# ---- sys_resp_rx ----
sys_resp_rx/layer_met3.png
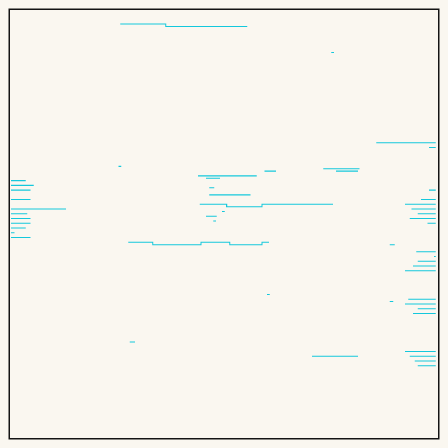

`src/rtl/sys_resp_pkg.sv`:
```
// Shared types and constants for the UART response receiver.
// FSM state encoding, legal oversampling ratios and their fallback.
package sys_resp_pkg;

  typedef enum logic [2:0] {
    ST_IDLE,
    ST_WAIT,
    ST_START,
    ST_DATA,
    ST_PARITY,
    ST_STOP
  } state_t;

  localparam logic [5:0] PRESC_8   = 6'd8;
  localparam logic [5:0] PRESC_16  = 6'd16;
  localparam logic [5:0] PRESC_32  = 6'd32;
  localparam logic [5:0] PRESC_DEF = PRESC_16;

  // Anything but 8/16/32 falls back to the default ratio.
  function automatic logic [5:0] legal_presc(
    input logic [5:0] p
  );
    case (p)
      PRESC_8, PRESC_16, PRESC_32: return p;
      default:                     return PRESC_DEF;
    endcase
  endfunction

endpackage

```
`src/rtl/sys_resp_bit_sampler.sv`:
```
// Line synchronizer, per-bit edge counter and 3-sample majority vote.
// Ports: clk, rst_n, ser_in, presc, run -> ser_sync, bit_done, bit_val, bit_end.
module sys_resp_bit_sampler (
  input  logic       clk,
  input  logic       rst_n,
  input  logic       ser_in,
  input  logic [5:0] presc,
  input  logic       run,
  output logic       ser_sync,
  output logic       bit_done,
  output logic       bit_val,
  output logic       bit_end
);

  logic [1:0] sync_q;
  logic [5:0] edge_cnt;
  logic [5:0] half;
  logic       s0;
  logic       s1;

  assign half     = presc >> 1;
  assign ser_sync = sync_q[1];
  assign bit_done = run && (edge_cnt == half + 6'd1);
  assign bit_end  = run && (edge_cnt == presc - 6'd1);
  // Third vote is the live sample at the decision point.
  assign bit_val  = (s0 & s1) | (s0 & ser_sync) | (s1 & ser_sync);

  always_ff @(posedge clk or negedge rst_n) begin
    if (!rst_n) begin
      sync_q   <= 2'b11;
      edge_cnt <= '0;
      s0       <= 1'b0;
      s1       <= 1'b0;
    end else begin
      sync_q <= {sync_q[0], ser_in};
      if (!run || bit_end)
        edge_cnt <= '0;
      else
        edge_cnt <= edge_cnt + 6'd1;
      if (run && edge_cnt == half - 6'd1)
        s0 <= ser_sync;
      if (run && edge_cnt == half)
        s1 <= ser_sync;
    end
  end

endmodule

```
`src/rtl/sys_resp_rx.sv`:
```
// Host-side UART response receiver: 1- or 2-byte responses with error flags.
// Ports: CLK, RST, SER_IN, config, ARM/EXPECT_LEN -> RESP_*, *_ERR, TIMEOUT, BUSY.
module sys_resp_rx
  import sys_resp_pkg::*;
#(
  parameter int DATA_WIDTH    = 8,
  parameter int TIMEOUT_WIDTH = 16
) (
  input  logic                      CLK,
  input  logic                      RST,
  input  logic                      SER_IN,
  input  logic [5:0]                PRESCALE,
  input  logic                      PAR_EN,
  input  logic                      PAR_TYP,
  input  logic                      ARM,
  input  logic                      EXPECT_LEN,
  input  logic [TIMEOUT_WIDTH-1:0]  TIMEOUT_LIMIT,
  output logic [2*DATA_WIDTH-1:0]   RESP_DATA,
  output logic                      RESP_VALID,
  output logic                      PAR_ERR,
  output logic                      STOP_ERR,
  output logic                      TIMEOUT,
  output logic                      BUSY
);

  localparam int BW = $clog2(DATA_WIDTH);

  state_t                   state;
  logic [5:0]               presc_q;
  logic                     par_en_q;
  logic                     par_typ_q;
  logic                     len_q;
  logic                     byte_idx;
  logic [DATA_WIDTH-1:0]    shreg;
  logic [BW-1:0]            bit_cnt;
  logic                     par_bad;
  logic [TIMEOUT_WIDTH-1:0] tmo_cnt;
  logic [TIMEOUT_WIDTH-1:0] tmo_nxt;
  logic                     run;
  logic                     ser_sync;
  logic                     bit_done;
  logic                     bit_val;
  logic                     bit_end;
  logic                     tmo_hit;

  assign run = state inside {ST_START, ST_DATA, ST_PARITY, ST_STOP};
  assign tmo_nxt = tmo_cnt + 1'b1;
  // A glitch in START keeps counting, so the check is >= not ==.
  assign tmo_hit = (TIMEOUT_LIMIT != '0) && (tmo_nxt >= TIMEOUT_LIMIT);

  sys_resp_bit_sampler u_sampler (
    .clk      (CLK),
    .rst_n    (RST),
    .ser_in   (SER_IN),
    .presc    (presc_q),
    .run      (run),
    .ser_sync (ser_sync),
    .bit_done (bit_done),
    .bit_val  (bit_val),
    .bit_end  (bit_end)
  );

  always_ff @(posedge CLK or negedge RST) begin
    if (!RST) begin
      state      <= ST_IDLE;
      presc_q    <= '0;
      par_en_q   <= 1'b0;
      par_typ_q  <= 1'b0;
      len_q      <= 1'b0;
      byte_idx   <= 1'b0;
      shreg      <= '0;
      bit_cnt    <= '0;
      par_bad    <= 1'b0;
      tmo_cnt    <= '0;
      RESP_DATA  <= '0;
      RESP_VALID <= 1'b0;
      PAR_ERR    <= 1'b0;
      STOP_ERR   <= 1'b0;
      TIMEOUT    <= 1'b0;
      BUSY       <= 1'b0;
    end else begin
      RESP_VALID <= 1'b0;
      PAR_ERR    <= 1'b0;
      STOP_ERR   <= 1'b0;
      TIMEOUT    <= 1'b0;
      unique case (state)
        ST_IDLE: begin
          if (ARM) begin
            presc_q   <= legal_presc(PRESCALE);
            par_en_q  <= PAR_EN;
            par_typ_q <= PAR_TYP;
            len_q     <= EXPECT_LEN;
            byte_idx  <= 1'b0;
            par_bad   <= 1'b0;
            tmo_cnt   <= '0;
            RESP_DATA <= '0;
            BUSY      <= 1'b1;
            state     <= ST_WAIT;
          end
        end
        ST_WAIT: begin
          tmo_cnt <= tmo_nxt;
          if (!ser_sync) begin
            par_bad <= 1'b0;
            bit_cnt <= '0;
            state   <= ST_START;
          end else if (tmo_hit) begin
            TIMEOUT <= 1'b1;
            BUSY    <= 1'b0;
            state   <= ST_IDLE;
          end
        end
        ST_START: begin
          tmo_cnt <= tmo_nxt;
          if (bit_done && bit_val)
            state <= ST_WAIT;
          else if (bit_end)
            state <= ST_DATA;
        end
        ST_DATA: begin
          if (bit_done)
            shreg[bit_cnt] <= bit_val;
          if (bit_end) begin
            if (bit_cnt == BW'(DATA_WIDTH - 1))
              state <= par_en_q ? ST_PARITY : ST_STOP;
            else
              bit_cnt <= bit_cnt + 1'b1;
          end
        end
        ST_PARITY: begin
          if (bit_done)
            par_bad <= bit_val != ((^shreg) ^ par_typ_q);
          if (bit_end)
            state <= ST_STOP;
        end
        ST_STOP: begin
          if (bit_done) begin
            if (!bit_val) begin
              STOP_ERR <= 1'b1;
              BUSY     <= 1'b0;
              state    <= ST_IDLE;
            end else if (par_bad) begin
              PAR_ERR <= 1'b1;
              BUSY    <= 1'b0;
              state   <= ST_IDLE;
            end else begin
              if (byte_idx)
                RESP_DATA[2*DATA_WIDTH-1:DATA_WIDTH] <= shreg;
              else
                RESP_DATA[DATA_WIDTH-1:0] <= shreg;
              if (byte_idx == len_q) begin
                RESP_VALID <= 1'b1;
                BUSY       <= 1'b0;
                state      <= ST_IDLE;
              end else begin
                byte_idx <= 1'b1;
                tmo_cnt  <= '0;
                state    <= ST_WAIT;
              end
            end
          end
        end
        default: state <= ST_IDLE;
      endcase
    end
  end

endmodule

```
`config.mk`:
```
export PLATFORM = sky130hd
export DESIGN_NAME = sys_resp_rx
export DESIGN_NICKNAME = d
export VERILOG_FILES = /design/src/rtl/sys_resp_pkg.sv /design/src/rtl/sys_resp_bit_sampler.sv /design/src/rtl/sys_resp_rx.sv
export SDC_FILE = /design/constraint.sdc
export NUM_CORES = 1
export LEC_CHECK = 0
export ABC_AREA = 1
export CAP_MARGIN = 20
export CORE_MARGIN = 2
export CORE_UTILIZATION = 34
export DETAILED_ROUTE_END_ITERATION = 7
export GPL_TIMING_DRIVEN = 0
export PLACE_DENSITY = 0.6
export REMOVE_ABC_BUFFERS = 1
export SYNTH_ARGS = -nofsm -noshare
export SYNTH_HDL_FRONTEND = slang
export SYNTH_SLANG_ARGS = --single-unit
export TNS_END_PERCENT = 30
```
`constraint.sdc`:
```
create_clock -name CLK -period 3.1 [get_ports CLK]
set_input_delay 0.31 -clock CLK [delete_from_list [all_inputs] [get_ports CLK]]
set_output_delay 0.31 -clock CLK [all_outputs]
set_load 0.005 [all_outputs]
```
# ---- clint_mtimer ----
File: config.mk
export PLATFORM = sky130hd
export DESIGN_NAME = clint_mtimer
export DESIGN_NICKNAME = d
export VERILOG_FILES = /design/src/rtl/clint_mtimer.sv
export SDC_FILE = /design/constraint.sdc
export NUM_CORES = 1
export LEC_CHECK = 0
export ABC_AREA = 1
export CELL_PAD_IN_SITES_DETAIL_PLACEMENT = 0
export CELL_PAD_IN_SITES_GLOBAL_PLACEMENT = 1
export CORE_UTILIZATION = 47
export DETAILED_ROUTE_END_ITERATION = 7
export GPL_ROUTABILITY_DRIVEN = 1
export PLACE_DENSITY_LB_ADDON = 0.1
export SLEW_MARGIN = 20
export SYNTH_ARGS = -nofsm -noshare
export SYNTH_HDL_FRONTEND = slang
export SYNTH_SLANG_ARGS = --single-unit
File: constraint.sdc
create_clock -name clk -period 2.9 [get_ports clk]
set_input_delay 0.87 -clock clk [delete_from_list [all_inputs] [get_ports clk]]
set_output_delay 0.87 -clock clk [all_outputs]
set_load 0.03 [all_outputs]
File: src/rtl/clint_mtimer.sv
// CLINT msip/mtimecmp/mtime slave: 1-cycle registered ack and rdata, irq_timer registered.
// No backpressure: every accepted request completes in the next cycle; req held through ack is not a new transfer.
module clint_mtimer #(
  parameter int unsigned TICK_DIV = 1
) (
  input  logic        clk,
  input  logic        rst_n,
  input  logic        req,
  input  logic        we,
  input  logic [15:0] addr,
  input  logic [31:0] wdata,
  input  logic [3:0]  be,
  output logic [31:0] rdata,
  output logic        ack,
  output logic        irq_sw,
  output logic        irq_timer
);

  localparam logic [15:0] PRE_MAX   = 16'(TICK_DIV - 1);
  localparam logic [13:0] W_MSIP    = 14'h0000;
  localparam logic [13:0] W_CMP_LO  = 14'h1000;
  localparam logic [13:0] W_CMP_HI  = 14'h1001;
  localparam logic [13:0] W_TIME_LO = 14'h2FFE;
  localparam logic [13:0] W_TIME_HI = 14'h2FFF;

  logic [15:0] pre;
  logic        tick;
  logic [63:0] mtime;
  logic [63:0] mtimecmp;
  logic        msip;
  logic        accept;
  logic        wr;
  logic [13:0] widx;
  logic [31:0] rd_mux;
  logic        wr_msip, wr_cmp_lo, wr_cmp_hi, wr_time_lo, wr_time_hi;
  logic        unused_addr;

  assign widx        = addr[15:2];
  assign unused_addr = ^addr[1:0];
  assign accept      = req & ~ack;
  assign wr          = accept & we;
  assign tick        = (pre == PRE_MAX);

  assign wr_msip    = wr && (widx == W_MSIP);
  assign wr_cmp_lo  = wr && (widx == W_CMP_LO);
  assign wr_cmp_hi  = wr && (widx == W_CMP_HI);
  assign wr_time_lo = wr && (widx == W_TIME_LO);
  assign wr_time_hi = wr && (widx == W_TIME_HI);

  function automatic logic [31:0] merge(input logic [31:0] cur, input logic [31:0] wd,
                                        input logic [3:0] mask);
    logic [31:0] r;
    for (int i = 0; i < 4; i++) begin
      r[8*i +: 8] = mask[i] ? wd[8*i +: 8] : cur[8*i +: 8];
    end
    return r;
  endfunction

  always_comb begin
    rd_mux = 32'h0;
    case (widx)
      W_MSIP:    rd_mux = {31'h0, msip};
      W_CMP_LO:  rd_mux = mtimecmp[31:0];
      W_CMP_HI:  rd_mux = mtimecmp[63:32];
      W_TIME_LO: rd_mux = mtime[31:0];
      W_TIME_HI: rd_mux = mtime[63:32];
      default:   rd_mux = 32'h0;
    endcase
  end

  // Prescaler free-runs; bus traffic never disturbs its phase.
  always_ff @(posedge clk or negedge rst_n) begin
    if (!rst_n) begin
      pre <= 16'h0;
    end else if (tick) begin
      pre <= 16'h0;
    end else begin
      pre <= pre + 16'd1;
    end
  end

  // A write to either half suppresses the tick for the whole 64-bit counter.
  always_ff @(posedge clk or negedge rst_n) begin
    if (!rst_n) begin
      mtime <= 64'h0;
    end else if (wr_time_lo || wr_time_hi) begin
      if (wr_time_lo) mtime[31:0]  <= merge(mtime[31:0], wdata, be);
      if (wr_time_hi) mtime[63:32] <= merge(mtime[63:32], wdata, be);
    end else if (tick) begin
      mtime <= mtime + 64'd1;
    end
  end

  always_ff @(posedge clk or negedge rst_n) begin
    if (!rst_n) begin
      mtimecmp <= 64'hFFFF_FFFF_FFFF_FFFF;
      msip     <= 1'b0;
    end else begin
      if (wr_cmp_lo) mtimecmp[31:0]  <= merge(mtimecmp[31:0], wdata, be);
      if (wr_cmp_hi) mtimecmp[63:32] <= merge(mtimecmp[63:32], wdata, be);
      if (wr_msip && be[0]) msip <= wdata[0];
    end
  end

  always_ff @(posedge clk or negedge rst_n) begin
    if (!rst_n) begin
      ack       <= 1'b0;
      rdata     <= 32'h0;
      irq_timer <= 1'b0;
    end else begin
      ack       <= accept;
      rdata     <= (accept && !we) ? rd_mux : 32'h0;
      irq_timer <= (mtime >= mtimecmp);
    end
  end

  assign irq_sw = msip;

endmodule

# ---- dac_sequencer ----
===== config.mk =====
export PLATFORM = sky130hd
export DESIGN_NAME = dac_sequencer
export DESIGN_NICKNAME = d
export VERILOG_FILES = /design/src/rtl/dac_sequencer.sv
export SDC_FILE = /design/constraint.sdc
export NUM_CORES = 1
export LEC_CHECK = 0
export ABC_AREA = 1
export CORE_ASPECT_RATIO = 1.75
export CORE_MARGIN = 8
export CORE_UTILIZATION = 64
export CTS_BUF_LIST = sky130_fd_sc_hd__clkbuf_4 sky130_fd_sc_hd__clkbuf_8
export CTS_CLUSTER_SIZE = 28
export DETAILED_ROUTE_END_ITERATION = 7
export HOLD_SLACK_MARGIN = 0.03
export PLACE_DENSITY = 0.95
export REMOVE_ABC_BUFFERS = 1
export SKIP_LAST_GASP = 1
export SLEW_MARGIN = 5
export SYNTH_ARGS = -nofsm -noshare
export SYNTH_HDL_FRONTEND = slang
export SYNTH_SLANG_ARGS = --single-unit

===== constraint.sdc =====
create_clock -name CLK50MHZ -period 6.75 [get_ports CLK50MHZ]
set_input_delay 2.025 -clock CLK50MHZ [delete_from_list [all_inputs] [get_ports CLK50MHZ]]
set_output_delay 2.025 -clock CLK50MHZ [all_outputs]
set_load 0.01 [all_outputs]

===== src/rtl/dac_sequencer.sv =====
// -----------------------------------------------------------------------------
// dac_sequencer
//
// Upstream control stage for the SPI DAC driver. A free-running tick counter
// starts a sweep every PERIOD cycles; each sweep writes one sample to every
// channel whose bit is set in chan_mask (latched at sweep start). Each
// channel's sample is an independent 12-bit sawtooth ramp that advances by
// `step` after every completed write. Only one write is in flight at a time.
//
// Optional feature (compile-time macro DAC_SEQ_TIMEOUT_EN):
//   defined   - a wait counter bounds WAIT_DONE to TIMEOUT cycles. On expiry,
//               error is set and the sweep is abandoned.
//   undefined - WAIT_DONE waits indefinitely and error is tied low.
//
// Ports:
//   CLK50MHZ   in   1   system clock, rising edge
//   RST        in   1   asynchronous active-low reset
//   enable     in   1   run sweeps while high; low clears overrun/error
//   chan_mask  in   4   bit n set = channel n written each sweep
//   step       in  12   ramp increment, sampled when a write completes
//   data       out 12   sample for the driver
//   address    out  4   channel number 0..3
//   command    out  4   CMD nibble, loaded with every write
//   dactrig    out  1   one-cycle start pulse to the driver
//   dacdone    in   1   one-cycle completion pulse from the driver
//   busy       out  1   high from the trig cycle until the sweep ends
//   overrun    out  1   sticky: a tick arrived while a sweep was active
//   error      out  1   sticky: dacdone timeout (zero without the macro)
//   state_dbg  out  3   current FSM state encoding (IDLE=0 .. ADVANCE=4)
// -----------------------------------------------------------------------------
module dac_sequencer #(
    parameter int unsigned PERIOD  = 5000,
    parameter logic [3:0]  CMD     = 4'b0011,
    parameter int unsigned TIMEOUT = 2048
) (
    input  logic        CLK50MHZ,
    input  logic        RST,
    input  logic        enable,
    input  logic [3:0]  chan_mask,
    input  logic [11:0] step,
    output logic [11:0] data,
    output logic [3:0]  address,
    output logic [3:0]  command,
    output logic        dactrig,
    input  logic        dacdone,
    output logic        busy,
    output logic        overrun,
    output logic        error,
    output logic [2:0]  state_dbg
);

    typedef enum logic [2:0] {
        IDLE      = 3'd0,
        SCAN      = 3'd1,
        TRIG      = 3'd2,
        WAIT_DONE = 3'd3,
        ADVANCE   = 3'd4
    } state_t;

    localparam int unsigned CW = $clog2(PERIOD);
    localparam logic [CW-1:0] TICK_LAST = CW'(PERIOD - 1);

    state_t        state;
    state_t        state_n;

    logic [CW-1:0] tick_cnt;
    logic          tick;

    logic [3:0]    mask;
    logic [1:0]    ch;
    logic [11:0]   ramp [4];
    logic          higher;

    // FSM strobes towards the datapath
    logic          do_latch;     // sweep start: capture mask, ch <= 0
    logic          do_load;      // channel hit: load data/address/command
    logic          do_inc_ch;    // move on to the next channel
    logic          do_adv;       // write completed: advance ramp[ch]
    logic          do_end;       // sweep finished normally
    logic          timeout_hit;  // WAIT_DONE expired (timeout build only)

    // -------------------------------------------------------------------------
    // Driver handshake: dactrig is a single-cycle request, asserted only in
    // TRIG. data/address/command are loaded on the cycle before TRIG and are
    // not touched again until the next channel hit, so they stay stable from
    // TRIG until the driver's dacdone has been taken. dacdone is a
    // single-cycle acknowledge and is honoured only in WAIT_DONE; a pulse in
    // any other state (including TRIG itself) is dropped.
    // -------------------------------------------------------------------------

    // Sweep tick: asserted on the last count of each period while enabled.
    assign tick = enable && (tick_cnt == TICK_LAST);

    // Any mask bit set above the current channel?
    always_comb begin
        case (ch)
            2'd0:    higher = |mask[3:1];
            2'd1:    higher = |mask[3:2];
            2'd2:    higher = mask[3];
            default: higher = 1'b0;
        endcase
    end

`ifdef DAC_SEQ_TIMEOUT_EN
    localparam int unsigned TW = $clog2(TIMEOUT + 1);
    localparam logic [TW-1:0] WAIT_LAST = TW'(TIMEOUT - 1);

    logic [TW-1:0] wait_cnt;
    logic          error_q;
`else
    // TIMEOUT has no effect in this build.
    if (TIMEOUT == 0) begin : g_timeout_unused
    end
`endif

    // -------------------------------------------------------------------------
    // FSM state register
    // -------------------------------------------------------------------------
    always_ff @(posedge CLK50MHZ or negedge RST) begin
        if (!RST) begin
            state <= IDLE;
        end else begin
            state <= state_n;
        end
    end

    // -------------------------------------------------------------------------
    // FSM next-state and strobes
    // -------------------------------------------------------------------------
    always_comb begin
        state_n     = state;
        dactrig     = 1'b0;
        do_latch    = 1'b0;
        do_load     = 1'b0;
        do_inc_ch   = 1'b0;
        do_adv      = 1'b0;
        do_end      = 1'b0;
        timeout_hit = 1'b0;

        case (state)
            IDLE: begin
                if (tick && (chan_mask != 4'd0)) begin
                    do_latch = 1'b1;
                    state_n  = SCAN;
                end
            end

            SCAN: begin
                // Losing enable before any write was issued ends the sweep.
                if (!enable) begin
                    do_end  = 1'b1;
                    state_n = IDLE;
                end else if (mask[ch]) begin
                    do_load = 1'b1;
                    state_n = TRIG;
                end else if (ch == 2'd3) begin
                    do_end  = 1'b1;
                    state_n = IDLE;
                end else begin
                    do_inc_ch = 1'b1;
                end
            end

            TRIG: begin
                dactrig = 1'b1;
                state_n = WAIT_DONE;
            end

            WAIT_DONE: begin
                if (dacdone) begin
                    state_n = ADVANCE;
                end
`ifdef DAC_SEQ_TIMEOUT_EN
                else if (wait_cnt == WAIT_LAST) begin
                    timeout_hit = 1'b1;
                    state_n     = IDLE;
                end
`endif
            end

            ADVANCE: begin
                do_adv = 1'b1;
                // A dropped enable lets the current write finish, then stops.
                if (!enable || (ch == 2'd3) || !higher) begin
                    do_end  = 1'b1;
                    state_n = IDLE;
                end else begin
                    do_inc_ch = 1'b1;
                    state_n   = SCAN;
                end
            end

            default: begin
                state_n = IDLE;
            end
        endcase
    end

    // -------------------------------------------------------------------------
    // Datapath: tick counter, channel index, ramps, driver outputs, flags
    // -------------------------------------------------------------------------
    always_ff @(posedge CLK50MHZ or negedge RST) begin
        if (!RST) begin
            tick_cnt <= '0;
            mask     <= '0;
            ch       <= '0;
            data     <= '0;
            address  <= '0;
            command  <= '0;
            busy     <= 1'b0;
            overrun  <= 1'b0;
            for (int i = 0; i < 4; i++) begin
                ramp[i] <= '0;
            end
        end else begin
            if (!enable || tick) begin
                tick_cnt <= '0;
            end else begin
                tick_cnt <= tick_cnt + CW'(1);
            end

            if (do_latch) begin
                mask <= chan_mask;
                ch   <= 2'd0;
            end else if (do_inc_ch) begin
                ch <= ch + 2'd1;
            end

            if (do_load) begin
                data    <= ramp[ch];
                address <= {2'b00, ch};
                command <= CMD;
            end

            // Modulo-4096 wrap is the natural 12-bit overflow.
            if (do_adv) begin
                ramp[ch] <= ramp[ch] + step;
            end

            // busy rises together with the TRIG state.
            if (do_load) begin
                busy <= 1'b1;
            end else if (do_end || timeout_hit) begin
                busy <= 1'b0;
            end

            // tick already implies enable, so the clear never races the set.
            if (!enable) begin
                overrun <= 1'b0;
            end else if (tick && (state != IDLE)) begin
                overrun <= 1'b1;
            end
        end
    end

`ifdef DAC_SEQ_TIMEOUT_EN
    // Wait counter restarts on every entry into WAIT_DONE (cleared in TRIG).
    always_ff @(posedge CLK50MHZ or negedge RST) begin
        if (!RST) begin
            wait_cnt <= '0;
            error_q  <= 1'b0;
        end else begin
            if (state == TRIG) begin
                wait_cnt <= '0;
            end else if (state == WAIT_DONE) begin
                wait_cnt <= wait_cnt + TW'(1);
            end

            if (!enable) begin
                error_q <= 1'b0;
            end else if (timeout_hit) begin
                error_q <= 1'b1;
            end
        end
    end

    assign error = error_q;
`else
    assign error = 1'b0;
`endif

    assign state_dbg = state;

endmodule



==> layout pictures side by side <==
The metal 1 layer.
(a)
Scale bar: 20 µm. Supply wires on this layer in grey.
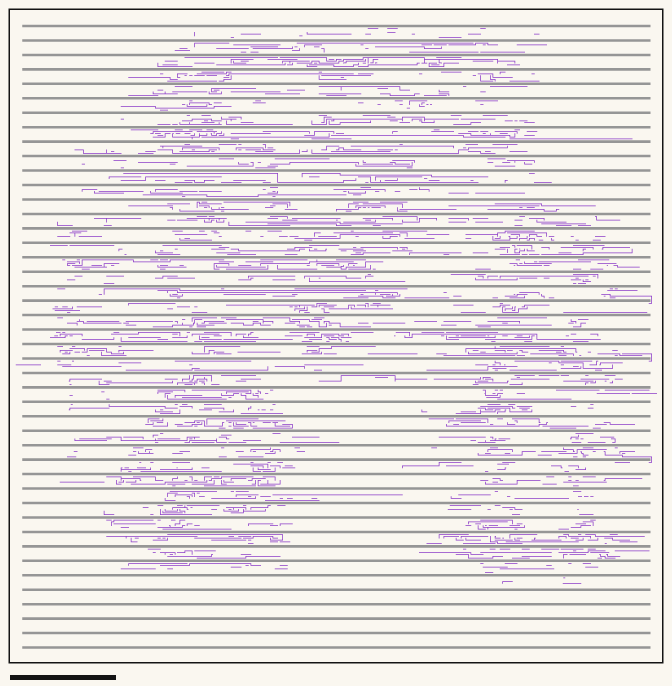
(b)
Scale bar: 20 µm. Supply wires on this layer in grey.
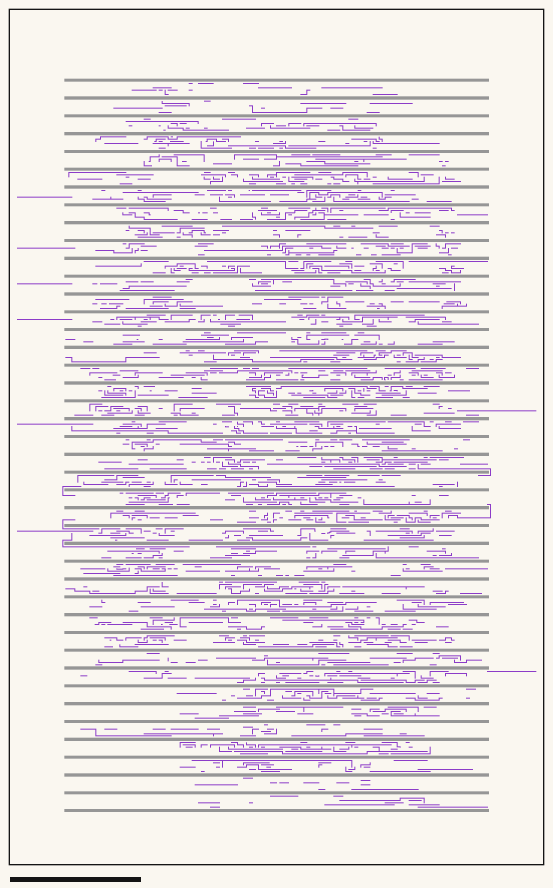
(c)
Scale bar: 50 µm. Supply wires on this layer in grey.
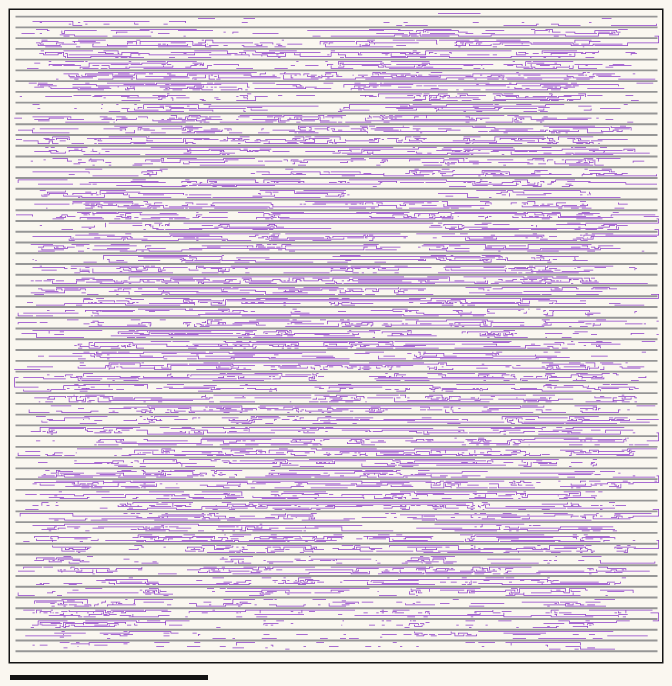
(c) is clint_mtimer.
(a) is sys_resp_rx.
(b) is dac_sequencer.
Of these, largest die: (c)
Of these, smallest die: (b)

Key to (c):
main direction: horizontal
nets with wire on the layer: 1,908
longest straight run: 69.5 µm
wire length on this layer: 19,800 µm
share of all routed wire: 46%

clint_mtimer/layer_met4.png
Scale bar: 50 µm. Supply wires on this layer in grey.
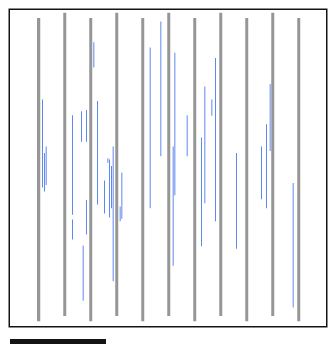
nets with wire on the layer: 25
wire length on this layer: 1,200 µm
main direction: vertical
share of all routed wire: 2.8%
longest straight run: 85.0 µm

==> qor.tcl, clint_mtimer <==
set qor(result_of_the_run) {finished clean}
set qor(path_depth) 13
set qor(met3_usage_pct) 3.69
set qor(arrival_ns) 2.91
set qor(core_util_floorplan_pct) 47.8
set qor(warning_count) 29
set qor(largest_class) {multi-input combinational cells}
set qor(count_of_library_flops_with_an_enable_pin) 0
set qor(final_worst_path_cycle_share_pct) 88.7
set qor(fp_nets) 1920
set qor(grt_most_used_layer) {met2}
set qor(drt_drc_violations_left) 0
set qor(final_cell_area_um2) 14800
set qor(simple_gate_share_pct) 33.6
set qor(insertedDiodeCount) 0
set qor(grt_setup_unrepaired) {false}
set qor(number_of_primary_i_o_pins) 91
clint_mtimer: state kept, by name, summed over array words and instances, names as in the netlist:
| register | cells |
|---|---|
| irq_sw | 1 |
| pre | 16 |
| rdata | 32 |
| mtimecmp | 64 |
| ack | 1 |
| irq_timer | 1 |
| mtime | 64 |
clint_mtimer: power by group through the flow:
stage / registers (µW) / clock network, µW / logic, µW
4_1_cts: 2600 / 2460 / 428
3_5_place_dp: 2650 / 0 / 426
3_3_place_gp: 2650 / 0 / 419
6_report: 2610 / 2430 / 430
2_1_floorplan: 2630 / 0 / 201
5_1_grt: 2610 / 2560 / 478
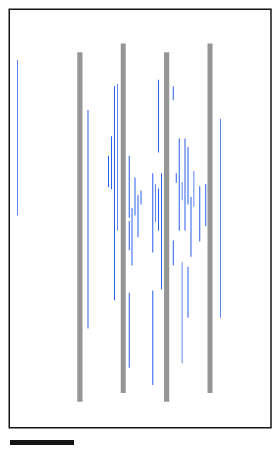
dac_sequencer/layer_met4.png
Scale bar: 20 µm. Supply wires on this layer in grey.
share of all routed wire: 6.2%
longest straight run: 68.0 µm
nets with wire on the layer: 26
main direction: vertical

==> qor.tcl, dac_sequencer <==
set qor(timing_hold_violations_final) 0
set qor(post_synth_inst_count) 621
set qor(drt_drc_violations_left) 0
set qor(arrival_ns) 1.68
set qor(regToRegStartpoint) {ch[0]}
set qor(ys.flop_type) {sky130_fd_sc_hd__dfrtp_1}
set qor(wl_met3_um) 897
set qor(tritoncts) {yes}
set qor(pg_comb_uw) 72.3
set qor(global_route.usage.total_pct) 24.8
set qor(cts_root_buffer) {sky130_fd_sc_hd__clkbuf_8}
set qor(timing.max_slew.rel_slack_pct) 24.5
set qor(met3_usage_pct) 4.99
set qor(postPlaceCellArea_um2) 5180
set qor(avgViaCountPerCell) 5.98
set qor(result_of_the_run) {finished clean}
set qor(count_of_library_flops_with_an_enable_pin) 0
set qor(grt_first_pass_wirelength_um) 20400
set qor(end_kind) {output pin}
dac_sequencer: cell type report:
type | instances | area, µm²
fill | 533 | 1870
inverter | 58 | 220
timing repair buffer | 41 | 408
clock buffer | 14 | 174
sequential | 87 | 2180
clock inverter | 2 | 15.0
tap | 86 | 108
multi-input combinational | 460 | 2260
dac_sequencer: worst min-delay path, stage by stage (launching register included):
cell,delay (ns)
sky130_fd_sc_hd__dfrtp_1,0.35
sky130_fd_sc_hd__nand2_1,0.05
sky130_fd_sc_hd__nand2_1,0.05
sys_resp_rx/layer_met4.png
Scale bar: 20 µm. Supply wires on this layer in grey.
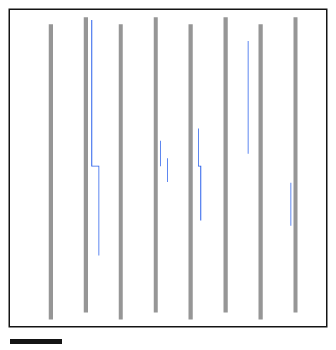
main direction: vertical
nets with wire on the layer: 4

## Picture notes: sys_resp_rx/layer_met3.png
wire length on this layer: 383 µm
nets with wire on the layer: 44
share of all routed wire: 3.6%
longest straight run: 23.2 µm

==> qor.tcl, sys_resp_rx <==
set qor(postPlaceCellArea_um2) 5430
set qor(timing_hold_violations_final) 0
set qor(crit_family) {simple AND/OR/NAND/NOR gates}
set qor(warning_count) 27
set qor(p_sw_uw) 1550
set qor(postCtsResizedCells) 0
set qor(netlist_top_cells_area) {sky130_fd_sc_hd__dfrtp_1 37%, sky130_fd_sc_hd__nand2_1 16%, sky130_fd_sc_hd__inv_1 6.7%}
set qor(std_cell_rows) 43
set qor(setup_slack_of_the_worst_register_to_register_path_ns) 0.27
set qor(seq_pwr_share_pct) 32.8
set qor(count_of_library_flops_with_an_enable_pin) 0
set qor(worstPathCellList) {ha_1, nand2_1, nor2_2, nand3_1, nor2_2, inv_1, nor2_4, nand2_1, nor2_1, xor2_1, ha_1, nand2_1, nor2_1, a21oi_1, nand2_1, nand2_2, nand2_1, nand2_2, nor2_2, nand2_1, nand2_1}
set qor(end_kind) {register}
set qor(post_layout_nonfiller_instances) 875
set qor(dr_wl_met2_um) 4740
set qor(insertion_delay_ns) 0.34
set qor(worstPathRequired_ns) 3.32
set qor(result_of_the_run) {finished clean}
set qor(place.gp.congestion) 0.849
set qor(critical-path-slowest-cell) {sky130_fd_sc_hd__dfrtp_1}
set qor(final_setup_violation_count) 0
## sys_resp_rx: layout by cell type (no fill, tap or decap), types with 14 or more instances in the layout
cell type and instances:
sky130_fd_sc_hd__xor2_1 16, sky130_fd_sc_hd__o21ai_0 26, sky130_fd_sc_hd__nand3_1 32, sky130_fd_sc_hd__nor2_1 41
sky130_fd_sc_hd__inv_1 85, sky130_fd_sc_hd__dfrtp_1 70, sky130_fd_sc_hd__a21oi_1 14, sky130_fd_sc_hd__nand2_1 199
sky130_fd_sc_hd__o21ai_2 16, sky130_fd_sc_hd__clkdlybuf4s50_1 48, sky130_fd_sc_hd__ha_1 24

# ---- vid_timing_ctrl ----
vid_timing_ctrl/layer_met1.png
Scale bar: 50 µm. Supply wires on this layer in grey.
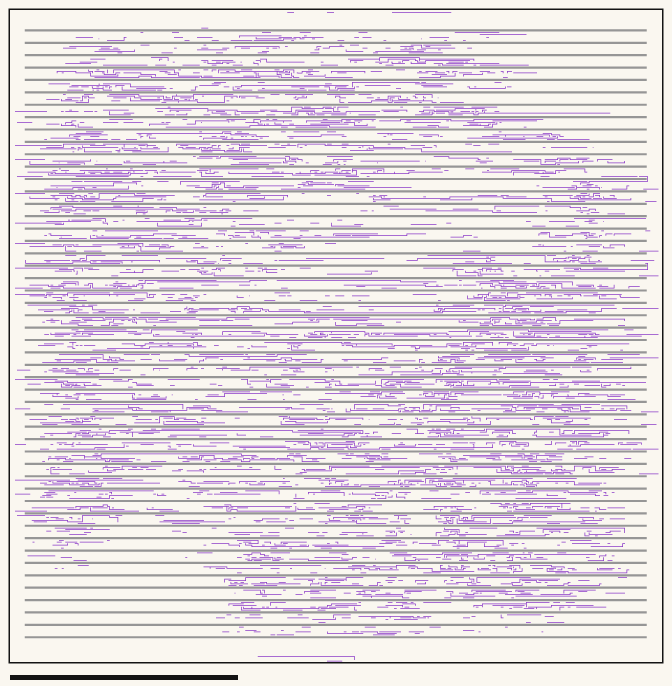

<file path="src/rtl/vid_timing_pkg.sv">
// Shared definitions for the DSI TX video timing controller and generator wrapper.
//   - ctrl_state_t : controller run/stop state encoding
//   - TIM_*        : default field widths
//   - DEF_*        : 640x480@60 power-on timing
//   - timing_cfg_t : timing record at default widths
//   - cfg_word_width(): width of the packed config word
//     (layout, MSB..LSB: hsync, hbp, hact, hfp, vsync, vbp, vact, vfp, frames)
package vid_timing_pkg;

  typedef enum logic [1:0] {
    ST_IDLE,
    ST_RELOAD,
    ST_RUN
  } ctrl_state_t;

  localparam int unsigned TIM_PW  = 14;
  localparam int unsigned TIM_VW  = 12;
  localparam int unsigned TIM_FCW = 16;

  localparam logic [7:0]  DEF_HSYNC = 8'd96;
  localparam logic [7:0]  DEF_HBP   = 8'd48;
  localparam int unsigned DEF_HACT  = 640;
  localparam logic [7:0]  DEF_HFP   = 8'd16;
  localparam logic [7:0]  DEF_VSYNC = 8'd2;
  localparam logic [7:0]  DEF_VBP   = 8'd33;
  localparam int unsigned DEF_VACT  = 480;
  localparam logic [7:0]  DEF_VFP   = 8'd10;

  typedef struct packed {
    logic [7:0]         hsync;
    logic [7:0]         hbp;
    logic [TIM_PW-1:0]  hact;
    logic [7:0]         hfp;
    logic [7:0]         vsync;
    logic [7:0]         vbp;
    logic [TIM_VW-1:0]  vact;
    logic [7:0]         vfp;
    logic [TIM_FCW-1:0] frames;
  } timing_cfg_t;

  function automatic int unsigned cfg_word_width(int unsigned pw, int unsigned vw,
                                                 int unsigned fcw);
    return 6 * 8 + pw + vw + fcw;
  endfunction

endpackage

</file>
<file path="src/rtl/vid_timing_shadow.sv">
// Config shadow register with valid/ready capture and validation.
//   in_pclk, in_rst : clock, synchronous active-high reset
//   cfg_valid/ready : host handshake; ready whenever no config is pending
//   cfg_word        : packed config (see vid_timing_pkg layout)
//   consume         : controller has copied the shadow into the active set
//   pending         : shadow holds a config not yet applied
//   sh_word         : shadow contents
//   cfg_err         : one-cycle pulse after a config with zero hact or vact
module vid_timing_shadow
  import vid_timing_pkg::*;
#(
  parameter int unsigned PW  = TIM_PW,
  parameter int unsigned VW  = TIM_VW,
  parameter int unsigned FCW = TIM_FCW,
  localparam int unsigned DW = cfg_word_width(PW, VW, FCW)
) (
  input  logic          in_pclk,
  input  logic          in_rst,
  input  logic          cfg_valid,
  output logic          cfg_ready,
  input  logic [DW-1:0] cfg_word,
  input  logic          consume,
  output logic          pending,
  output logic [DW-1:0] sh_word,
  output logic          cfg_err
);

  localparam int unsigned O_VACT = FCW + 8;
  localparam int unsigned O_HACT = FCW + 8 + VW + 24;

  logic          pend_q;
  logic          err_q;
  logic [DW-1:0] word_q;
  logic          xfer;
  logic          cfg_ok;

  assign xfer   = cfg_valid & ~pend_q;
  assign cfg_ok = (|cfg_word[O_HACT +: PW]) & (|cfg_word[O_VACT +: VW]);

  // Bad configs still complete the handshake so the host never stalls on them.
  always_ff @(posedge in_pclk) begin
    if (in_rst) begin
      pend_q <= 1'b0;
      err_q  <= 1'b0;
      word_q <= '0;
    end else begin
      err_q <= xfer & ~cfg_ok;
      if (xfer && cfg_ok) begin
        word_q <= cfg_word;
        pend_q <= 1'b1;
      end else if (consume) begin
        pend_q <= 1'b0;
      end
    end
  end

  assign cfg_ready = ~pend_q;
  assign pending   = pend_q;
  assign sh_word   = word_q;
  assign cfg_err   = err_q;

endmodule

</file>
<file path="src/rtl/vid_timing_ctrl.sv">
// Run/stop and mode-switch controller for the DSI TX video timing generator.
//   in_pclk, in_rst     : pixel clock, synchronous active-high reset
//   cfg_*               : host timing config with valid/ready handshake
//   cfg_frames          : frames per burst, 0 = continuous
//   start, stop         : single-cycle run / graceful stop requests
//   gen_vs              : generator VS (active low); its falling edge ends a frame
//   gen_rstn            : generator reset, active low (high only in RUN)
//   act_*               : timing currently driven to the generator
//   busy, frame_cnt     : not idle, frames completed in the current run
//   done, cfg_err       : one-cycle run-complete / rejected-config pulses
module vid_timing_ctrl
  import vid_timing_pkg::*;
#(
  parameter int unsigned PW         = TIM_PW,
  parameter int unsigned VW         = TIM_VW,
  parameter int unsigned FCW        = TIM_FCW,
  parameter int unsigned RELOAD_CYC = 2
) (
  input  logic           in_pclk,
  input  logic           in_rst,
  input  logic           cfg_valid,
  output logic           cfg_ready,
  input  logic [7:0]     cfg_hsync,
  input  logic [7:0]     cfg_hbp,
  input  logic [PW-1:0]  cfg_hact,
  input  logic [7:0]     cfg_hfp,
  input  logic [7:0]     cfg_vsync,
  input  logic [7:0]     cfg_vbp,
  input  logic [VW-1:0]  cfg_vact,
  input  logic [7:0]     cfg_vfp,
  input  logic [FCW-1:0] cfg_frames,
  input  logic           start,
  input  logic           stop,
  input  logic           gen_vs,
  output logic           gen_rstn,
  output logic [7:0]     act_hsync,
  output logic [7:0]     act_hbp,
  output logic [PW-1:0]  act_hact,
  output logic [7:0]     act_hfp,
  output logic [7:0]     act_vsync,
  output logic [7:0]     act_vbp,
  output logic [VW-1:0]  act_vact,
  output logic [7:0]     act_vfp,
  output logic           busy,
  output logic [FCW-1:0] frame_cnt,
  output logic           done,
  output logic           cfg_err
);

  localparam int unsigned DW      = cfg_word_width(PW, VW, FCW);
  localparam int unsigned O_VFP   = FCW;
  localparam int unsigned O_VACT  = O_VFP + 8;
  localparam int unsigned O_VBP   = O_VACT + VW;
  localparam int unsigned O_VSYNC = O_VBP + 8;
  localparam int unsigned O_HFP   = O_VSYNC + 8;
  localparam int unsigned O_HACT  = O_HFP + 8;
  localparam int unsigned O_HBP   = O_HACT + PW;
  localparam int unsigned O_HSYNC = O_HBP + 8;
  localparam int unsigned RCW     = (RELOAD_CYC > 1) ? $clog2(RELOAD_CYC) : 1;
  localparam logic [RCW-1:0] RLAST = RCW'(RELOAD_CYC - 1);

  localparam logic [DW-1:0] DEF_WORD = {DEF_HSYNC, DEF_HBP, PW'(DEF_HACT), DEF_HFP,
                                        DEF_VSYNC, DEF_VBP, VW'(DEF_VACT), DEF_VFP,
                                        {FCW{1'b0}}};

  ctrl_state_t    state_q, state_n;
  logic [RCW-1:0] rcnt_q, rcnt_n;
  logic [FCW-1:0] fcnt_q, fcnt_n, fcnt_inc;
  logic           stop_q, stop_n;
  logic           done_q, done_n;
  logic           vs_q;
  logic [DW-1:0]  act_q;
  logic [DW-1:0]  cfg_word, sh_word;
  logic           sh_pending;
  logic           apply;
  logic           fe;

  assign cfg_word = {cfg_hsync, cfg_hbp, cfg_hact, cfg_hfp,
                     cfg_vsync, cfg_vbp, cfg_vact, cfg_vfp, cfg_frames};

  vid_timing_shadow #(
    .PW  (PW),
    .VW  (VW),
    .FCW (FCW)
  ) u_shadow (
    .in_pclk   (in_pclk),
    .in_rst    (in_rst),
    .cfg_valid (cfg_valid),
    .cfg_ready (cfg_ready),
    .cfg_word  (cfg_word),
    .consume   (apply),
    .pending   (sh_pending),
    .sh_word   (sh_word),
    .cfg_err   (cfg_err)
  );

  assign fe       = (state_q == ST_RUN) & vs_q & ~gen_vs;
  assign fcnt_inc = (&fcnt_q) ? fcnt_q : fcnt_q + 1'b1;

  always_comb begin
    state_n = state_q;
    rcnt_n  = rcnt_q;
    fcnt_n  = fcnt_q;
    stop_n  = stop_q;
    done_n  = 1'b0;
    apply   = 1'b0;
    unique case (state_q)
      ST_IDLE: begin
        stop_n = 1'b0;
        apply  = sh_pending;
        if (start) begin
          state_n = ST_RELOAD;
          rcnt_n  = '0;
          fcnt_n  = '0;
        end
      end
      ST_RELOAD: begin
        stop_n = 1'b0;
        if (stop) begin
          state_n = ST_IDLE;
        end else if (rcnt_q == RLAST) begin
          state_n = ST_RUN;
        end else begin
          rcnt_n = rcnt_q + 1'b1;
        end
      end
      ST_RUN: begin
        stop_n = stop_q | stop;
        // A stop arriving on the frame-end cycle itself is honoured at that
        // frame end rather than being lost across a reload.
        if (fe) begin
          fcnt_n = fcnt_inc;
          if (stop_q || stop) begin
            state_n = ST_IDLE;
            done_n  = 1'b1;
            stop_n  = 1'b0;
          end else if ((act_q[FCW-1:0] != '0) && (fcnt_inc == act_q[FCW-1:0])) begin
            state_n = ST_IDLE;
            done_n  = 1'b1;
            stop_n  = 1'b0;
          end else if (sh_pending) begin
            apply   = 1'b1;
            state_n = ST_RELOAD;
            rcnt_n  = '0;
            stop_n  = 1'b0;
          end
        end
      end
      default: state_n = ST_IDLE;
    endcase
  end

  always_ff @(posedge in_pclk) begin
    if (in_rst) begin
      state_q <= ST_IDLE;
      rcnt_q  <= '0;
      fcnt_q  <= '0;
      stop_q  <= 1'b0;
      done_q  <= 1'b0;
      vs_q    <= 1'b1;
      act_q   <= DEF_WORD;
    end else begin
      state_q <= state_n;
      rcnt_q  <= rcnt_n;
      fcnt_q  <= fcnt_n;
      stop_q  <= stop_n;
      done_q  <= done_n;
      vs_q    <= gen_vs;
      if (apply) act_q <= sh_word;
    end
  end

  assign gen_rstn  = (state_q == ST_RUN);
  assign busy      = (state_q != ST_IDLE);
  assign frame_cnt = fcnt_q;
  assign done      = done_q;

  assign act_hsync = act_q[O_HSYNC +: 8];
  assign act_hbp   = act_q[O_HBP   +: 8];
  assign act_hact  = act_q[O_HACT  +: PW];
  assign act_hfp   = act_q[O_HFP   +: 8];
  assign act_vsync = act_q[O_VSYNC +: 8];
  assign act_vbp   = act_q[O_VBP   +: 8];
  assign act_vact  = act_q[O_VACT  +: VW];
  assign act_vfp   = act_q[O_VFP   +: 8];

endmodule
</file>
<file path="config.mk">
export PLATFORM = sky130hd
export DESIGN_NAME = vid_timing_ctrl
export DESIGN_NICKNAME = d
export VERILOG_FILES = /design/src/rtl/vid_timing_pkg.sv /design/src/rtl/vid_timing_shadow.sv /design/src/rtl/vid_timing_ctrl.sv
export SDC_FILE = /design/constraint.sdc
export NUM_CORES = 1
export LEC_CHECK = 0
export ABC_AREA = 1
export CAP_MARGIN = 0
export CORE_MARGIN = 3
export CORE_UTILIZATION = 46
export CTS_CLUSTER_DIAMETER = 30
export DETAILED_ROUTE_END_ITERATION = 12
export PLACE_DENSITY = 0.77
export RECOVER_POWER = 50
export SETUP_SLACK_MARGIN = 0.05
export SKIP_CTS_REPAIR_TIMING = 1
export SLEW_MARGIN = 20
export SYNTH_ARGS = -nofsm -noshare
export SYNTH_HDL_FRONTEND = slang
export SYNTH_SLANG_ARGS = --single-unit
</file>
<file path="constraint.sdc">
create_clock -name in_pclk -period 2.42 [get_ports in_pclk]
set_clock_uncertainty 0.05 [all_clocks]
set_input_delay 0.726 -clock in_pclk [delete_from_list [all_inputs] [get_ports in_pclk]]
set_output_delay 0.726 -clock in_pclk [all_outputs]
set_load 0.005 [all_outputs]
</file>
# ---- encoder_8to3_seq ----
`config.mk`:
```
export PLATFORM = sky130hd
export DESIGN_NAME = encoder_8to3_seq
export DESIGN_NICKNAME = d
export VERILOG_FILES = /design/src/rtl/enc_pkg.sv /design/src/rtl/enc_pick.sv /design/src/rtl/encoder_8to3_seq.sv
export SDC_FILE = /design/constraint.sdc
export NUM_CORES = 1
export LEC_CHECK = 0
export CORE_MARGIN = 4
export CORE_UTILIZATION = 37
export DETAILED_ROUTE_END_ITERATION = 16
export PLACE_DENSITY_LB_ADDON = 0.2
export SLEW_MARGIN = 15
export SYNTH_ARGS = -nofsm -noshare
export SYNTH_HDL_FRONTEND = slang
export SYNTH_SLANG_ARGS = --single-unit
```
`constraint.sdc`:
```
create_clock -name clk -period 1.6 [get_ports clk]
set_input_delay 0.16 -clock clk [delete_from_list [all_inputs] [get_ports clk]]
set_output_delay 0.16 -clock clk [all_outputs]
set_load 0.1 [all_outputs]
```
`src/rtl/enc_pkg.sv`:
```
`default_nettype none
// ============================================================================
// Module  : enc_pkg
// Purpose : Shared constants and types for the 8-to-3 sequential encoder.
//           N_DEF  - default number of request lines
//           CW_DEF - default code width ($clog2(N_DEF))
//           state_t - output-stage control state (EMPTY / HOLD)
// Revision: 1.0 - initial release
// ============================================================================
package enc_pkg;

  localparam int N_DEF  = 8;
  localparam int CW_DEF = 3;

  // EMPTY: no code presented; HOLD: out_code is valid and waiting for acceptance
  typedef enum logic [0:0] {
    ST_EMPTY = 1'b0,
    ST_HOLD  = 1'b1
  } state_t;

endpackage : enc_pkg
`default_nettype wire

```
`src/rtl/enc_pick.sv`:
```
`default_nettype none
// ============================================================================
// Module  : enc_pick
// Purpose : Combinational rotating first-set-bit picker.
//           Rotates cand right by base, finds the lowest set bit of the rotated
//           vector, then adds base back (mod N). With base=0 this is a plain
//           lowest-index priority encoder.
// Ports   : cand [N]  in  - candidate request set
//           base [CW] in  - search start index
//           idx  [CW] out - chosen index (only meaningful when any=1)
//           any       out - cand has at least one bit set
// Revision: 1.0 - initial release
// ============================================================================
module enc_pick
  import enc_pkg::*;
#(
  parameter int N = N_DEF,
  localparam int CW = $clog2(N)
) (
  input  logic [N-1:0]  cand,
  input  logic [CW-1:0] base,
  output logic [CW-1:0] idx,
  output logic          any
);

  logic [N-1:0]  w_rot;
  logic [CW-1:0] w_src;
  logic [CW-1:0] w_off;

  always_comb begin
    w_rot = '0;
    w_src = '0;
    w_off = '0;
    // Rotated bit i comes from original position (i + base); CW-bit add wraps
    // modulo N because N is a power of two.
    for (int i = 0; i < N; i++) begin
      w_src    = CW'(i) + base;
      w_rot[i] = cand[w_src];
    end
    // Descending scan so the lowest set bit wins.
    for (int i = N - 1; i >= 0; i--) begin
      if (w_rot[i]) begin
        w_off = CW'(i);
      end
    end
    any = |cand;
    idx = w_off + base;
  end

endmodule : enc_pick
`default_nettype wire

```
`src/rtl/encoder_8to3_seq.sv`:
```
`default_nettype none
// ============================================================================
// Module  : encoder_8to3_seq
// Purpose : Registered N-to-log2(N) request encoder with valid/ready output.
//           Requests are collected into a sticky pending set; one index is
//           issued per accepted transfer and its bit cleared as it is served.
// Ports   : clk        in      - rising-edge clock
//           rst_n      in      - asynchronous active-low reset
//           EN         in      - capture enable for req
//           req        in  N   - request lines, bit i requests code i
//           out_ready  in      - consumer accepts out_code this cycle
//           out_valid  out     - out_code is valid
//           out_code   out CW  - encoded index of the served request
//           pending    out N   - captured requests not yet issued
// Config  : ENC_ROUND_ROBIN_EN - when defined, search starts at a rotating
//           pointer (one past the last issued index) instead of bit 0.
// Revision: 1.0 - initial release
// ============================================================================
module encoder_8to3_seq
  import enc_pkg::*;
#(
  parameter int N = N_DEF,
  localparam int CW = $clog2(N)
) (
  input  logic          clk,
  input  logic          rst_n,
  input  logic          EN,
  input  logic [N-1:0]  req,
  input  logic          out_ready,
  output logic          out_valid,
  output logic [CW-1:0] out_code,
  output logic [N-1:0]  pending
);

  localparam logic [N-1:0] c_one = N'(1);

  state_t        r_state;
  state_t        w_state_nxt;
  logic [N-1:0]  r_pending;
  logic [CW-1:0] r_code;

  logic [N-1:0]  w_cand;
  logic          w_load;
  logic          w_any;
  logic [CW-1:0] w_idx;
  logic [CW-1:0] w_base;

  assign w_cand = r_pending | (EN ? req : '0);
  // The output register may be refilled when empty or being drained this cycle.
  assign w_load = (r_state == ST_EMPTY) || out_ready;

  enc_pick #(
    .N (N)
  ) u_pick (
    .cand (w_cand),
    .base (w_base),
    .idx  (w_idx),
    .any  (w_any)
  );

`ifdef ENC_ROUND_ROBIN_EN
  logic [CW-1:0] r_rr_ptr;

  // Pointer moves one past every issued index; CW-bit add wraps N-1 -> 0.
  always_ff @(posedge clk or negedge rst_n) begin
    if (!rst_n) begin
      r_rr_ptr <= '0;
    end else if (w_load && w_any) begin
      r_rr_ptr <= w_idx + CW'(1);
    end
  end

  assign w_base = r_rr_ptr;
`else
  assign w_base = '0;
`endif

  // Control state register
  always_ff @(posedge clk or negedge rst_n) begin
    if (!rst_n) begin
      r_state <= ST_EMPTY;
    end else begin
      r_state <= w_state_nxt;
    end
  end

  // Next-state logic
  always_comb begin
    w_state_nxt = r_state;
    case (r_state)
      ST_EMPTY: begin
        if (w_any) begin
          w_state_nxt = ST_HOLD;
        end
      end
      ST_HOLD: begin
        if (out_ready && !w_any) begin
          w_state_nxt = ST_EMPTY;
        end
      end
    endcase
  end

  // Data path: pending set and output code
  always_ff @(posedge clk or negedge rst_n) begin
    if (!rst_n) begin
      r_pending <= '0;
      r_code    <= '0;
    end else if (w_load) begin
      if (w_any) begin
        r_code    <= w_idx;
        // A request arriving on the bit being issued is absorbed by this issue.
        r_pending <= w_cand & ~(c_one << w_idx);
      end else begin
        r_pending <= '0;
      end
    end else begin
      // Stall: output holds, new requests keep accumulating.
      r_pending <= w_cand;
    end
  end

  assign out_valid = (r_state == ST_HOLD);
  assign out_code  = r_code;
  assign pending   = r_pending;

endmodule : encoder_8to3_seq
`default_nettype wire

```
# ---- dmi_arbiter ----
## src/rtl/dm_pkg.sv

```systemverilog
// Debug-module DMI payload types shared by the debug module and anything on its DMI port.
package dm;

    typedef struct packed {
        logic [6:0]  addr;
        logic [1:0]  op;
        logic [31:0] data;
    } dmi_req_t;

    typedef struct packed {
        logic [31:0] data;
        logic [1:0]  resp;
    } dmi_resp_t;

endpackage

```

## src/rtl/dmi_arb_pkg.sv

```systemverilog
// Shared types and constants for the two-host DMI arbiter.
package dmi_arb_pkg;

    typedef enum logic [1:0] {
        IDLE    = 2'd0,
        REQ     = 2'd1,
        RESP    = 2'd2,
        DELIVER = 2'd3
    } dmi_arb_state_e;

    typedef logic req_idx_t;

    localparam logic [1:0] DmiRespErr = 2'h2;

endpackage

```

## src/rtl/dmi_arb_timeout.sv

```systemverilog
// Response watchdog for the DMI arbiter: counts cycles spent waiting in RESP and
// remembers (stale flag) that the debug module still owes a response after a timeout.
// Only instantiated when DMI_ARB_TIMEOUT_EN is defined.
module dmi_arb_timeout #(
    parameter int unsigned TimeoutCycles = 1024
) (
    input  logic clk,
    input  logic rst_n,
    input  logic in_resp,
    input  logic resp_valid,
    input  logic stale_clear,
    output logic timeout_hit,
    output logic stale
);

    localparam int unsigned CntW = $clog2(TimeoutCycles);
    localparam logic [CntW-1:0] CntLast = CntW'(TimeoutCycles - 1);

    logic [CntW-1:0] cnt_reg;
    logic            stale_reg;

    // Fires in the TimeoutCycles-th consecutive RESP cycle without a response.
    assign timeout_hit = in_resp && !resp_valid && (cnt_reg == CntLast);
    assign stale       = stale_reg;

    // Counter runs only in RESP so every entry starts from zero; stale set on timeout.
    always_ff @(posedge clk) begin
        if (!rst_n) begin
            cnt_reg   <= '0;
            stale_reg <= 1'b0;
        end else begin
            if (in_resp && !timeout_hit) begin
                cnt_reg <= cnt_reg + 1'b1;
            end else begin
                cnt_reg <= '0;
            end
            if (timeout_hit) begin
                stale_reg <= 1'b1;
            end else if (stale_clear) begin
                stale_reg <= 1'b0;
            end
        end
    end

endmodule

```

## src/rtl/dmi_arbiter.sv

```systemverilog
// Two-host round-robin arbiter in front of the single debug-module DMI port.
// One transaction in flight at a time; the response is routed back to its owner.
// Optional response watchdog enabled by defining DMI_ARB_TIMEOUT_EN.
module dmi_arbiter
    import dmi_arb_pkg::*;
#(
    parameter int unsigned TimeoutCycles = 1024
) (
    input  logic                  clk,
    input  logic                  rst_n,
    input  logic [1:0]            h_req_valid,
    output logic [1:0]            h_req_ready,
    input  dm::dmi_req_t [1:0]    h_req,
    output logic [1:0]            h_resp_valid,
    input  logic [1:0]            h_resp_ready,
    output dm::dmi_resp_t         h_resp,
    output logic                  dm_req_valid,
    input  logic                  dm_req_ready,
    output dm::dmi_req_t          dm_req,
    input  logic                  dm_resp_valid,
    output logic                  dm_resp_ready,
    input  dm::dmi_resp_t         dm_resp
);

    dmi_arb_state_e state_reg, state_next;
    req_idx_t       ptr_reg, ptr_next;
    req_idx_t       owner_reg, owner_next;
    dm::dmi_req_t   dm_req_reg, dm_req_next;
    dm::dmi_resp_t  h_resp_reg, h_resp_next;

    logic           grant_any;
    req_idx_t       grant_idx;
    logic           timeout_hit;
    logic           stale;

`ifdef DMI_ARB_TIMEOUT_EN
    logic stale_clear;

    // A late response is swallowed in IDLE/REQ while the stale flag is set.
    assign stale_clear = stale && dm_resp_valid
                       && ((state_reg == IDLE) || (state_reg == REQ));

    dmi_arb_timeout #(
        .TimeoutCycles (TimeoutCycles)
    ) u_timeout (
        .clk         (clk),
        .rst_n       (rst_n),
        .in_resp     (state_reg == RESP),
        .resp_valid  (dm_resp_valid),
        .stale_clear (stale_clear),
        .timeout_hit (timeout_hit),
        .stale       (stale)
    );
`else
    assign timeout_hit = 1'b0;
    assign stale       = 1'b0;
`endif

    // Round-robin pick: priority requester first, otherwise the other one.
    always_comb begin
        grant_any = 1'b0;
        grant_idx = ptr_reg;
        if (h_req_valid[ptr_reg]) begin
            grant_any = 1'b1;
            grant_idx = ptr_reg;
        end else if (h_req_valid[~ptr_reg]) begin
            grant_any = 1'b1;
            grant_idx = ~ptr_reg;
        end
    end

    // Per-requester handshake outputs; accept is suppressed while reset is held.
    for (genvar gi = 0; gi < 2; gi++) begin : g_host
        assign h_req_ready[gi]  = rst_n && (state_reg == IDLE) && grant_any
                                && (grant_idx == req_idx_t'(gi));
        assign h_resp_valid[gi] = (state_reg == DELIVER) && (owner_reg == req_idx_t'(gi));
    end

    // The DM request is held back while a stale response is still outstanding.
    assign dm_req_valid  = (state_reg == REQ) && !stale;
    assign dm_resp_ready = (state_reg == RESP)
                         || (stale && ((state_reg == IDLE) || (state_reg == REQ)));
    assign dm_req        = dm_req_reg;
    assign h_resp        = h_resp_reg;

    // Next-state, payload capture and priority update.
    always_comb begin
        state_next  = state_reg;
        ptr_next    = ptr_reg;
        owner_next  = owner_reg;
        dm_req_next = dm_req_reg;
        h_resp_next = h_resp_reg;
        case (state_reg)
            IDLE: begin
                if (grant_any) begin
                    owner_next  = grant_idx;
                    dm_req_next = h_req[grant_idx];
                    state_next  = REQ;
                end
            end
            REQ: begin
                if (dm_req_valid && dm_req_ready) begin
                    state_next = RESP;
                end
            end
            RESP: begin
                if (dm_resp_valid) begin
                    h_resp_next = dm_resp;
                    state_next  = DELIVER;
                end else if (timeout_hit) begin
                    h_resp_next = '{data: 32'h0, resp: DmiRespErr};
                    state_next  = DELIVER;
                end
            end
            DELIVER: begin
                if (h_resp_ready[owner_reg]) begin
                    ptr_next   = ~owner_reg;
                    state_next = IDLE;
                end
            end
            default: state_next = IDLE;
        endcase
    end

    // State and payload registers with synchronous active-low reset.
    always_ff @(posedge clk) begin
        if (!rst_n) begin
            state_reg  <= IDLE;
            ptr_reg    <= 1'b0;
            owner_reg  <= 1'b0;
            dm_req_reg <= '0;
            h_resp_reg <= '0;
        end else begin
            state_reg  <= state_next;
            ptr_reg    <= ptr_next;
            owner_reg  <= owner_next;
            dm_req_reg <= dm_req_next;
            h_resp_reg <= h_resp_next;
        end
    end

endmodule

```

## config.mk

```make
export PLATFORM = sky130hd
export DESIGN_NAME = dmi_arbiter
export DESIGN_NICKNAME = d
export VERILOG_FILES = /design/src/rtl/dm_pkg.sv /design/src/rtl/dmi_arb_pkg.sv /design/src/rtl/dmi_arb_timeout.sv /design/src/rtl/dmi_arbiter.sv
export SDC_FILE = /design/constraint.sdc
export NUM_CORES = 1
export LEC_CHECK = 0
export CORE_MARGIN = 1.5
export CORE_UTILIZATION = 37
export CTS_CLUSTER_DIAMETER = 200
export DETAILED_ROUTE_END_ITERATION = 10
export PLACE_DENSITY = 0.78
export SLEW_MARGIN = 20
export SYNTH_ARGS = -nofsm -noshare
export SYNTH_HDL_FRONTEND = slang
export SYNTH_HIERARCHICAL = 1
export SYNTH_SLANG_ARGS = --single-unit
```

## constraint.sdc

```tcl
create_clock -name clk -period 1.8 [get_ports clk]
set_input_delay 0.18 -clock clk [delete_from_list [all_inputs] [get_ports clk]]
set_output_delay 0.18 -clock clk [all_outputs]
set_load 0.01 [all_outputs]
```

# ---- if_fetch_ctrl ----
## config.mk

```make
export PLATFORM = sky130hd
export DESIGN_NAME = if_fetch_ctrl
export DESIGN_NICKNAME = d
export VERILOG_FILES = /design/src/rtl/if_fetch_ctrl_pkg.sv /design/src/rtl/if_fetch_ctrl.sv
export SDC_FILE = /design/constraint.sdc
export NUM_CORES = 1
export LEC_CHECK = 0
export ABC_AREA = 1
export CAP_MARGIN = 20
export CORE_MARGIN = 3
export CORE_UTILIZATION = 30
export CTS_CLUSTER_SIZE = 10
export DETAILED_ROUTE_END_ITERATION = 10
export HOLD_SLACK_MARGIN = 0.02
export PLACE_DENSITY = 0.64
export SLEW_MARGIN = 25
export SYNTH_ARGS = -nofsm -noshare
export SYNTH_HDL_FRONTEND = slang
export SYNTH_SLANG_ARGS = --single-unit
export TNS_END_PERCENT = 1
```

## constraint.sdc

```tcl
create_clock -name clk -period 2.16 [get_ports clk]
set_clock_uncertainty 0.05 [all_clocks]
set_input_delay 0.432 -clock clk [delete_from_list [all_inputs] [get_ports clk]]
set_output_delay 0.432 -clock clk [all_outputs]
set_load 0.05 [all_outputs]
```

## src/rtl/if_fetch_ctrl_pkg.sv

```systemverilog
// Shared types and constants for the instruction-fetch controller.
package if_fetch_ctrl_pkg;
  localparam int INSTR_W = 32;
  localparam int ADDR_W  = 64;
  localparam int PC_STEP = 4;

  typedef enum logic [1:0] {
    S_FETCH = 2'd0,
    S_HALT  = 2'd1,
    S_FAULT = 2'd2
  } fetch_state_e;

  function automatic logic addr_aligned(input logic [ADDR_W-1:0] a);
    return (a[1:0] == 2'b00);
  endfunction
endpackage

```

## src/rtl/if_fetch_ctrl.sv

```systemverilog
// Instruction fetch stage: drives the PC to an external memory and holds the
// fetched word in an IF/ID register with a valid/ready handshake to decode.
module if_fetch_ctrl
  import if_fetch_ctrl_pkg::*;
#(
  parameter logic [63:0] RESET_PC     = 64'h0,
  parameter int          MEM_SIZE     = 256,
  parameter bit          HALT_ON_ZERO = 1'b1
) (
  input  logic        clk,
  input  logic        rst_n,
  output logic [63:0] imem_adr,
  input  logic [31:0] imem_instr,
  input  logic        branch_taken,
  input  logic [63:0] branch_target,
  output logic        out_valid,
  input  logic        out_ready,
  output logic [31:0] out_instr,
  output logic [63:0] out_pc,
  output logic        halted,
  output logic        fault,
  output logic [31:0] fetch_count
);
  localparam logic [ADDR_W-1:0] LAST_PC = ADDR_W'(MEM_SIZE - PC_STEP);

  fetch_state_e        r_state;
  logic [ADDR_W-1:0]   r_pc;
  logic                r_valid;
  logic [INSTR_W-1:0]  r_instr;
  logic [ADDR_W-1:0]   r_out_pc;
  logic [31:0]         r_count;

  logic w_xfer;
  logic w_advance;
  logic w_stop;

  assign w_xfer    = r_valid & out_ready;
  assign w_advance = (r_state == S_FETCH) & ~branch_taken & (~r_valid | out_ready);
  // Running off the end of memory or hitting a zero word ends the program.
  assign w_stop    = (r_pc > LAST_PC) | (HALT_ON_ZERO & (imem_instr == '0));

  always_ff @(posedge clk) begin
    if (!rst_n) begin
      r_state  <= S_FETCH;
      r_pc     <= RESET_PC;
      r_valid  <= 1'b0;
      r_instr  <= '0;
      r_out_pc <= '0;
      r_count  <= '0;
    end else begin
      if (w_xfer && (r_count != 32'hFFFF_FFFF))
        r_count <= r_count + 32'd1;

      if (r_state == S_FETCH) begin
        if (branch_taken) begin
          // Any pending word is on the wrong path and is dropped.
          r_valid <= 1'b0;
          if (addr_aligned(branch_target))
            r_pc <= branch_target;
          else
            r_state <= S_FAULT;
        end else if (w_advance) begin
          if (w_stop) begin
            r_state <= S_HALT;
            r_valid <= 1'b0;
          end else begin
            r_valid  <= 1'b1;
            r_instr  <= imem_instr;
            r_out_pc <= r_pc;
            r_pc     <= r_pc + ADDR_W'(PC_STEP);
          end
        end
      end
    end
  end

  assign imem_adr    = r_pc;
  assign out_valid   = r_valid;
  assign out_instr   = r_instr;
  assign out_pc      = r_out_pc;
  assign halted      = (r_state != S_FETCH);
  assign fault       = (r_state == S_FAULT);
  assign fetch_count = r_count;
endmodule
```

dmi_arbiter/layer_met2.png
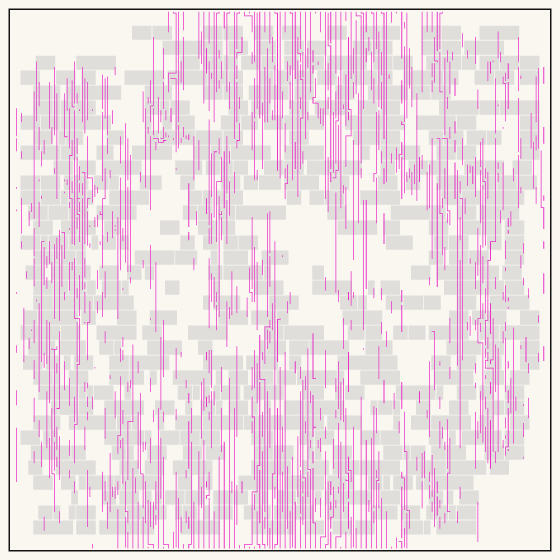
main direction: vertical
share of all routed wire: 51%
nets with wire on the layer: 581

==> qor.tcl, dmi_arbiter <==
set qor(clock_h_tree_levels) 3
set qor(insertedDiodeCount) 0
set qor(cts_root_buffer) {sky130_fd_sc_hd__clkbuf_8}
set qor(max_clock_freq_ghz) 0.584
set qor(global_route.usage.total_pct) 21.3
set qor(layout_net_count) 683
set qor(cts.sinks) 79
set qor(warning_count) 29
set qor(pg_seq_uw) 2360
set qor(worstPathRequired_ns) 1.62
set qor(synth.largest_area_cell) {sky130_fd_sc_hd__dfxtp_1}
set qor(die_y_um) 98.0
set qor(numPlacedInstances) 652
set qor(powerDensity_nw_per_um2) 1050
set qor(die_width_um) 98.0
set qor(result_of_the_run) {finished clean}
[dmi_arbiter: layout make-up]
class                      instances  area [µm²]  share of cell area (%)
timing repair buffer             221        2190                    38.4
multi-input combinational        241        1590                    27.8
sequential                        79        1580                    27.7
tap                              108         135                    2.37
clock buffer                       9         124                    2.17
clock inverter                     7        80.1                    1.40
inverter                           3        11.3                   0.197
[dmi_arbiter: repair_timing]
action | CTS | global route
endpoints found under the setup margin | 5 | 3
gates resized | 10 | 1
endpoints found under the hold margin | 0 | 0
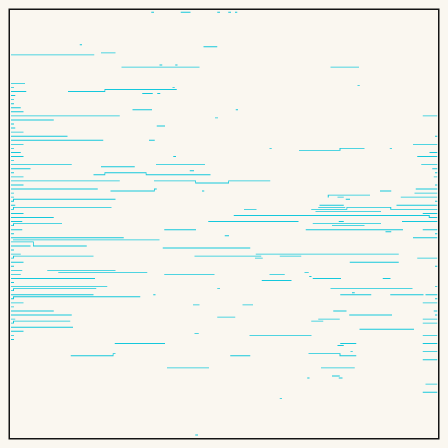
vid_timing_ctrl/layer_met3.png
nets with wire on the layer: 159
wire length on this layer: 1,910 µm
main direction: horizontal
longest straight run: 65.3 µm
share of all routed wire: 7.6%

vid_timing_ctrl/layer_met2.png
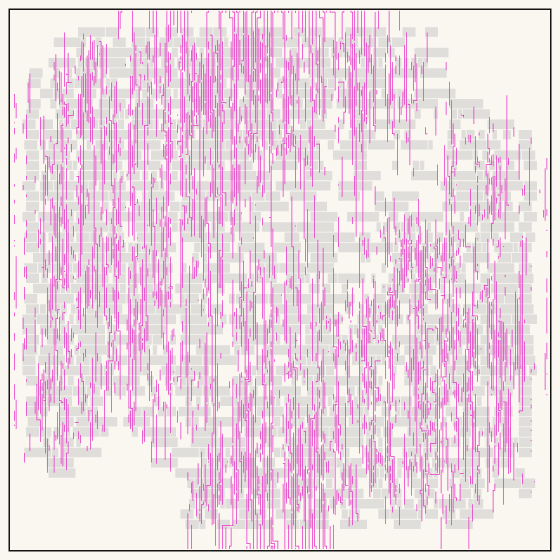
nets with wire on the layer: 1,182
longest straight run: 62.9 µm
wire length on this layer: 12,000 µm
share of all routed wire: 47%
main direction: vertical

Notes on vid_timing_ctrl/layer_met1.png above:
nets with wire on the layer: 1,342
longest straight run: 34.5 µm
wire length on this layer: 10,700 µm

==> qor.tcl, vid_timing_ctrl <==
set qor(timing.setup.tns_ns) -15.84
set qor(clk_share_pct) 11.0
set qor(finalWorstSetupSlack_ns) -0.291
set qor(result_of_the_run) {complete, but fails checks}
set qor(synthMostInstantiatedCell) {sky130_fd_sc_hd__dfxtp_1}
set qor(path_class) {reg -> reg}
set qor(maximum_number_of_pins_on_one_net_before_global_route_repair) 72
set qor(layout.cells.most_common) {sky130_fd_sc_hd__dfxtp_1}
set qor(placement.io_buffers) 190
set qor(post_synth_main_logic_family) {simple AND/OR/NAND/NOR gates}
set qor(cts_root_buffer) {sky130_fd_sc_hd__clkbuf_16}
set qor(drtAntennaViolNets) 0
set qor(ys_sh_aoi_pct) 17.1
set qor(gr-usage-met2_pct) 35.8
set qor(violations_in_the_final_reports) {negative setup slack}
set qor(final_setup_violation_count) 90
set qor(cellLeakagePower_uw) 0.00537
set qor(global_route.usage.total_pct) 21.9
set qor(worst-path-max-fanout) 8
==> vid_timing_ctrl: state kept, by name, indices dropped and copies added (netlist names) <==
| name | cells |
|---|---|
| u_shadow.cfg_err | 1 |
| state_q | 2 |
| rcnt_q | 1 |
| done | 1 |
| u_shadow.pending | 1 |
| frame_cnt | 16 |
| stop_q | 1 |
| vs_q | 1 |
| act_q | 90 |
| u_shadow.sh_word | 90 |
==> vid_timing_ctrl: power by group <==
part | switching, µW | internal, µW
logic | 1540 | 1510
registers | 353 | 3890
clock network | 1920 | 3710
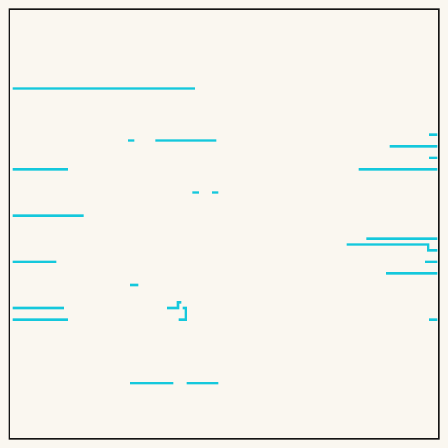
encoder_8to3_seq/layer_met3.png
share of all routed wire: 5.9%
nets with wire on the layer: 19
wire length on this layer: 115 µm

==> qor.tcl, encoder_8to3_seq <==
set qor(global_route.usage.total_pct) 18.0
set qor(crit_family) {flip-flops}
set qor(p_int_uw) 644
set qor(post-layout-total-power_uw) 1110
set qor(layout_net_count) 122
set qor(highest-signal-layer) {met4}
set qor(place.gp.congestion) 0.888
set qor(synth.ff_latch_count) 12
set qor(result_of_the_run) {finished clean}
set qor(cap_viol_max_count) 0
set qor(combinationalPowerShare_pct) 47.3
set qor(clock_h_tree_levels) 1
set qor(pg_seq_uw) 378
set qor(core_area_um2) 1710
set qor(cts_root_buffer) {sky130_fd_sc_hd__clkbuf_4}
set qor(netlist_top_cells_area) {sky130_fd_sc_hd__dfrtp_1 45%, sky130_fd_sc_hd__a21oi_1 8.3%, sky130_fd_sc_hd__nor2_1 4.0%}
set qor(wl_per_cell_um) 14.5
set qor(post_layout_nonfiller_instances) 134
set qor(timing.critical_path.mode_cell) {sky130_fd_sc_hd__nor2_1}
set qor(r2r.worst_path.cells) 4
## encoder_8to3_seq: cells by family after synthesis
| kind of cell | share of synthesized area, % |
|---|---|
| AOI/OAI and AO/OA | 32.0 |
| and+or+nand+nor | 18.3 |
| DFF | 45.2 |
| buffers and inverters | 2.82 |
| muxes | 1.69 |
## encoder_8to3_seq: repair_timing
action | 4_1_cts | 5_1_grt
endpoints found under the hold margin | 0 | 0
resized | 0 | 4
buffers inserted | 0 | 0
setup endpoints to repair | 0 | 3
## encoder_8to3_seq: state kept, by name, indices dropped and copies added (netlist names)
name,flops
pending,8
out_valid,1
out_code,3
if_fetch_ctrl/layer_met3.png
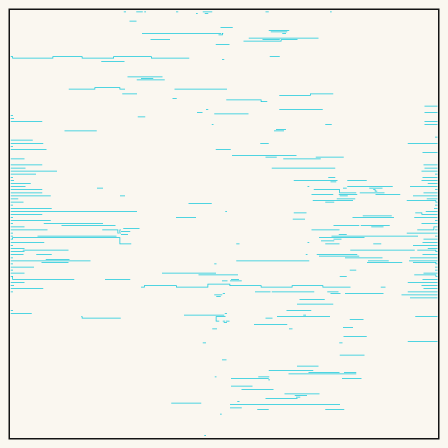
wire length on this layer: 2,670 µm
share of all routed wire: 6.7%
nets with wire on the layer: 215
main direction: horizontal

==> qor.tcl, if_fetch_ctrl <==
set qor(result_of_the_run) {finished clean}
set qor(cts.reportedPaths.clkPinSlew_ns) 0.08
set qor(cp-startpoint) {out_pc[7]}
set qor(core_util_floorplan_pct) 30.5
set qor(endpoint) {out_pc[7]}
set qor(crit_family) {buffers and inverters}
set qor(cellLeakagePower_uw) 0.00654
set qor(hold_path_depth) 3
set qor(clock_h_tree_levels) 4
set qor(xor_share_synth_pct) 2.20
set qor(dr_wl_met2_um) 18800
set qor(m1WireLength_um) 17500
set qor(fp_nets) 1661
set qor(clockBufferCount) 21
set qor(cts.path.max_buffers) 2
set qor(sw_frac_of_total_pct) 30.4
set qor(yosysChipArea_um2) 9950
set qor(maxPowerGroup) {sequential cells}
set qor(dr.first_iter.drc_count) 977
set qor(synth_sequential_area_ratio_pct) 39.2
set qor(numPlacedInstances) 2376
set qor(wl_met3_um) 2670
set qor(highest-signal-layer) {met5}
set qor(grt_first_pass_wirelength_um) 60000
set qor(final_setup_violation_count) 0
set qor(ys_sh_aoi_pct) 9.81
==> if_fetch_ctrl: synthesized netlist by cell type (all sizes together), types with 2 or more instances <==
master / instances
xnor2: 8
inv: 155
nand3b: 2
nor3b: 5
xor2: 17
nand3: 139
ha: 2
clkbuf: 42
buf: 33
dfxtp: 195
a31oi: 3
nand4: 60
a21oi: 121
o21ai: 55
or2: 5
o31ai: 4
nand2: 451
a22oi: 2
nor4: 2
nor2: 236
nor3: 17

==> screenshots <==
Congestion heat map.
shot_01.png
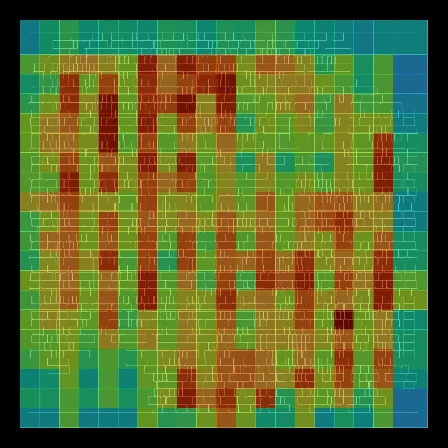
shot_02.png
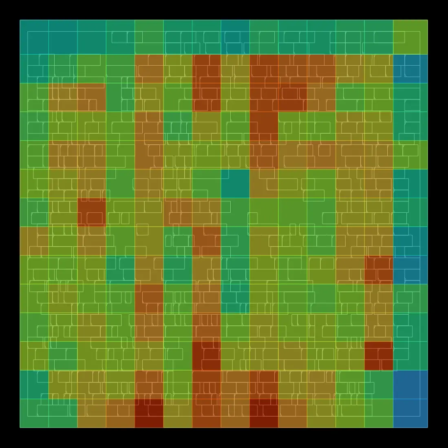
shot_03.png
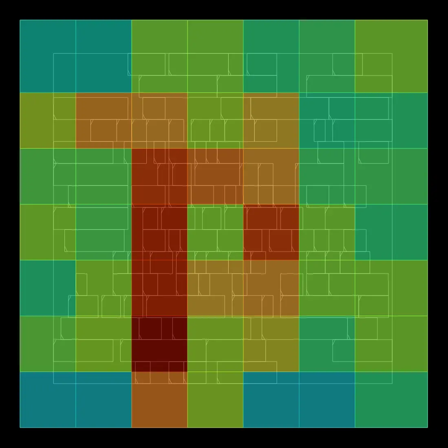
shot_04.png
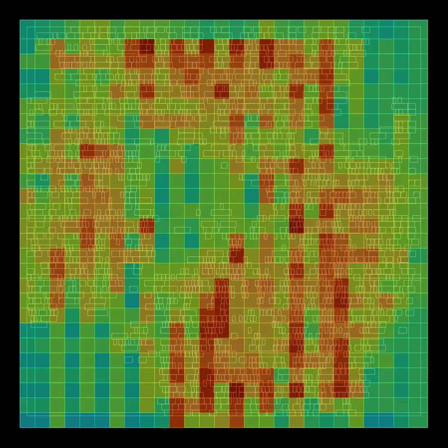
Of these, lowest track usage: shot_03.png
shot_02.png -> dmi_arbiter
shot_03.png -> encoder_8to3_seq
shot_01.png -> vid_timing_ctrl
shot_04.png -> if_fetch_ctrl


# ---- square_channel_ctrl_flat ----
square_channel_ctrl_flat/layer_met3.png
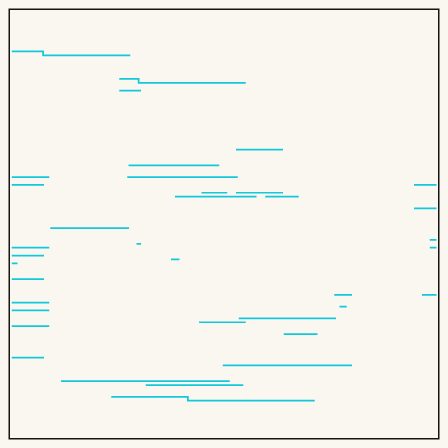

### src/rtl/sq_ctrl_pkg.sv
// Shared definitions for the square/wave/noise channel controllers:
// register addresses, frame-step masks, envelope/sweep field layouts.
package sq_ctrl_pkg;

    typedef logic [2:0] sq_addr_t;

    localparam sq_addr_t SQ_ADDR_SWEEP   = 3'd0;
    localparam sq_addr_t SQ_ADDR_DUTY    = 3'd1;
    localparam sq_addr_t SQ_ADDR_ENV     = 3'd2;
    localparam sq_addr_t SQ_ADDR_FREQ_LO = 3'd3;
    localparam sq_addr_t SQ_ADDR_TRIG    = 3'd4;

    // Bit n set means the unit is clocked on frame step n.
    localparam logic [7:0] LEN_STEP_MASK   = 8'b0101_0101;
    localparam logic [7:0] SWEEP_STEP_MASK = 8'b0100_0100;
    localparam logic [7:0] ENV_STEP_MASK   = 8'b1000_0000;

    localparam int SQ_LEN_MAX = 64;

    typedef struct packed {
        logic [3:0] init_vol;
        logic       add;
        logic [2:0] period;
    } env_fields_t;

    typedef struct packed {
        logic [2:0] period;
        logic       negate;
        logic [2:0] shift;
    } sweep_fields_t;

    // The DAC is powered whenever the upper five envelope bits are non-zero.
    function automatic logic dac_on(input env_fields_t e);
        return (e.init_vol != 4'h0) || e.add;
    endfunction

    // 12-bit result so that bit 11 flags a period above 2047.
    function automatic logic [11:0] sweep_calc(input logic [10:0] shadow, input sweep_fields_t s);
        logic [11:0] base;
        logic [11:0] delta;
        base  = {1'b0, shadow};
        delta = base >> s.shift;
        return s.negate ? (base - delta) : (base + delta);
    endfunction

    function automatic logic [3:0] sweep_reload(input logic [2:0] period);
        return (period == 3'd0) ? 4'd8 : {1'b0, period};
    endfunction

endpackage

### src/rtl/square_channel_ctrl_if.sv
// CPU-side sound register write bus feeding one channel controller.
interface square_channel_ctrl_if;
    import sq_ctrl_pkg::*;

    logic       I_WR_EN;
    sq_addr_t   I_WR_ADDR;
    logic [7:0] I_WR_DATA;

    modport master (output I_WR_EN, I_WR_ADDR, I_WR_DATA);
    modport slave  (input  I_WR_EN, I_WR_ADDR, I_WR_DATA);
endinterface

### src/rtl/sq_frame_sequencer.sv
// 512 Hz frame sequencer: divider plus 3-bit step counter producing
// one-cycle length/sweep/envelope clock pulses for the entered step.
module sq_frame_sequencer
    import sq_ctrl_pkg::*;
#(
    parameter int FRAME_DIV = 24000
)(
    input  logic       I_BITCLK,
    input  logic       I_RESET,
    output logic [2:0] o_step,
    output logic       o_len_clk,
    output logic       o_sweep_clk,
    output logic       o_env_clk
);

    localparam int               DIV_W    = (FRAME_DIV > 1) ? $clog2(FRAME_DIV) : 1;
    localparam logic [DIV_W-1:0] DIV_LAST = DIV_W'(FRAME_DIV - 1);

    logic [DIV_W-1:0] r_div;
    logic [2:0]       r_step;
    logic             r_len_clk;
    logic             r_sweep_clk;
    logic             r_env_clk;
    logic [2:0]       w_step_nxt;

    assign w_step_nxt = r_step + 3'd1;

    // NOTE: sequential state is written with non-blocking assignments only.
    always_ff @(posedge I_BITCLK) begin
        if (I_RESET) begin
            r_div       <= '0;
            r_step      <= '0;
            r_len_clk   <= 1'b0;
            r_sweep_clk <= 1'b0;
            r_env_clk   <= 1'b0;
        end else begin
            r_len_clk   <= 1'b0;
            r_sweep_clk <= 1'b0;
            r_env_clk   <= 1'b0;
            if (r_div == DIV_LAST) begin
                r_div       <= '0;
                r_step      <= w_step_nxt;
                r_len_clk   <= LEN_STEP_MASK[w_step_nxt];
                r_sweep_clk <= SWEEP_STEP_MASK[w_step_nxt];
                r_env_clk   <= ENV_STEP_MASK[w_step_nxt];
            end else begin
                r_div <= r_div + DIV_W'(1);
            end
        end
    end

    assign o_step      = r_step;
    assign o_len_clk   = r_len_clk;
    assign o_sweep_clk = r_sweep_clk;
    assign o_env_clk   = r_env_clk;

endmodule

### src/rtl/square_channel_ctrl.sv
// Square-channel sequencer: NRx0-NRx4 decode, length counter, envelope and
// frequency sweep. The sweep unit exists only when SQUARE_CTRL_SWEEP_EN is defined.
module square_channel_ctrl
    import sq_ctrl_pkg::*;
#(
    parameter int FRAME_DIV = 24000,
    parameter int LEN_MAX   = SQ_LEN_MAX
)(
    input  logic                 I_BITCLK,
    input  logic                 I_RESET,
    square_channel_ctrl_if.slave i_wr,
    output logic [10:0]          O_FREQUENCY,
    output logic [1:0]           O_DUTY_CYCLE,
    output logic [3:0]           O_VOLUME,
    output logic                 O_WAVEFORM_EN,
    output logic [2:0]           O_FRAME_STEP
);

    logic w_len_clk;
    logic w_sweep_clk;
    logic w_env_clk;

    sq_frame_sequencer #(.FRAME_DIV(FRAME_DIV)) u_frame_seq (
        .I_BITCLK    (I_BITCLK),
        .I_RESET     (I_RESET),
        .o_step      (O_FRAME_STEP),
        .o_len_clk   (w_len_clk),
        .o_sweep_clk (w_sweep_clk),
        .o_env_clk   (w_env_clk)
    );

    logic [1:0]  r_duty;
    logic [6:0]  r_len_cnt;
    logic        r_len_en;
    env_fields_t r_env;
    logic [2:0]  r_env_timer;
    logic [3:0]  r_volume;
    logic [10:0] r_freq;
    logic        r_en;
    logic [3:0]  r_vol_out;

    logic [1:0]  w_duty_nxt;
    logic [6:0]  w_len_cnt_nxt;
    logic        w_len_en_nxt;
    env_fields_t w_env_nxt;
    logic [2:0]  w_env_timer_nxt;
    logic [3:0]  w_volume_nxt;
    logic [10:0] w_freq_nxt;
    logic        w_en_nxt;

    logic        w_trigger;
    env_fields_t w_wr_env;
    logic [10:0] w_trig_freq;

    assign w_trigger   = i_wr.I_WR_EN && (i_wr.I_WR_ADDR == SQ_ADDR_TRIG) && i_wr.I_WR_DATA[7];
    assign w_wr_env    = env_fields_t'(i_wr.I_WR_DATA);
    assign w_trig_freq = {i_wr.I_WR_DATA[2:0], r_freq[7:0]};

`ifdef SQUARE_CTRL_SWEEP_EN
    sweep_fields_t r_sweep;
    logic [3:0]    r_sw_timer;
    logic [10:0]   r_shadow;
    logic          r_sw_active;

    sweep_fields_t w_sweep_nxt;
    logic [3:0]    w_sw_timer_nxt;
    logic [10:0]   w_shadow_nxt;
    logic          w_sw_active_nxt;
    logic          w_sw_wb;
    logic [11:0]   w_sw_calc;
    logic [11:0]   w_sw_recheck;
    logic [11:0]   w_trig_calc;

    assign w_sw_calc    = sweep_calc(r_shadow, r_sweep);
    assign w_sw_recheck = sweep_calc(w_sw_calc[10:0], r_sweep);
    assign w_trig_calc  = sweep_calc(w_trig_freq, r_sweep);
`else
    logic w_unused_sweep_clk;
    assign w_unused_sweep_clk = w_sweep_clk;
`endif

    // NOTE: every next-state variable takes its hold value first, so no latch is inferred.
    always_comb begin
        w_duty_nxt      = r_duty;
        w_len_cnt_nxt   = r_len_cnt;
        w_len_en_nxt    = r_len_en;
        w_env_nxt       = r_env;
        w_env_timer_nxt = r_env_timer;
        w_volume_nxt    = r_volume;
        w_freq_nxt      = r_freq;
        w_en_nxt        = r_en;
`ifdef SQUARE_CTRL_SWEEP_EN
        w_sweep_nxt     = r_sweep;
        w_sw_timer_nxt  = r_sw_timer;
        w_shadow_nxt    = r_shadow;
        w_sw_active_nxt = r_sw_active;
        w_sw_wb         = 1'b0;
`endif

        // A trigger reloads the units itself, so frame clocks in that cycle are dropped.
        if (!w_trigger) begin
            if (w_len_clk && r_len_en && (r_len_cnt != 7'd0)) begin
                w_len_cnt_nxt = r_len_cnt - 7'd1;
                if (r_len_cnt == 7'd1) w_en_nxt = 1'b0;
            end
            if (w_env_clk && (r_env.period != 3'd0)) begin
                if (r_env_timer <= 3'd1) begin
                    w_env_timer_nxt = r_env.period;
                    if (r_env.add && (r_volume != 4'hF))
                        w_volume_nxt = r_volume + 4'd1;
                    else if (!r_env.add && (r_volume != 4'h0))
                        w_volume_nxt = r_volume - 4'd1;
                end else begin
                    w_env_timer_nxt = r_env_timer - 3'd1;
                end
            end
`ifdef SQUARE_CTRL_SWEEP_EN
            if (w_sweep_clk) begin
                if (r_sw_timer <= 4'd1) begin
                    w_sw_timer_nxt = sweep_reload(r_sweep.period);
                    if (r_sw_active && (r_sweep.period != 3'd0)) begin
                        if (w_sw_calc[11]) begin
                            w_en_nxt = 1'b0;
                        end else if (r_sweep.shift != 3'd0) begin
                            w_sw_wb      = 1'b1;
                            w_shadow_nxt = w_sw_calc[10:0];
                            if (w_sw_recheck[11]) w_en_nxt = 1'b0;
                        end
                    end
                end else begin
                    w_sw_timer_nxt = r_sw_timer - 4'd1;
                end
            end
`endif
        end

        if (i_wr.I_WR_EN) begin
            case (i_wr.I_WR_ADDR)
`ifdef SQUARE_CTRL_SWEEP_EN
                SQ_ADDR_SWEEP: w_sweep_nxt = sweep_fields_t'(i_wr.I_WR_DATA[6:0]);
`endif
                SQ_ADDR_DUTY: begin
                    w_duty_nxt    = i_wr.I_WR_DATA[7:6];
                    w_len_cnt_nxt = 7'(LEN_MAX) - {1'b0, i_wr.I_WR_DATA[5:0]};
                end
                SQ_ADDR_ENV: begin
                    w_env_nxt = w_wr_env;
                    if (!dac_on(w_wr_env)) w_en_nxt = 1'b0;
                end
                SQ_ADDR_FREQ_LO: w_freq_nxt[7:0] = i_wr.I_WR_DATA;
                SQ_ADDR_TRIG: begin
                    w_len_en_nxt     = i_wr.I_WR_DATA[6];
                    w_freq_nxt[10:8] = i_wr.I_WR_DATA[2:0];
                    if (i_wr.I_WR_DATA[7]) begin
                        w_en_nxt        = dac_on(r_env);
                        w_volume_nxt    = r_env.init_vol;
                        w_env_timer_nxt = r_env.period;
                        if (r_len_cnt == 7'd0) w_len_cnt_nxt = 7'(LEN_MAX);
`ifdef SQUARE_CTRL_SWEEP_EN
                        w_shadow_nxt    = w_trig_freq;
                        w_sw_timer_nxt  = sweep_reload(r_sweep.period);
                        w_sw_active_nxt = (r_sweep.period != 3'd0) || (r_sweep.shift != 3'd0);
                        if ((r_sweep.shift != 3'd0) && w_trig_calc[11]) w_en_nxt = 1'b0;
`endif
                    end
                end
                default: ;
            endcase
        end

`ifdef SQUARE_CTRL_SWEEP_EN
        // Sweep writeback overrides a coincident CPU frequency write.
        if (w_sw_wb) w_freq_nxt = w_sw_calc[10:0];
`endif
    end

    always_ff @(posedge I_BITCLK) begin
        if (I_RESET) begin
            r_duty      <= '0;
            r_len_cnt   <= '0;
            r_len_en    <= 1'b0;
            r_env       <= '0;
            r_env_timer <= '0;
            r_volume    <= '0;
            r_freq      <= '0;
            r_en        <= 1'b0;
            r_vol_out   <= '0;
`ifdef SQUARE_CTRL_SWEEP_EN
            r_sweep     <= '0;
            r_sw_timer  <= '0;
            r_shadow    <= '0;
            r_sw_active <= 1'b0;
`endif
        end else begin
            r_duty      <= w_duty_nxt;
            r_len_cnt   <= w_len_cnt_nxt;
            r_len_en    <= w_len_en_nxt;
            r_env       <= w_env_nxt;
            r_env_timer <= w_env_timer_nxt;
            r_volume    <= w_volume_nxt;
            r_freq      <= w_freq_nxt;
            r_en        <= w_en_nxt;
            r_vol_out   <= w_en_nxt ? w_volume_nxt : 4'h0;
`ifdef SQUARE_CTRL_SWEEP_EN
            r_sweep     <= w_sweep_nxt;
            r_sw_timer  <= w_sw_timer_nxt;
            r_shadow    <= w_shadow_nxt;
            r_sw_active <= w_sw_active_nxt;
`endif
        end
    end

    assign O_FREQUENCY   = r_freq;
    assign O_DUTY_CYCLE  = r_duty;
    assign O_VOLUME      = r_vol_out;
    assign O_WAVEFORM_EN = r_en;

endmodule

### src/flat_wrapper.sv
// flat-port wrapper written by rule: the top's interface ports become plain ports
module square_channel_ctrl_flat import sq_ctrl_pkg::*;
#(
    parameter int FRAME_DIV = 24000,
    parameter int LEN_MAX   = SQ_LEN_MAX
)
  (I_BITCLK, I_RESET, O_FREQUENCY, O_DUTY_CYCLE, O_VOLUME, O_WAVEFORM_EN, O_FRAME_STEP, i_wr_I_WR_EN, i_wr_I_WR_ADDR, i_wr_I_WR_DATA);
  square_channel_ctrl_if i_wr_i ();
  input  logic I_BITCLK;
  input  logic I_RESET;
  output logic [10:0] O_FREQUENCY;
  output logic [1:0] O_DUTY_CYCLE;
  output logic [3:0] O_VOLUME;
  output logic O_WAVEFORM_EN;
  output logic [2:0] O_FRAME_STEP;
  input wire logic [$bits(i_wr_i.I_WR_EN)-1:0] i_wr_I_WR_EN;
  input wire logic [$bits(i_wr_i.I_WR_ADDR)-1:0] i_wr_I_WR_ADDR;
  input wire logic [$bits(i_wr_i.I_WR_DATA)-1:0] i_wr_I_WR_DATA;
  assign i_wr_i.I_WR_EN = i_wr_I_WR_EN;
  assign i_wr_i.I_WR_ADDR = i_wr_I_WR_ADDR;
  assign i_wr_i.I_WR_DATA = i_wr_I_WR_DATA;
  square_channel_ctrl #(.FRAME_DIV(FRAME_DIV), .LEN_MAX(LEN_MAX)) u_core (.I_BITCLK(I_BITCLK), .I_RESET(I_RESET), .i_wr(i_wr_i), .O_FREQUENCY(O_FREQUENCY), .O_DUTY_CYCLE(O_DUTY_CYCLE), .O_VOLUME(O_VOLUME), .O_WAVEFORM_EN(O_WAVEFORM_EN), .O_FRAME_STEP(O_FRAME_STEP));
endmodule
### config.mk
export PLATFORM = sky130hd
export DESIGN_NAME = square_channel_ctrl_flat
export DESIGN_NICKNAME = d
export VERILOG_FILES = /design/src/rtl/sq_ctrl_pkg.sv /design/src/rtl/square_channel_ctrl_if.sv /design/src/rtl/sq_frame_sequencer.sv /design/src/rtl/square_channel_ctrl.sv /design/src/flat_wrapper.sv
export SDC_FILE = /design/constraint.sdc
export NUM_CORES = 1
export LEC_CHECK = 0
export CAP_MARGIN = 20
export CORE_MARGIN = 2
export CORE_UTILIZATION = 59
export DETAILED_ROUTE_END_ITERATION = 8
export PLACE_DENSITY_LB_ADDON = 0.15
export SLEW_MARGIN = 40
export SYNTH_ARGS = -nofsm -noshare
export SYNTH_HDL_FRONTEND = slang
export SYNTH_SLANG_ARGS = --single-unit
### constraint.sdc
create_clock -name I_BITCLK -period 4.85 [get_ports I_BITCLK]
set_clock_uncertainty 0.1 [all_clocks]
set_input_delay 0.97 -clock I_BITCLK [delete_from_list [all_inputs] [get_ports I_BITCLK]]
set_output_delay 0.97 -clock I_BITCLK [all_outputs]
set_load 0.03 [all_outputs]
# ---- fetch_queue_unit ----
$ cat src/rtl/fetch_queue_unit.sv
// Fetch front end: owns the fetch PC, issues imem reads and queues {instr, pc} for decode.
// Optional perf counters (fetch/stall/flush) are enabled by defining FETCH_PERF_CNT_EN.
module fetch_queue_unit #(
    parameter int ADDR_W = 32,
    parameter int DATA_W = 32,
    parameter int DEPTH  = 4,
    parameter logic [ADDR_W-1:0] PC_INIT = '0
) (
    input  logic                       CLK,
    input  logic                       nRST,
    output logic                       imemREN,
    output logic [ADDR_W-1:0]          imemaddr,
    input  logic                       ihit,
    input  logic [DATA_W-1:0]          imemload,
    output logic                       deq_valid,
    input  logic                       deq_ready,
    output logic [DATA_W-1:0]          deq_instr,
    output logic [ADDR_W-1:0]          deq_pc,
    output logic [ADDR_W-1:0]          deq_pc4,
    input  logic                       redirect,
    input  logic [ADDR_W-1:0]          redirect_pc,
    input  logic                       halt_req,
    output logic                       halt,
    output logic [$clog2(DEPTH):0]     occupancy
`ifdef FETCH_PERF_CNT_EN
    ,
    output logic [31:0]                fetch_cnt,
    output logic [31:0]                stall_cnt,
    output logic [31:0]                flush_cnt
`endif
);

    localparam int PW = $clog2(DEPTH);
    localparam int OW = PW + 1;
    localparam logic [OW-1:0] FULL_C = OW'(DEPTH);

    typedef enum logic [1:0] {
        FETCH  = 2'd0,
        FULL   = 2'd1,
        HALTED = 2'd2
    } state_t;

    state_t            state_q, state_d;
    logic [ADDR_W-1:0] pc_q, pc_d;
    logic [OW-1:0]     occ_q, occ_d;
    logic [PW-1:0]     wr_q, wr_d;
    logic [PW-1:0]     rd_q, rd_d;
    logic              run_q;

    logic [DATA_W-1:0] mem_instr [DEPTH];
    logic [ADDR_W-1:0] mem_pc    [DEPTH];

    logic push, pop, we, live;

    assign live      = (state_q != HALTED);
    assign imemREN   = run_q && (state_q == FETCH) && (occ_q != FULL_C);
    assign imemaddr  = pc_q;
    assign deq_valid = live && (occ_q != '0);
    assign deq_instr = mem_instr[rd_q];
    assign deq_pc    = mem_pc[rd_q];
    assign deq_pc4   = mem_pc[rd_q] + ADDR_W'(4);
    assign halt      = (state_q == HALTED);
    assign occupancy = occ_q;

    assign push = ihit && imemREN;
    assign pop  = deq_valid && deq_ready;
    // halt_req and redirect both discard the queue update of their cycle
    assign we   = push && !redirect && !halt_req;

    always_comb begin
        state_d = state_q;
        pc_d    = pc_q;
        occ_d   = occ_q;
        wr_d    = wr_q;
        rd_d    = rd_q;
        unique case (state_q)
            HALTED: begin
                state_d = HALTED;
            end
            default: begin
                if (halt_req) begin
                    state_d = HALTED;
                end else if (redirect) begin
                    occ_d   = '0;
                    wr_d    = '0;
                    rd_d    = '0;
                    pc_d    = {redirect_pc[ADDR_W-1:2], 2'b00};
                    state_d = FETCH;
                end else begin
                    if (push) begin
                        wr_d = wr_q + PW'(1);
                        pc_d = pc_q + ADDR_W'(4);
                    end
                    if (pop) begin
                        rd_d = rd_q + PW'(1);
                    end
                    unique case ({push, pop})
                        2'b10:   occ_d = occ_q + OW'(1);
                        2'b01:   occ_d = occ_q - OW'(1);
                        default: occ_d = occ_q;
                    endcase
                    state_d = (occ_d == FULL_C) ? FULL : FETCH;
                end
            end
        endcase
    end

    always_ff @(posedge CLK or negedge nRST) begin
        if (!nRST) begin
            state_q <= FETCH;
            pc_q    <= PC_INIT;
            occ_q   <= '0;
            wr_q    <= '0;
            rd_q    <= '0;
            run_q   <= 1'b0;
        end else begin
            state_q <= state_d;
            pc_q    <= pc_d;
            occ_q   <= occ_d;
            wr_q    <= wr_d;
            rd_q    <= rd_d;
            run_q   <= 1'b1;
        end
    end

    always_ff @(posedge CLK) begin
        if (we) begin
            mem_instr[wr_q] <= imemload;
            mem_pc[wr_q]    <= pc_q;
        end
    end

`ifdef FETCH_PERF_CNT_EN
    logic [31:0] fetch_q, stall_q, flush_q;

    assign fetch_cnt = fetch_q;
    assign stall_cnt = stall_q;
    assign flush_cnt = flush_q;

    always_ff @(posedge CLK or negedge nRST) begin
        if (!nRST) begin
            fetch_q <= '0;
            stall_q <= '0;
            flush_q <= '0;
        end else if (live) begin
            if (we && fetch_q != '1) begin
                fetch_q <= fetch_q + 32'd1;
            end
            if (imemREN && !ihit && stall_q != '1) begin
                stall_q <= stall_q + 32'd1;
            end
            if (redirect && !halt_req && flush_q != '1) begin
                flush_q <= flush_q + 32'd1;
            end
        end
    end
`endif

endmodule
$ cat config.mk
export PLATFORM = sky130hd
export DESIGN_NAME = fetch_queue_unit
export DESIGN_NICKNAME = d
export VERILOG_FILES = /design/src/rtl/fetch_queue_unit.sv
export SDC_FILE = /design/constraint.sdc
export NUM_CORES = 1
export LEC_CHECK = 0
export CORE_MARGIN = 10
export CORE_UTILIZATION = 35
export DETAILED_ROUTE_END_ITERATION = 10
export GPL_TIMING_DRIVEN = 0
export SYNTH_ARGS = -nofsm -noshare
export SYNTH_HDL_FRONTEND = slang
export SYNTH_SLANG_ARGS = --single-unit
$ cat constraint.sdc
create_clock -name CLK -period 9.9 [get_ports CLK]
set_input_delay 1.98 -clock CLK [delete_from_list [all_inputs] [get_ports CLK]]
set_output_delay 1.98 -clock CLK [all_outputs]
set_load 0.02 [all_outputs]
# ---- mem_arbiter ----
File: config.mk
export PLATFORM = sky130hd
export DESIGN_NAME = mem_arbiter
export DESIGN_NICKNAME = d
export VERILOG_FILES = /design/src/rtl/mem_arbiter_pkg.sv /design/src/rtl/mem_arbiter_store_formatter.sv /design/src/rtl/mem_arbiter.sv
export SDC_FILE = /design/constraint.sdc
export NUM_CORES = 1
export LEC_CHECK = 0
export ABC_CLOCK_PERIOD_IN_PS = 1800
export CELL_PAD_IN_SITES_DETAIL_PLACEMENT = 1
export CELL_PAD_IN_SITES_GLOBAL_PLACEMENT = 1
export CORE_ASPECT_RATIO = 0.6
export CORE_MARGIN = 10
export CORE_UTILIZATION = 16
export DETAILED_ROUTE_END_ITERATION = 6
export PLACE_DENSITY_LB_ADDON = 0.1
export SKIP_CTS_REPAIR_TIMING = 1
export SYNTH_ARGS = -nofsm -noshare
export SYNTH_HDL_FRONTEND = slang
export SYNTH_SLANG_ARGS = --single-unit
File: constraint.sdc
create_clock -name clk -period 1.8 [get_ports clk]
set_input_delay 0.18 -clock clk [delete_from_list [all_inputs] [get_ports clk]]
set_output_delay 0.18 -clock clk [all_outputs]
set_load 0.1 [all_outputs]
File: src/rtl/mem_arbiter_pkg.sv
// Shared encodings and defaults for the IF/MEM memory arbiter.
package mem_arbiter_pkg;

    localparam int unsigned ADDR_W_DEF     = 10;
    localparam int unsigned STARVE_MAX_DEF = 3;

    typedef enum logic [1:0] {
        SIZE_B = 2'b00,
        SIZE_H = 2'b01,
        SIZE_W = 2'b10,
        SIZE_X = 2'b11
    } size_e;

    typedef enum logic [2:0] {
        RSP_NONE  = 3'd0,
        RSP_IF    = 3'd1,
        RSP_D_RD  = 3'd2,
        RSP_D_WR  = 3'd3,
        RSP_D_ERR = 3'd4
    } rsp_sel_e;

    // Starvation counter width: enough for STARVE_MAX, never below 2 bits.
    function automatic int unsigned cnt_width(input int unsigned max_val);
        int unsigned w;
        w = $clog2(max_val + 1);
        return (w < 2) ? 2 : w;
    endfunction

endpackage

File: src/rtl/mem_arbiter_store_formatter.sv
// Store lane formatting: byte enables, lane-replicated data and an illegal-access flag.
module store_formatter
    import mem_arbiter_pkg::*;
(
    input  logic [1:0]  size,
    input  logic [1:0]  addr_lo,
    input  logic [31:0] wdata,
    output logic [3:0]  be,
    output logic [31:0] wdata_rep,
    output logic        misalign
);

    always_comb begin
        be        = 4'b0000;
        wdata_rep = 32'h0000_0000;
        misalign  = 1'b0;
        case (size)
            SIZE_B: begin
                be        = 4'b0001 << addr_lo;
                wdata_rep = {4{wdata[7:0]}};
            end
            SIZE_H: begin
                misalign  = addr_lo[0];
                be        = addr_lo[0] ? 4'b0000 : (4'b0011 << addr_lo);
                wdata_rep = {2{wdata[15:0]}};
            end
            SIZE_W: begin
                misalign  = |addr_lo;
                be        = (|addr_lo) ? 4'b0000 : 4'b1111;
                wdata_rep = wdata;
            end
            default: misalign = 1'b1;
        endcase
    end

endmodule

File: src/rtl/mem_arbiter.sv
// Single-port memory arbiter between instruction fetch and load/store, data-priority
// with a starvation counter that forces a fetch grant after STARVE_MAX denials.
module mem_arbiter
    import mem_arbiter_pkg::*;
#(
    parameter int unsigned ADDR_W     = ADDR_W_DEF,
    parameter int unsigned STARVE_MAX = STARVE_MAX_DEF
) (
    input  logic              clk,
    input  logic              rst,
    input  logic              if_req_valid,
    input  logic [ADDR_W-1:0] if_req_addr,
    output logic              if_req_ready,
    output logic              if_rsp_valid,
    output logic [31:0]       if_rsp_data,
    input  logic              d_req_valid,
    input  logic              d_req_we,
    input  logic [1:0]        d_req_size,
    input  logic [ADDR_W-1:0] d_req_addr,
    input  logic [31:0]       d_req_wdata,
    output logic              d_req_ready,
    output logic              d_rsp_valid,
    output logic [31:0]       d_rsp_data,
    output logic              d_rsp_err,
    output logic              mem_en,
    output logic [3:0]        mem_we,
    output logic [ADDR_W-3:0] mem_addr,
    output logic [31:0]       mem_wdata,
    input  logic [31:0]       mem_rdata
);

    localparam int unsigned CNT_W = cnt_width(STARVE_MAX);

    logic [CNT_W-1:0] starve_cnt_q, starve_cnt_d;
    rsp_sel_e         rsp_sel_q, rsp_sel_d;
    logic             grant_if_c, grant_d_c;
    logic [3:0]       fmt_be;
    logic [31:0]      fmt_wdata;
    logic             fmt_bad;
    logic             unused_if_addr_lo;

    // Instruction fetches are always word accesses.
    assign unused_if_addr_lo = ^if_req_addr[1:0];

    store_formatter u_store_formatter (
        .size      (d_req_size),
        .addr_lo   (d_req_addr[1:0]),
        .wdata     (d_req_wdata),
        .be        (fmt_be),
        .wdata_rep (fmt_wdata),
        .misalign  (fmt_bad)
    );

    // Data wins unless fetch has been denied STARVE_MAX cycles in a row.
    always_comb begin
        grant_if_c = 1'b0;
        grant_d_c  = 1'b0;
        if (!rst) begin
            if (d_req_valid && !(if_req_valid && (starve_cnt_q == CNT_W'(STARVE_MAX)))) begin
                grant_d_c = 1'b1;
            end else if (if_req_valid) begin
                grant_if_c = 1'b1;
            end
        end
    end

    assign if_req_ready = grant_if_c;
    assign d_req_ready  = grant_d_c;

    // Memory strobes and the response kind to deliver next cycle.
    always_comb begin
        mem_en    = 1'b0;
        mem_we    = 4'b0000;
        mem_addr  = '0;
        mem_wdata = 32'h0000_0000;
        rsp_sel_d = RSP_NONE;
        if (grant_if_c) begin
            mem_en    = 1'b1;
            mem_addr  = if_req_addr[ADDR_W-1:2];
            rsp_sel_d = RSP_IF;
        end else if (grant_d_c) begin
            if (fmt_bad) begin
                rsp_sel_d = RSP_D_ERR;
            end else begin
                mem_en   = 1'b1;
                mem_addr = d_req_addr[ADDR_W-1:2];
                if (d_req_we) begin
                    mem_we    = fmt_be;
                    mem_wdata = fmt_wdata;
                    rsp_sel_d = RSP_D_WR;
                end else begin
                    rsp_sel_d = RSP_D_RD;
                end
            end
        end
    end

    always_comb begin
        starve_cnt_d = '0;
        if (!rst && if_req_valid && !grant_if_c) begin
            starve_cnt_d = (starve_cnt_q == CNT_W'(STARVE_MAX)) ? starve_cnt_q
                                                                : starve_cnt_q + CNT_W'(1);
        end
    end

    always_ff @(posedge clk) begin
        if (rst) begin
            starve_cnt_q <= '0;
            rsp_sel_q    <= RSP_NONE;
        end else begin
            starve_cnt_q <= starve_cnt_d;
            rsp_sel_q    <= rsp_sel_d;
        end
    end

    // Responses are masked by rst so a grant followed by reset is dropped.
    always_comb begin
        if_rsp_valid = 1'b0;
        if_rsp_data  = 32'h0000_0000;
        d_rsp_valid  = 1'b0;
        d_rsp_data   = 32'h0000_0000;
        d_rsp_err    = 1'b0;
        if (!rst) begin
            case (rsp_sel_q)
                RSP_IF: begin
                    if_rsp_valid = 1'b1;
                    if_rsp_data  = mem_rdata;
                end
                RSP_D_RD: begin
                    d_rsp_valid = 1'b1;
                    d_rsp_data  = mem_rdata;
                end
                RSP_D_WR:  d_rsp_valid = 1'b1;
                RSP_D_ERR: begin
                    d_rsp_valid = 1'b1;
                    d_rsp_err   = 1'b1;
                end
                default: ;
            endcase
        end
    end

endmodule

# ---- alu_operand_stage ----
<file path="src/rtl/alu_pkg.sv">
// Shared types and constants for the 8-bit ALU operand capture stage.
package alu_pkg;

  localparam int DATA_W = 8;

  typedef enum logic [2:0] {
    OP_ADD = 3'd0,
    OP_SUB = 3'd1,
    OP_AND = 3'd2,
    OP_OR  = 3'd3,
    OP_MOD = 3'd4
  } op_e;

  // Any opcode above this value is illegal and is dropped on accept.
  localparam logic [2:0] OP_LAST = 3'd4;

  typedef struct packed {
    logic [DATA_W-1:0] data0;
    logic [DATA_W-1:0] data1;
    logic [2:0]        op;
    logic              zero;
  } operand_entry_t;

endpackage

</file>
<file path="src/rtl/alu_operand_fifo.sv">
// DEPTH-entry synchronous FIFO of operand entries with occupancy, full and empty.
module alu_operand_fifo
  import alu_pkg::*;
#(
  parameter int DEPTH = 2
) (
  input  logic                   clk_i,
  input  logic                   rst_ni,
  input  logic                   push_i,
  input  operand_entry_t         wdata_i,
  input  logic                   pop_i,
  output operand_entry_t         rdata_o,
  output logic [$clog2(DEPTH):0] count_o,
  output logic                   full_o,
  output logic                   empty_o
);

  localparam int PTR_W = $clog2(DEPTH);

  operand_entry_t     r_mem [DEPTH];
  logic [PTR_W-1:0]   r_wr_ptr;
  logic [PTR_W-1:0]   r_rd_ptr;
  logic [PTR_W:0]     r_count;
  logic [PTR_W-1:0]   w_last_ptr;
  logic               w_push;
  logic               w_pop;

  assign full_o  = (r_count == (PTR_W+1)'(DEPTH));
  assign empty_o = (r_count == '0);
  assign count_o = r_count;
  assign w_push  = push_i & ~full_o;
  assign w_pop   = pop_i & ~empty_o;

  // When empty the slot behind the read pointer still holds the last entry
  // shown; a push into an empty FIFO writes at rd_ptr, so that slot survives.
  assign w_last_ptr = r_rd_ptr - 1'b1;
  assign rdata_o    = empty_o ? r_mem[w_last_ptr] : r_mem[r_rd_ptr];

  always_ff @(posedge clk_i or negedge rst_ni) begin
    if (!rst_ni) begin
      for (int i = 0; i < DEPTH; i++) r_mem[i] <= '0;
      r_wr_ptr <= '0;
      r_rd_ptr <= '0;
      r_count  <= '0;
    end else begin
      if (w_push) begin
        r_mem[r_wr_ptr] <= wdata_i;
        r_wr_ptr        <= r_wr_ptr + 1'b1;
      end
      if (w_pop) r_rd_ptr <= r_rd_ptr + 1'b1;
      case ({w_push, w_pop})
        2'b10:   r_count <= r_count + 1'b1;
        2'b01:   r_count <= r_count - 1'b1;
        default: r_count <= r_count;
      endcase
    end
  end

endmodule

</file>
<file path="src/rtl/alu_operand_stage.sv">
// Operand capture/dispatch stage: validates opcodes, tags zero operands, buffers in a FIFO.
// Optional statistics counters are enabled with the ALU_OPERAND_STATS_EN macro.
module alu_operand_stage #(
  parameter int DATA_W = alu_pkg::DATA_W,
  parameter int DEPTH  = 2
) (
  input  logic                   clk_i,
  input  logic                   rst_ni,
  input  logic                   in_valid_i,
  output logic                   in_ready_o,
  input  logic [DATA_W-1:0]      data0_i,
  input  logic [DATA_W-1:0]      data1_i,
  input  logic [2:0]             op_i,
  output logic                   out_valid_o,
  input  logic                   out_ready_i,
  output logic [DATA_W-1:0]      data0_o,
  output logic [DATA_W-1:0]      data1_o,
  output logic [2:0]             op_o,
  output logic                   zero_o,
  output logic                   illegal_o,
  output logic [$clog2(DEPTH):0] count_o
`ifdef ALU_OPERAND_STATS_EN
  ,
  output logic [15:0]            accepted_cnt_o,
  output logic [15:0]            dropped_cnt_o
`endif
);

  // Handshake: a transfer happens on a rising edge where valid and ready are
  // both high. in_ready_o depends only on stored occupancy (never on
  // out_ready_i), so a full FIFO refuses a push even when it pops that cycle.
  // out_valid_o is high whenever an entry is stored; outputs hold until popped.

  alu_pkg::operand_entry_t w_wentry;
  alu_pkg::operand_entry_t w_head;
  logic                    w_full;
  logic                    w_empty;
  logic                    w_accept;
  logic                    w_legal;
  logic                    w_push;
  logic                    w_pop;
  logic                    r_illegal;

  assign in_ready_o  = ~w_full;
  assign out_valid_o = ~w_empty;
  assign w_accept    = in_valid_i & in_ready_o;
  assign w_legal     = (op_i <= alu_pkg::OP_LAST);
  assign w_push      = w_accept & w_legal;
  assign w_pop       = out_valid_o & out_ready_i;

  assign w_wentry.data0 = data0_i;
  assign w_wentry.data1 = data1_i;
  assign w_wentry.op    = op_i;
  assign w_wentry.zero  = (data0_i == '0) || (data1_i == '0);

  alu_operand_fifo #(.DEPTH(DEPTH)) u_fifo (
    .clk_i   (clk_i),
    .rst_ni  (rst_ni),
    .push_i  (w_push),
    .wdata_i (w_wentry),
    .pop_i   (w_pop),
    .rdata_o (w_head),
    .count_o (count_o),
    .full_o  (w_full),
    .empty_o (w_empty)
  );

  assign data0_o   = w_head.data0;
  assign data1_o   = w_head.data1;
  assign op_o      = w_head.op;
  assign zero_o    = w_head.zero;
  assign illegal_o = r_illegal;

  always_ff @(posedge clk_i or negedge rst_ni) begin
    if (!rst_ni) r_illegal <= 1'b0;
    else         r_illegal <= w_accept & ~w_legal;
  end

`ifdef ALU_OPERAND_STATS_EN
  logic [15:0] r_accepted_cnt;
  logic [15:0] r_dropped_cnt;

  always_ff @(posedge clk_i or negedge rst_ni) begin
    if (!rst_ni) begin
      r_accepted_cnt <= '0;
      r_dropped_cnt  <= '0;
    end else begin
      if (w_push && r_accepted_cnt != 16'hFFFF) r_accepted_cnt <= r_accepted_cnt + 16'd1;
      if (w_accept && !w_legal && r_dropped_cnt != 16'hFFFF) r_dropped_cnt <= r_dropped_cnt + 16'd1;
    end
  end

  assign accepted_cnt_o = r_accepted_cnt;
  assign dropped_cnt_o  = r_dropped_cnt;
`endif

endmodule

</file>
<file path="config.mk">
export PLATFORM = sky130hd
export DESIGN_NAME = alu_operand_stage
export DESIGN_NICKNAME = d
export VERILOG_FILES = /design/src/rtl/alu_pkg.sv /design/src/rtl/alu_operand_fifo.sv /design/src/rtl/alu_operand_stage.sv
export SDC_FILE = /design/constraint.sdc
export NUM_CORES = 1
export LEC_CHECK = 0
export ABC_AREA = 1
export ABC_CLOCK_PERIOD_IN_PS = 2200
export CAP_MARGIN = 15
export CORE_UTILIZATION = 50
export DETAILED_ROUTE_END_ITERATION = 10
export GPL_TIMING_DRIVEN = 1
export PLACE_DENSITY = 0.74
export SYNTH_ARGS = -nofsm -noshare
export SYNTH_HDL_FRONTEND = slang
export SYNTH_HIERARCHICAL = 1
export SYNTH_SLANG_ARGS = --single-unit
</file>
<file path="constraint.sdc">
create_clock -name clk_i -period 2.2 [get_ports clk_i]
set_input_delay 0.44 -clock clk_i [delete_from_list [all_inputs] [get_ports clk_i]]
set_output_delay 0.44 -clock clk_i [all_outputs]
set_load 0.01 [all_outputs]
</file>
mem_arbiter/congestion.png
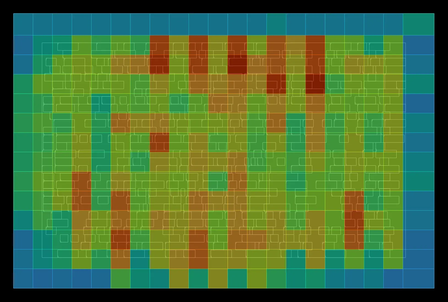
peak-usage layer in the global routing report: met2
total routing usage reported by global routing: 14.8%
met3 track utilization from global routing: 4.42%

==> qor.tcl, mem_arbiter <==
set qor(final_setup_violation_count) 40
set qor(post-layout-total-power_uw) 1730
set qor(p_clk_uw) 369
set qor(yosysTopAreaCellShare_pct) 25.0
set qor(postLayoutCoreUtil_pct) 60.4
set qor(number_of_primary_i_o_pins) 205
set qor(comb.multi_input.count) 180
set qor(slowest_delay_ns) 0.33
set qor(result_of_the_run) {complete, but fails checks}
set qor(timing_hold_violations_final) 0
set qor(finalWorstSetupSlack_ns) -0.0475
set qor(cts.sinks) 5
set qor(number_of_antenna_violations_at_the_first_check_in_global_routing) 0
set qor(violations_in_the_final_reports) {negative setup slack}
set qor(maxPowerGroup) {combinational cells}
set qor(route.final.wire_length_um) 12600
-- mem_arbiter: layer usage --
layer	part of all wire, %	up-vias
met5	0	-
met4	0.072	0
met3	7.2	2
met2	50	92
met1	42	1215
li1	-	1224
-- mem_arbiter: final timing paths --
kind | startpoint | endpoint | slack (ns) | depth (start not counted)
setup / recovery | starve_cnt_q[0] | mem_wdata[10] | -0.05 | 7
hold / removal | if_req_valid | starve_cnt_q[0] | 0.36 | 2
setup reg to reg | starve_cnt_q[0] | rsp_sel_q[0] | 0.44 | 7
hold reg to reg | starve_cnt_q[0] | starve_cnt_q[0] | 0.44 | 1
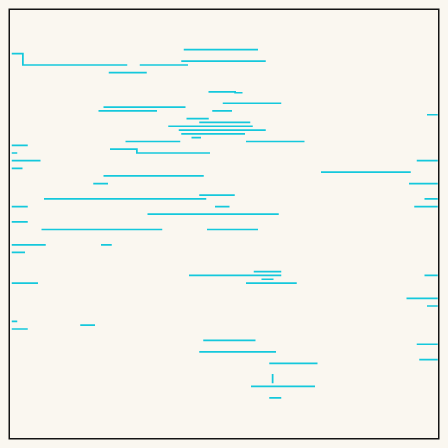
alu_operand_stage/layer_met3.png
wire length on this layer: 467 µm
longest straight run: 28.5 µm
share of all routed wire: 6.4%
nets with wire on the layer: 51

==> qor.tcl, alu_operand_stage <==
set qor(core_util_floorplan_pct) 52.7
set qor(top_register) {u_fifo/r_mem}
set qor(place_hpwl_um) 4830
set qor(result_of_the_run) {finished clean}
set qor(post-layout-total-power_uw) 4950
set qor(final_cell_area_um2) 3460
set qor(clk_share_pct) 2.50
set qor(via_count) 2809
set qor(cts-hold-fix-buffers) 0
set qor(dr.first_iter.drc_count) 279
set qor(wl_met3_um) 467
set qor(postCtsResizedCells) 26
set qor(ys_warn_count) 6
set qor(powerDensity_nw_per_um2) 1430
set qor(regToRegStartpoint) {u_fifo/count_o[1]}
set qor(number_of_primary_i_o_pins) 48
set qor(inverters) 44
set qor(tritoncts) {yes}
set qor(synth.distinct_cells) 19
set qor(clock_h_tree_levels) 2
set qor(numPlacedInstances) 521
set qor(fin_hold_ws_ns) 0.00760
set qor(ys_sh_aoi_pct) 7.80
alu_operand_stage: Yosys cell counts, drive strengths merged:
cell type / count / area [µm²]
nand2: 200 / 753
dfrtp: 45 / 1130
inv: 44 / 165
o21ai: 42 / 214
nand4: 41 / 257
buf: 20 / 100
clkbuf: 9 / 33.8
nor2: 9 / 38.8
nand3: 3 / 20.0
and2: 1 / 6.26
ha: 1 / 12.5
nor2b: 1 / 8.76
xnor2: 1 / 8.76
alu_operand_stage: where the power goes:
group	switching [µW]	internal [µW]	leakage, µW
registers	261	1190	0.000565
logic	1770	1210	0.00128
clock network	277	250	0.0000443
total	2310	2650	0.00189
fetch_queue_unit/layer_met1.png
Scale bar: 50 µm. Supply wires on this layer in grey.
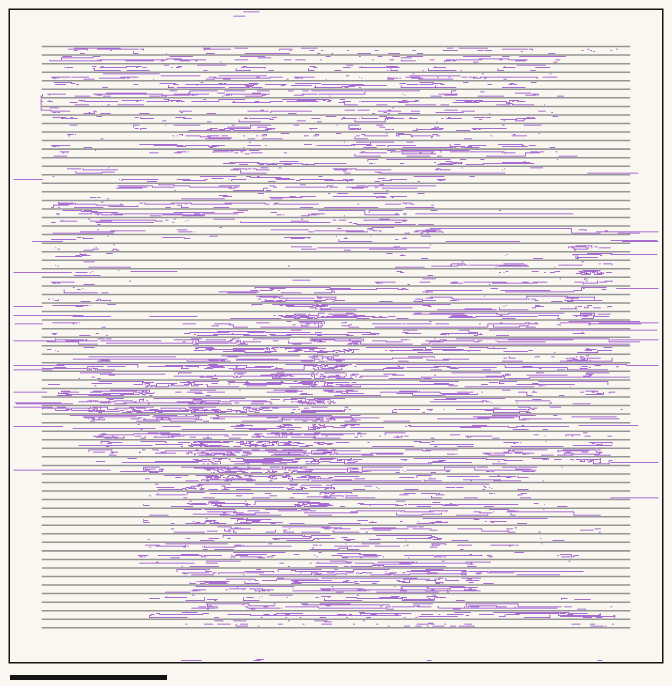
wire length on this layer: 14,100 µm
nets with wire on the layer: 997
longest straight run: 63.0 µm
share of all routed wire: 43%
main direction: horizontal

==> qor.tcl, fetch_queue_unit <==
set qor(clockBufferCount) 40
set qor(sw_frac_of_total_pct) 20.8
set qor(postCtsSetupBuffers) 0
set qor(postLayoutCoreUtil_pct) 46.6
set qor(layout-area-overhead-vs-synth_pct) 31.1
set qor(result_of_the_run) {finished clean}
set qor(holdCritStartpoint) {imemaddr[24]}
set qor(highest-signal-layer) {met5}
set qor(seq_pwr_share_pct) 52.8
set qor(non_clock_buffer_area_share_pct) 15.7
set qor(drive_gt1_share_pct) 17.1
set qor(path_depth) 11
set qor(cts.path.max_buffers) 3
set qor(timing_hold_violations_final) 0
set qor(post_layout_nonfiller_instances) 1478
set qor(dr.pass1.iters) 5
-- fetch_queue_unit: cell families (layout without fill, tap and decap cells) --
group	Yosys count	count (layout)	synth area share, %
mux	71	71	12.5
flops	288	288	68.7
simple gates	167	167	7.96
xor+xnor	30	30	2.14
other cells	2	9	0.0611
compound gates	103	103	5.38
fa+ha+maj	8	8	0.875
buf+inv	55	347	2.36
-- fetch_queue_unit: registers in the layout, indices dropped and copies added, names as in the netlist --
name and cells:
occupancy 3, mem_instr 128, run_q 1, mem_pc 120, rd_q 2, imemaddr 30
wr_q 2, state_q 2
square_channel_ctrl_flat/layer_met2.png
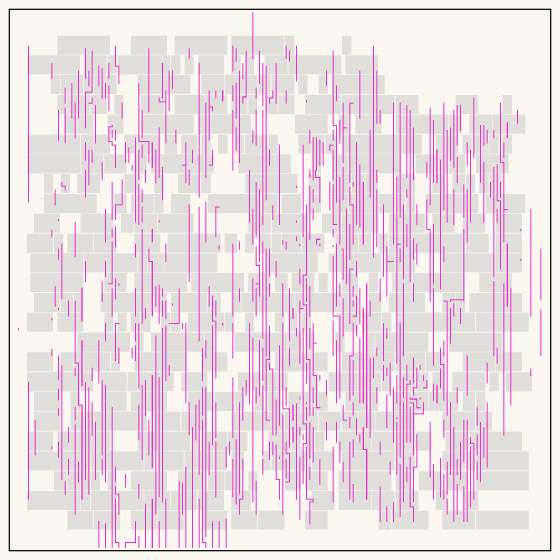
share of all routed wire: 46%
main direction: vertical
longest straight run: 28.9 µm

## Picture notes: square_channel_ctrl_flat/layer_met3.png
longest straight run: 29.0 µm
nets with wire on the layer: 31
wire length on this layer: 336 µm

==> qor.tcl, square_channel_ctrl_flat <==
set qor(result_of_the_run) {finished clean}
set qor(comb_area_share_pct) 44.6
set qor(ys.flop_type) {sky130_fd_sc_hd__dfxtp_1}
set qor(final_setup_violation_count) 0
set qor(ys_async_sr_fraction_pct) 0
set qor(synth.distinct_cells) 52
set qor(synth_sequential_area_ratio_pct) 42.0
set qor(maximum_number_of_pins_on_one_net_before_global_route_repair) 38
set qor(hold_path_depth) 2
set qor(pg_seq_uw) 517
set qor(top_register) {u_core.u_frame_seq.r_div}
set qor(mi_logic_area_um2) 1570
set qor(critical-path-slowest-cell) {sky130_fd_sc_hd__clkdlybuf4s50_1}
set qor(syn-mean-instance-area_um2) 8.57
set qor(cts.sinks) 61
set qor(postCtsSetupBuffers) 0
set qor(seq_cells) 61
set qor(clockBufferCount) 13
set qor(worst-path-max-fanout) 17
set qor(final_worst_path_cycle_share_pct) 58.7
set qor(path_depth) 7
set qor(m1WireLength_um) 2930
set qor(wl_met3_um) 335
set qor(post_synth_main_logic_family) {simple AND/OR/NAND/NOR gates}
square_channel_ctrl_flat: routing by layer:
| layer | vias up | track usage [%] |
|---|---|---|
| met3 | 8 | 7.32 |
| met1 | 1138 | 31.4 |
| li1 | 1259 | - |
| met4 | 0 | 7.47 |
| met2 | 58 | 42.2 |
| met5 | - | 0 |
square_channel_ctrl_flat: stage by stage:
stage               util [%]  instance area, µm²  std cells
CTS                     74.6                3530        446
global route            74.6                3530        446
global placement        69.9                3300        430
finish                  74.6                3530        446
floorplan                  -                2910        339
detailed placement      69.9                3300        430

==> layout pictures side by side <==
Placement by cell class.
picture 1
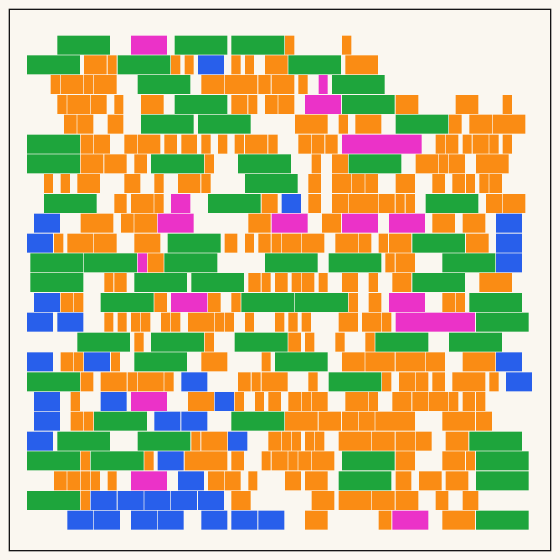
picture 2
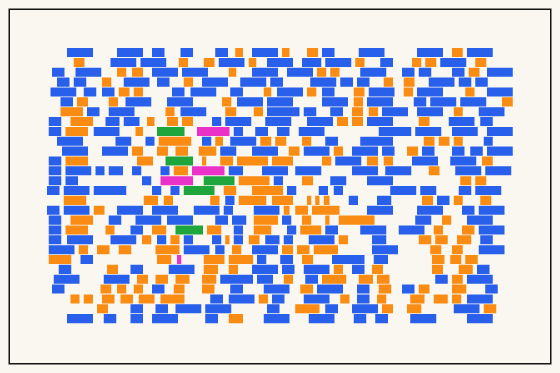
picture 3
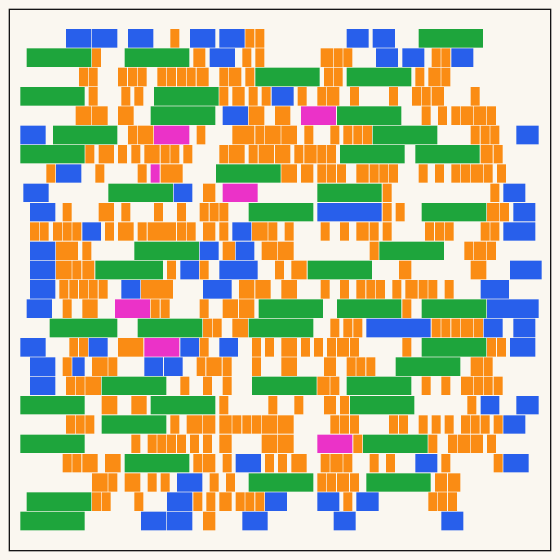
Picture 3 comes from alu_operand_stage.
Picture 1 comes from square_channel_ctrl_flat.
Picture 2 comes from mem_arbiter.
Of these, most sequential cells: picture 1
Of these, fewest cells: picture 1

Key to picture 1:
legend:
  combinational and other logic:
    colour: orange
    cells: 265
  remaining buffers and delay cells:
    colour: blue
    cells: 37
  sequential cells:
    colour: green
    cells: 61
  clock drivers and dummy loads:
    colour: magenta
    cells: 16


# ---- verif_metric_scheduler ----
verif_metric_scheduler/layer_met2.png
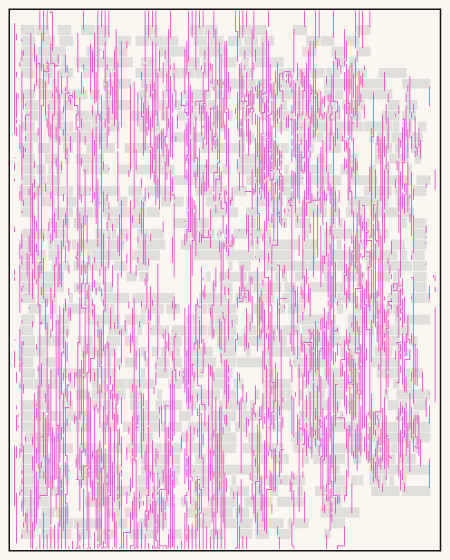

==> src/rtl/verif_pkg.sv <==
// Shared types for the verification metric scheduler: campaign phase encoding
// and the saturating grant-counter helper.
package verif_pkg;

    typedef enum logic [1:0] {
        PH_IDLE   = 2'd0,
        PH_SAMPLE = 2'd1,
        PH_DRAIN  = 2'd2,
        PH_DONE   = 2'd3
    } phase_e;

    localparam logic [31:0] GRANT_CNT_MAX = 32'hFFFF_FFFF;

    function automatic logic [31:0] sat_inc32(input logic [31:0] val);
        return (val == GRANT_CNT_MAX) ? val : val + 32'd1;
    endfunction

endpackage

==> src/rtl/verif_rr_arbiter.sv <==
// Round-robin arbiter: one-hot grant to the first requester at or after the
// pointer; the pointer moves past the winner and holds when nothing is granted.
module verif_rr_arbiter #(
    parameter int NUM_REQ = 4
) (
    input  logic                       clk_i,
    input  logic                       rst_i,
    input  logic [NUM_REQ-1:0]         req,
    input  logic                       enable,
    output logic [NUM_REQ-1:0]         grant,
    output logic [$clog2(NUM_REQ)-1:0] grant_idx
);

    localparam int IDX_W = $clog2(NUM_REQ);

    logic [IDX_W-1:0] ptr_r;
    logic [IDX_W-1:0] cand_s;
    logic             grant_any_s;

    // search order starts at the pointer and wraps around
    always_comb begin
        grant       = '0;
        grant_idx   = '0;
        grant_any_s = 1'b0;
        cand_s      = '0;
        for (int i = 0; i < NUM_REQ; i++) begin
            cand_s = IDX_W'((int'(ptr_r) + i) % NUM_REQ);
            if (enable && !grant_any_s && req[cand_s]) begin
                grant[cand_s] = 1'b1;
                grant_idx     = cand_s;
                grant_any_s   = 1'b1;
            end else begin
                grant_any_s = grant_any_s;
            end
        end
    end

    // pointer update after each grant
    always_ff @(posedge clk_i) begin
        if (rst_i) begin
            ptr_r <= '0;
        end else if (grant_any_s) begin
            ptr_r <= (grant_idx == IDX_W'(NUM_REQ - 1)) ? '0 : grant_idx + IDX_W'(1);
        end else begin
            ptr_r <= ptr_r;
        end
    end

endmodule

==> src/rtl/verif_metric_scheduler.sv <==
// Campaign scheduler: collects metric samples from NUM_REQ requesters through a
// round-robin arbiter into a one-entry output register toward the monitor.
module verif_metric_scheduler
    import verif_pkg::*;
#(
    parameter int NUM_REQ       = 4,
    parameter int DATA_W        = 32,
    parameter int SAMPLE_CYCLES = 1024,
    parameter int STARVE_LIMIT  = 8
) (
    input  logic                        clk_i,
    input  logic                        rst_i,
    input  logic                        enable_i,
    input  logic [NUM_REQ-1:0]          req_valid_i,
    input  logic [NUM_REQ*DATA_W-1:0]   req_data_i,
    output logic [NUM_REQ-1:0]          req_ready_o,
    output logic                        mon_valid_o,
    output logic [DATA_W-1:0]           mon_data_o,
    output logic [$clog2(NUM_REQ)-1:0]  mon_src_o,
    input  logic                        mon_ready_i,
    output logic [1:0]                  phase_o,
    output logic                        phase_done_o,
    output logic [31:0]                 grant_count_o,
    output logic [NUM_REQ-1:0]          starve_o
);

    localparam int IDX_W  = $clog2(NUM_REQ);
    localparam int CNT_W  = (SAMPLE_CYCLES > 1) ? $clog2(SAMPLE_CYCLES) : 1;
    localparam int WAIT_W = (STARVE_LIMIT > 0) ? $clog2(STARVE_LIMIT + 1) : 1;
    localparam logic [CNT_W-1:0]  CNT_LAST = CNT_W'(SAMPLE_CYCLES - 1);
    localparam logic [WAIT_W-1:0] WAIT_LIM = WAIT_W'(STARVE_LIMIT);

    phase_e              state_r;
    phase_e              state_nx_s;
    logic [CNT_W-1:0]    cyc_cnt_r;
    logic                mon_valid_r;
    logic [DATA_W-1:0]   mon_data_r;
    logic [IDX_W-1:0]    mon_src_r;
    logic                phase_done_r;
    logic [31:0]         grant_count_r;
    logic [NUM_REQ-1:0]  starve_r;
    logic [WAIT_W-1:0]   wait_cnt_r [NUM_REQ];
    logic [WAIT_W-1:0]   wait_nx_s  [NUM_REQ];

    logic                out_free_s;
    logic                arb_en_s;
    logic                start_s;
    logic                in_sample_s;
    logic [NUM_REQ-1:0]  grant_s;
    logic [IDX_W-1:0]    grant_idx_s;
    logic                grant_any_s;
    logic [DATA_W-1:0]   sel_data_s;

    // output slot can take a new sample when empty or draining this cycle
    assign out_free_s  = !mon_valid_r || mon_ready_i;
    assign in_sample_s = (state_r == PH_SAMPLE);
    assign arb_en_s    = in_sample_s && enable_i && out_free_s;
    assign start_s     = (state_r == PH_IDLE) && enable_i;
    assign grant_any_s = |grant_s;

    verif_rr_arbiter #(
        .NUM_REQ (NUM_REQ)
    ) u_arb (
        .clk_i     (clk_i),
        .rst_i     (rst_i),
        .req       (req_valid_i),
        .enable    (arb_en_s),
        .grant     (grant_s),
        .grant_idx (grant_idx_s)
    );

    // phase sequencing
    always_comb begin
        state_nx_s = state_r;
        case (state_r)
            PH_IDLE:   state_nx_s = enable_i ? PH_SAMPLE : PH_IDLE;
            PH_SAMPLE: state_nx_s = (enable_i && (cyc_cnt_r == CNT_LAST)) ? PH_DRAIN : PH_SAMPLE;
            PH_DRAIN:  state_nx_s = out_free_s ? PH_DONE : PH_DRAIN;
            PH_DONE:   state_nx_s = enable_i ? PH_DONE : PH_IDLE;
            default:   state_nx_s = PH_IDLE;
        endcase
    end

    // state and done-pulse registers
    always_ff @(posedge clk_i) begin
        if (rst_i) begin
            state_r      <= PH_IDLE;
            phase_done_r <= 1'b0;
        end else begin
            state_r      <= state_nx_s;
            phase_done_r <= (state_r != PH_DONE) && (state_nx_s == PH_DONE);
        end
    end

    // sample-phase cycle counter, frozen while enable is low
    always_ff @(posedge clk_i) begin
        if (rst_i || start_s) begin
            cyc_cnt_r <= '0;
        end else if (in_sample_s && enable_i && (cyc_cnt_r != CNT_LAST)) begin
            cyc_cnt_r <= cyc_cnt_r + CNT_W'(1);
        end else begin
            cyc_cnt_r <= cyc_cnt_r;
        end
    end

    // mux the granted requester's sample
    always_comb begin
        sel_data_s = '0;
        for (int k = 0; k < NUM_REQ; k++) begin
            if (grant_idx_s == IDX_W'(k)) begin
                sel_data_s = req_data_i[k*DATA_W +: DATA_W];
            end else begin
                sel_data_s = sel_data_s;
            end
        end
    end

    // one-entry output register; a grant overwrites a draining entry
    always_ff @(posedge clk_i) begin
        if (rst_i) begin
            mon_valid_r <= 1'b0;
            mon_data_r  <= '0;
            mon_src_r   <= '0;
        end else if (grant_any_s) begin
            mon_valid_r <= 1'b1;
            mon_data_r  <= sel_data_s;
            mon_src_r   <= grant_idx_s;
        end else if (mon_ready_i) begin
            mon_valid_r <= 1'b0;
            mon_data_r  <= mon_data_r;
            mon_src_r   <= mon_src_r;
        end else begin
            mon_valid_r <= mon_valid_r;
            mon_data_r  <= mon_data_r;
            mon_src_r   <= mon_src_r;
        end
    end

    // accepted-sample count for the current campaign
    always_ff @(posedge clk_i) begin
        if (rst_i || start_s) begin
            grant_count_r <= 32'd0;
        end else if (grant_any_s) begin
            grant_count_r <= sat_inc32(grant_count_r);
        end else begin
            grant_count_r <= grant_count_r;
        end
    end

    // per-requester wait tracking
    always_comb begin
        wait_nx_s = wait_cnt_r;
        for (int k = 0; k < NUM_REQ; k++) begin
            if (grant_s[k] || !req_valid_i[k]) begin
                wait_nx_s[k] = '0;
            end else if (in_sample_s) begin
                wait_nx_s[k] = (wait_cnt_r[k] == WAIT_LIM) ? wait_cnt_r[k] : wait_cnt_r[k] + WAIT_W'(1);
            end else begin
                wait_nx_s[k] = wait_cnt_r[k];
            end
        end
    end

    // wait counters and sticky starvation flags
    always_ff @(posedge clk_i) begin
        if (rst_i || start_s) begin
            for (int k = 0; k < NUM_REQ; k++) begin
                wait_cnt_r[k] <= '0;
            end
            starve_r <= '0;
        end else begin
            for (int k = 0; k < NUM_REQ; k++) begin
                wait_cnt_r[k] <= wait_nx_s[k];
                starve_r[k]   <= starve_r[k] || (wait_nx_s[k] == WAIT_LIM);
            end
        end
    end

    assign req_ready_o   = grant_s;
    assign mon_valid_o   = mon_valid_r;
    assign mon_data_o    = mon_data_r;
    assign mon_src_o     = mon_src_r;
    assign phase_o       = state_r;
    assign phase_done_o  = phase_done_r;
    assign grant_count_o = grant_count_r;
    assign starve_o      = starve_r;

endmodule

==> config.mk <==
export PLATFORM = sky130hd
export DESIGN_NAME = verif_metric_scheduler
export DESIGN_NICKNAME = d
export VERILOG_FILES = /design/src/rtl/verif_pkg.sv /design/src/rtl/verif_rr_arbiter.sv /design/src/rtl/verif_metric_scheduler.sv
export SDC_FILE = /design/constraint.sdc
export NUM_CORES = 1
export LEC_CHECK = 0
export CAP_MARGIN = 20
export CORE_AREA = 2 2 107 135
export CTS_CLUSTER_DIAMETER = 50
export DETAILED_ROUTE_END_ITERATION = 10
export DIE_AREA = 0 0 109 137
export GPL_TIMING_DRIVEN = 0
export PLACE_DENSITY_LB_ADDON = 0.05
export SLEW_MARGIN = 10
export SYNTH_ARGS = -nofsm -noshare
export SYNTH_HDL_FRONTEND = slang
export SYNTH_SLANG_ARGS = --single-unit
==> constraint.sdc <==
create_clock -name clk_i -period 5.1 [get_ports clk_i]
set_input_delay 0.51 -clock clk_i [delete_from_list [all_inputs] [get_ports clk_i]]
set_output_delay 0.51 -clock clk_i [all_outputs]
set_load 0.01 [all_outputs]
# ---- fft_input_loader ----
## src/rtl/fft_input_loader.sv

```systemverilog
// Ping-pong FFT sample loader: streams complex samples into two banks, bit-reversed when LOADER_BITREV_EN is defined.
// Writes appear exactly 1 cycle after accept; in_ready_o drops while the target bank is still owned by the FFT core.
module fft_input_loader #(
  parameter int N            = 8,
  parameter int BITS_PER_ROW = 3,
  parameter int DATA_W       = 16
) (
  input  logic                    clk_i,
  input  logic                    rst_n_i,
  input  logic                    run_i,
  input  logic                    in_valid_i,
  output logic                    in_ready_o,
  input  logic [DATA_W-1:0]       in_re_i,
  input  logic [DATA_W-1:0]       in_im_i,
  output logic                    wr_en_o,
  output logic                    wr_bank_o,
  output logic [BITS_PER_ROW-1:0] wr_addr_o,
  output logic [DATA_W-1:0]       wr_re_o,
  output logic [DATA_W-1:0]       wr_im_o,
  output logic                    frame_done_o,
  output logic [1:0]              bank_full_o,
  input  logic [1:0]              bank_release_i
);

  typedef enum logic [1:0] {IDLE, LOAD, WAIT} state_e;

  state_e                  state_q;
  logic [BITS_PER_ROW-1:0] cnt_q;
  logic                    cur_bank_q;
  logic [1:0]              bank_full_q;
  logic                    wr_en_q;
  logic                    wr_bank_q;
  logic [BITS_PER_ROW-1:0] wr_addr_q;
  logic [DATA_W-1:0]       wr_re_q;
  logic [DATA_W-1:0]       wr_im_q;
  logic                    frame_done_q;

  logic                    accept;
  logic                    last_accept;
  logic [1:0]              bank_full_d;
  logic [BITS_PER_ROW-1:0] addr_d;

`ifdef LOADER_BITREV_EN
  function automatic logic [BITS_PER_ROW-1:0] bitrev(input logic [BITS_PER_ROW-1:0] v);
    logic [BITS_PER_ROW-1:0] r;
    r = '0;
    for (int i = 0; i < BITS_PER_ROW; i++) r[i] = v[BITS_PER_ROW-1-i];
    return r;
  endfunction
`endif

  assign in_ready_o = (state_q == LOAD);

  always_comb begin
    accept      = in_valid_i & in_ready_o;
    last_accept = accept && (cnt_q == BITS_PER_ROW'(N - 1));
    // A frame completing in the same cycle as a release of that bank keeps it full.
    bank_full_d = bank_full_q & ~bank_release_i;
    if (last_accept) bank_full_d[cur_bank_q] = 1'b1;
`ifdef LOADER_BITREV_EN
    addr_d = bitrev(cnt_q);
`else
    addr_d = cnt_q;
`endif
  end

  always_ff @(posedge clk_i or negedge rst_n_i) begin
    if (!rst_n_i) begin
      state_q      <= IDLE;
      cnt_q        <= '0;
      cur_bank_q   <= 1'b0;
      bank_full_q  <= 2'b00;
      wr_en_q      <= 1'b0;
      wr_bank_q    <= 1'b0;
      wr_addr_q    <= '0;
      wr_re_q      <= '0;
      wr_im_q      <= '0;
      frame_done_q <= 1'b0;
    end else begin
      wr_en_q      <= accept;
      frame_done_q <= last_accept;
      bank_full_q  <= bank_full_d;
      if (accept) begin
        wr_addr_q <= addr_d;
        wr_bank_q <= cur_bank_q;
        wr_re_q   <= in_re_i;
        wr_im_q   <= in_im_i;
        cnt_q     <= cnt_q + BITS_PER_ROW'(1);
      end
      case (state_q)
        IDLE: begin
          if (run_i) state_q <= bank_full_d[cur_bank_q] ? WAIT : LOAD;
        end
        WAIT: begin
          if (!run_i)                          state_q <= IDLE;
          else if (!bank_full_d[cur_bank_q])   state_q <= LOAD;
        end
        LOAD: begin
          // Once a frame has started it is finished even if run drops.
          if (last_accept) begin
            cur_bank_q <= ~cur_bank_q;
            if (!run_i)                         state_q <= IDLE;
            else if (bank_full_d[~cur_bank_q])  state_q <= WAIT;
            else                                state_q <= LOAD;
          end else if (!run_i && !accept && cnt_q == '0) begin
            state_q <= IDLE;
          end
        end
        default: state_q <= IDLE;
      endcase
    end
  end

  assign wr_en_o      = wr_en_q;
  assign wr_bank_o    = wr_bank_q;
  assign wr_addr_o    = wr_addr_q;
  assign wr_re_o      = wr_re_q;
  assign wr_im_o      = wr_im_q;
  assign frame_done_o = frame_done_q;
  assign bank_full_o  = bank_full_q;

endmodule

```

## config.mk

```make
export PLATFORM = sky130hd
export DESIGN_NAME = fft_input_loader
export DESIGN_NICKNAME = d
export VERILOG_FILES = /design/src/rtl/fft_input_loader.sv
export SDC_FILE = /design/constraint.sdc
export NUM_CORES = 1
export LEC_CHECK = 0
export CORE_MARGIN = 3
export CORE_UTILIZATION = 35
export CTS_CLUSTER_DIAMETER = 60
export DETAILED_ROUTE_END_ITERATION = 10
export PLACE_DENSITY = 0.77
export SLEW_MARGIN = 0
export SYNTH_ARGS = -nofsm -noshare
export SYNTH_HDL_FRONTEND = slang
export SYNTH_SLANG_ARGS = --single-unit
```

## constraint.sdc

```tcl
create_clock -name clk_i -period 1.4 [get_ports clk_i]
set_clock_uncertainty 0.2 [all_clocks]
set_input_delay 0.28 -clock clk_i [delete_from_list [all_inputs] [get_ports clk_i]]
set_output_delay 0.28 -clock clk_i [all_outputs]
set_load 0.02 [all_outputs]
```

# ---- neuron_mac_seq ----
$ cat src/rtl/neuron_mac_seq.sv
// neuron_mac_seq: sequential N-input neuron.
// A bias is loaded on start, one signed W*X product is accumulated per
// accepted pair into an accumulator wide enough to never overflow, and a
// selectable saturating activation produces one registered WIDTH-bit result.
module neuron_mac_seq #(
    parameter int WIDTH = 8,
    parameter int N_IN  = 4
) (
    input  logic                    clk,
    input  logic                    rst,
    input  logic                    start,
    input  logic signed [WIDTH-1:0] bias,
    input  logic [1:0]              mode,
    input  logic                    in_valid,
    output logic                    in_ready,
    input  logic signed [WIDTH-1:0] W,
    input  logic signed [WIDTH-1:0] X,
    output logic                    busy,
    output logic                    out_valid,
    output logic signed [WIDTH-1:0] Out
);

    // Accumulator width covers N_IN full products plus the bias without overflow.
    localparam int ACC_WIDTH = 2*WIDTH + $clog2(N_IN) + 1;
    localparam int CNT_W     = (N_IN > 1) ? $clog2(N_IN) : 1;
    localparam logic [CNT_W-1:0] CNT_LAST = CNT_W'(N_IN - 1);

    // Activation limits, in accumulator and output widths.
    localparam logic signed [ACC_WIDTH-1:0] ZERO_A = {ACC_WIDTH{1'b0}};
    localparam logic signed [ACC_WIDTH-1:0] MAX_A  =
        {{(ACC_WIDTH-WIDTH+1){1'b0}}, {(WIDTH-1){1'b1}}};
    localparam logic signed [ACC_WIDTH-1:0] MIN_A  =
        {{(ACC_WIDTH-WIDTH+1){1'b1}}, {(WIDTH-1){1'b0}}};
    localparam logic signed [WIDTH-1:0] ZERO_W    = {WIDTH{1'b0}};
    localparam logic signed [WIDTH-1:0] ONE_W     = {{(WIDTH-1){1'b0}}, 1'b1};
    localparam logic signed [WIDTH-1:0] NEG_ONE_W = {WIDTH{1'b1}};
    localparam logic signed [WIDTH-1:0] MAX_W     = {1'b0, {(WIDTH-1){1'b1}}};
    localparam logic signed [WIDTH-1:0] MIN_W     = {1'b1, {(WIDTH-1){1'b0}}};

    typedef enum logic [1:0] {
        S_IDLE = 2'd0,
        S_ACC  = 2'd1,
        S_ACT  = 2'd2
    } state_t;

    state_t                      state_r;
    state_t                      state_next_s;
    logic signed [ACC_WIDTH-1:0] acc_r;
    logic [CNT_W-1:0]            cnt_r;
    logic [1:0]                  mode_r;
    logic signed [WIDTH-1:0]     out_r;
    logic                        out_valid_r;
    logic                        in_ready_r;
    logic                        busy_r;
    logic signed [2*WIDTH-1:0]   prod_s;
    logic signed [ACC_WIDTH-1:0] prod_ext_s;
    logic signed [ACC_WIDTH-1:0] bias_ext_s;
    logic                        pair_accept_s;
    logic                        last_pair_s;

    // Saturating activation of the full-width accumulator.
    function automatic logic signed [WIDTH-1:0] activate(
        input logic signed [ACC_WIDTH-1:0] a,
        input logic [1:0]                  m
    );
        logic signed [WIDTH-1:0] res;
        res = ZERO_W;
        case (m)
            2'd0: begin
                if (a > ZERO_A) res = ONE_W;
                else            res = ZERO_W;
            end
            2'd1: begin
                if (a <= ZERO_A)     res = ZERO_W;
                else if (a > MAX_A)  res = MAX_W;
                else                 res = a[WIDTH-1:0];
            end
            2'd2: begin
                if (a > MAX_A)       res = MAX_W;
                else if (a < MIN_A)  res = MIN_W;
                else                 res = a[WIDTH-1:0];
            end
            2'd3: begin
                if (a > ZERO_A)      res = ONE_W;
                else if (a < ZERO_A) res = NEG_ONE_W;
                else                 res = ZERO_W;
            end
            default: res = ZERO_W;
        endcase
        return res;
    endfunction

    assign prod_s        = W * X;
    assign prod_ext_s    = {{(ACC_WIDTH-2*WIDTH){prod_s[2*WIDTH-1]}}, prod_s};
    assign bias_ext_s    = {{(ACC_WIDTH-WIDTH){bias[WIDTH-1]}}, bias};
    assign pair_accept_s = (state_r == S_ACC) && in_valid;
    assign last_pair_s   = (cnt_r == CNT_LAST);

    assign in_ready  = in_ready_r;
    assign busy      = busy_r;
    assign out_valid = out_valid_r;
    assign Out       = out_r;

    // State register.
    always_ff @(posedge clk or negedge rst) begin
        if (!rst) state_r <= S_IDLE;
        else      state_r <= state_next_s;
    end

    // Next-state logic: IDLE -> ACC on start, ACC -> ACT on last pair, ACT -> IDLE.
    always_comb begin
        state_next_s = state_r;
        case (state_r)
            S_IDLE: begin
                if (start) state_next_s = S_ACC;
                else       state_next_s = S_IDLE;
            end
            S_ACC: begin
                if (pair_accept_s && last_pair_s) state_next_s = S_ACT;
                else                              state_next_s = S_ACC;
            end
            S_ACT:   state_next_s = S_IDLE;
            default: state_next_s = S_IDLE;
        endcase
    end

    // Datapath and registered handshake/status outputs.
    always_ff @(posedge clk or negedge rst) begin
        if (!rst) begin
            acc_r       <= {ACC_WIDTH{1'b0}};
            cnt_r       <= {CNT_W{1'b0}};
            mode_r      <= 2'd0;
            out_r       <= {WIDTH{1'b0}};
            out_valid_r <= 1'b0;
            in_ready_r  <= 1'b0;
            busy_r      <= 1'b0;
        end else begin
            out_valid_r <= 1'b0;
            in_ready_r  <= (state_next_s == S_ACC);
            busy_r      <= (state_next_s != S_IDLE);
            case (state_r)
                S_IDLE: begin
                    if (start) begin
                        acc_r  <= bias_ext_s;
                        mode_r <= mode;
                        cnt_r  <= {CNT_W{1'b0}};
                    end
                end
                S_ACC: begin
                    if (in_valid) begin
                        acc_r <= acc_r + prod_ext_s;
                        cnt_r <= cnt_r + {{(CNT_W-1){1'b0}}, 1'b1};
                    end
                end
                S_ACT: begin
                    out_r       <= activate(acc_r, mode_r);
                    out_valid_r <= 1'b1;
                end
                default: begin
                    out_valid_r <= 1'b0;
                end
            endcase
        end
    end

endmodule

$ cat config.mk
export PLATFORM = sky130hd
export DESIGN_NAME = neuron_mac_seq
export DESIGN_NICKNAME = d
export VERILOG_FILES = /design/src/rtl/neuron_mac_seq.sv
export SDC_FILE = /design/constraint.sdc
export NUM_CORES = 1
export LEC_CHECK = 0
export ABC_AREA = 1
export CORE_MARGIN = 10
export CORE_UTILIZATION = 60
export CTS_BUF_LIST = sky130_fd_sc_hd__clkbuf_8
export DETAILED_ROUTE_END_ITERATION = 8
export DONT_BUFFER_PORTS = 1
export PLACE_DENSITY = 0.79
export SYNTH_ARGS = -nofsm -noshare
export SYNTH_HDL_FRONTEND = slang
export SYNTH_SLANG_ARGS = --single-unit
$ cat constraint.sdc
create_clock -name clk -period 3.8 [get_ports clk]
set_input_delay 0.76 -clock clk [delete_from_list [all_inputs] [get_ports clk]]
set_output_delay 0.76 -clock clk [all_outputs]
set_load 0.05 [all_outputs]
# ---- sbn_loader ----
==> src/rtl/sbn_pkg.sv <==
// Shared definitions for the SBN loader: FSM state encoding, stream command bytes
// and default operand/data widths.
package sbn_pkg;

  localparam int FWIDTH_DEF = 8;
  localparam int DWIDTH_DEF = 32;

  localparam logic [7:0] CMD_LDI = 8'h01;
  localparam logic [7:0] CMD_LDD = 8'h02;
  localparam logic [7:0] CMD_RUN = 8'h03;

  typedef enum logic [2:0] {
    IDLE,
    ADDR,
    CNT,
    DATA,
    CHK,
    RUN,
    ERR
  } state_t;

endpackage

==> src/rtl/sbn_word_asm.sv <==
// Big-endian word assembler: shifts in NBYTES bytes MSB first, flags the final byte
// combinationally (last) and pulses done on the following cycle with the word valid.
module sbn_word_asm #(
  parameter int NBYTES = 4,
  parameter int OWIDTH = 32
) (
  input  logic              clk,
  input  logic              rst,
  input  logic [7:0]        byte_in,
  input  logic              byte_en,
  output logic [OWIDTH-1:0] word,
  output logic              last,
  output logic              done
);

  localparam int SW = NBYTES * 8;
  localparam int CW = $clog2(NBYTES + 1);

  logic [SW-1:0] sr;
  logic [CW-1:0] cnt;

  assign last = byte_en && (cnt == CW'(NBYTES - 1));
  assign word = sr[OWIDTH-1:0];

  always_ff @(posedge clk) begin
    if (rst) begin
      sr   <= '0;
      cnt  <= '0;
      done <= 1'b0;
    end else begin
      done <= last;
      if (byte_en) begin
        sr  <= SW'({sr, byte_in});
        cnt <= last ? '0 : cnt + CW'(1);
      end
    end
  end

endmodule

==> src/rtl/sbn_loader.sv <==
// Byte-stream loader for the SBN machine: decodes load/run frames into memory writes.
// Optional trailing per-frame checksum byte is enabled by defining SBN_LOADER_CHKSUM_EN.
module sbn_loader
  import sbn_pkg::*;
#(
  parameter int fwidth = FWIDTH_DEF,
  parameter int dwidth = DWIDTH_DEF
) (
  input  logic                  clk,
  input  logic                  rst,
  input  logic [7:0]            in_data,
  input  logic                  in_valid,
  output logic                  in_ready,
  output logic                  im_we,
  output logic [fwidth-1:0]     im_addr,
  output logic [4*fwidth-1:0]   im_wdata,
  output logic                  dm_we,
  output logic [fwidth-1:0]     dm_addr,
  output logic [dwidth-1:0]     dm_wdata,
  output logic                  run,
  input  logic                  halt,
  output logic                  err
);

  localparam int IBYTES = (4 * fwidth + 7) / 8;
  localparam int DBYTES = (dwidth + 7) / 8;

`ifdef SBN_LOADER_CHKSUM_EN
  localparam state_t FRAME_END = CHK;
  logic [7:0] sum;
`else
  localparam state_t FRAME_END = IDLE;
`endif

  state_t            state;
  logic [7:0]        cmd;
  logic [fwidth-1:0] addr;
  logic [fwidth-1:0] count;
  logic [fwidth-1:0] field;
  logic              xfer;
  logic              i_en, d_en, i_last, d_last, word_last;

  assign xfer      = in_valid && in_ready;
  assign field     = in_data[fwidth-1:0];
  assign i_en      = xfer && (state == DATA) && (cmd == CMD_LDI);
  assign d_en      = xfer && (state == DATA) && (cmd == CMD_LDD);
  assign word_last = i_last || d_last;

  sbn_word_asm #(.NBYTES(IBYTES), .OWIDTH(4 * fwidth)) u_iasm (
    .clk(clk), .rst(rst), .byte_in(in_data), .byte_en(i_en),
    .word(im_wdata), .last(i_last), .done(im_we)
  );

  sbn_word_asm #(.NBYTES(DBYTES), .OWIDTH(dwidth)) u_dasm (
    .clk(clk), .rst(rst), .byte_in(in_data), .byte_en(d_en),
    .word(dm_wdata), .last(d_last), .done(dm_we)
  );

  // Write addresses are captured with the final byte so they line up with the strobe.
  always_ff @(posedge clk) begin
    if (rst) begin
      state    <= IDLE;
      in_ready <= 1'b1;
      run      <= 1'b0;
      err      <= 1'b0;
      cmd      <= '0;
      addr     <= '0;
      count    <= '0;
      im_addr  <= '0;
      dm_addr  <= '0;
`ifdef SBN_LOADER_CHKSUM_EN
      sum      <= '0;
`endif
    end else begin
      if (i_last) im_addr <= addr;
      if (d_last) dm_addr <= addr;
`ifdef SBN_LOADER_CHKSUM_EN
      if (xfer) sum <= (state == IDLE) ? in_data : 8'(sum + in_data);
`endif
      case (state)
        IDLE: if (xfer) begin
          cmd <= in_data;
          if (in_data == CMD_LDI || in_data == CMD_LDD) begin
            state <= ADDR;
          end else if (in_data == CMD_RUN) begin
`ifdef SBN_LOADER_CHKSUM_EN
            state <= CHK;
`else
            state    <= RUN;
            in_ready <= 1'b0;
            run      <= 1'b1;
`endif
          end else begin
            state    <= ERR;
            in_ready <= 1'b0;
            err      <= 1'b1;
          end
        end
        ADDR: if (xfer) begin
          addr  <= field;
          state <= CNT;
        end
        CNT: if (xfer) begin
          count <= field;
          state <= (field == '0) ? FRAME_END : DATA;
        end
        DATA: if (word_last) begin
          addr  <= addr + fwidth'(1);
          count <= count - fwidth'(1);
          if (count == fwidth'(1)) state <= FRAME_END;
        end
`ifdef SBN_LOADER_CHKSUM_EN
        CHK: if (xfer) begin
          if (8'(sum + in_data) != 8'h00) begin
            state    <= ERR;
            in_ready <= 1'b0;
            err      <= 1'b1;
          end else if (cmd == CMD_RUN) begin
            state    <= RUN;
            in_ready <= 1'b0;
            run      <= 1'b1;
          end else begin
            state <= IDLE;
          end
        end
`endif
        RUN: if (halt) begin
          state    <= IDLE;
          run      <= 1'b0;
          in_ready <= 1'b1;
        end
        ERR: ;
        default: begin
          state    <= ERR;
          in_ready <= 1'b0;
          run      <= 1'b0;
          err      <= 1'b1;
        end
      endcase
    end
  end

endmodule

==> config.mk <==
export PLATFORM = sky130hd
export DESIGN_NAME = sbn_loader
export DESIGN_NICKNAME = d
export VERILOG_FILES = /design/src/rtl/sbn_pkg.sv /design/src/rtl/sbn_word_asm.sv /design/src/rtl/sbn_loader.sv
export SDC_FILE = /design/constraint.sdc
export NUM_CORES = 1
export LEC_CHECK = 0
export ABC_AREA = 0
export CORE_ASPECT_RATIO = 0.7
export CORE_MARGIN = 2
export CORE_UTILIZATION = 45
export CTS_CLUSTER_SIZE = 20
export DETAILED_ROUTE_END_ITERATION = 10
export PLACE_DENSITY = 0.81
export REMOVE_ABC_BUFFERS = 1
export SKIP_LAST_GASP = 1
export SLEW_MARGIN = 20
export SYNTH_ARGS = -nofsm -noshare
export SYNTH_HDL_FRONTEND = slang
export SYNTH_SLANG_ARGS = --single-unit
export TNS_END_PERCENT = 10
==> constraint.sdc <==
create_clock -name clk -period 2.5 [get_ports clk]
set_clock_uncertainty 0.05 [all_clocks]
set_input_delay 0.25 -clock clk [delete_from_list [all_inputs] [get_ports clk]]
set_output_delay 0.25 -clock clk [all_outputs]
set_load 0.02 [all_outputs]

==> notes/layouts.md <==
Pictures saved along the way, in no particular order.

Metal 2.
Plate I
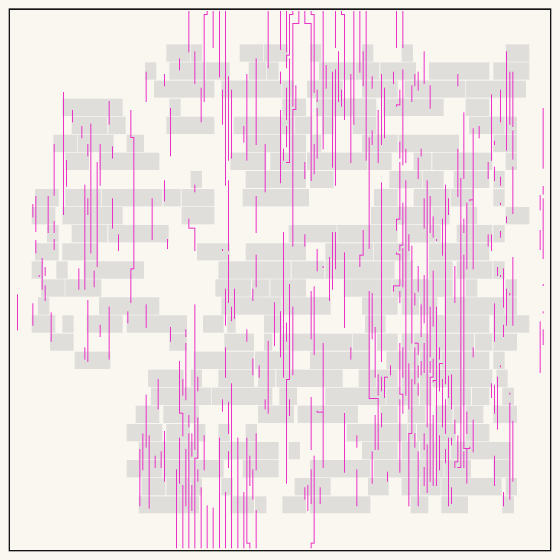
Plate II
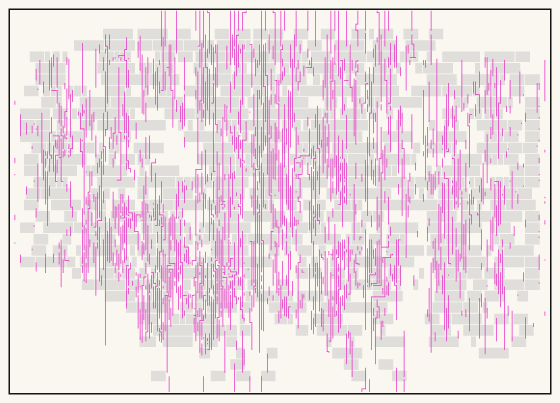
Plate III
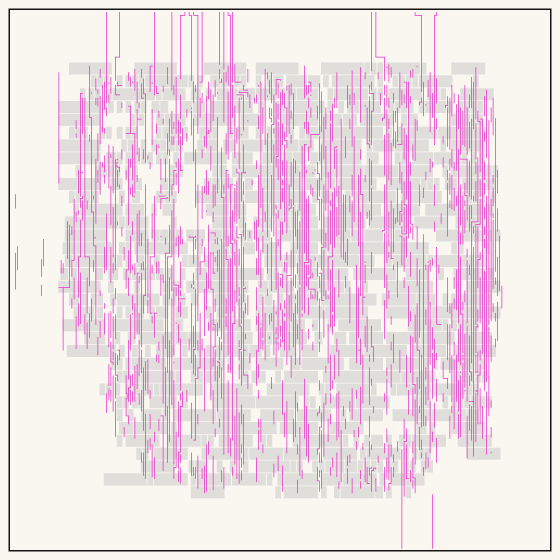
Plate II comes from sbn_loader.
Plate III comes from neuron_mac_seq.
Plate I comes from fft_input_loader.

Key to Plate I:
share of all routed wire: 49%
longest straight run: 43.5 µm
nets with wire on the layer: 245
wire length on this layer: 2,220 µm

sbn_loader/layer_met1.png
Scale bar: 50 µm. Supply wires on this layer in grey.
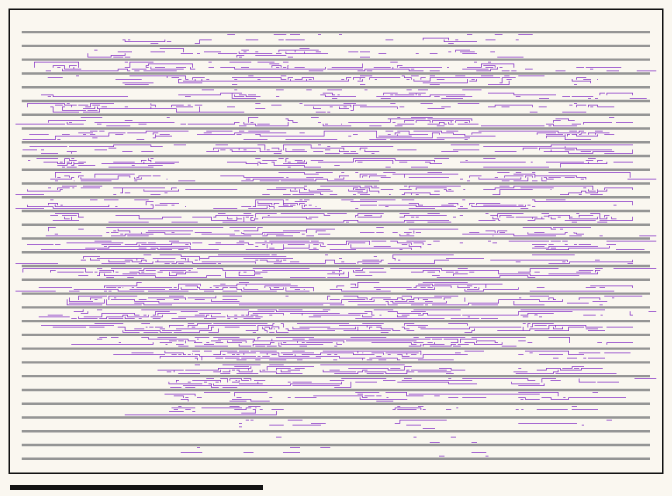
share of all routed wire: 46%
wire length on this layer: 6,020 µm
longest straight run: 36.1 µm

sbn_loader/congestion.png
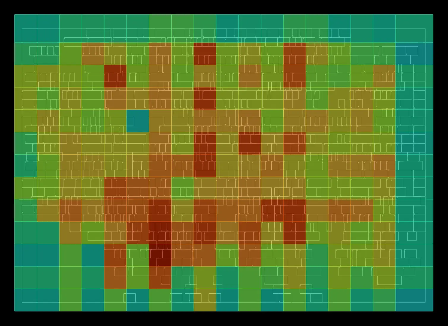
met2 global-route usage: 34.5%
total routing usage reported by global routing: 22.9%
share of the core filled with cells in the final layout: 63.2%
met1 layer usage reported by global route: 31.7%

==> qor.tcl, sbn_loader <==
set qor(result_of_the_run) {finished clean}
set qor(max_clock_freq_ghz) 0.437
set qor(critical-path-slowest-cell) {sky130_fd_sc_hd__a2111oi_4}
set qor(ys.flop_type) {sky130_fd_sc_hd__dfxtp_1}
set qor(ys_sh_aoi_pct) 18.7
set qor(maximum_number_of_pins_on_one_net_before_global_route_repair) 60
set qor(core_area_um2) 10500
set qor(final_setup_violation_count) 0
set qor(timing.critical_path.mode_cell) {sky130_fd_sc_hd__ha_1}
set qor(layout-area-overhead-vs-synth_pct) 34.7
set qor(cap_viol_max_count) 0
set qor(ys_async_sr_fraction_pct) 0
set qor(path_depth) 6
set qor(grt_first_pass_wirelength_um) 21600
set qor(yosysChipArea_um2) 4910
set qor(layout_net_count) 715
set qor(r2r_end) {count[5]}
set qor(drtAntennaViolNets) 0
set qor(worstPathBufferInverterCount) 0
set qor(drive_gt1_share_pct) 8.33
set qor(r2r.worst_path.cells) 6
set qor(postCtsResizedCells) 0
set qor(gr-total-overflow) 0
set qor(floorplan.tapcells) 132
set qor(std_cell_rows) 31
set qor(synth.largest_area_cell) {sky130_fd_sc_hd__dfxtp_1}
set qor(comb_area_share_pct) 35.4
-- sbn_loader: through the flow --
stage               utilization (%)  setup WS, ns  cell area, µm²
floorplan                         -        -0.139            4750
global placement               57.5         0.270            6020
detailed placement             57.5         0.189            6020
CTS                            63.2         0.235            6620
global route                   63.2        0.0903            6620
finish                         63.2         0.213            6620
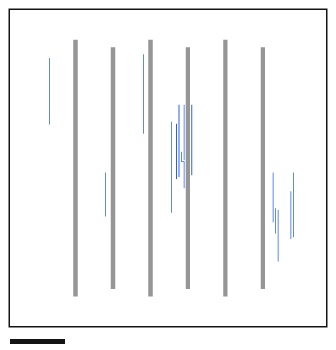
neuron_mac_seq/layer_met4.png
Scale bar: 20 µm. Supply wires on this layer in grey.
nets with wire on the layer: 14
main direction: vertical
wire length on this layer: 290 µm
longest straight run: 32.6 µm

==> qor.tcl, neuron_mac_seq <==
set qor(layout_min_cycle_time_ns) 4.48
set qor(netlist_top_cells_area) {sky130_fd_sc_hd__fa_1 31%, sky130_fd_sc_hd__dfrtp_1 17%, sky130_fd_sc_hd__nand2_1 13%}
set qor(n_fill_cell) 627
set qor(xor_share_synth_pct) 0.328
set qor(post_synth_mux_area_share_pct) 0
set qor(violations_in_the_final_reports) {negative setup slack}
set qor(layout-area-overhead-vs-synth_pct) 21.1
set qor(synth.ff_latch_count) 36
set qor(ys.flop_type) {sky130_fd_sc_hd__dfrtp_1}
set qor(cts.sinks) 36
set qor(cts.reportedPaths.clkPinSlew_ns) 0.08
set qor(final_setup_violation_count) 14
set qor(highest-signal-layer) {met4}
set qor(r2r_end) {acc_r[16]}
set qor(cts_made_buffers) 5
set qor(endpoint) {acc_r[16]}
set qor(route.final.wire_length_um) 13000
set qor(non_clock_buffer_area_share_pct) 6.47
set qor(finalWorstSetupSlack_ns) -0.680
set qor(result_of_the_run) {complete, but fails checks}
set qor(synthMostInstantiatedCell) {sky130_fd_sc_hd__nand2_1}
-- neuron_mac_seq: flip-flops by register name, summed over array words and instances, names as in the netlist --
signal,count
busy,1
out_valid,1
cnt_r,2
Out,8
state_r,2
in_ready,1
acc_r,19
mode_r,2
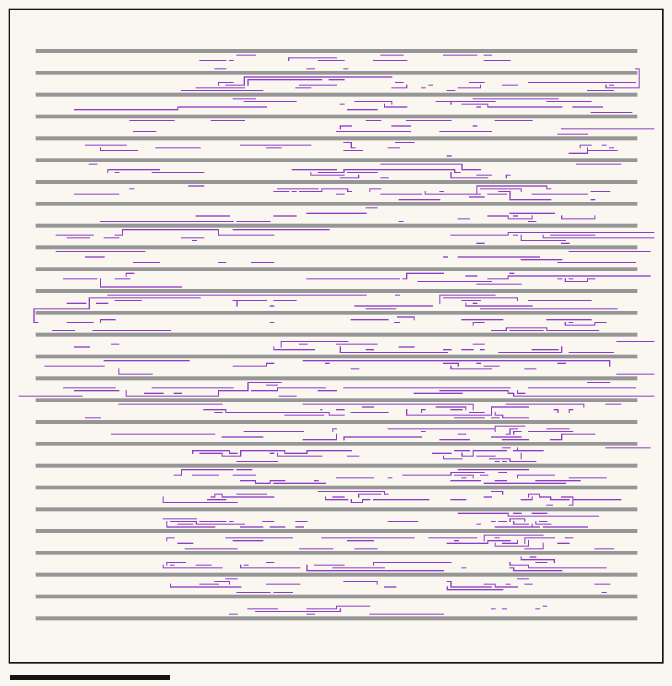
fft_input_loader/layer_met1.png
Scale bar: 20 µm. Supply wires on this layer in grey.
share of all routed wire: 45%
main direction: horizontal
nets with wire on the layer: 233
wire length on this layer: 2,040 µm
longest straight run: 38.2 µm

==> qor.tcl, fft_input_loader <==
set qor(warning_count) 30
set qor(core_area_um2) 5300
set qor(drt_drc_violations_left) 0
set qor(ys_cells) 118
set qor(placement.io_buffers) 78
set qor(max_clock_freq_ghz) 0.627
set qor(cap_viol_max_count) 0
set qor(synth.distinct_cells) 19
set qor(post_synth_mux_area_share_pct) 28.8
set qor(synth_sequential_area_ratio_pct) 58.0
set qor(clock_h_tree_levels) 2
set qor(worstHoldPathType) {in -> async}
set qor(violations_in_the_final_reports) {negative setup slack}
set qor(result_of_the_run) {complete, but fails checks}
set qor(r2r.worst_path.cells) 5
set qor(critical-path-slowest-cell) {sky130_fd_sc_hd__dfrtp_1}
set qor(layout_min_cycle_time_ns) 1.60
set qor(non_clock_buffer_area_share_pct) 30.0
set qor(flop_area_um2) 1150
set qor(final_setup_violation_count) 45
set qor(finalWorstSetupSlack_ns) -0.196
set qor(design.die.area_um2) 6610
set qor(grt_pass1_vias) 1464
set qor(comb_area_share_pct) 25.7
set qor(seq_cells) 46
set qor(r2r_end) {wr_im_o[6]}
set qor(n_fill_cell) 418
set qor(yosysChipArea_um2) 1980
set qor(postCtsResizedCells) 167
[fft_input_loader: how the worst max path moves through the flow]
stage,end,start,cells past startpoint
finish,wr_im_o[6],state_q[1],5
global route,wr_im_o[6],state_q[0],5
CTS,wr_im_o[5],state_q[0],5
detailed placement,wr_re_o[11],in_valid_i,4
global placement,wr_im_o[12],in_valid_i,4
floorplan,addr_d[1],state_q[0],4
verif_metric_scheduler/layer_met3.png
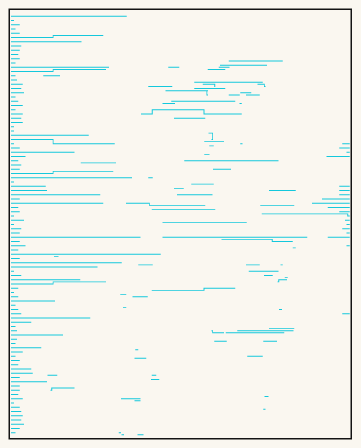
longest straight run: 47.6 µm
main direction: horizontal
share of all routed wire: 7.2%
wire length on this layer: 1,510 µm

## Picture notes: verif_metric_scheduler/layer_met2.png
longest straight run: 59.5 µm
nets with wire on the layer: 947
wire length on this layer: 10,600 µm
main direction: vertical
share of all routed wire: 51%

==> qor.tcl, verif_metric_scheduler <==
set qor(result_of_the_run) {finished clean}
set qor(met3_usage_pct) 7.19
set qor(ys_warn_count) 0
set qor(adder_share_pct) 4.49
set qor(insertion_delay_ns) 0.35
set qor(ys_sh_aoi_pct) 23.8
set qor(cp-startpoint) {u_arb.ptr_r[0]}
set qor(slowest_delay_ns) 0.63
set qor(std_cell_rows) 48
set qor(path_class) {reg -> reg}
set qor(number_of_primary_i_o_pins) 214
set qor(end_kind) {register}
set qor(gr-usage-met2_pct) 50.2
set qor(dr.first_iter.drc_count) 397
set qor(syn-mean-instance-area_um2) 7.57
## verif_metric_scheduler: cell type report
cell class	instances	area, µm²
Tap cell	175	219
Fill cell	1263	4910
Clock buffer	10	239
Timing Repair Buffer	207	2070
Buffer	63	282
Multi-Input combinational cell	626	3750
Sequential cell	102	2040
Inverter	19	71.3
Clock inverter	6	46.3
Antenna cell	1	2.50
## verif_metric_scheduler: worst max-delay path: cells and delay by family (launching register included)
family,cells,cell delay (ns)
buffers and inverters,4,1.17
AND-OR/OR-AND,4,0.83
AND/OR/NAND/NOR,5,0.78
adder cells (fa/ha/maj),2,0.66
multiplexers,1,0.63
flip-flops,1,0.51


==> notes/layouts.md <==
Pictures saved along the way, in no particular order.

The metal 1 layer.
image #1
Scale bar: 20 µm. Supply wires on this layer in grey.
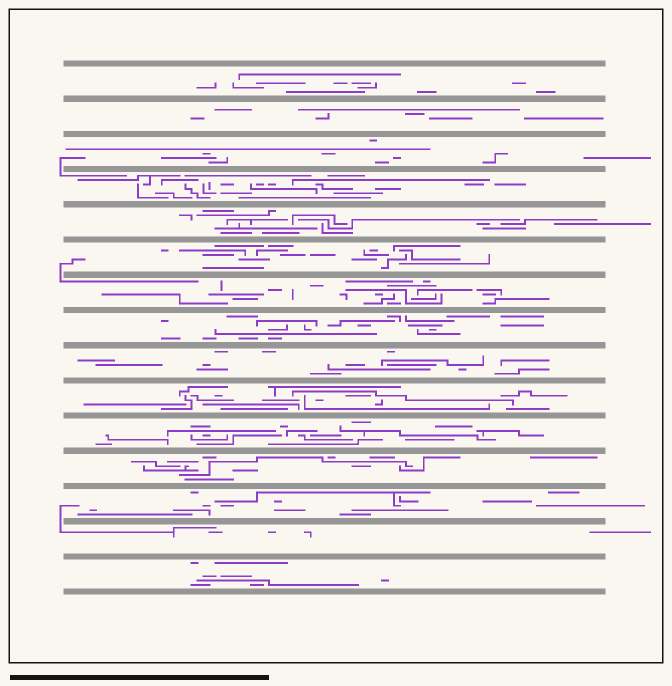
image #2
Scale bar: 50 µm. Supply wires on this layer in grey.
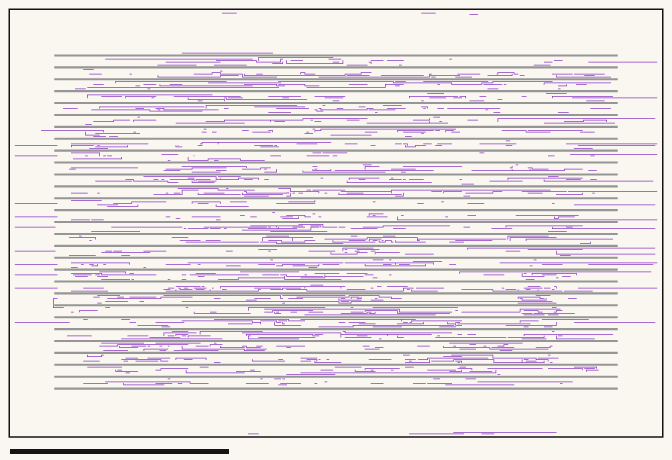
image #3
Scale bar: 20 µm. Supply wires on this layer in grey.
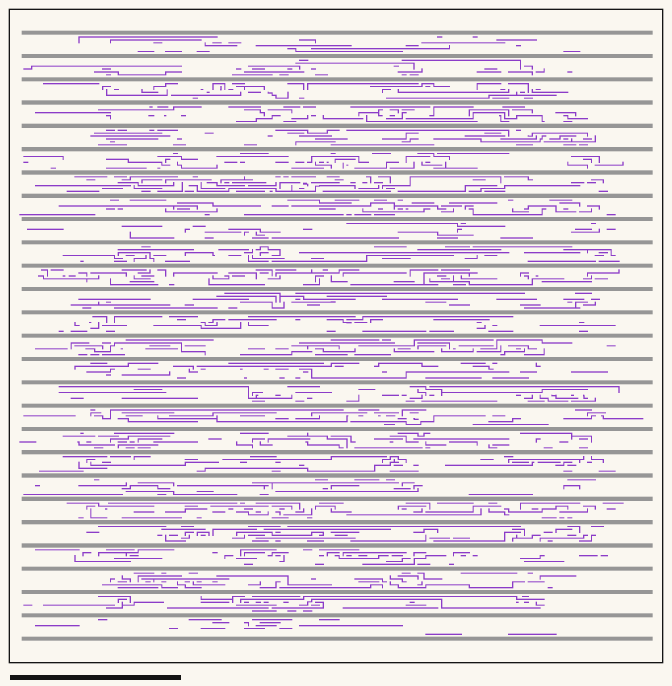
image #4
Scale bar: 20 µm. Supply wires on this layer in grey.
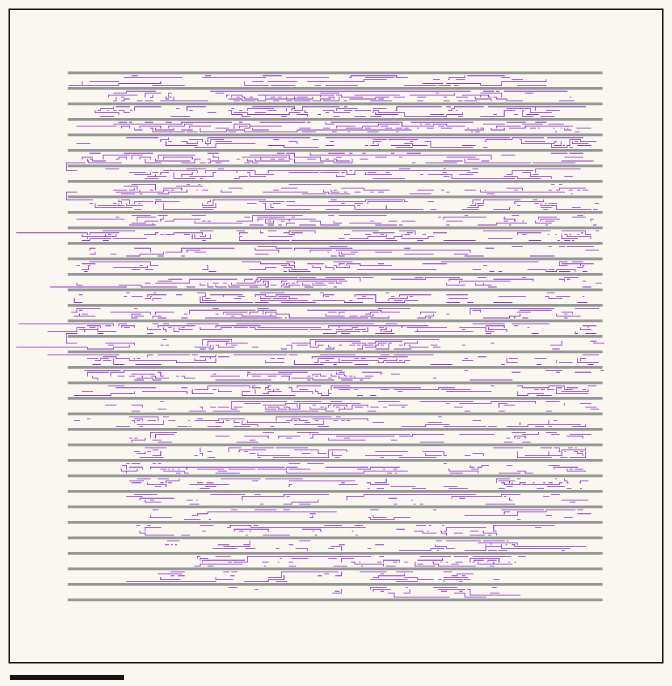
image #5
Scale bar: 20 µm. Supply wires on this layer in grey.
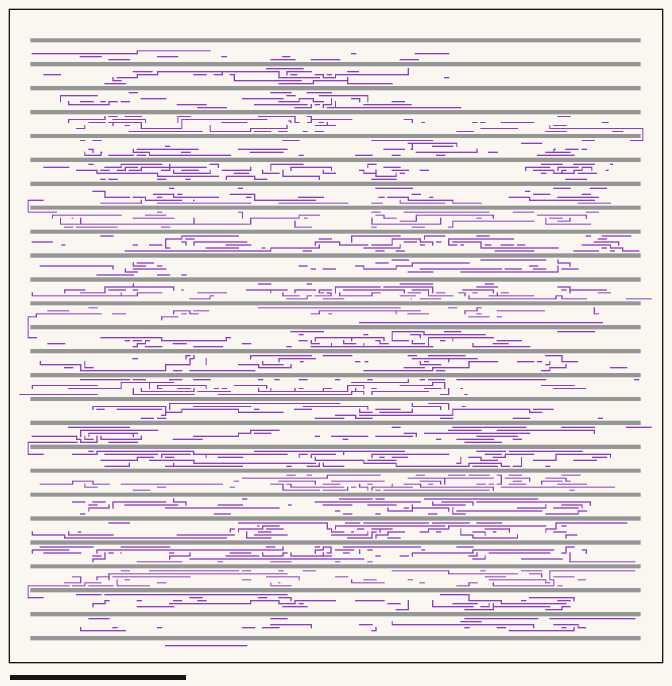
image #6
Scale bar: 50 µm. Supply wires on this layer in grey.
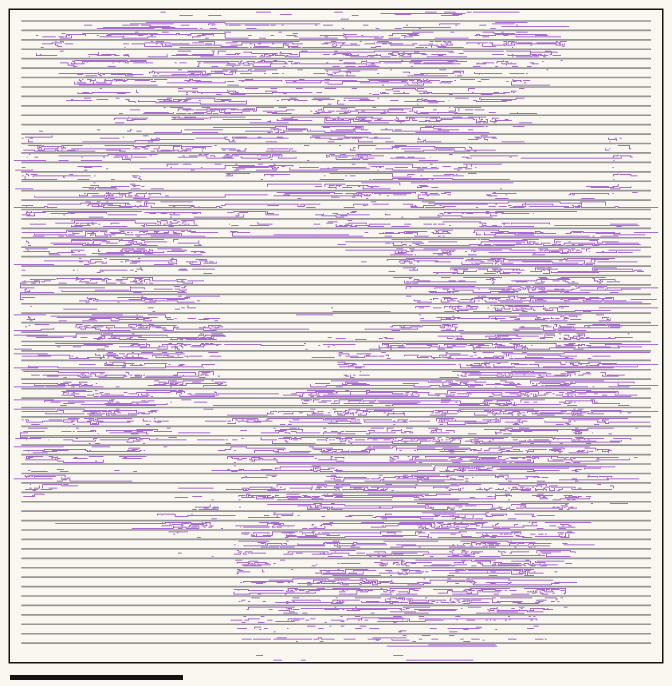
mem_arbiter: image #2
if_fetch_ctrl: image #6
alu_operand_stage: image #3
neuron_mac_seq: image #4
square_channel_ctrl_flat: image #5
encoder_8to3_seq: image #1

Key to image #1:
longest straight run: 28.1 µm
wire length on this layer: 832 µm
nets with wire on the layer: 108
share of all routed wire: 43%


## Gallery

M4 wires.
panel A
Scale bar: 50 µm. Supply wires on this layer in grey.
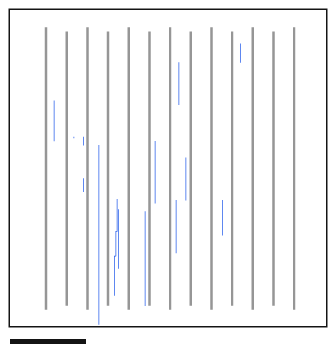
panel B
Scale bar: 50 µm. Supply wires on this layer in grey.
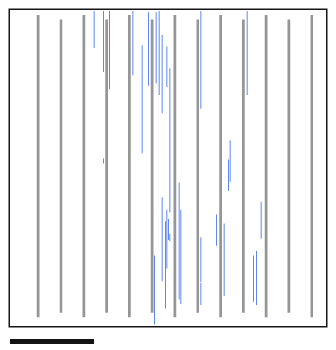
panel C
Scale bar: 50 µm. Supply wires on this layer in grey.
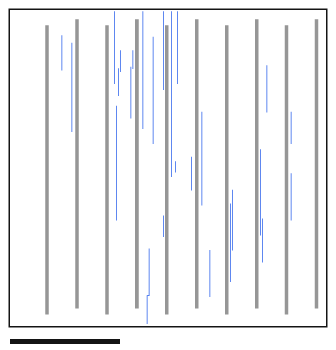
panel D
Scale bar: 20 µm. Supply wires on this layer in grey.
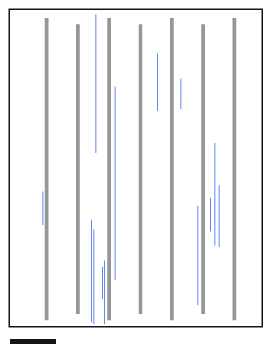
panel E
Scale bar: 50 µm. Supply wires on this layer in grey.
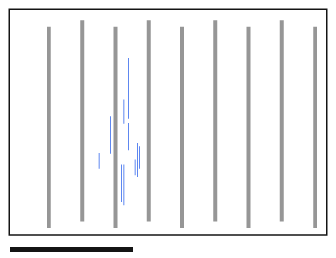
Of these, smallest die: panel E
vid_timing_ctrl: panel C
if_fetch_ctrl: panel B
verif_metric_scheduler: panel D
sbn_loader: panel E
fetch_queue_unit: panel A

Key to panel B:
wire length on this layer: 1,150 µm
share of all routed wire: 2.9%
main direction: vertical
nets with wire on the layer: 28

Power is estimated from default activity; no workload was simulated.
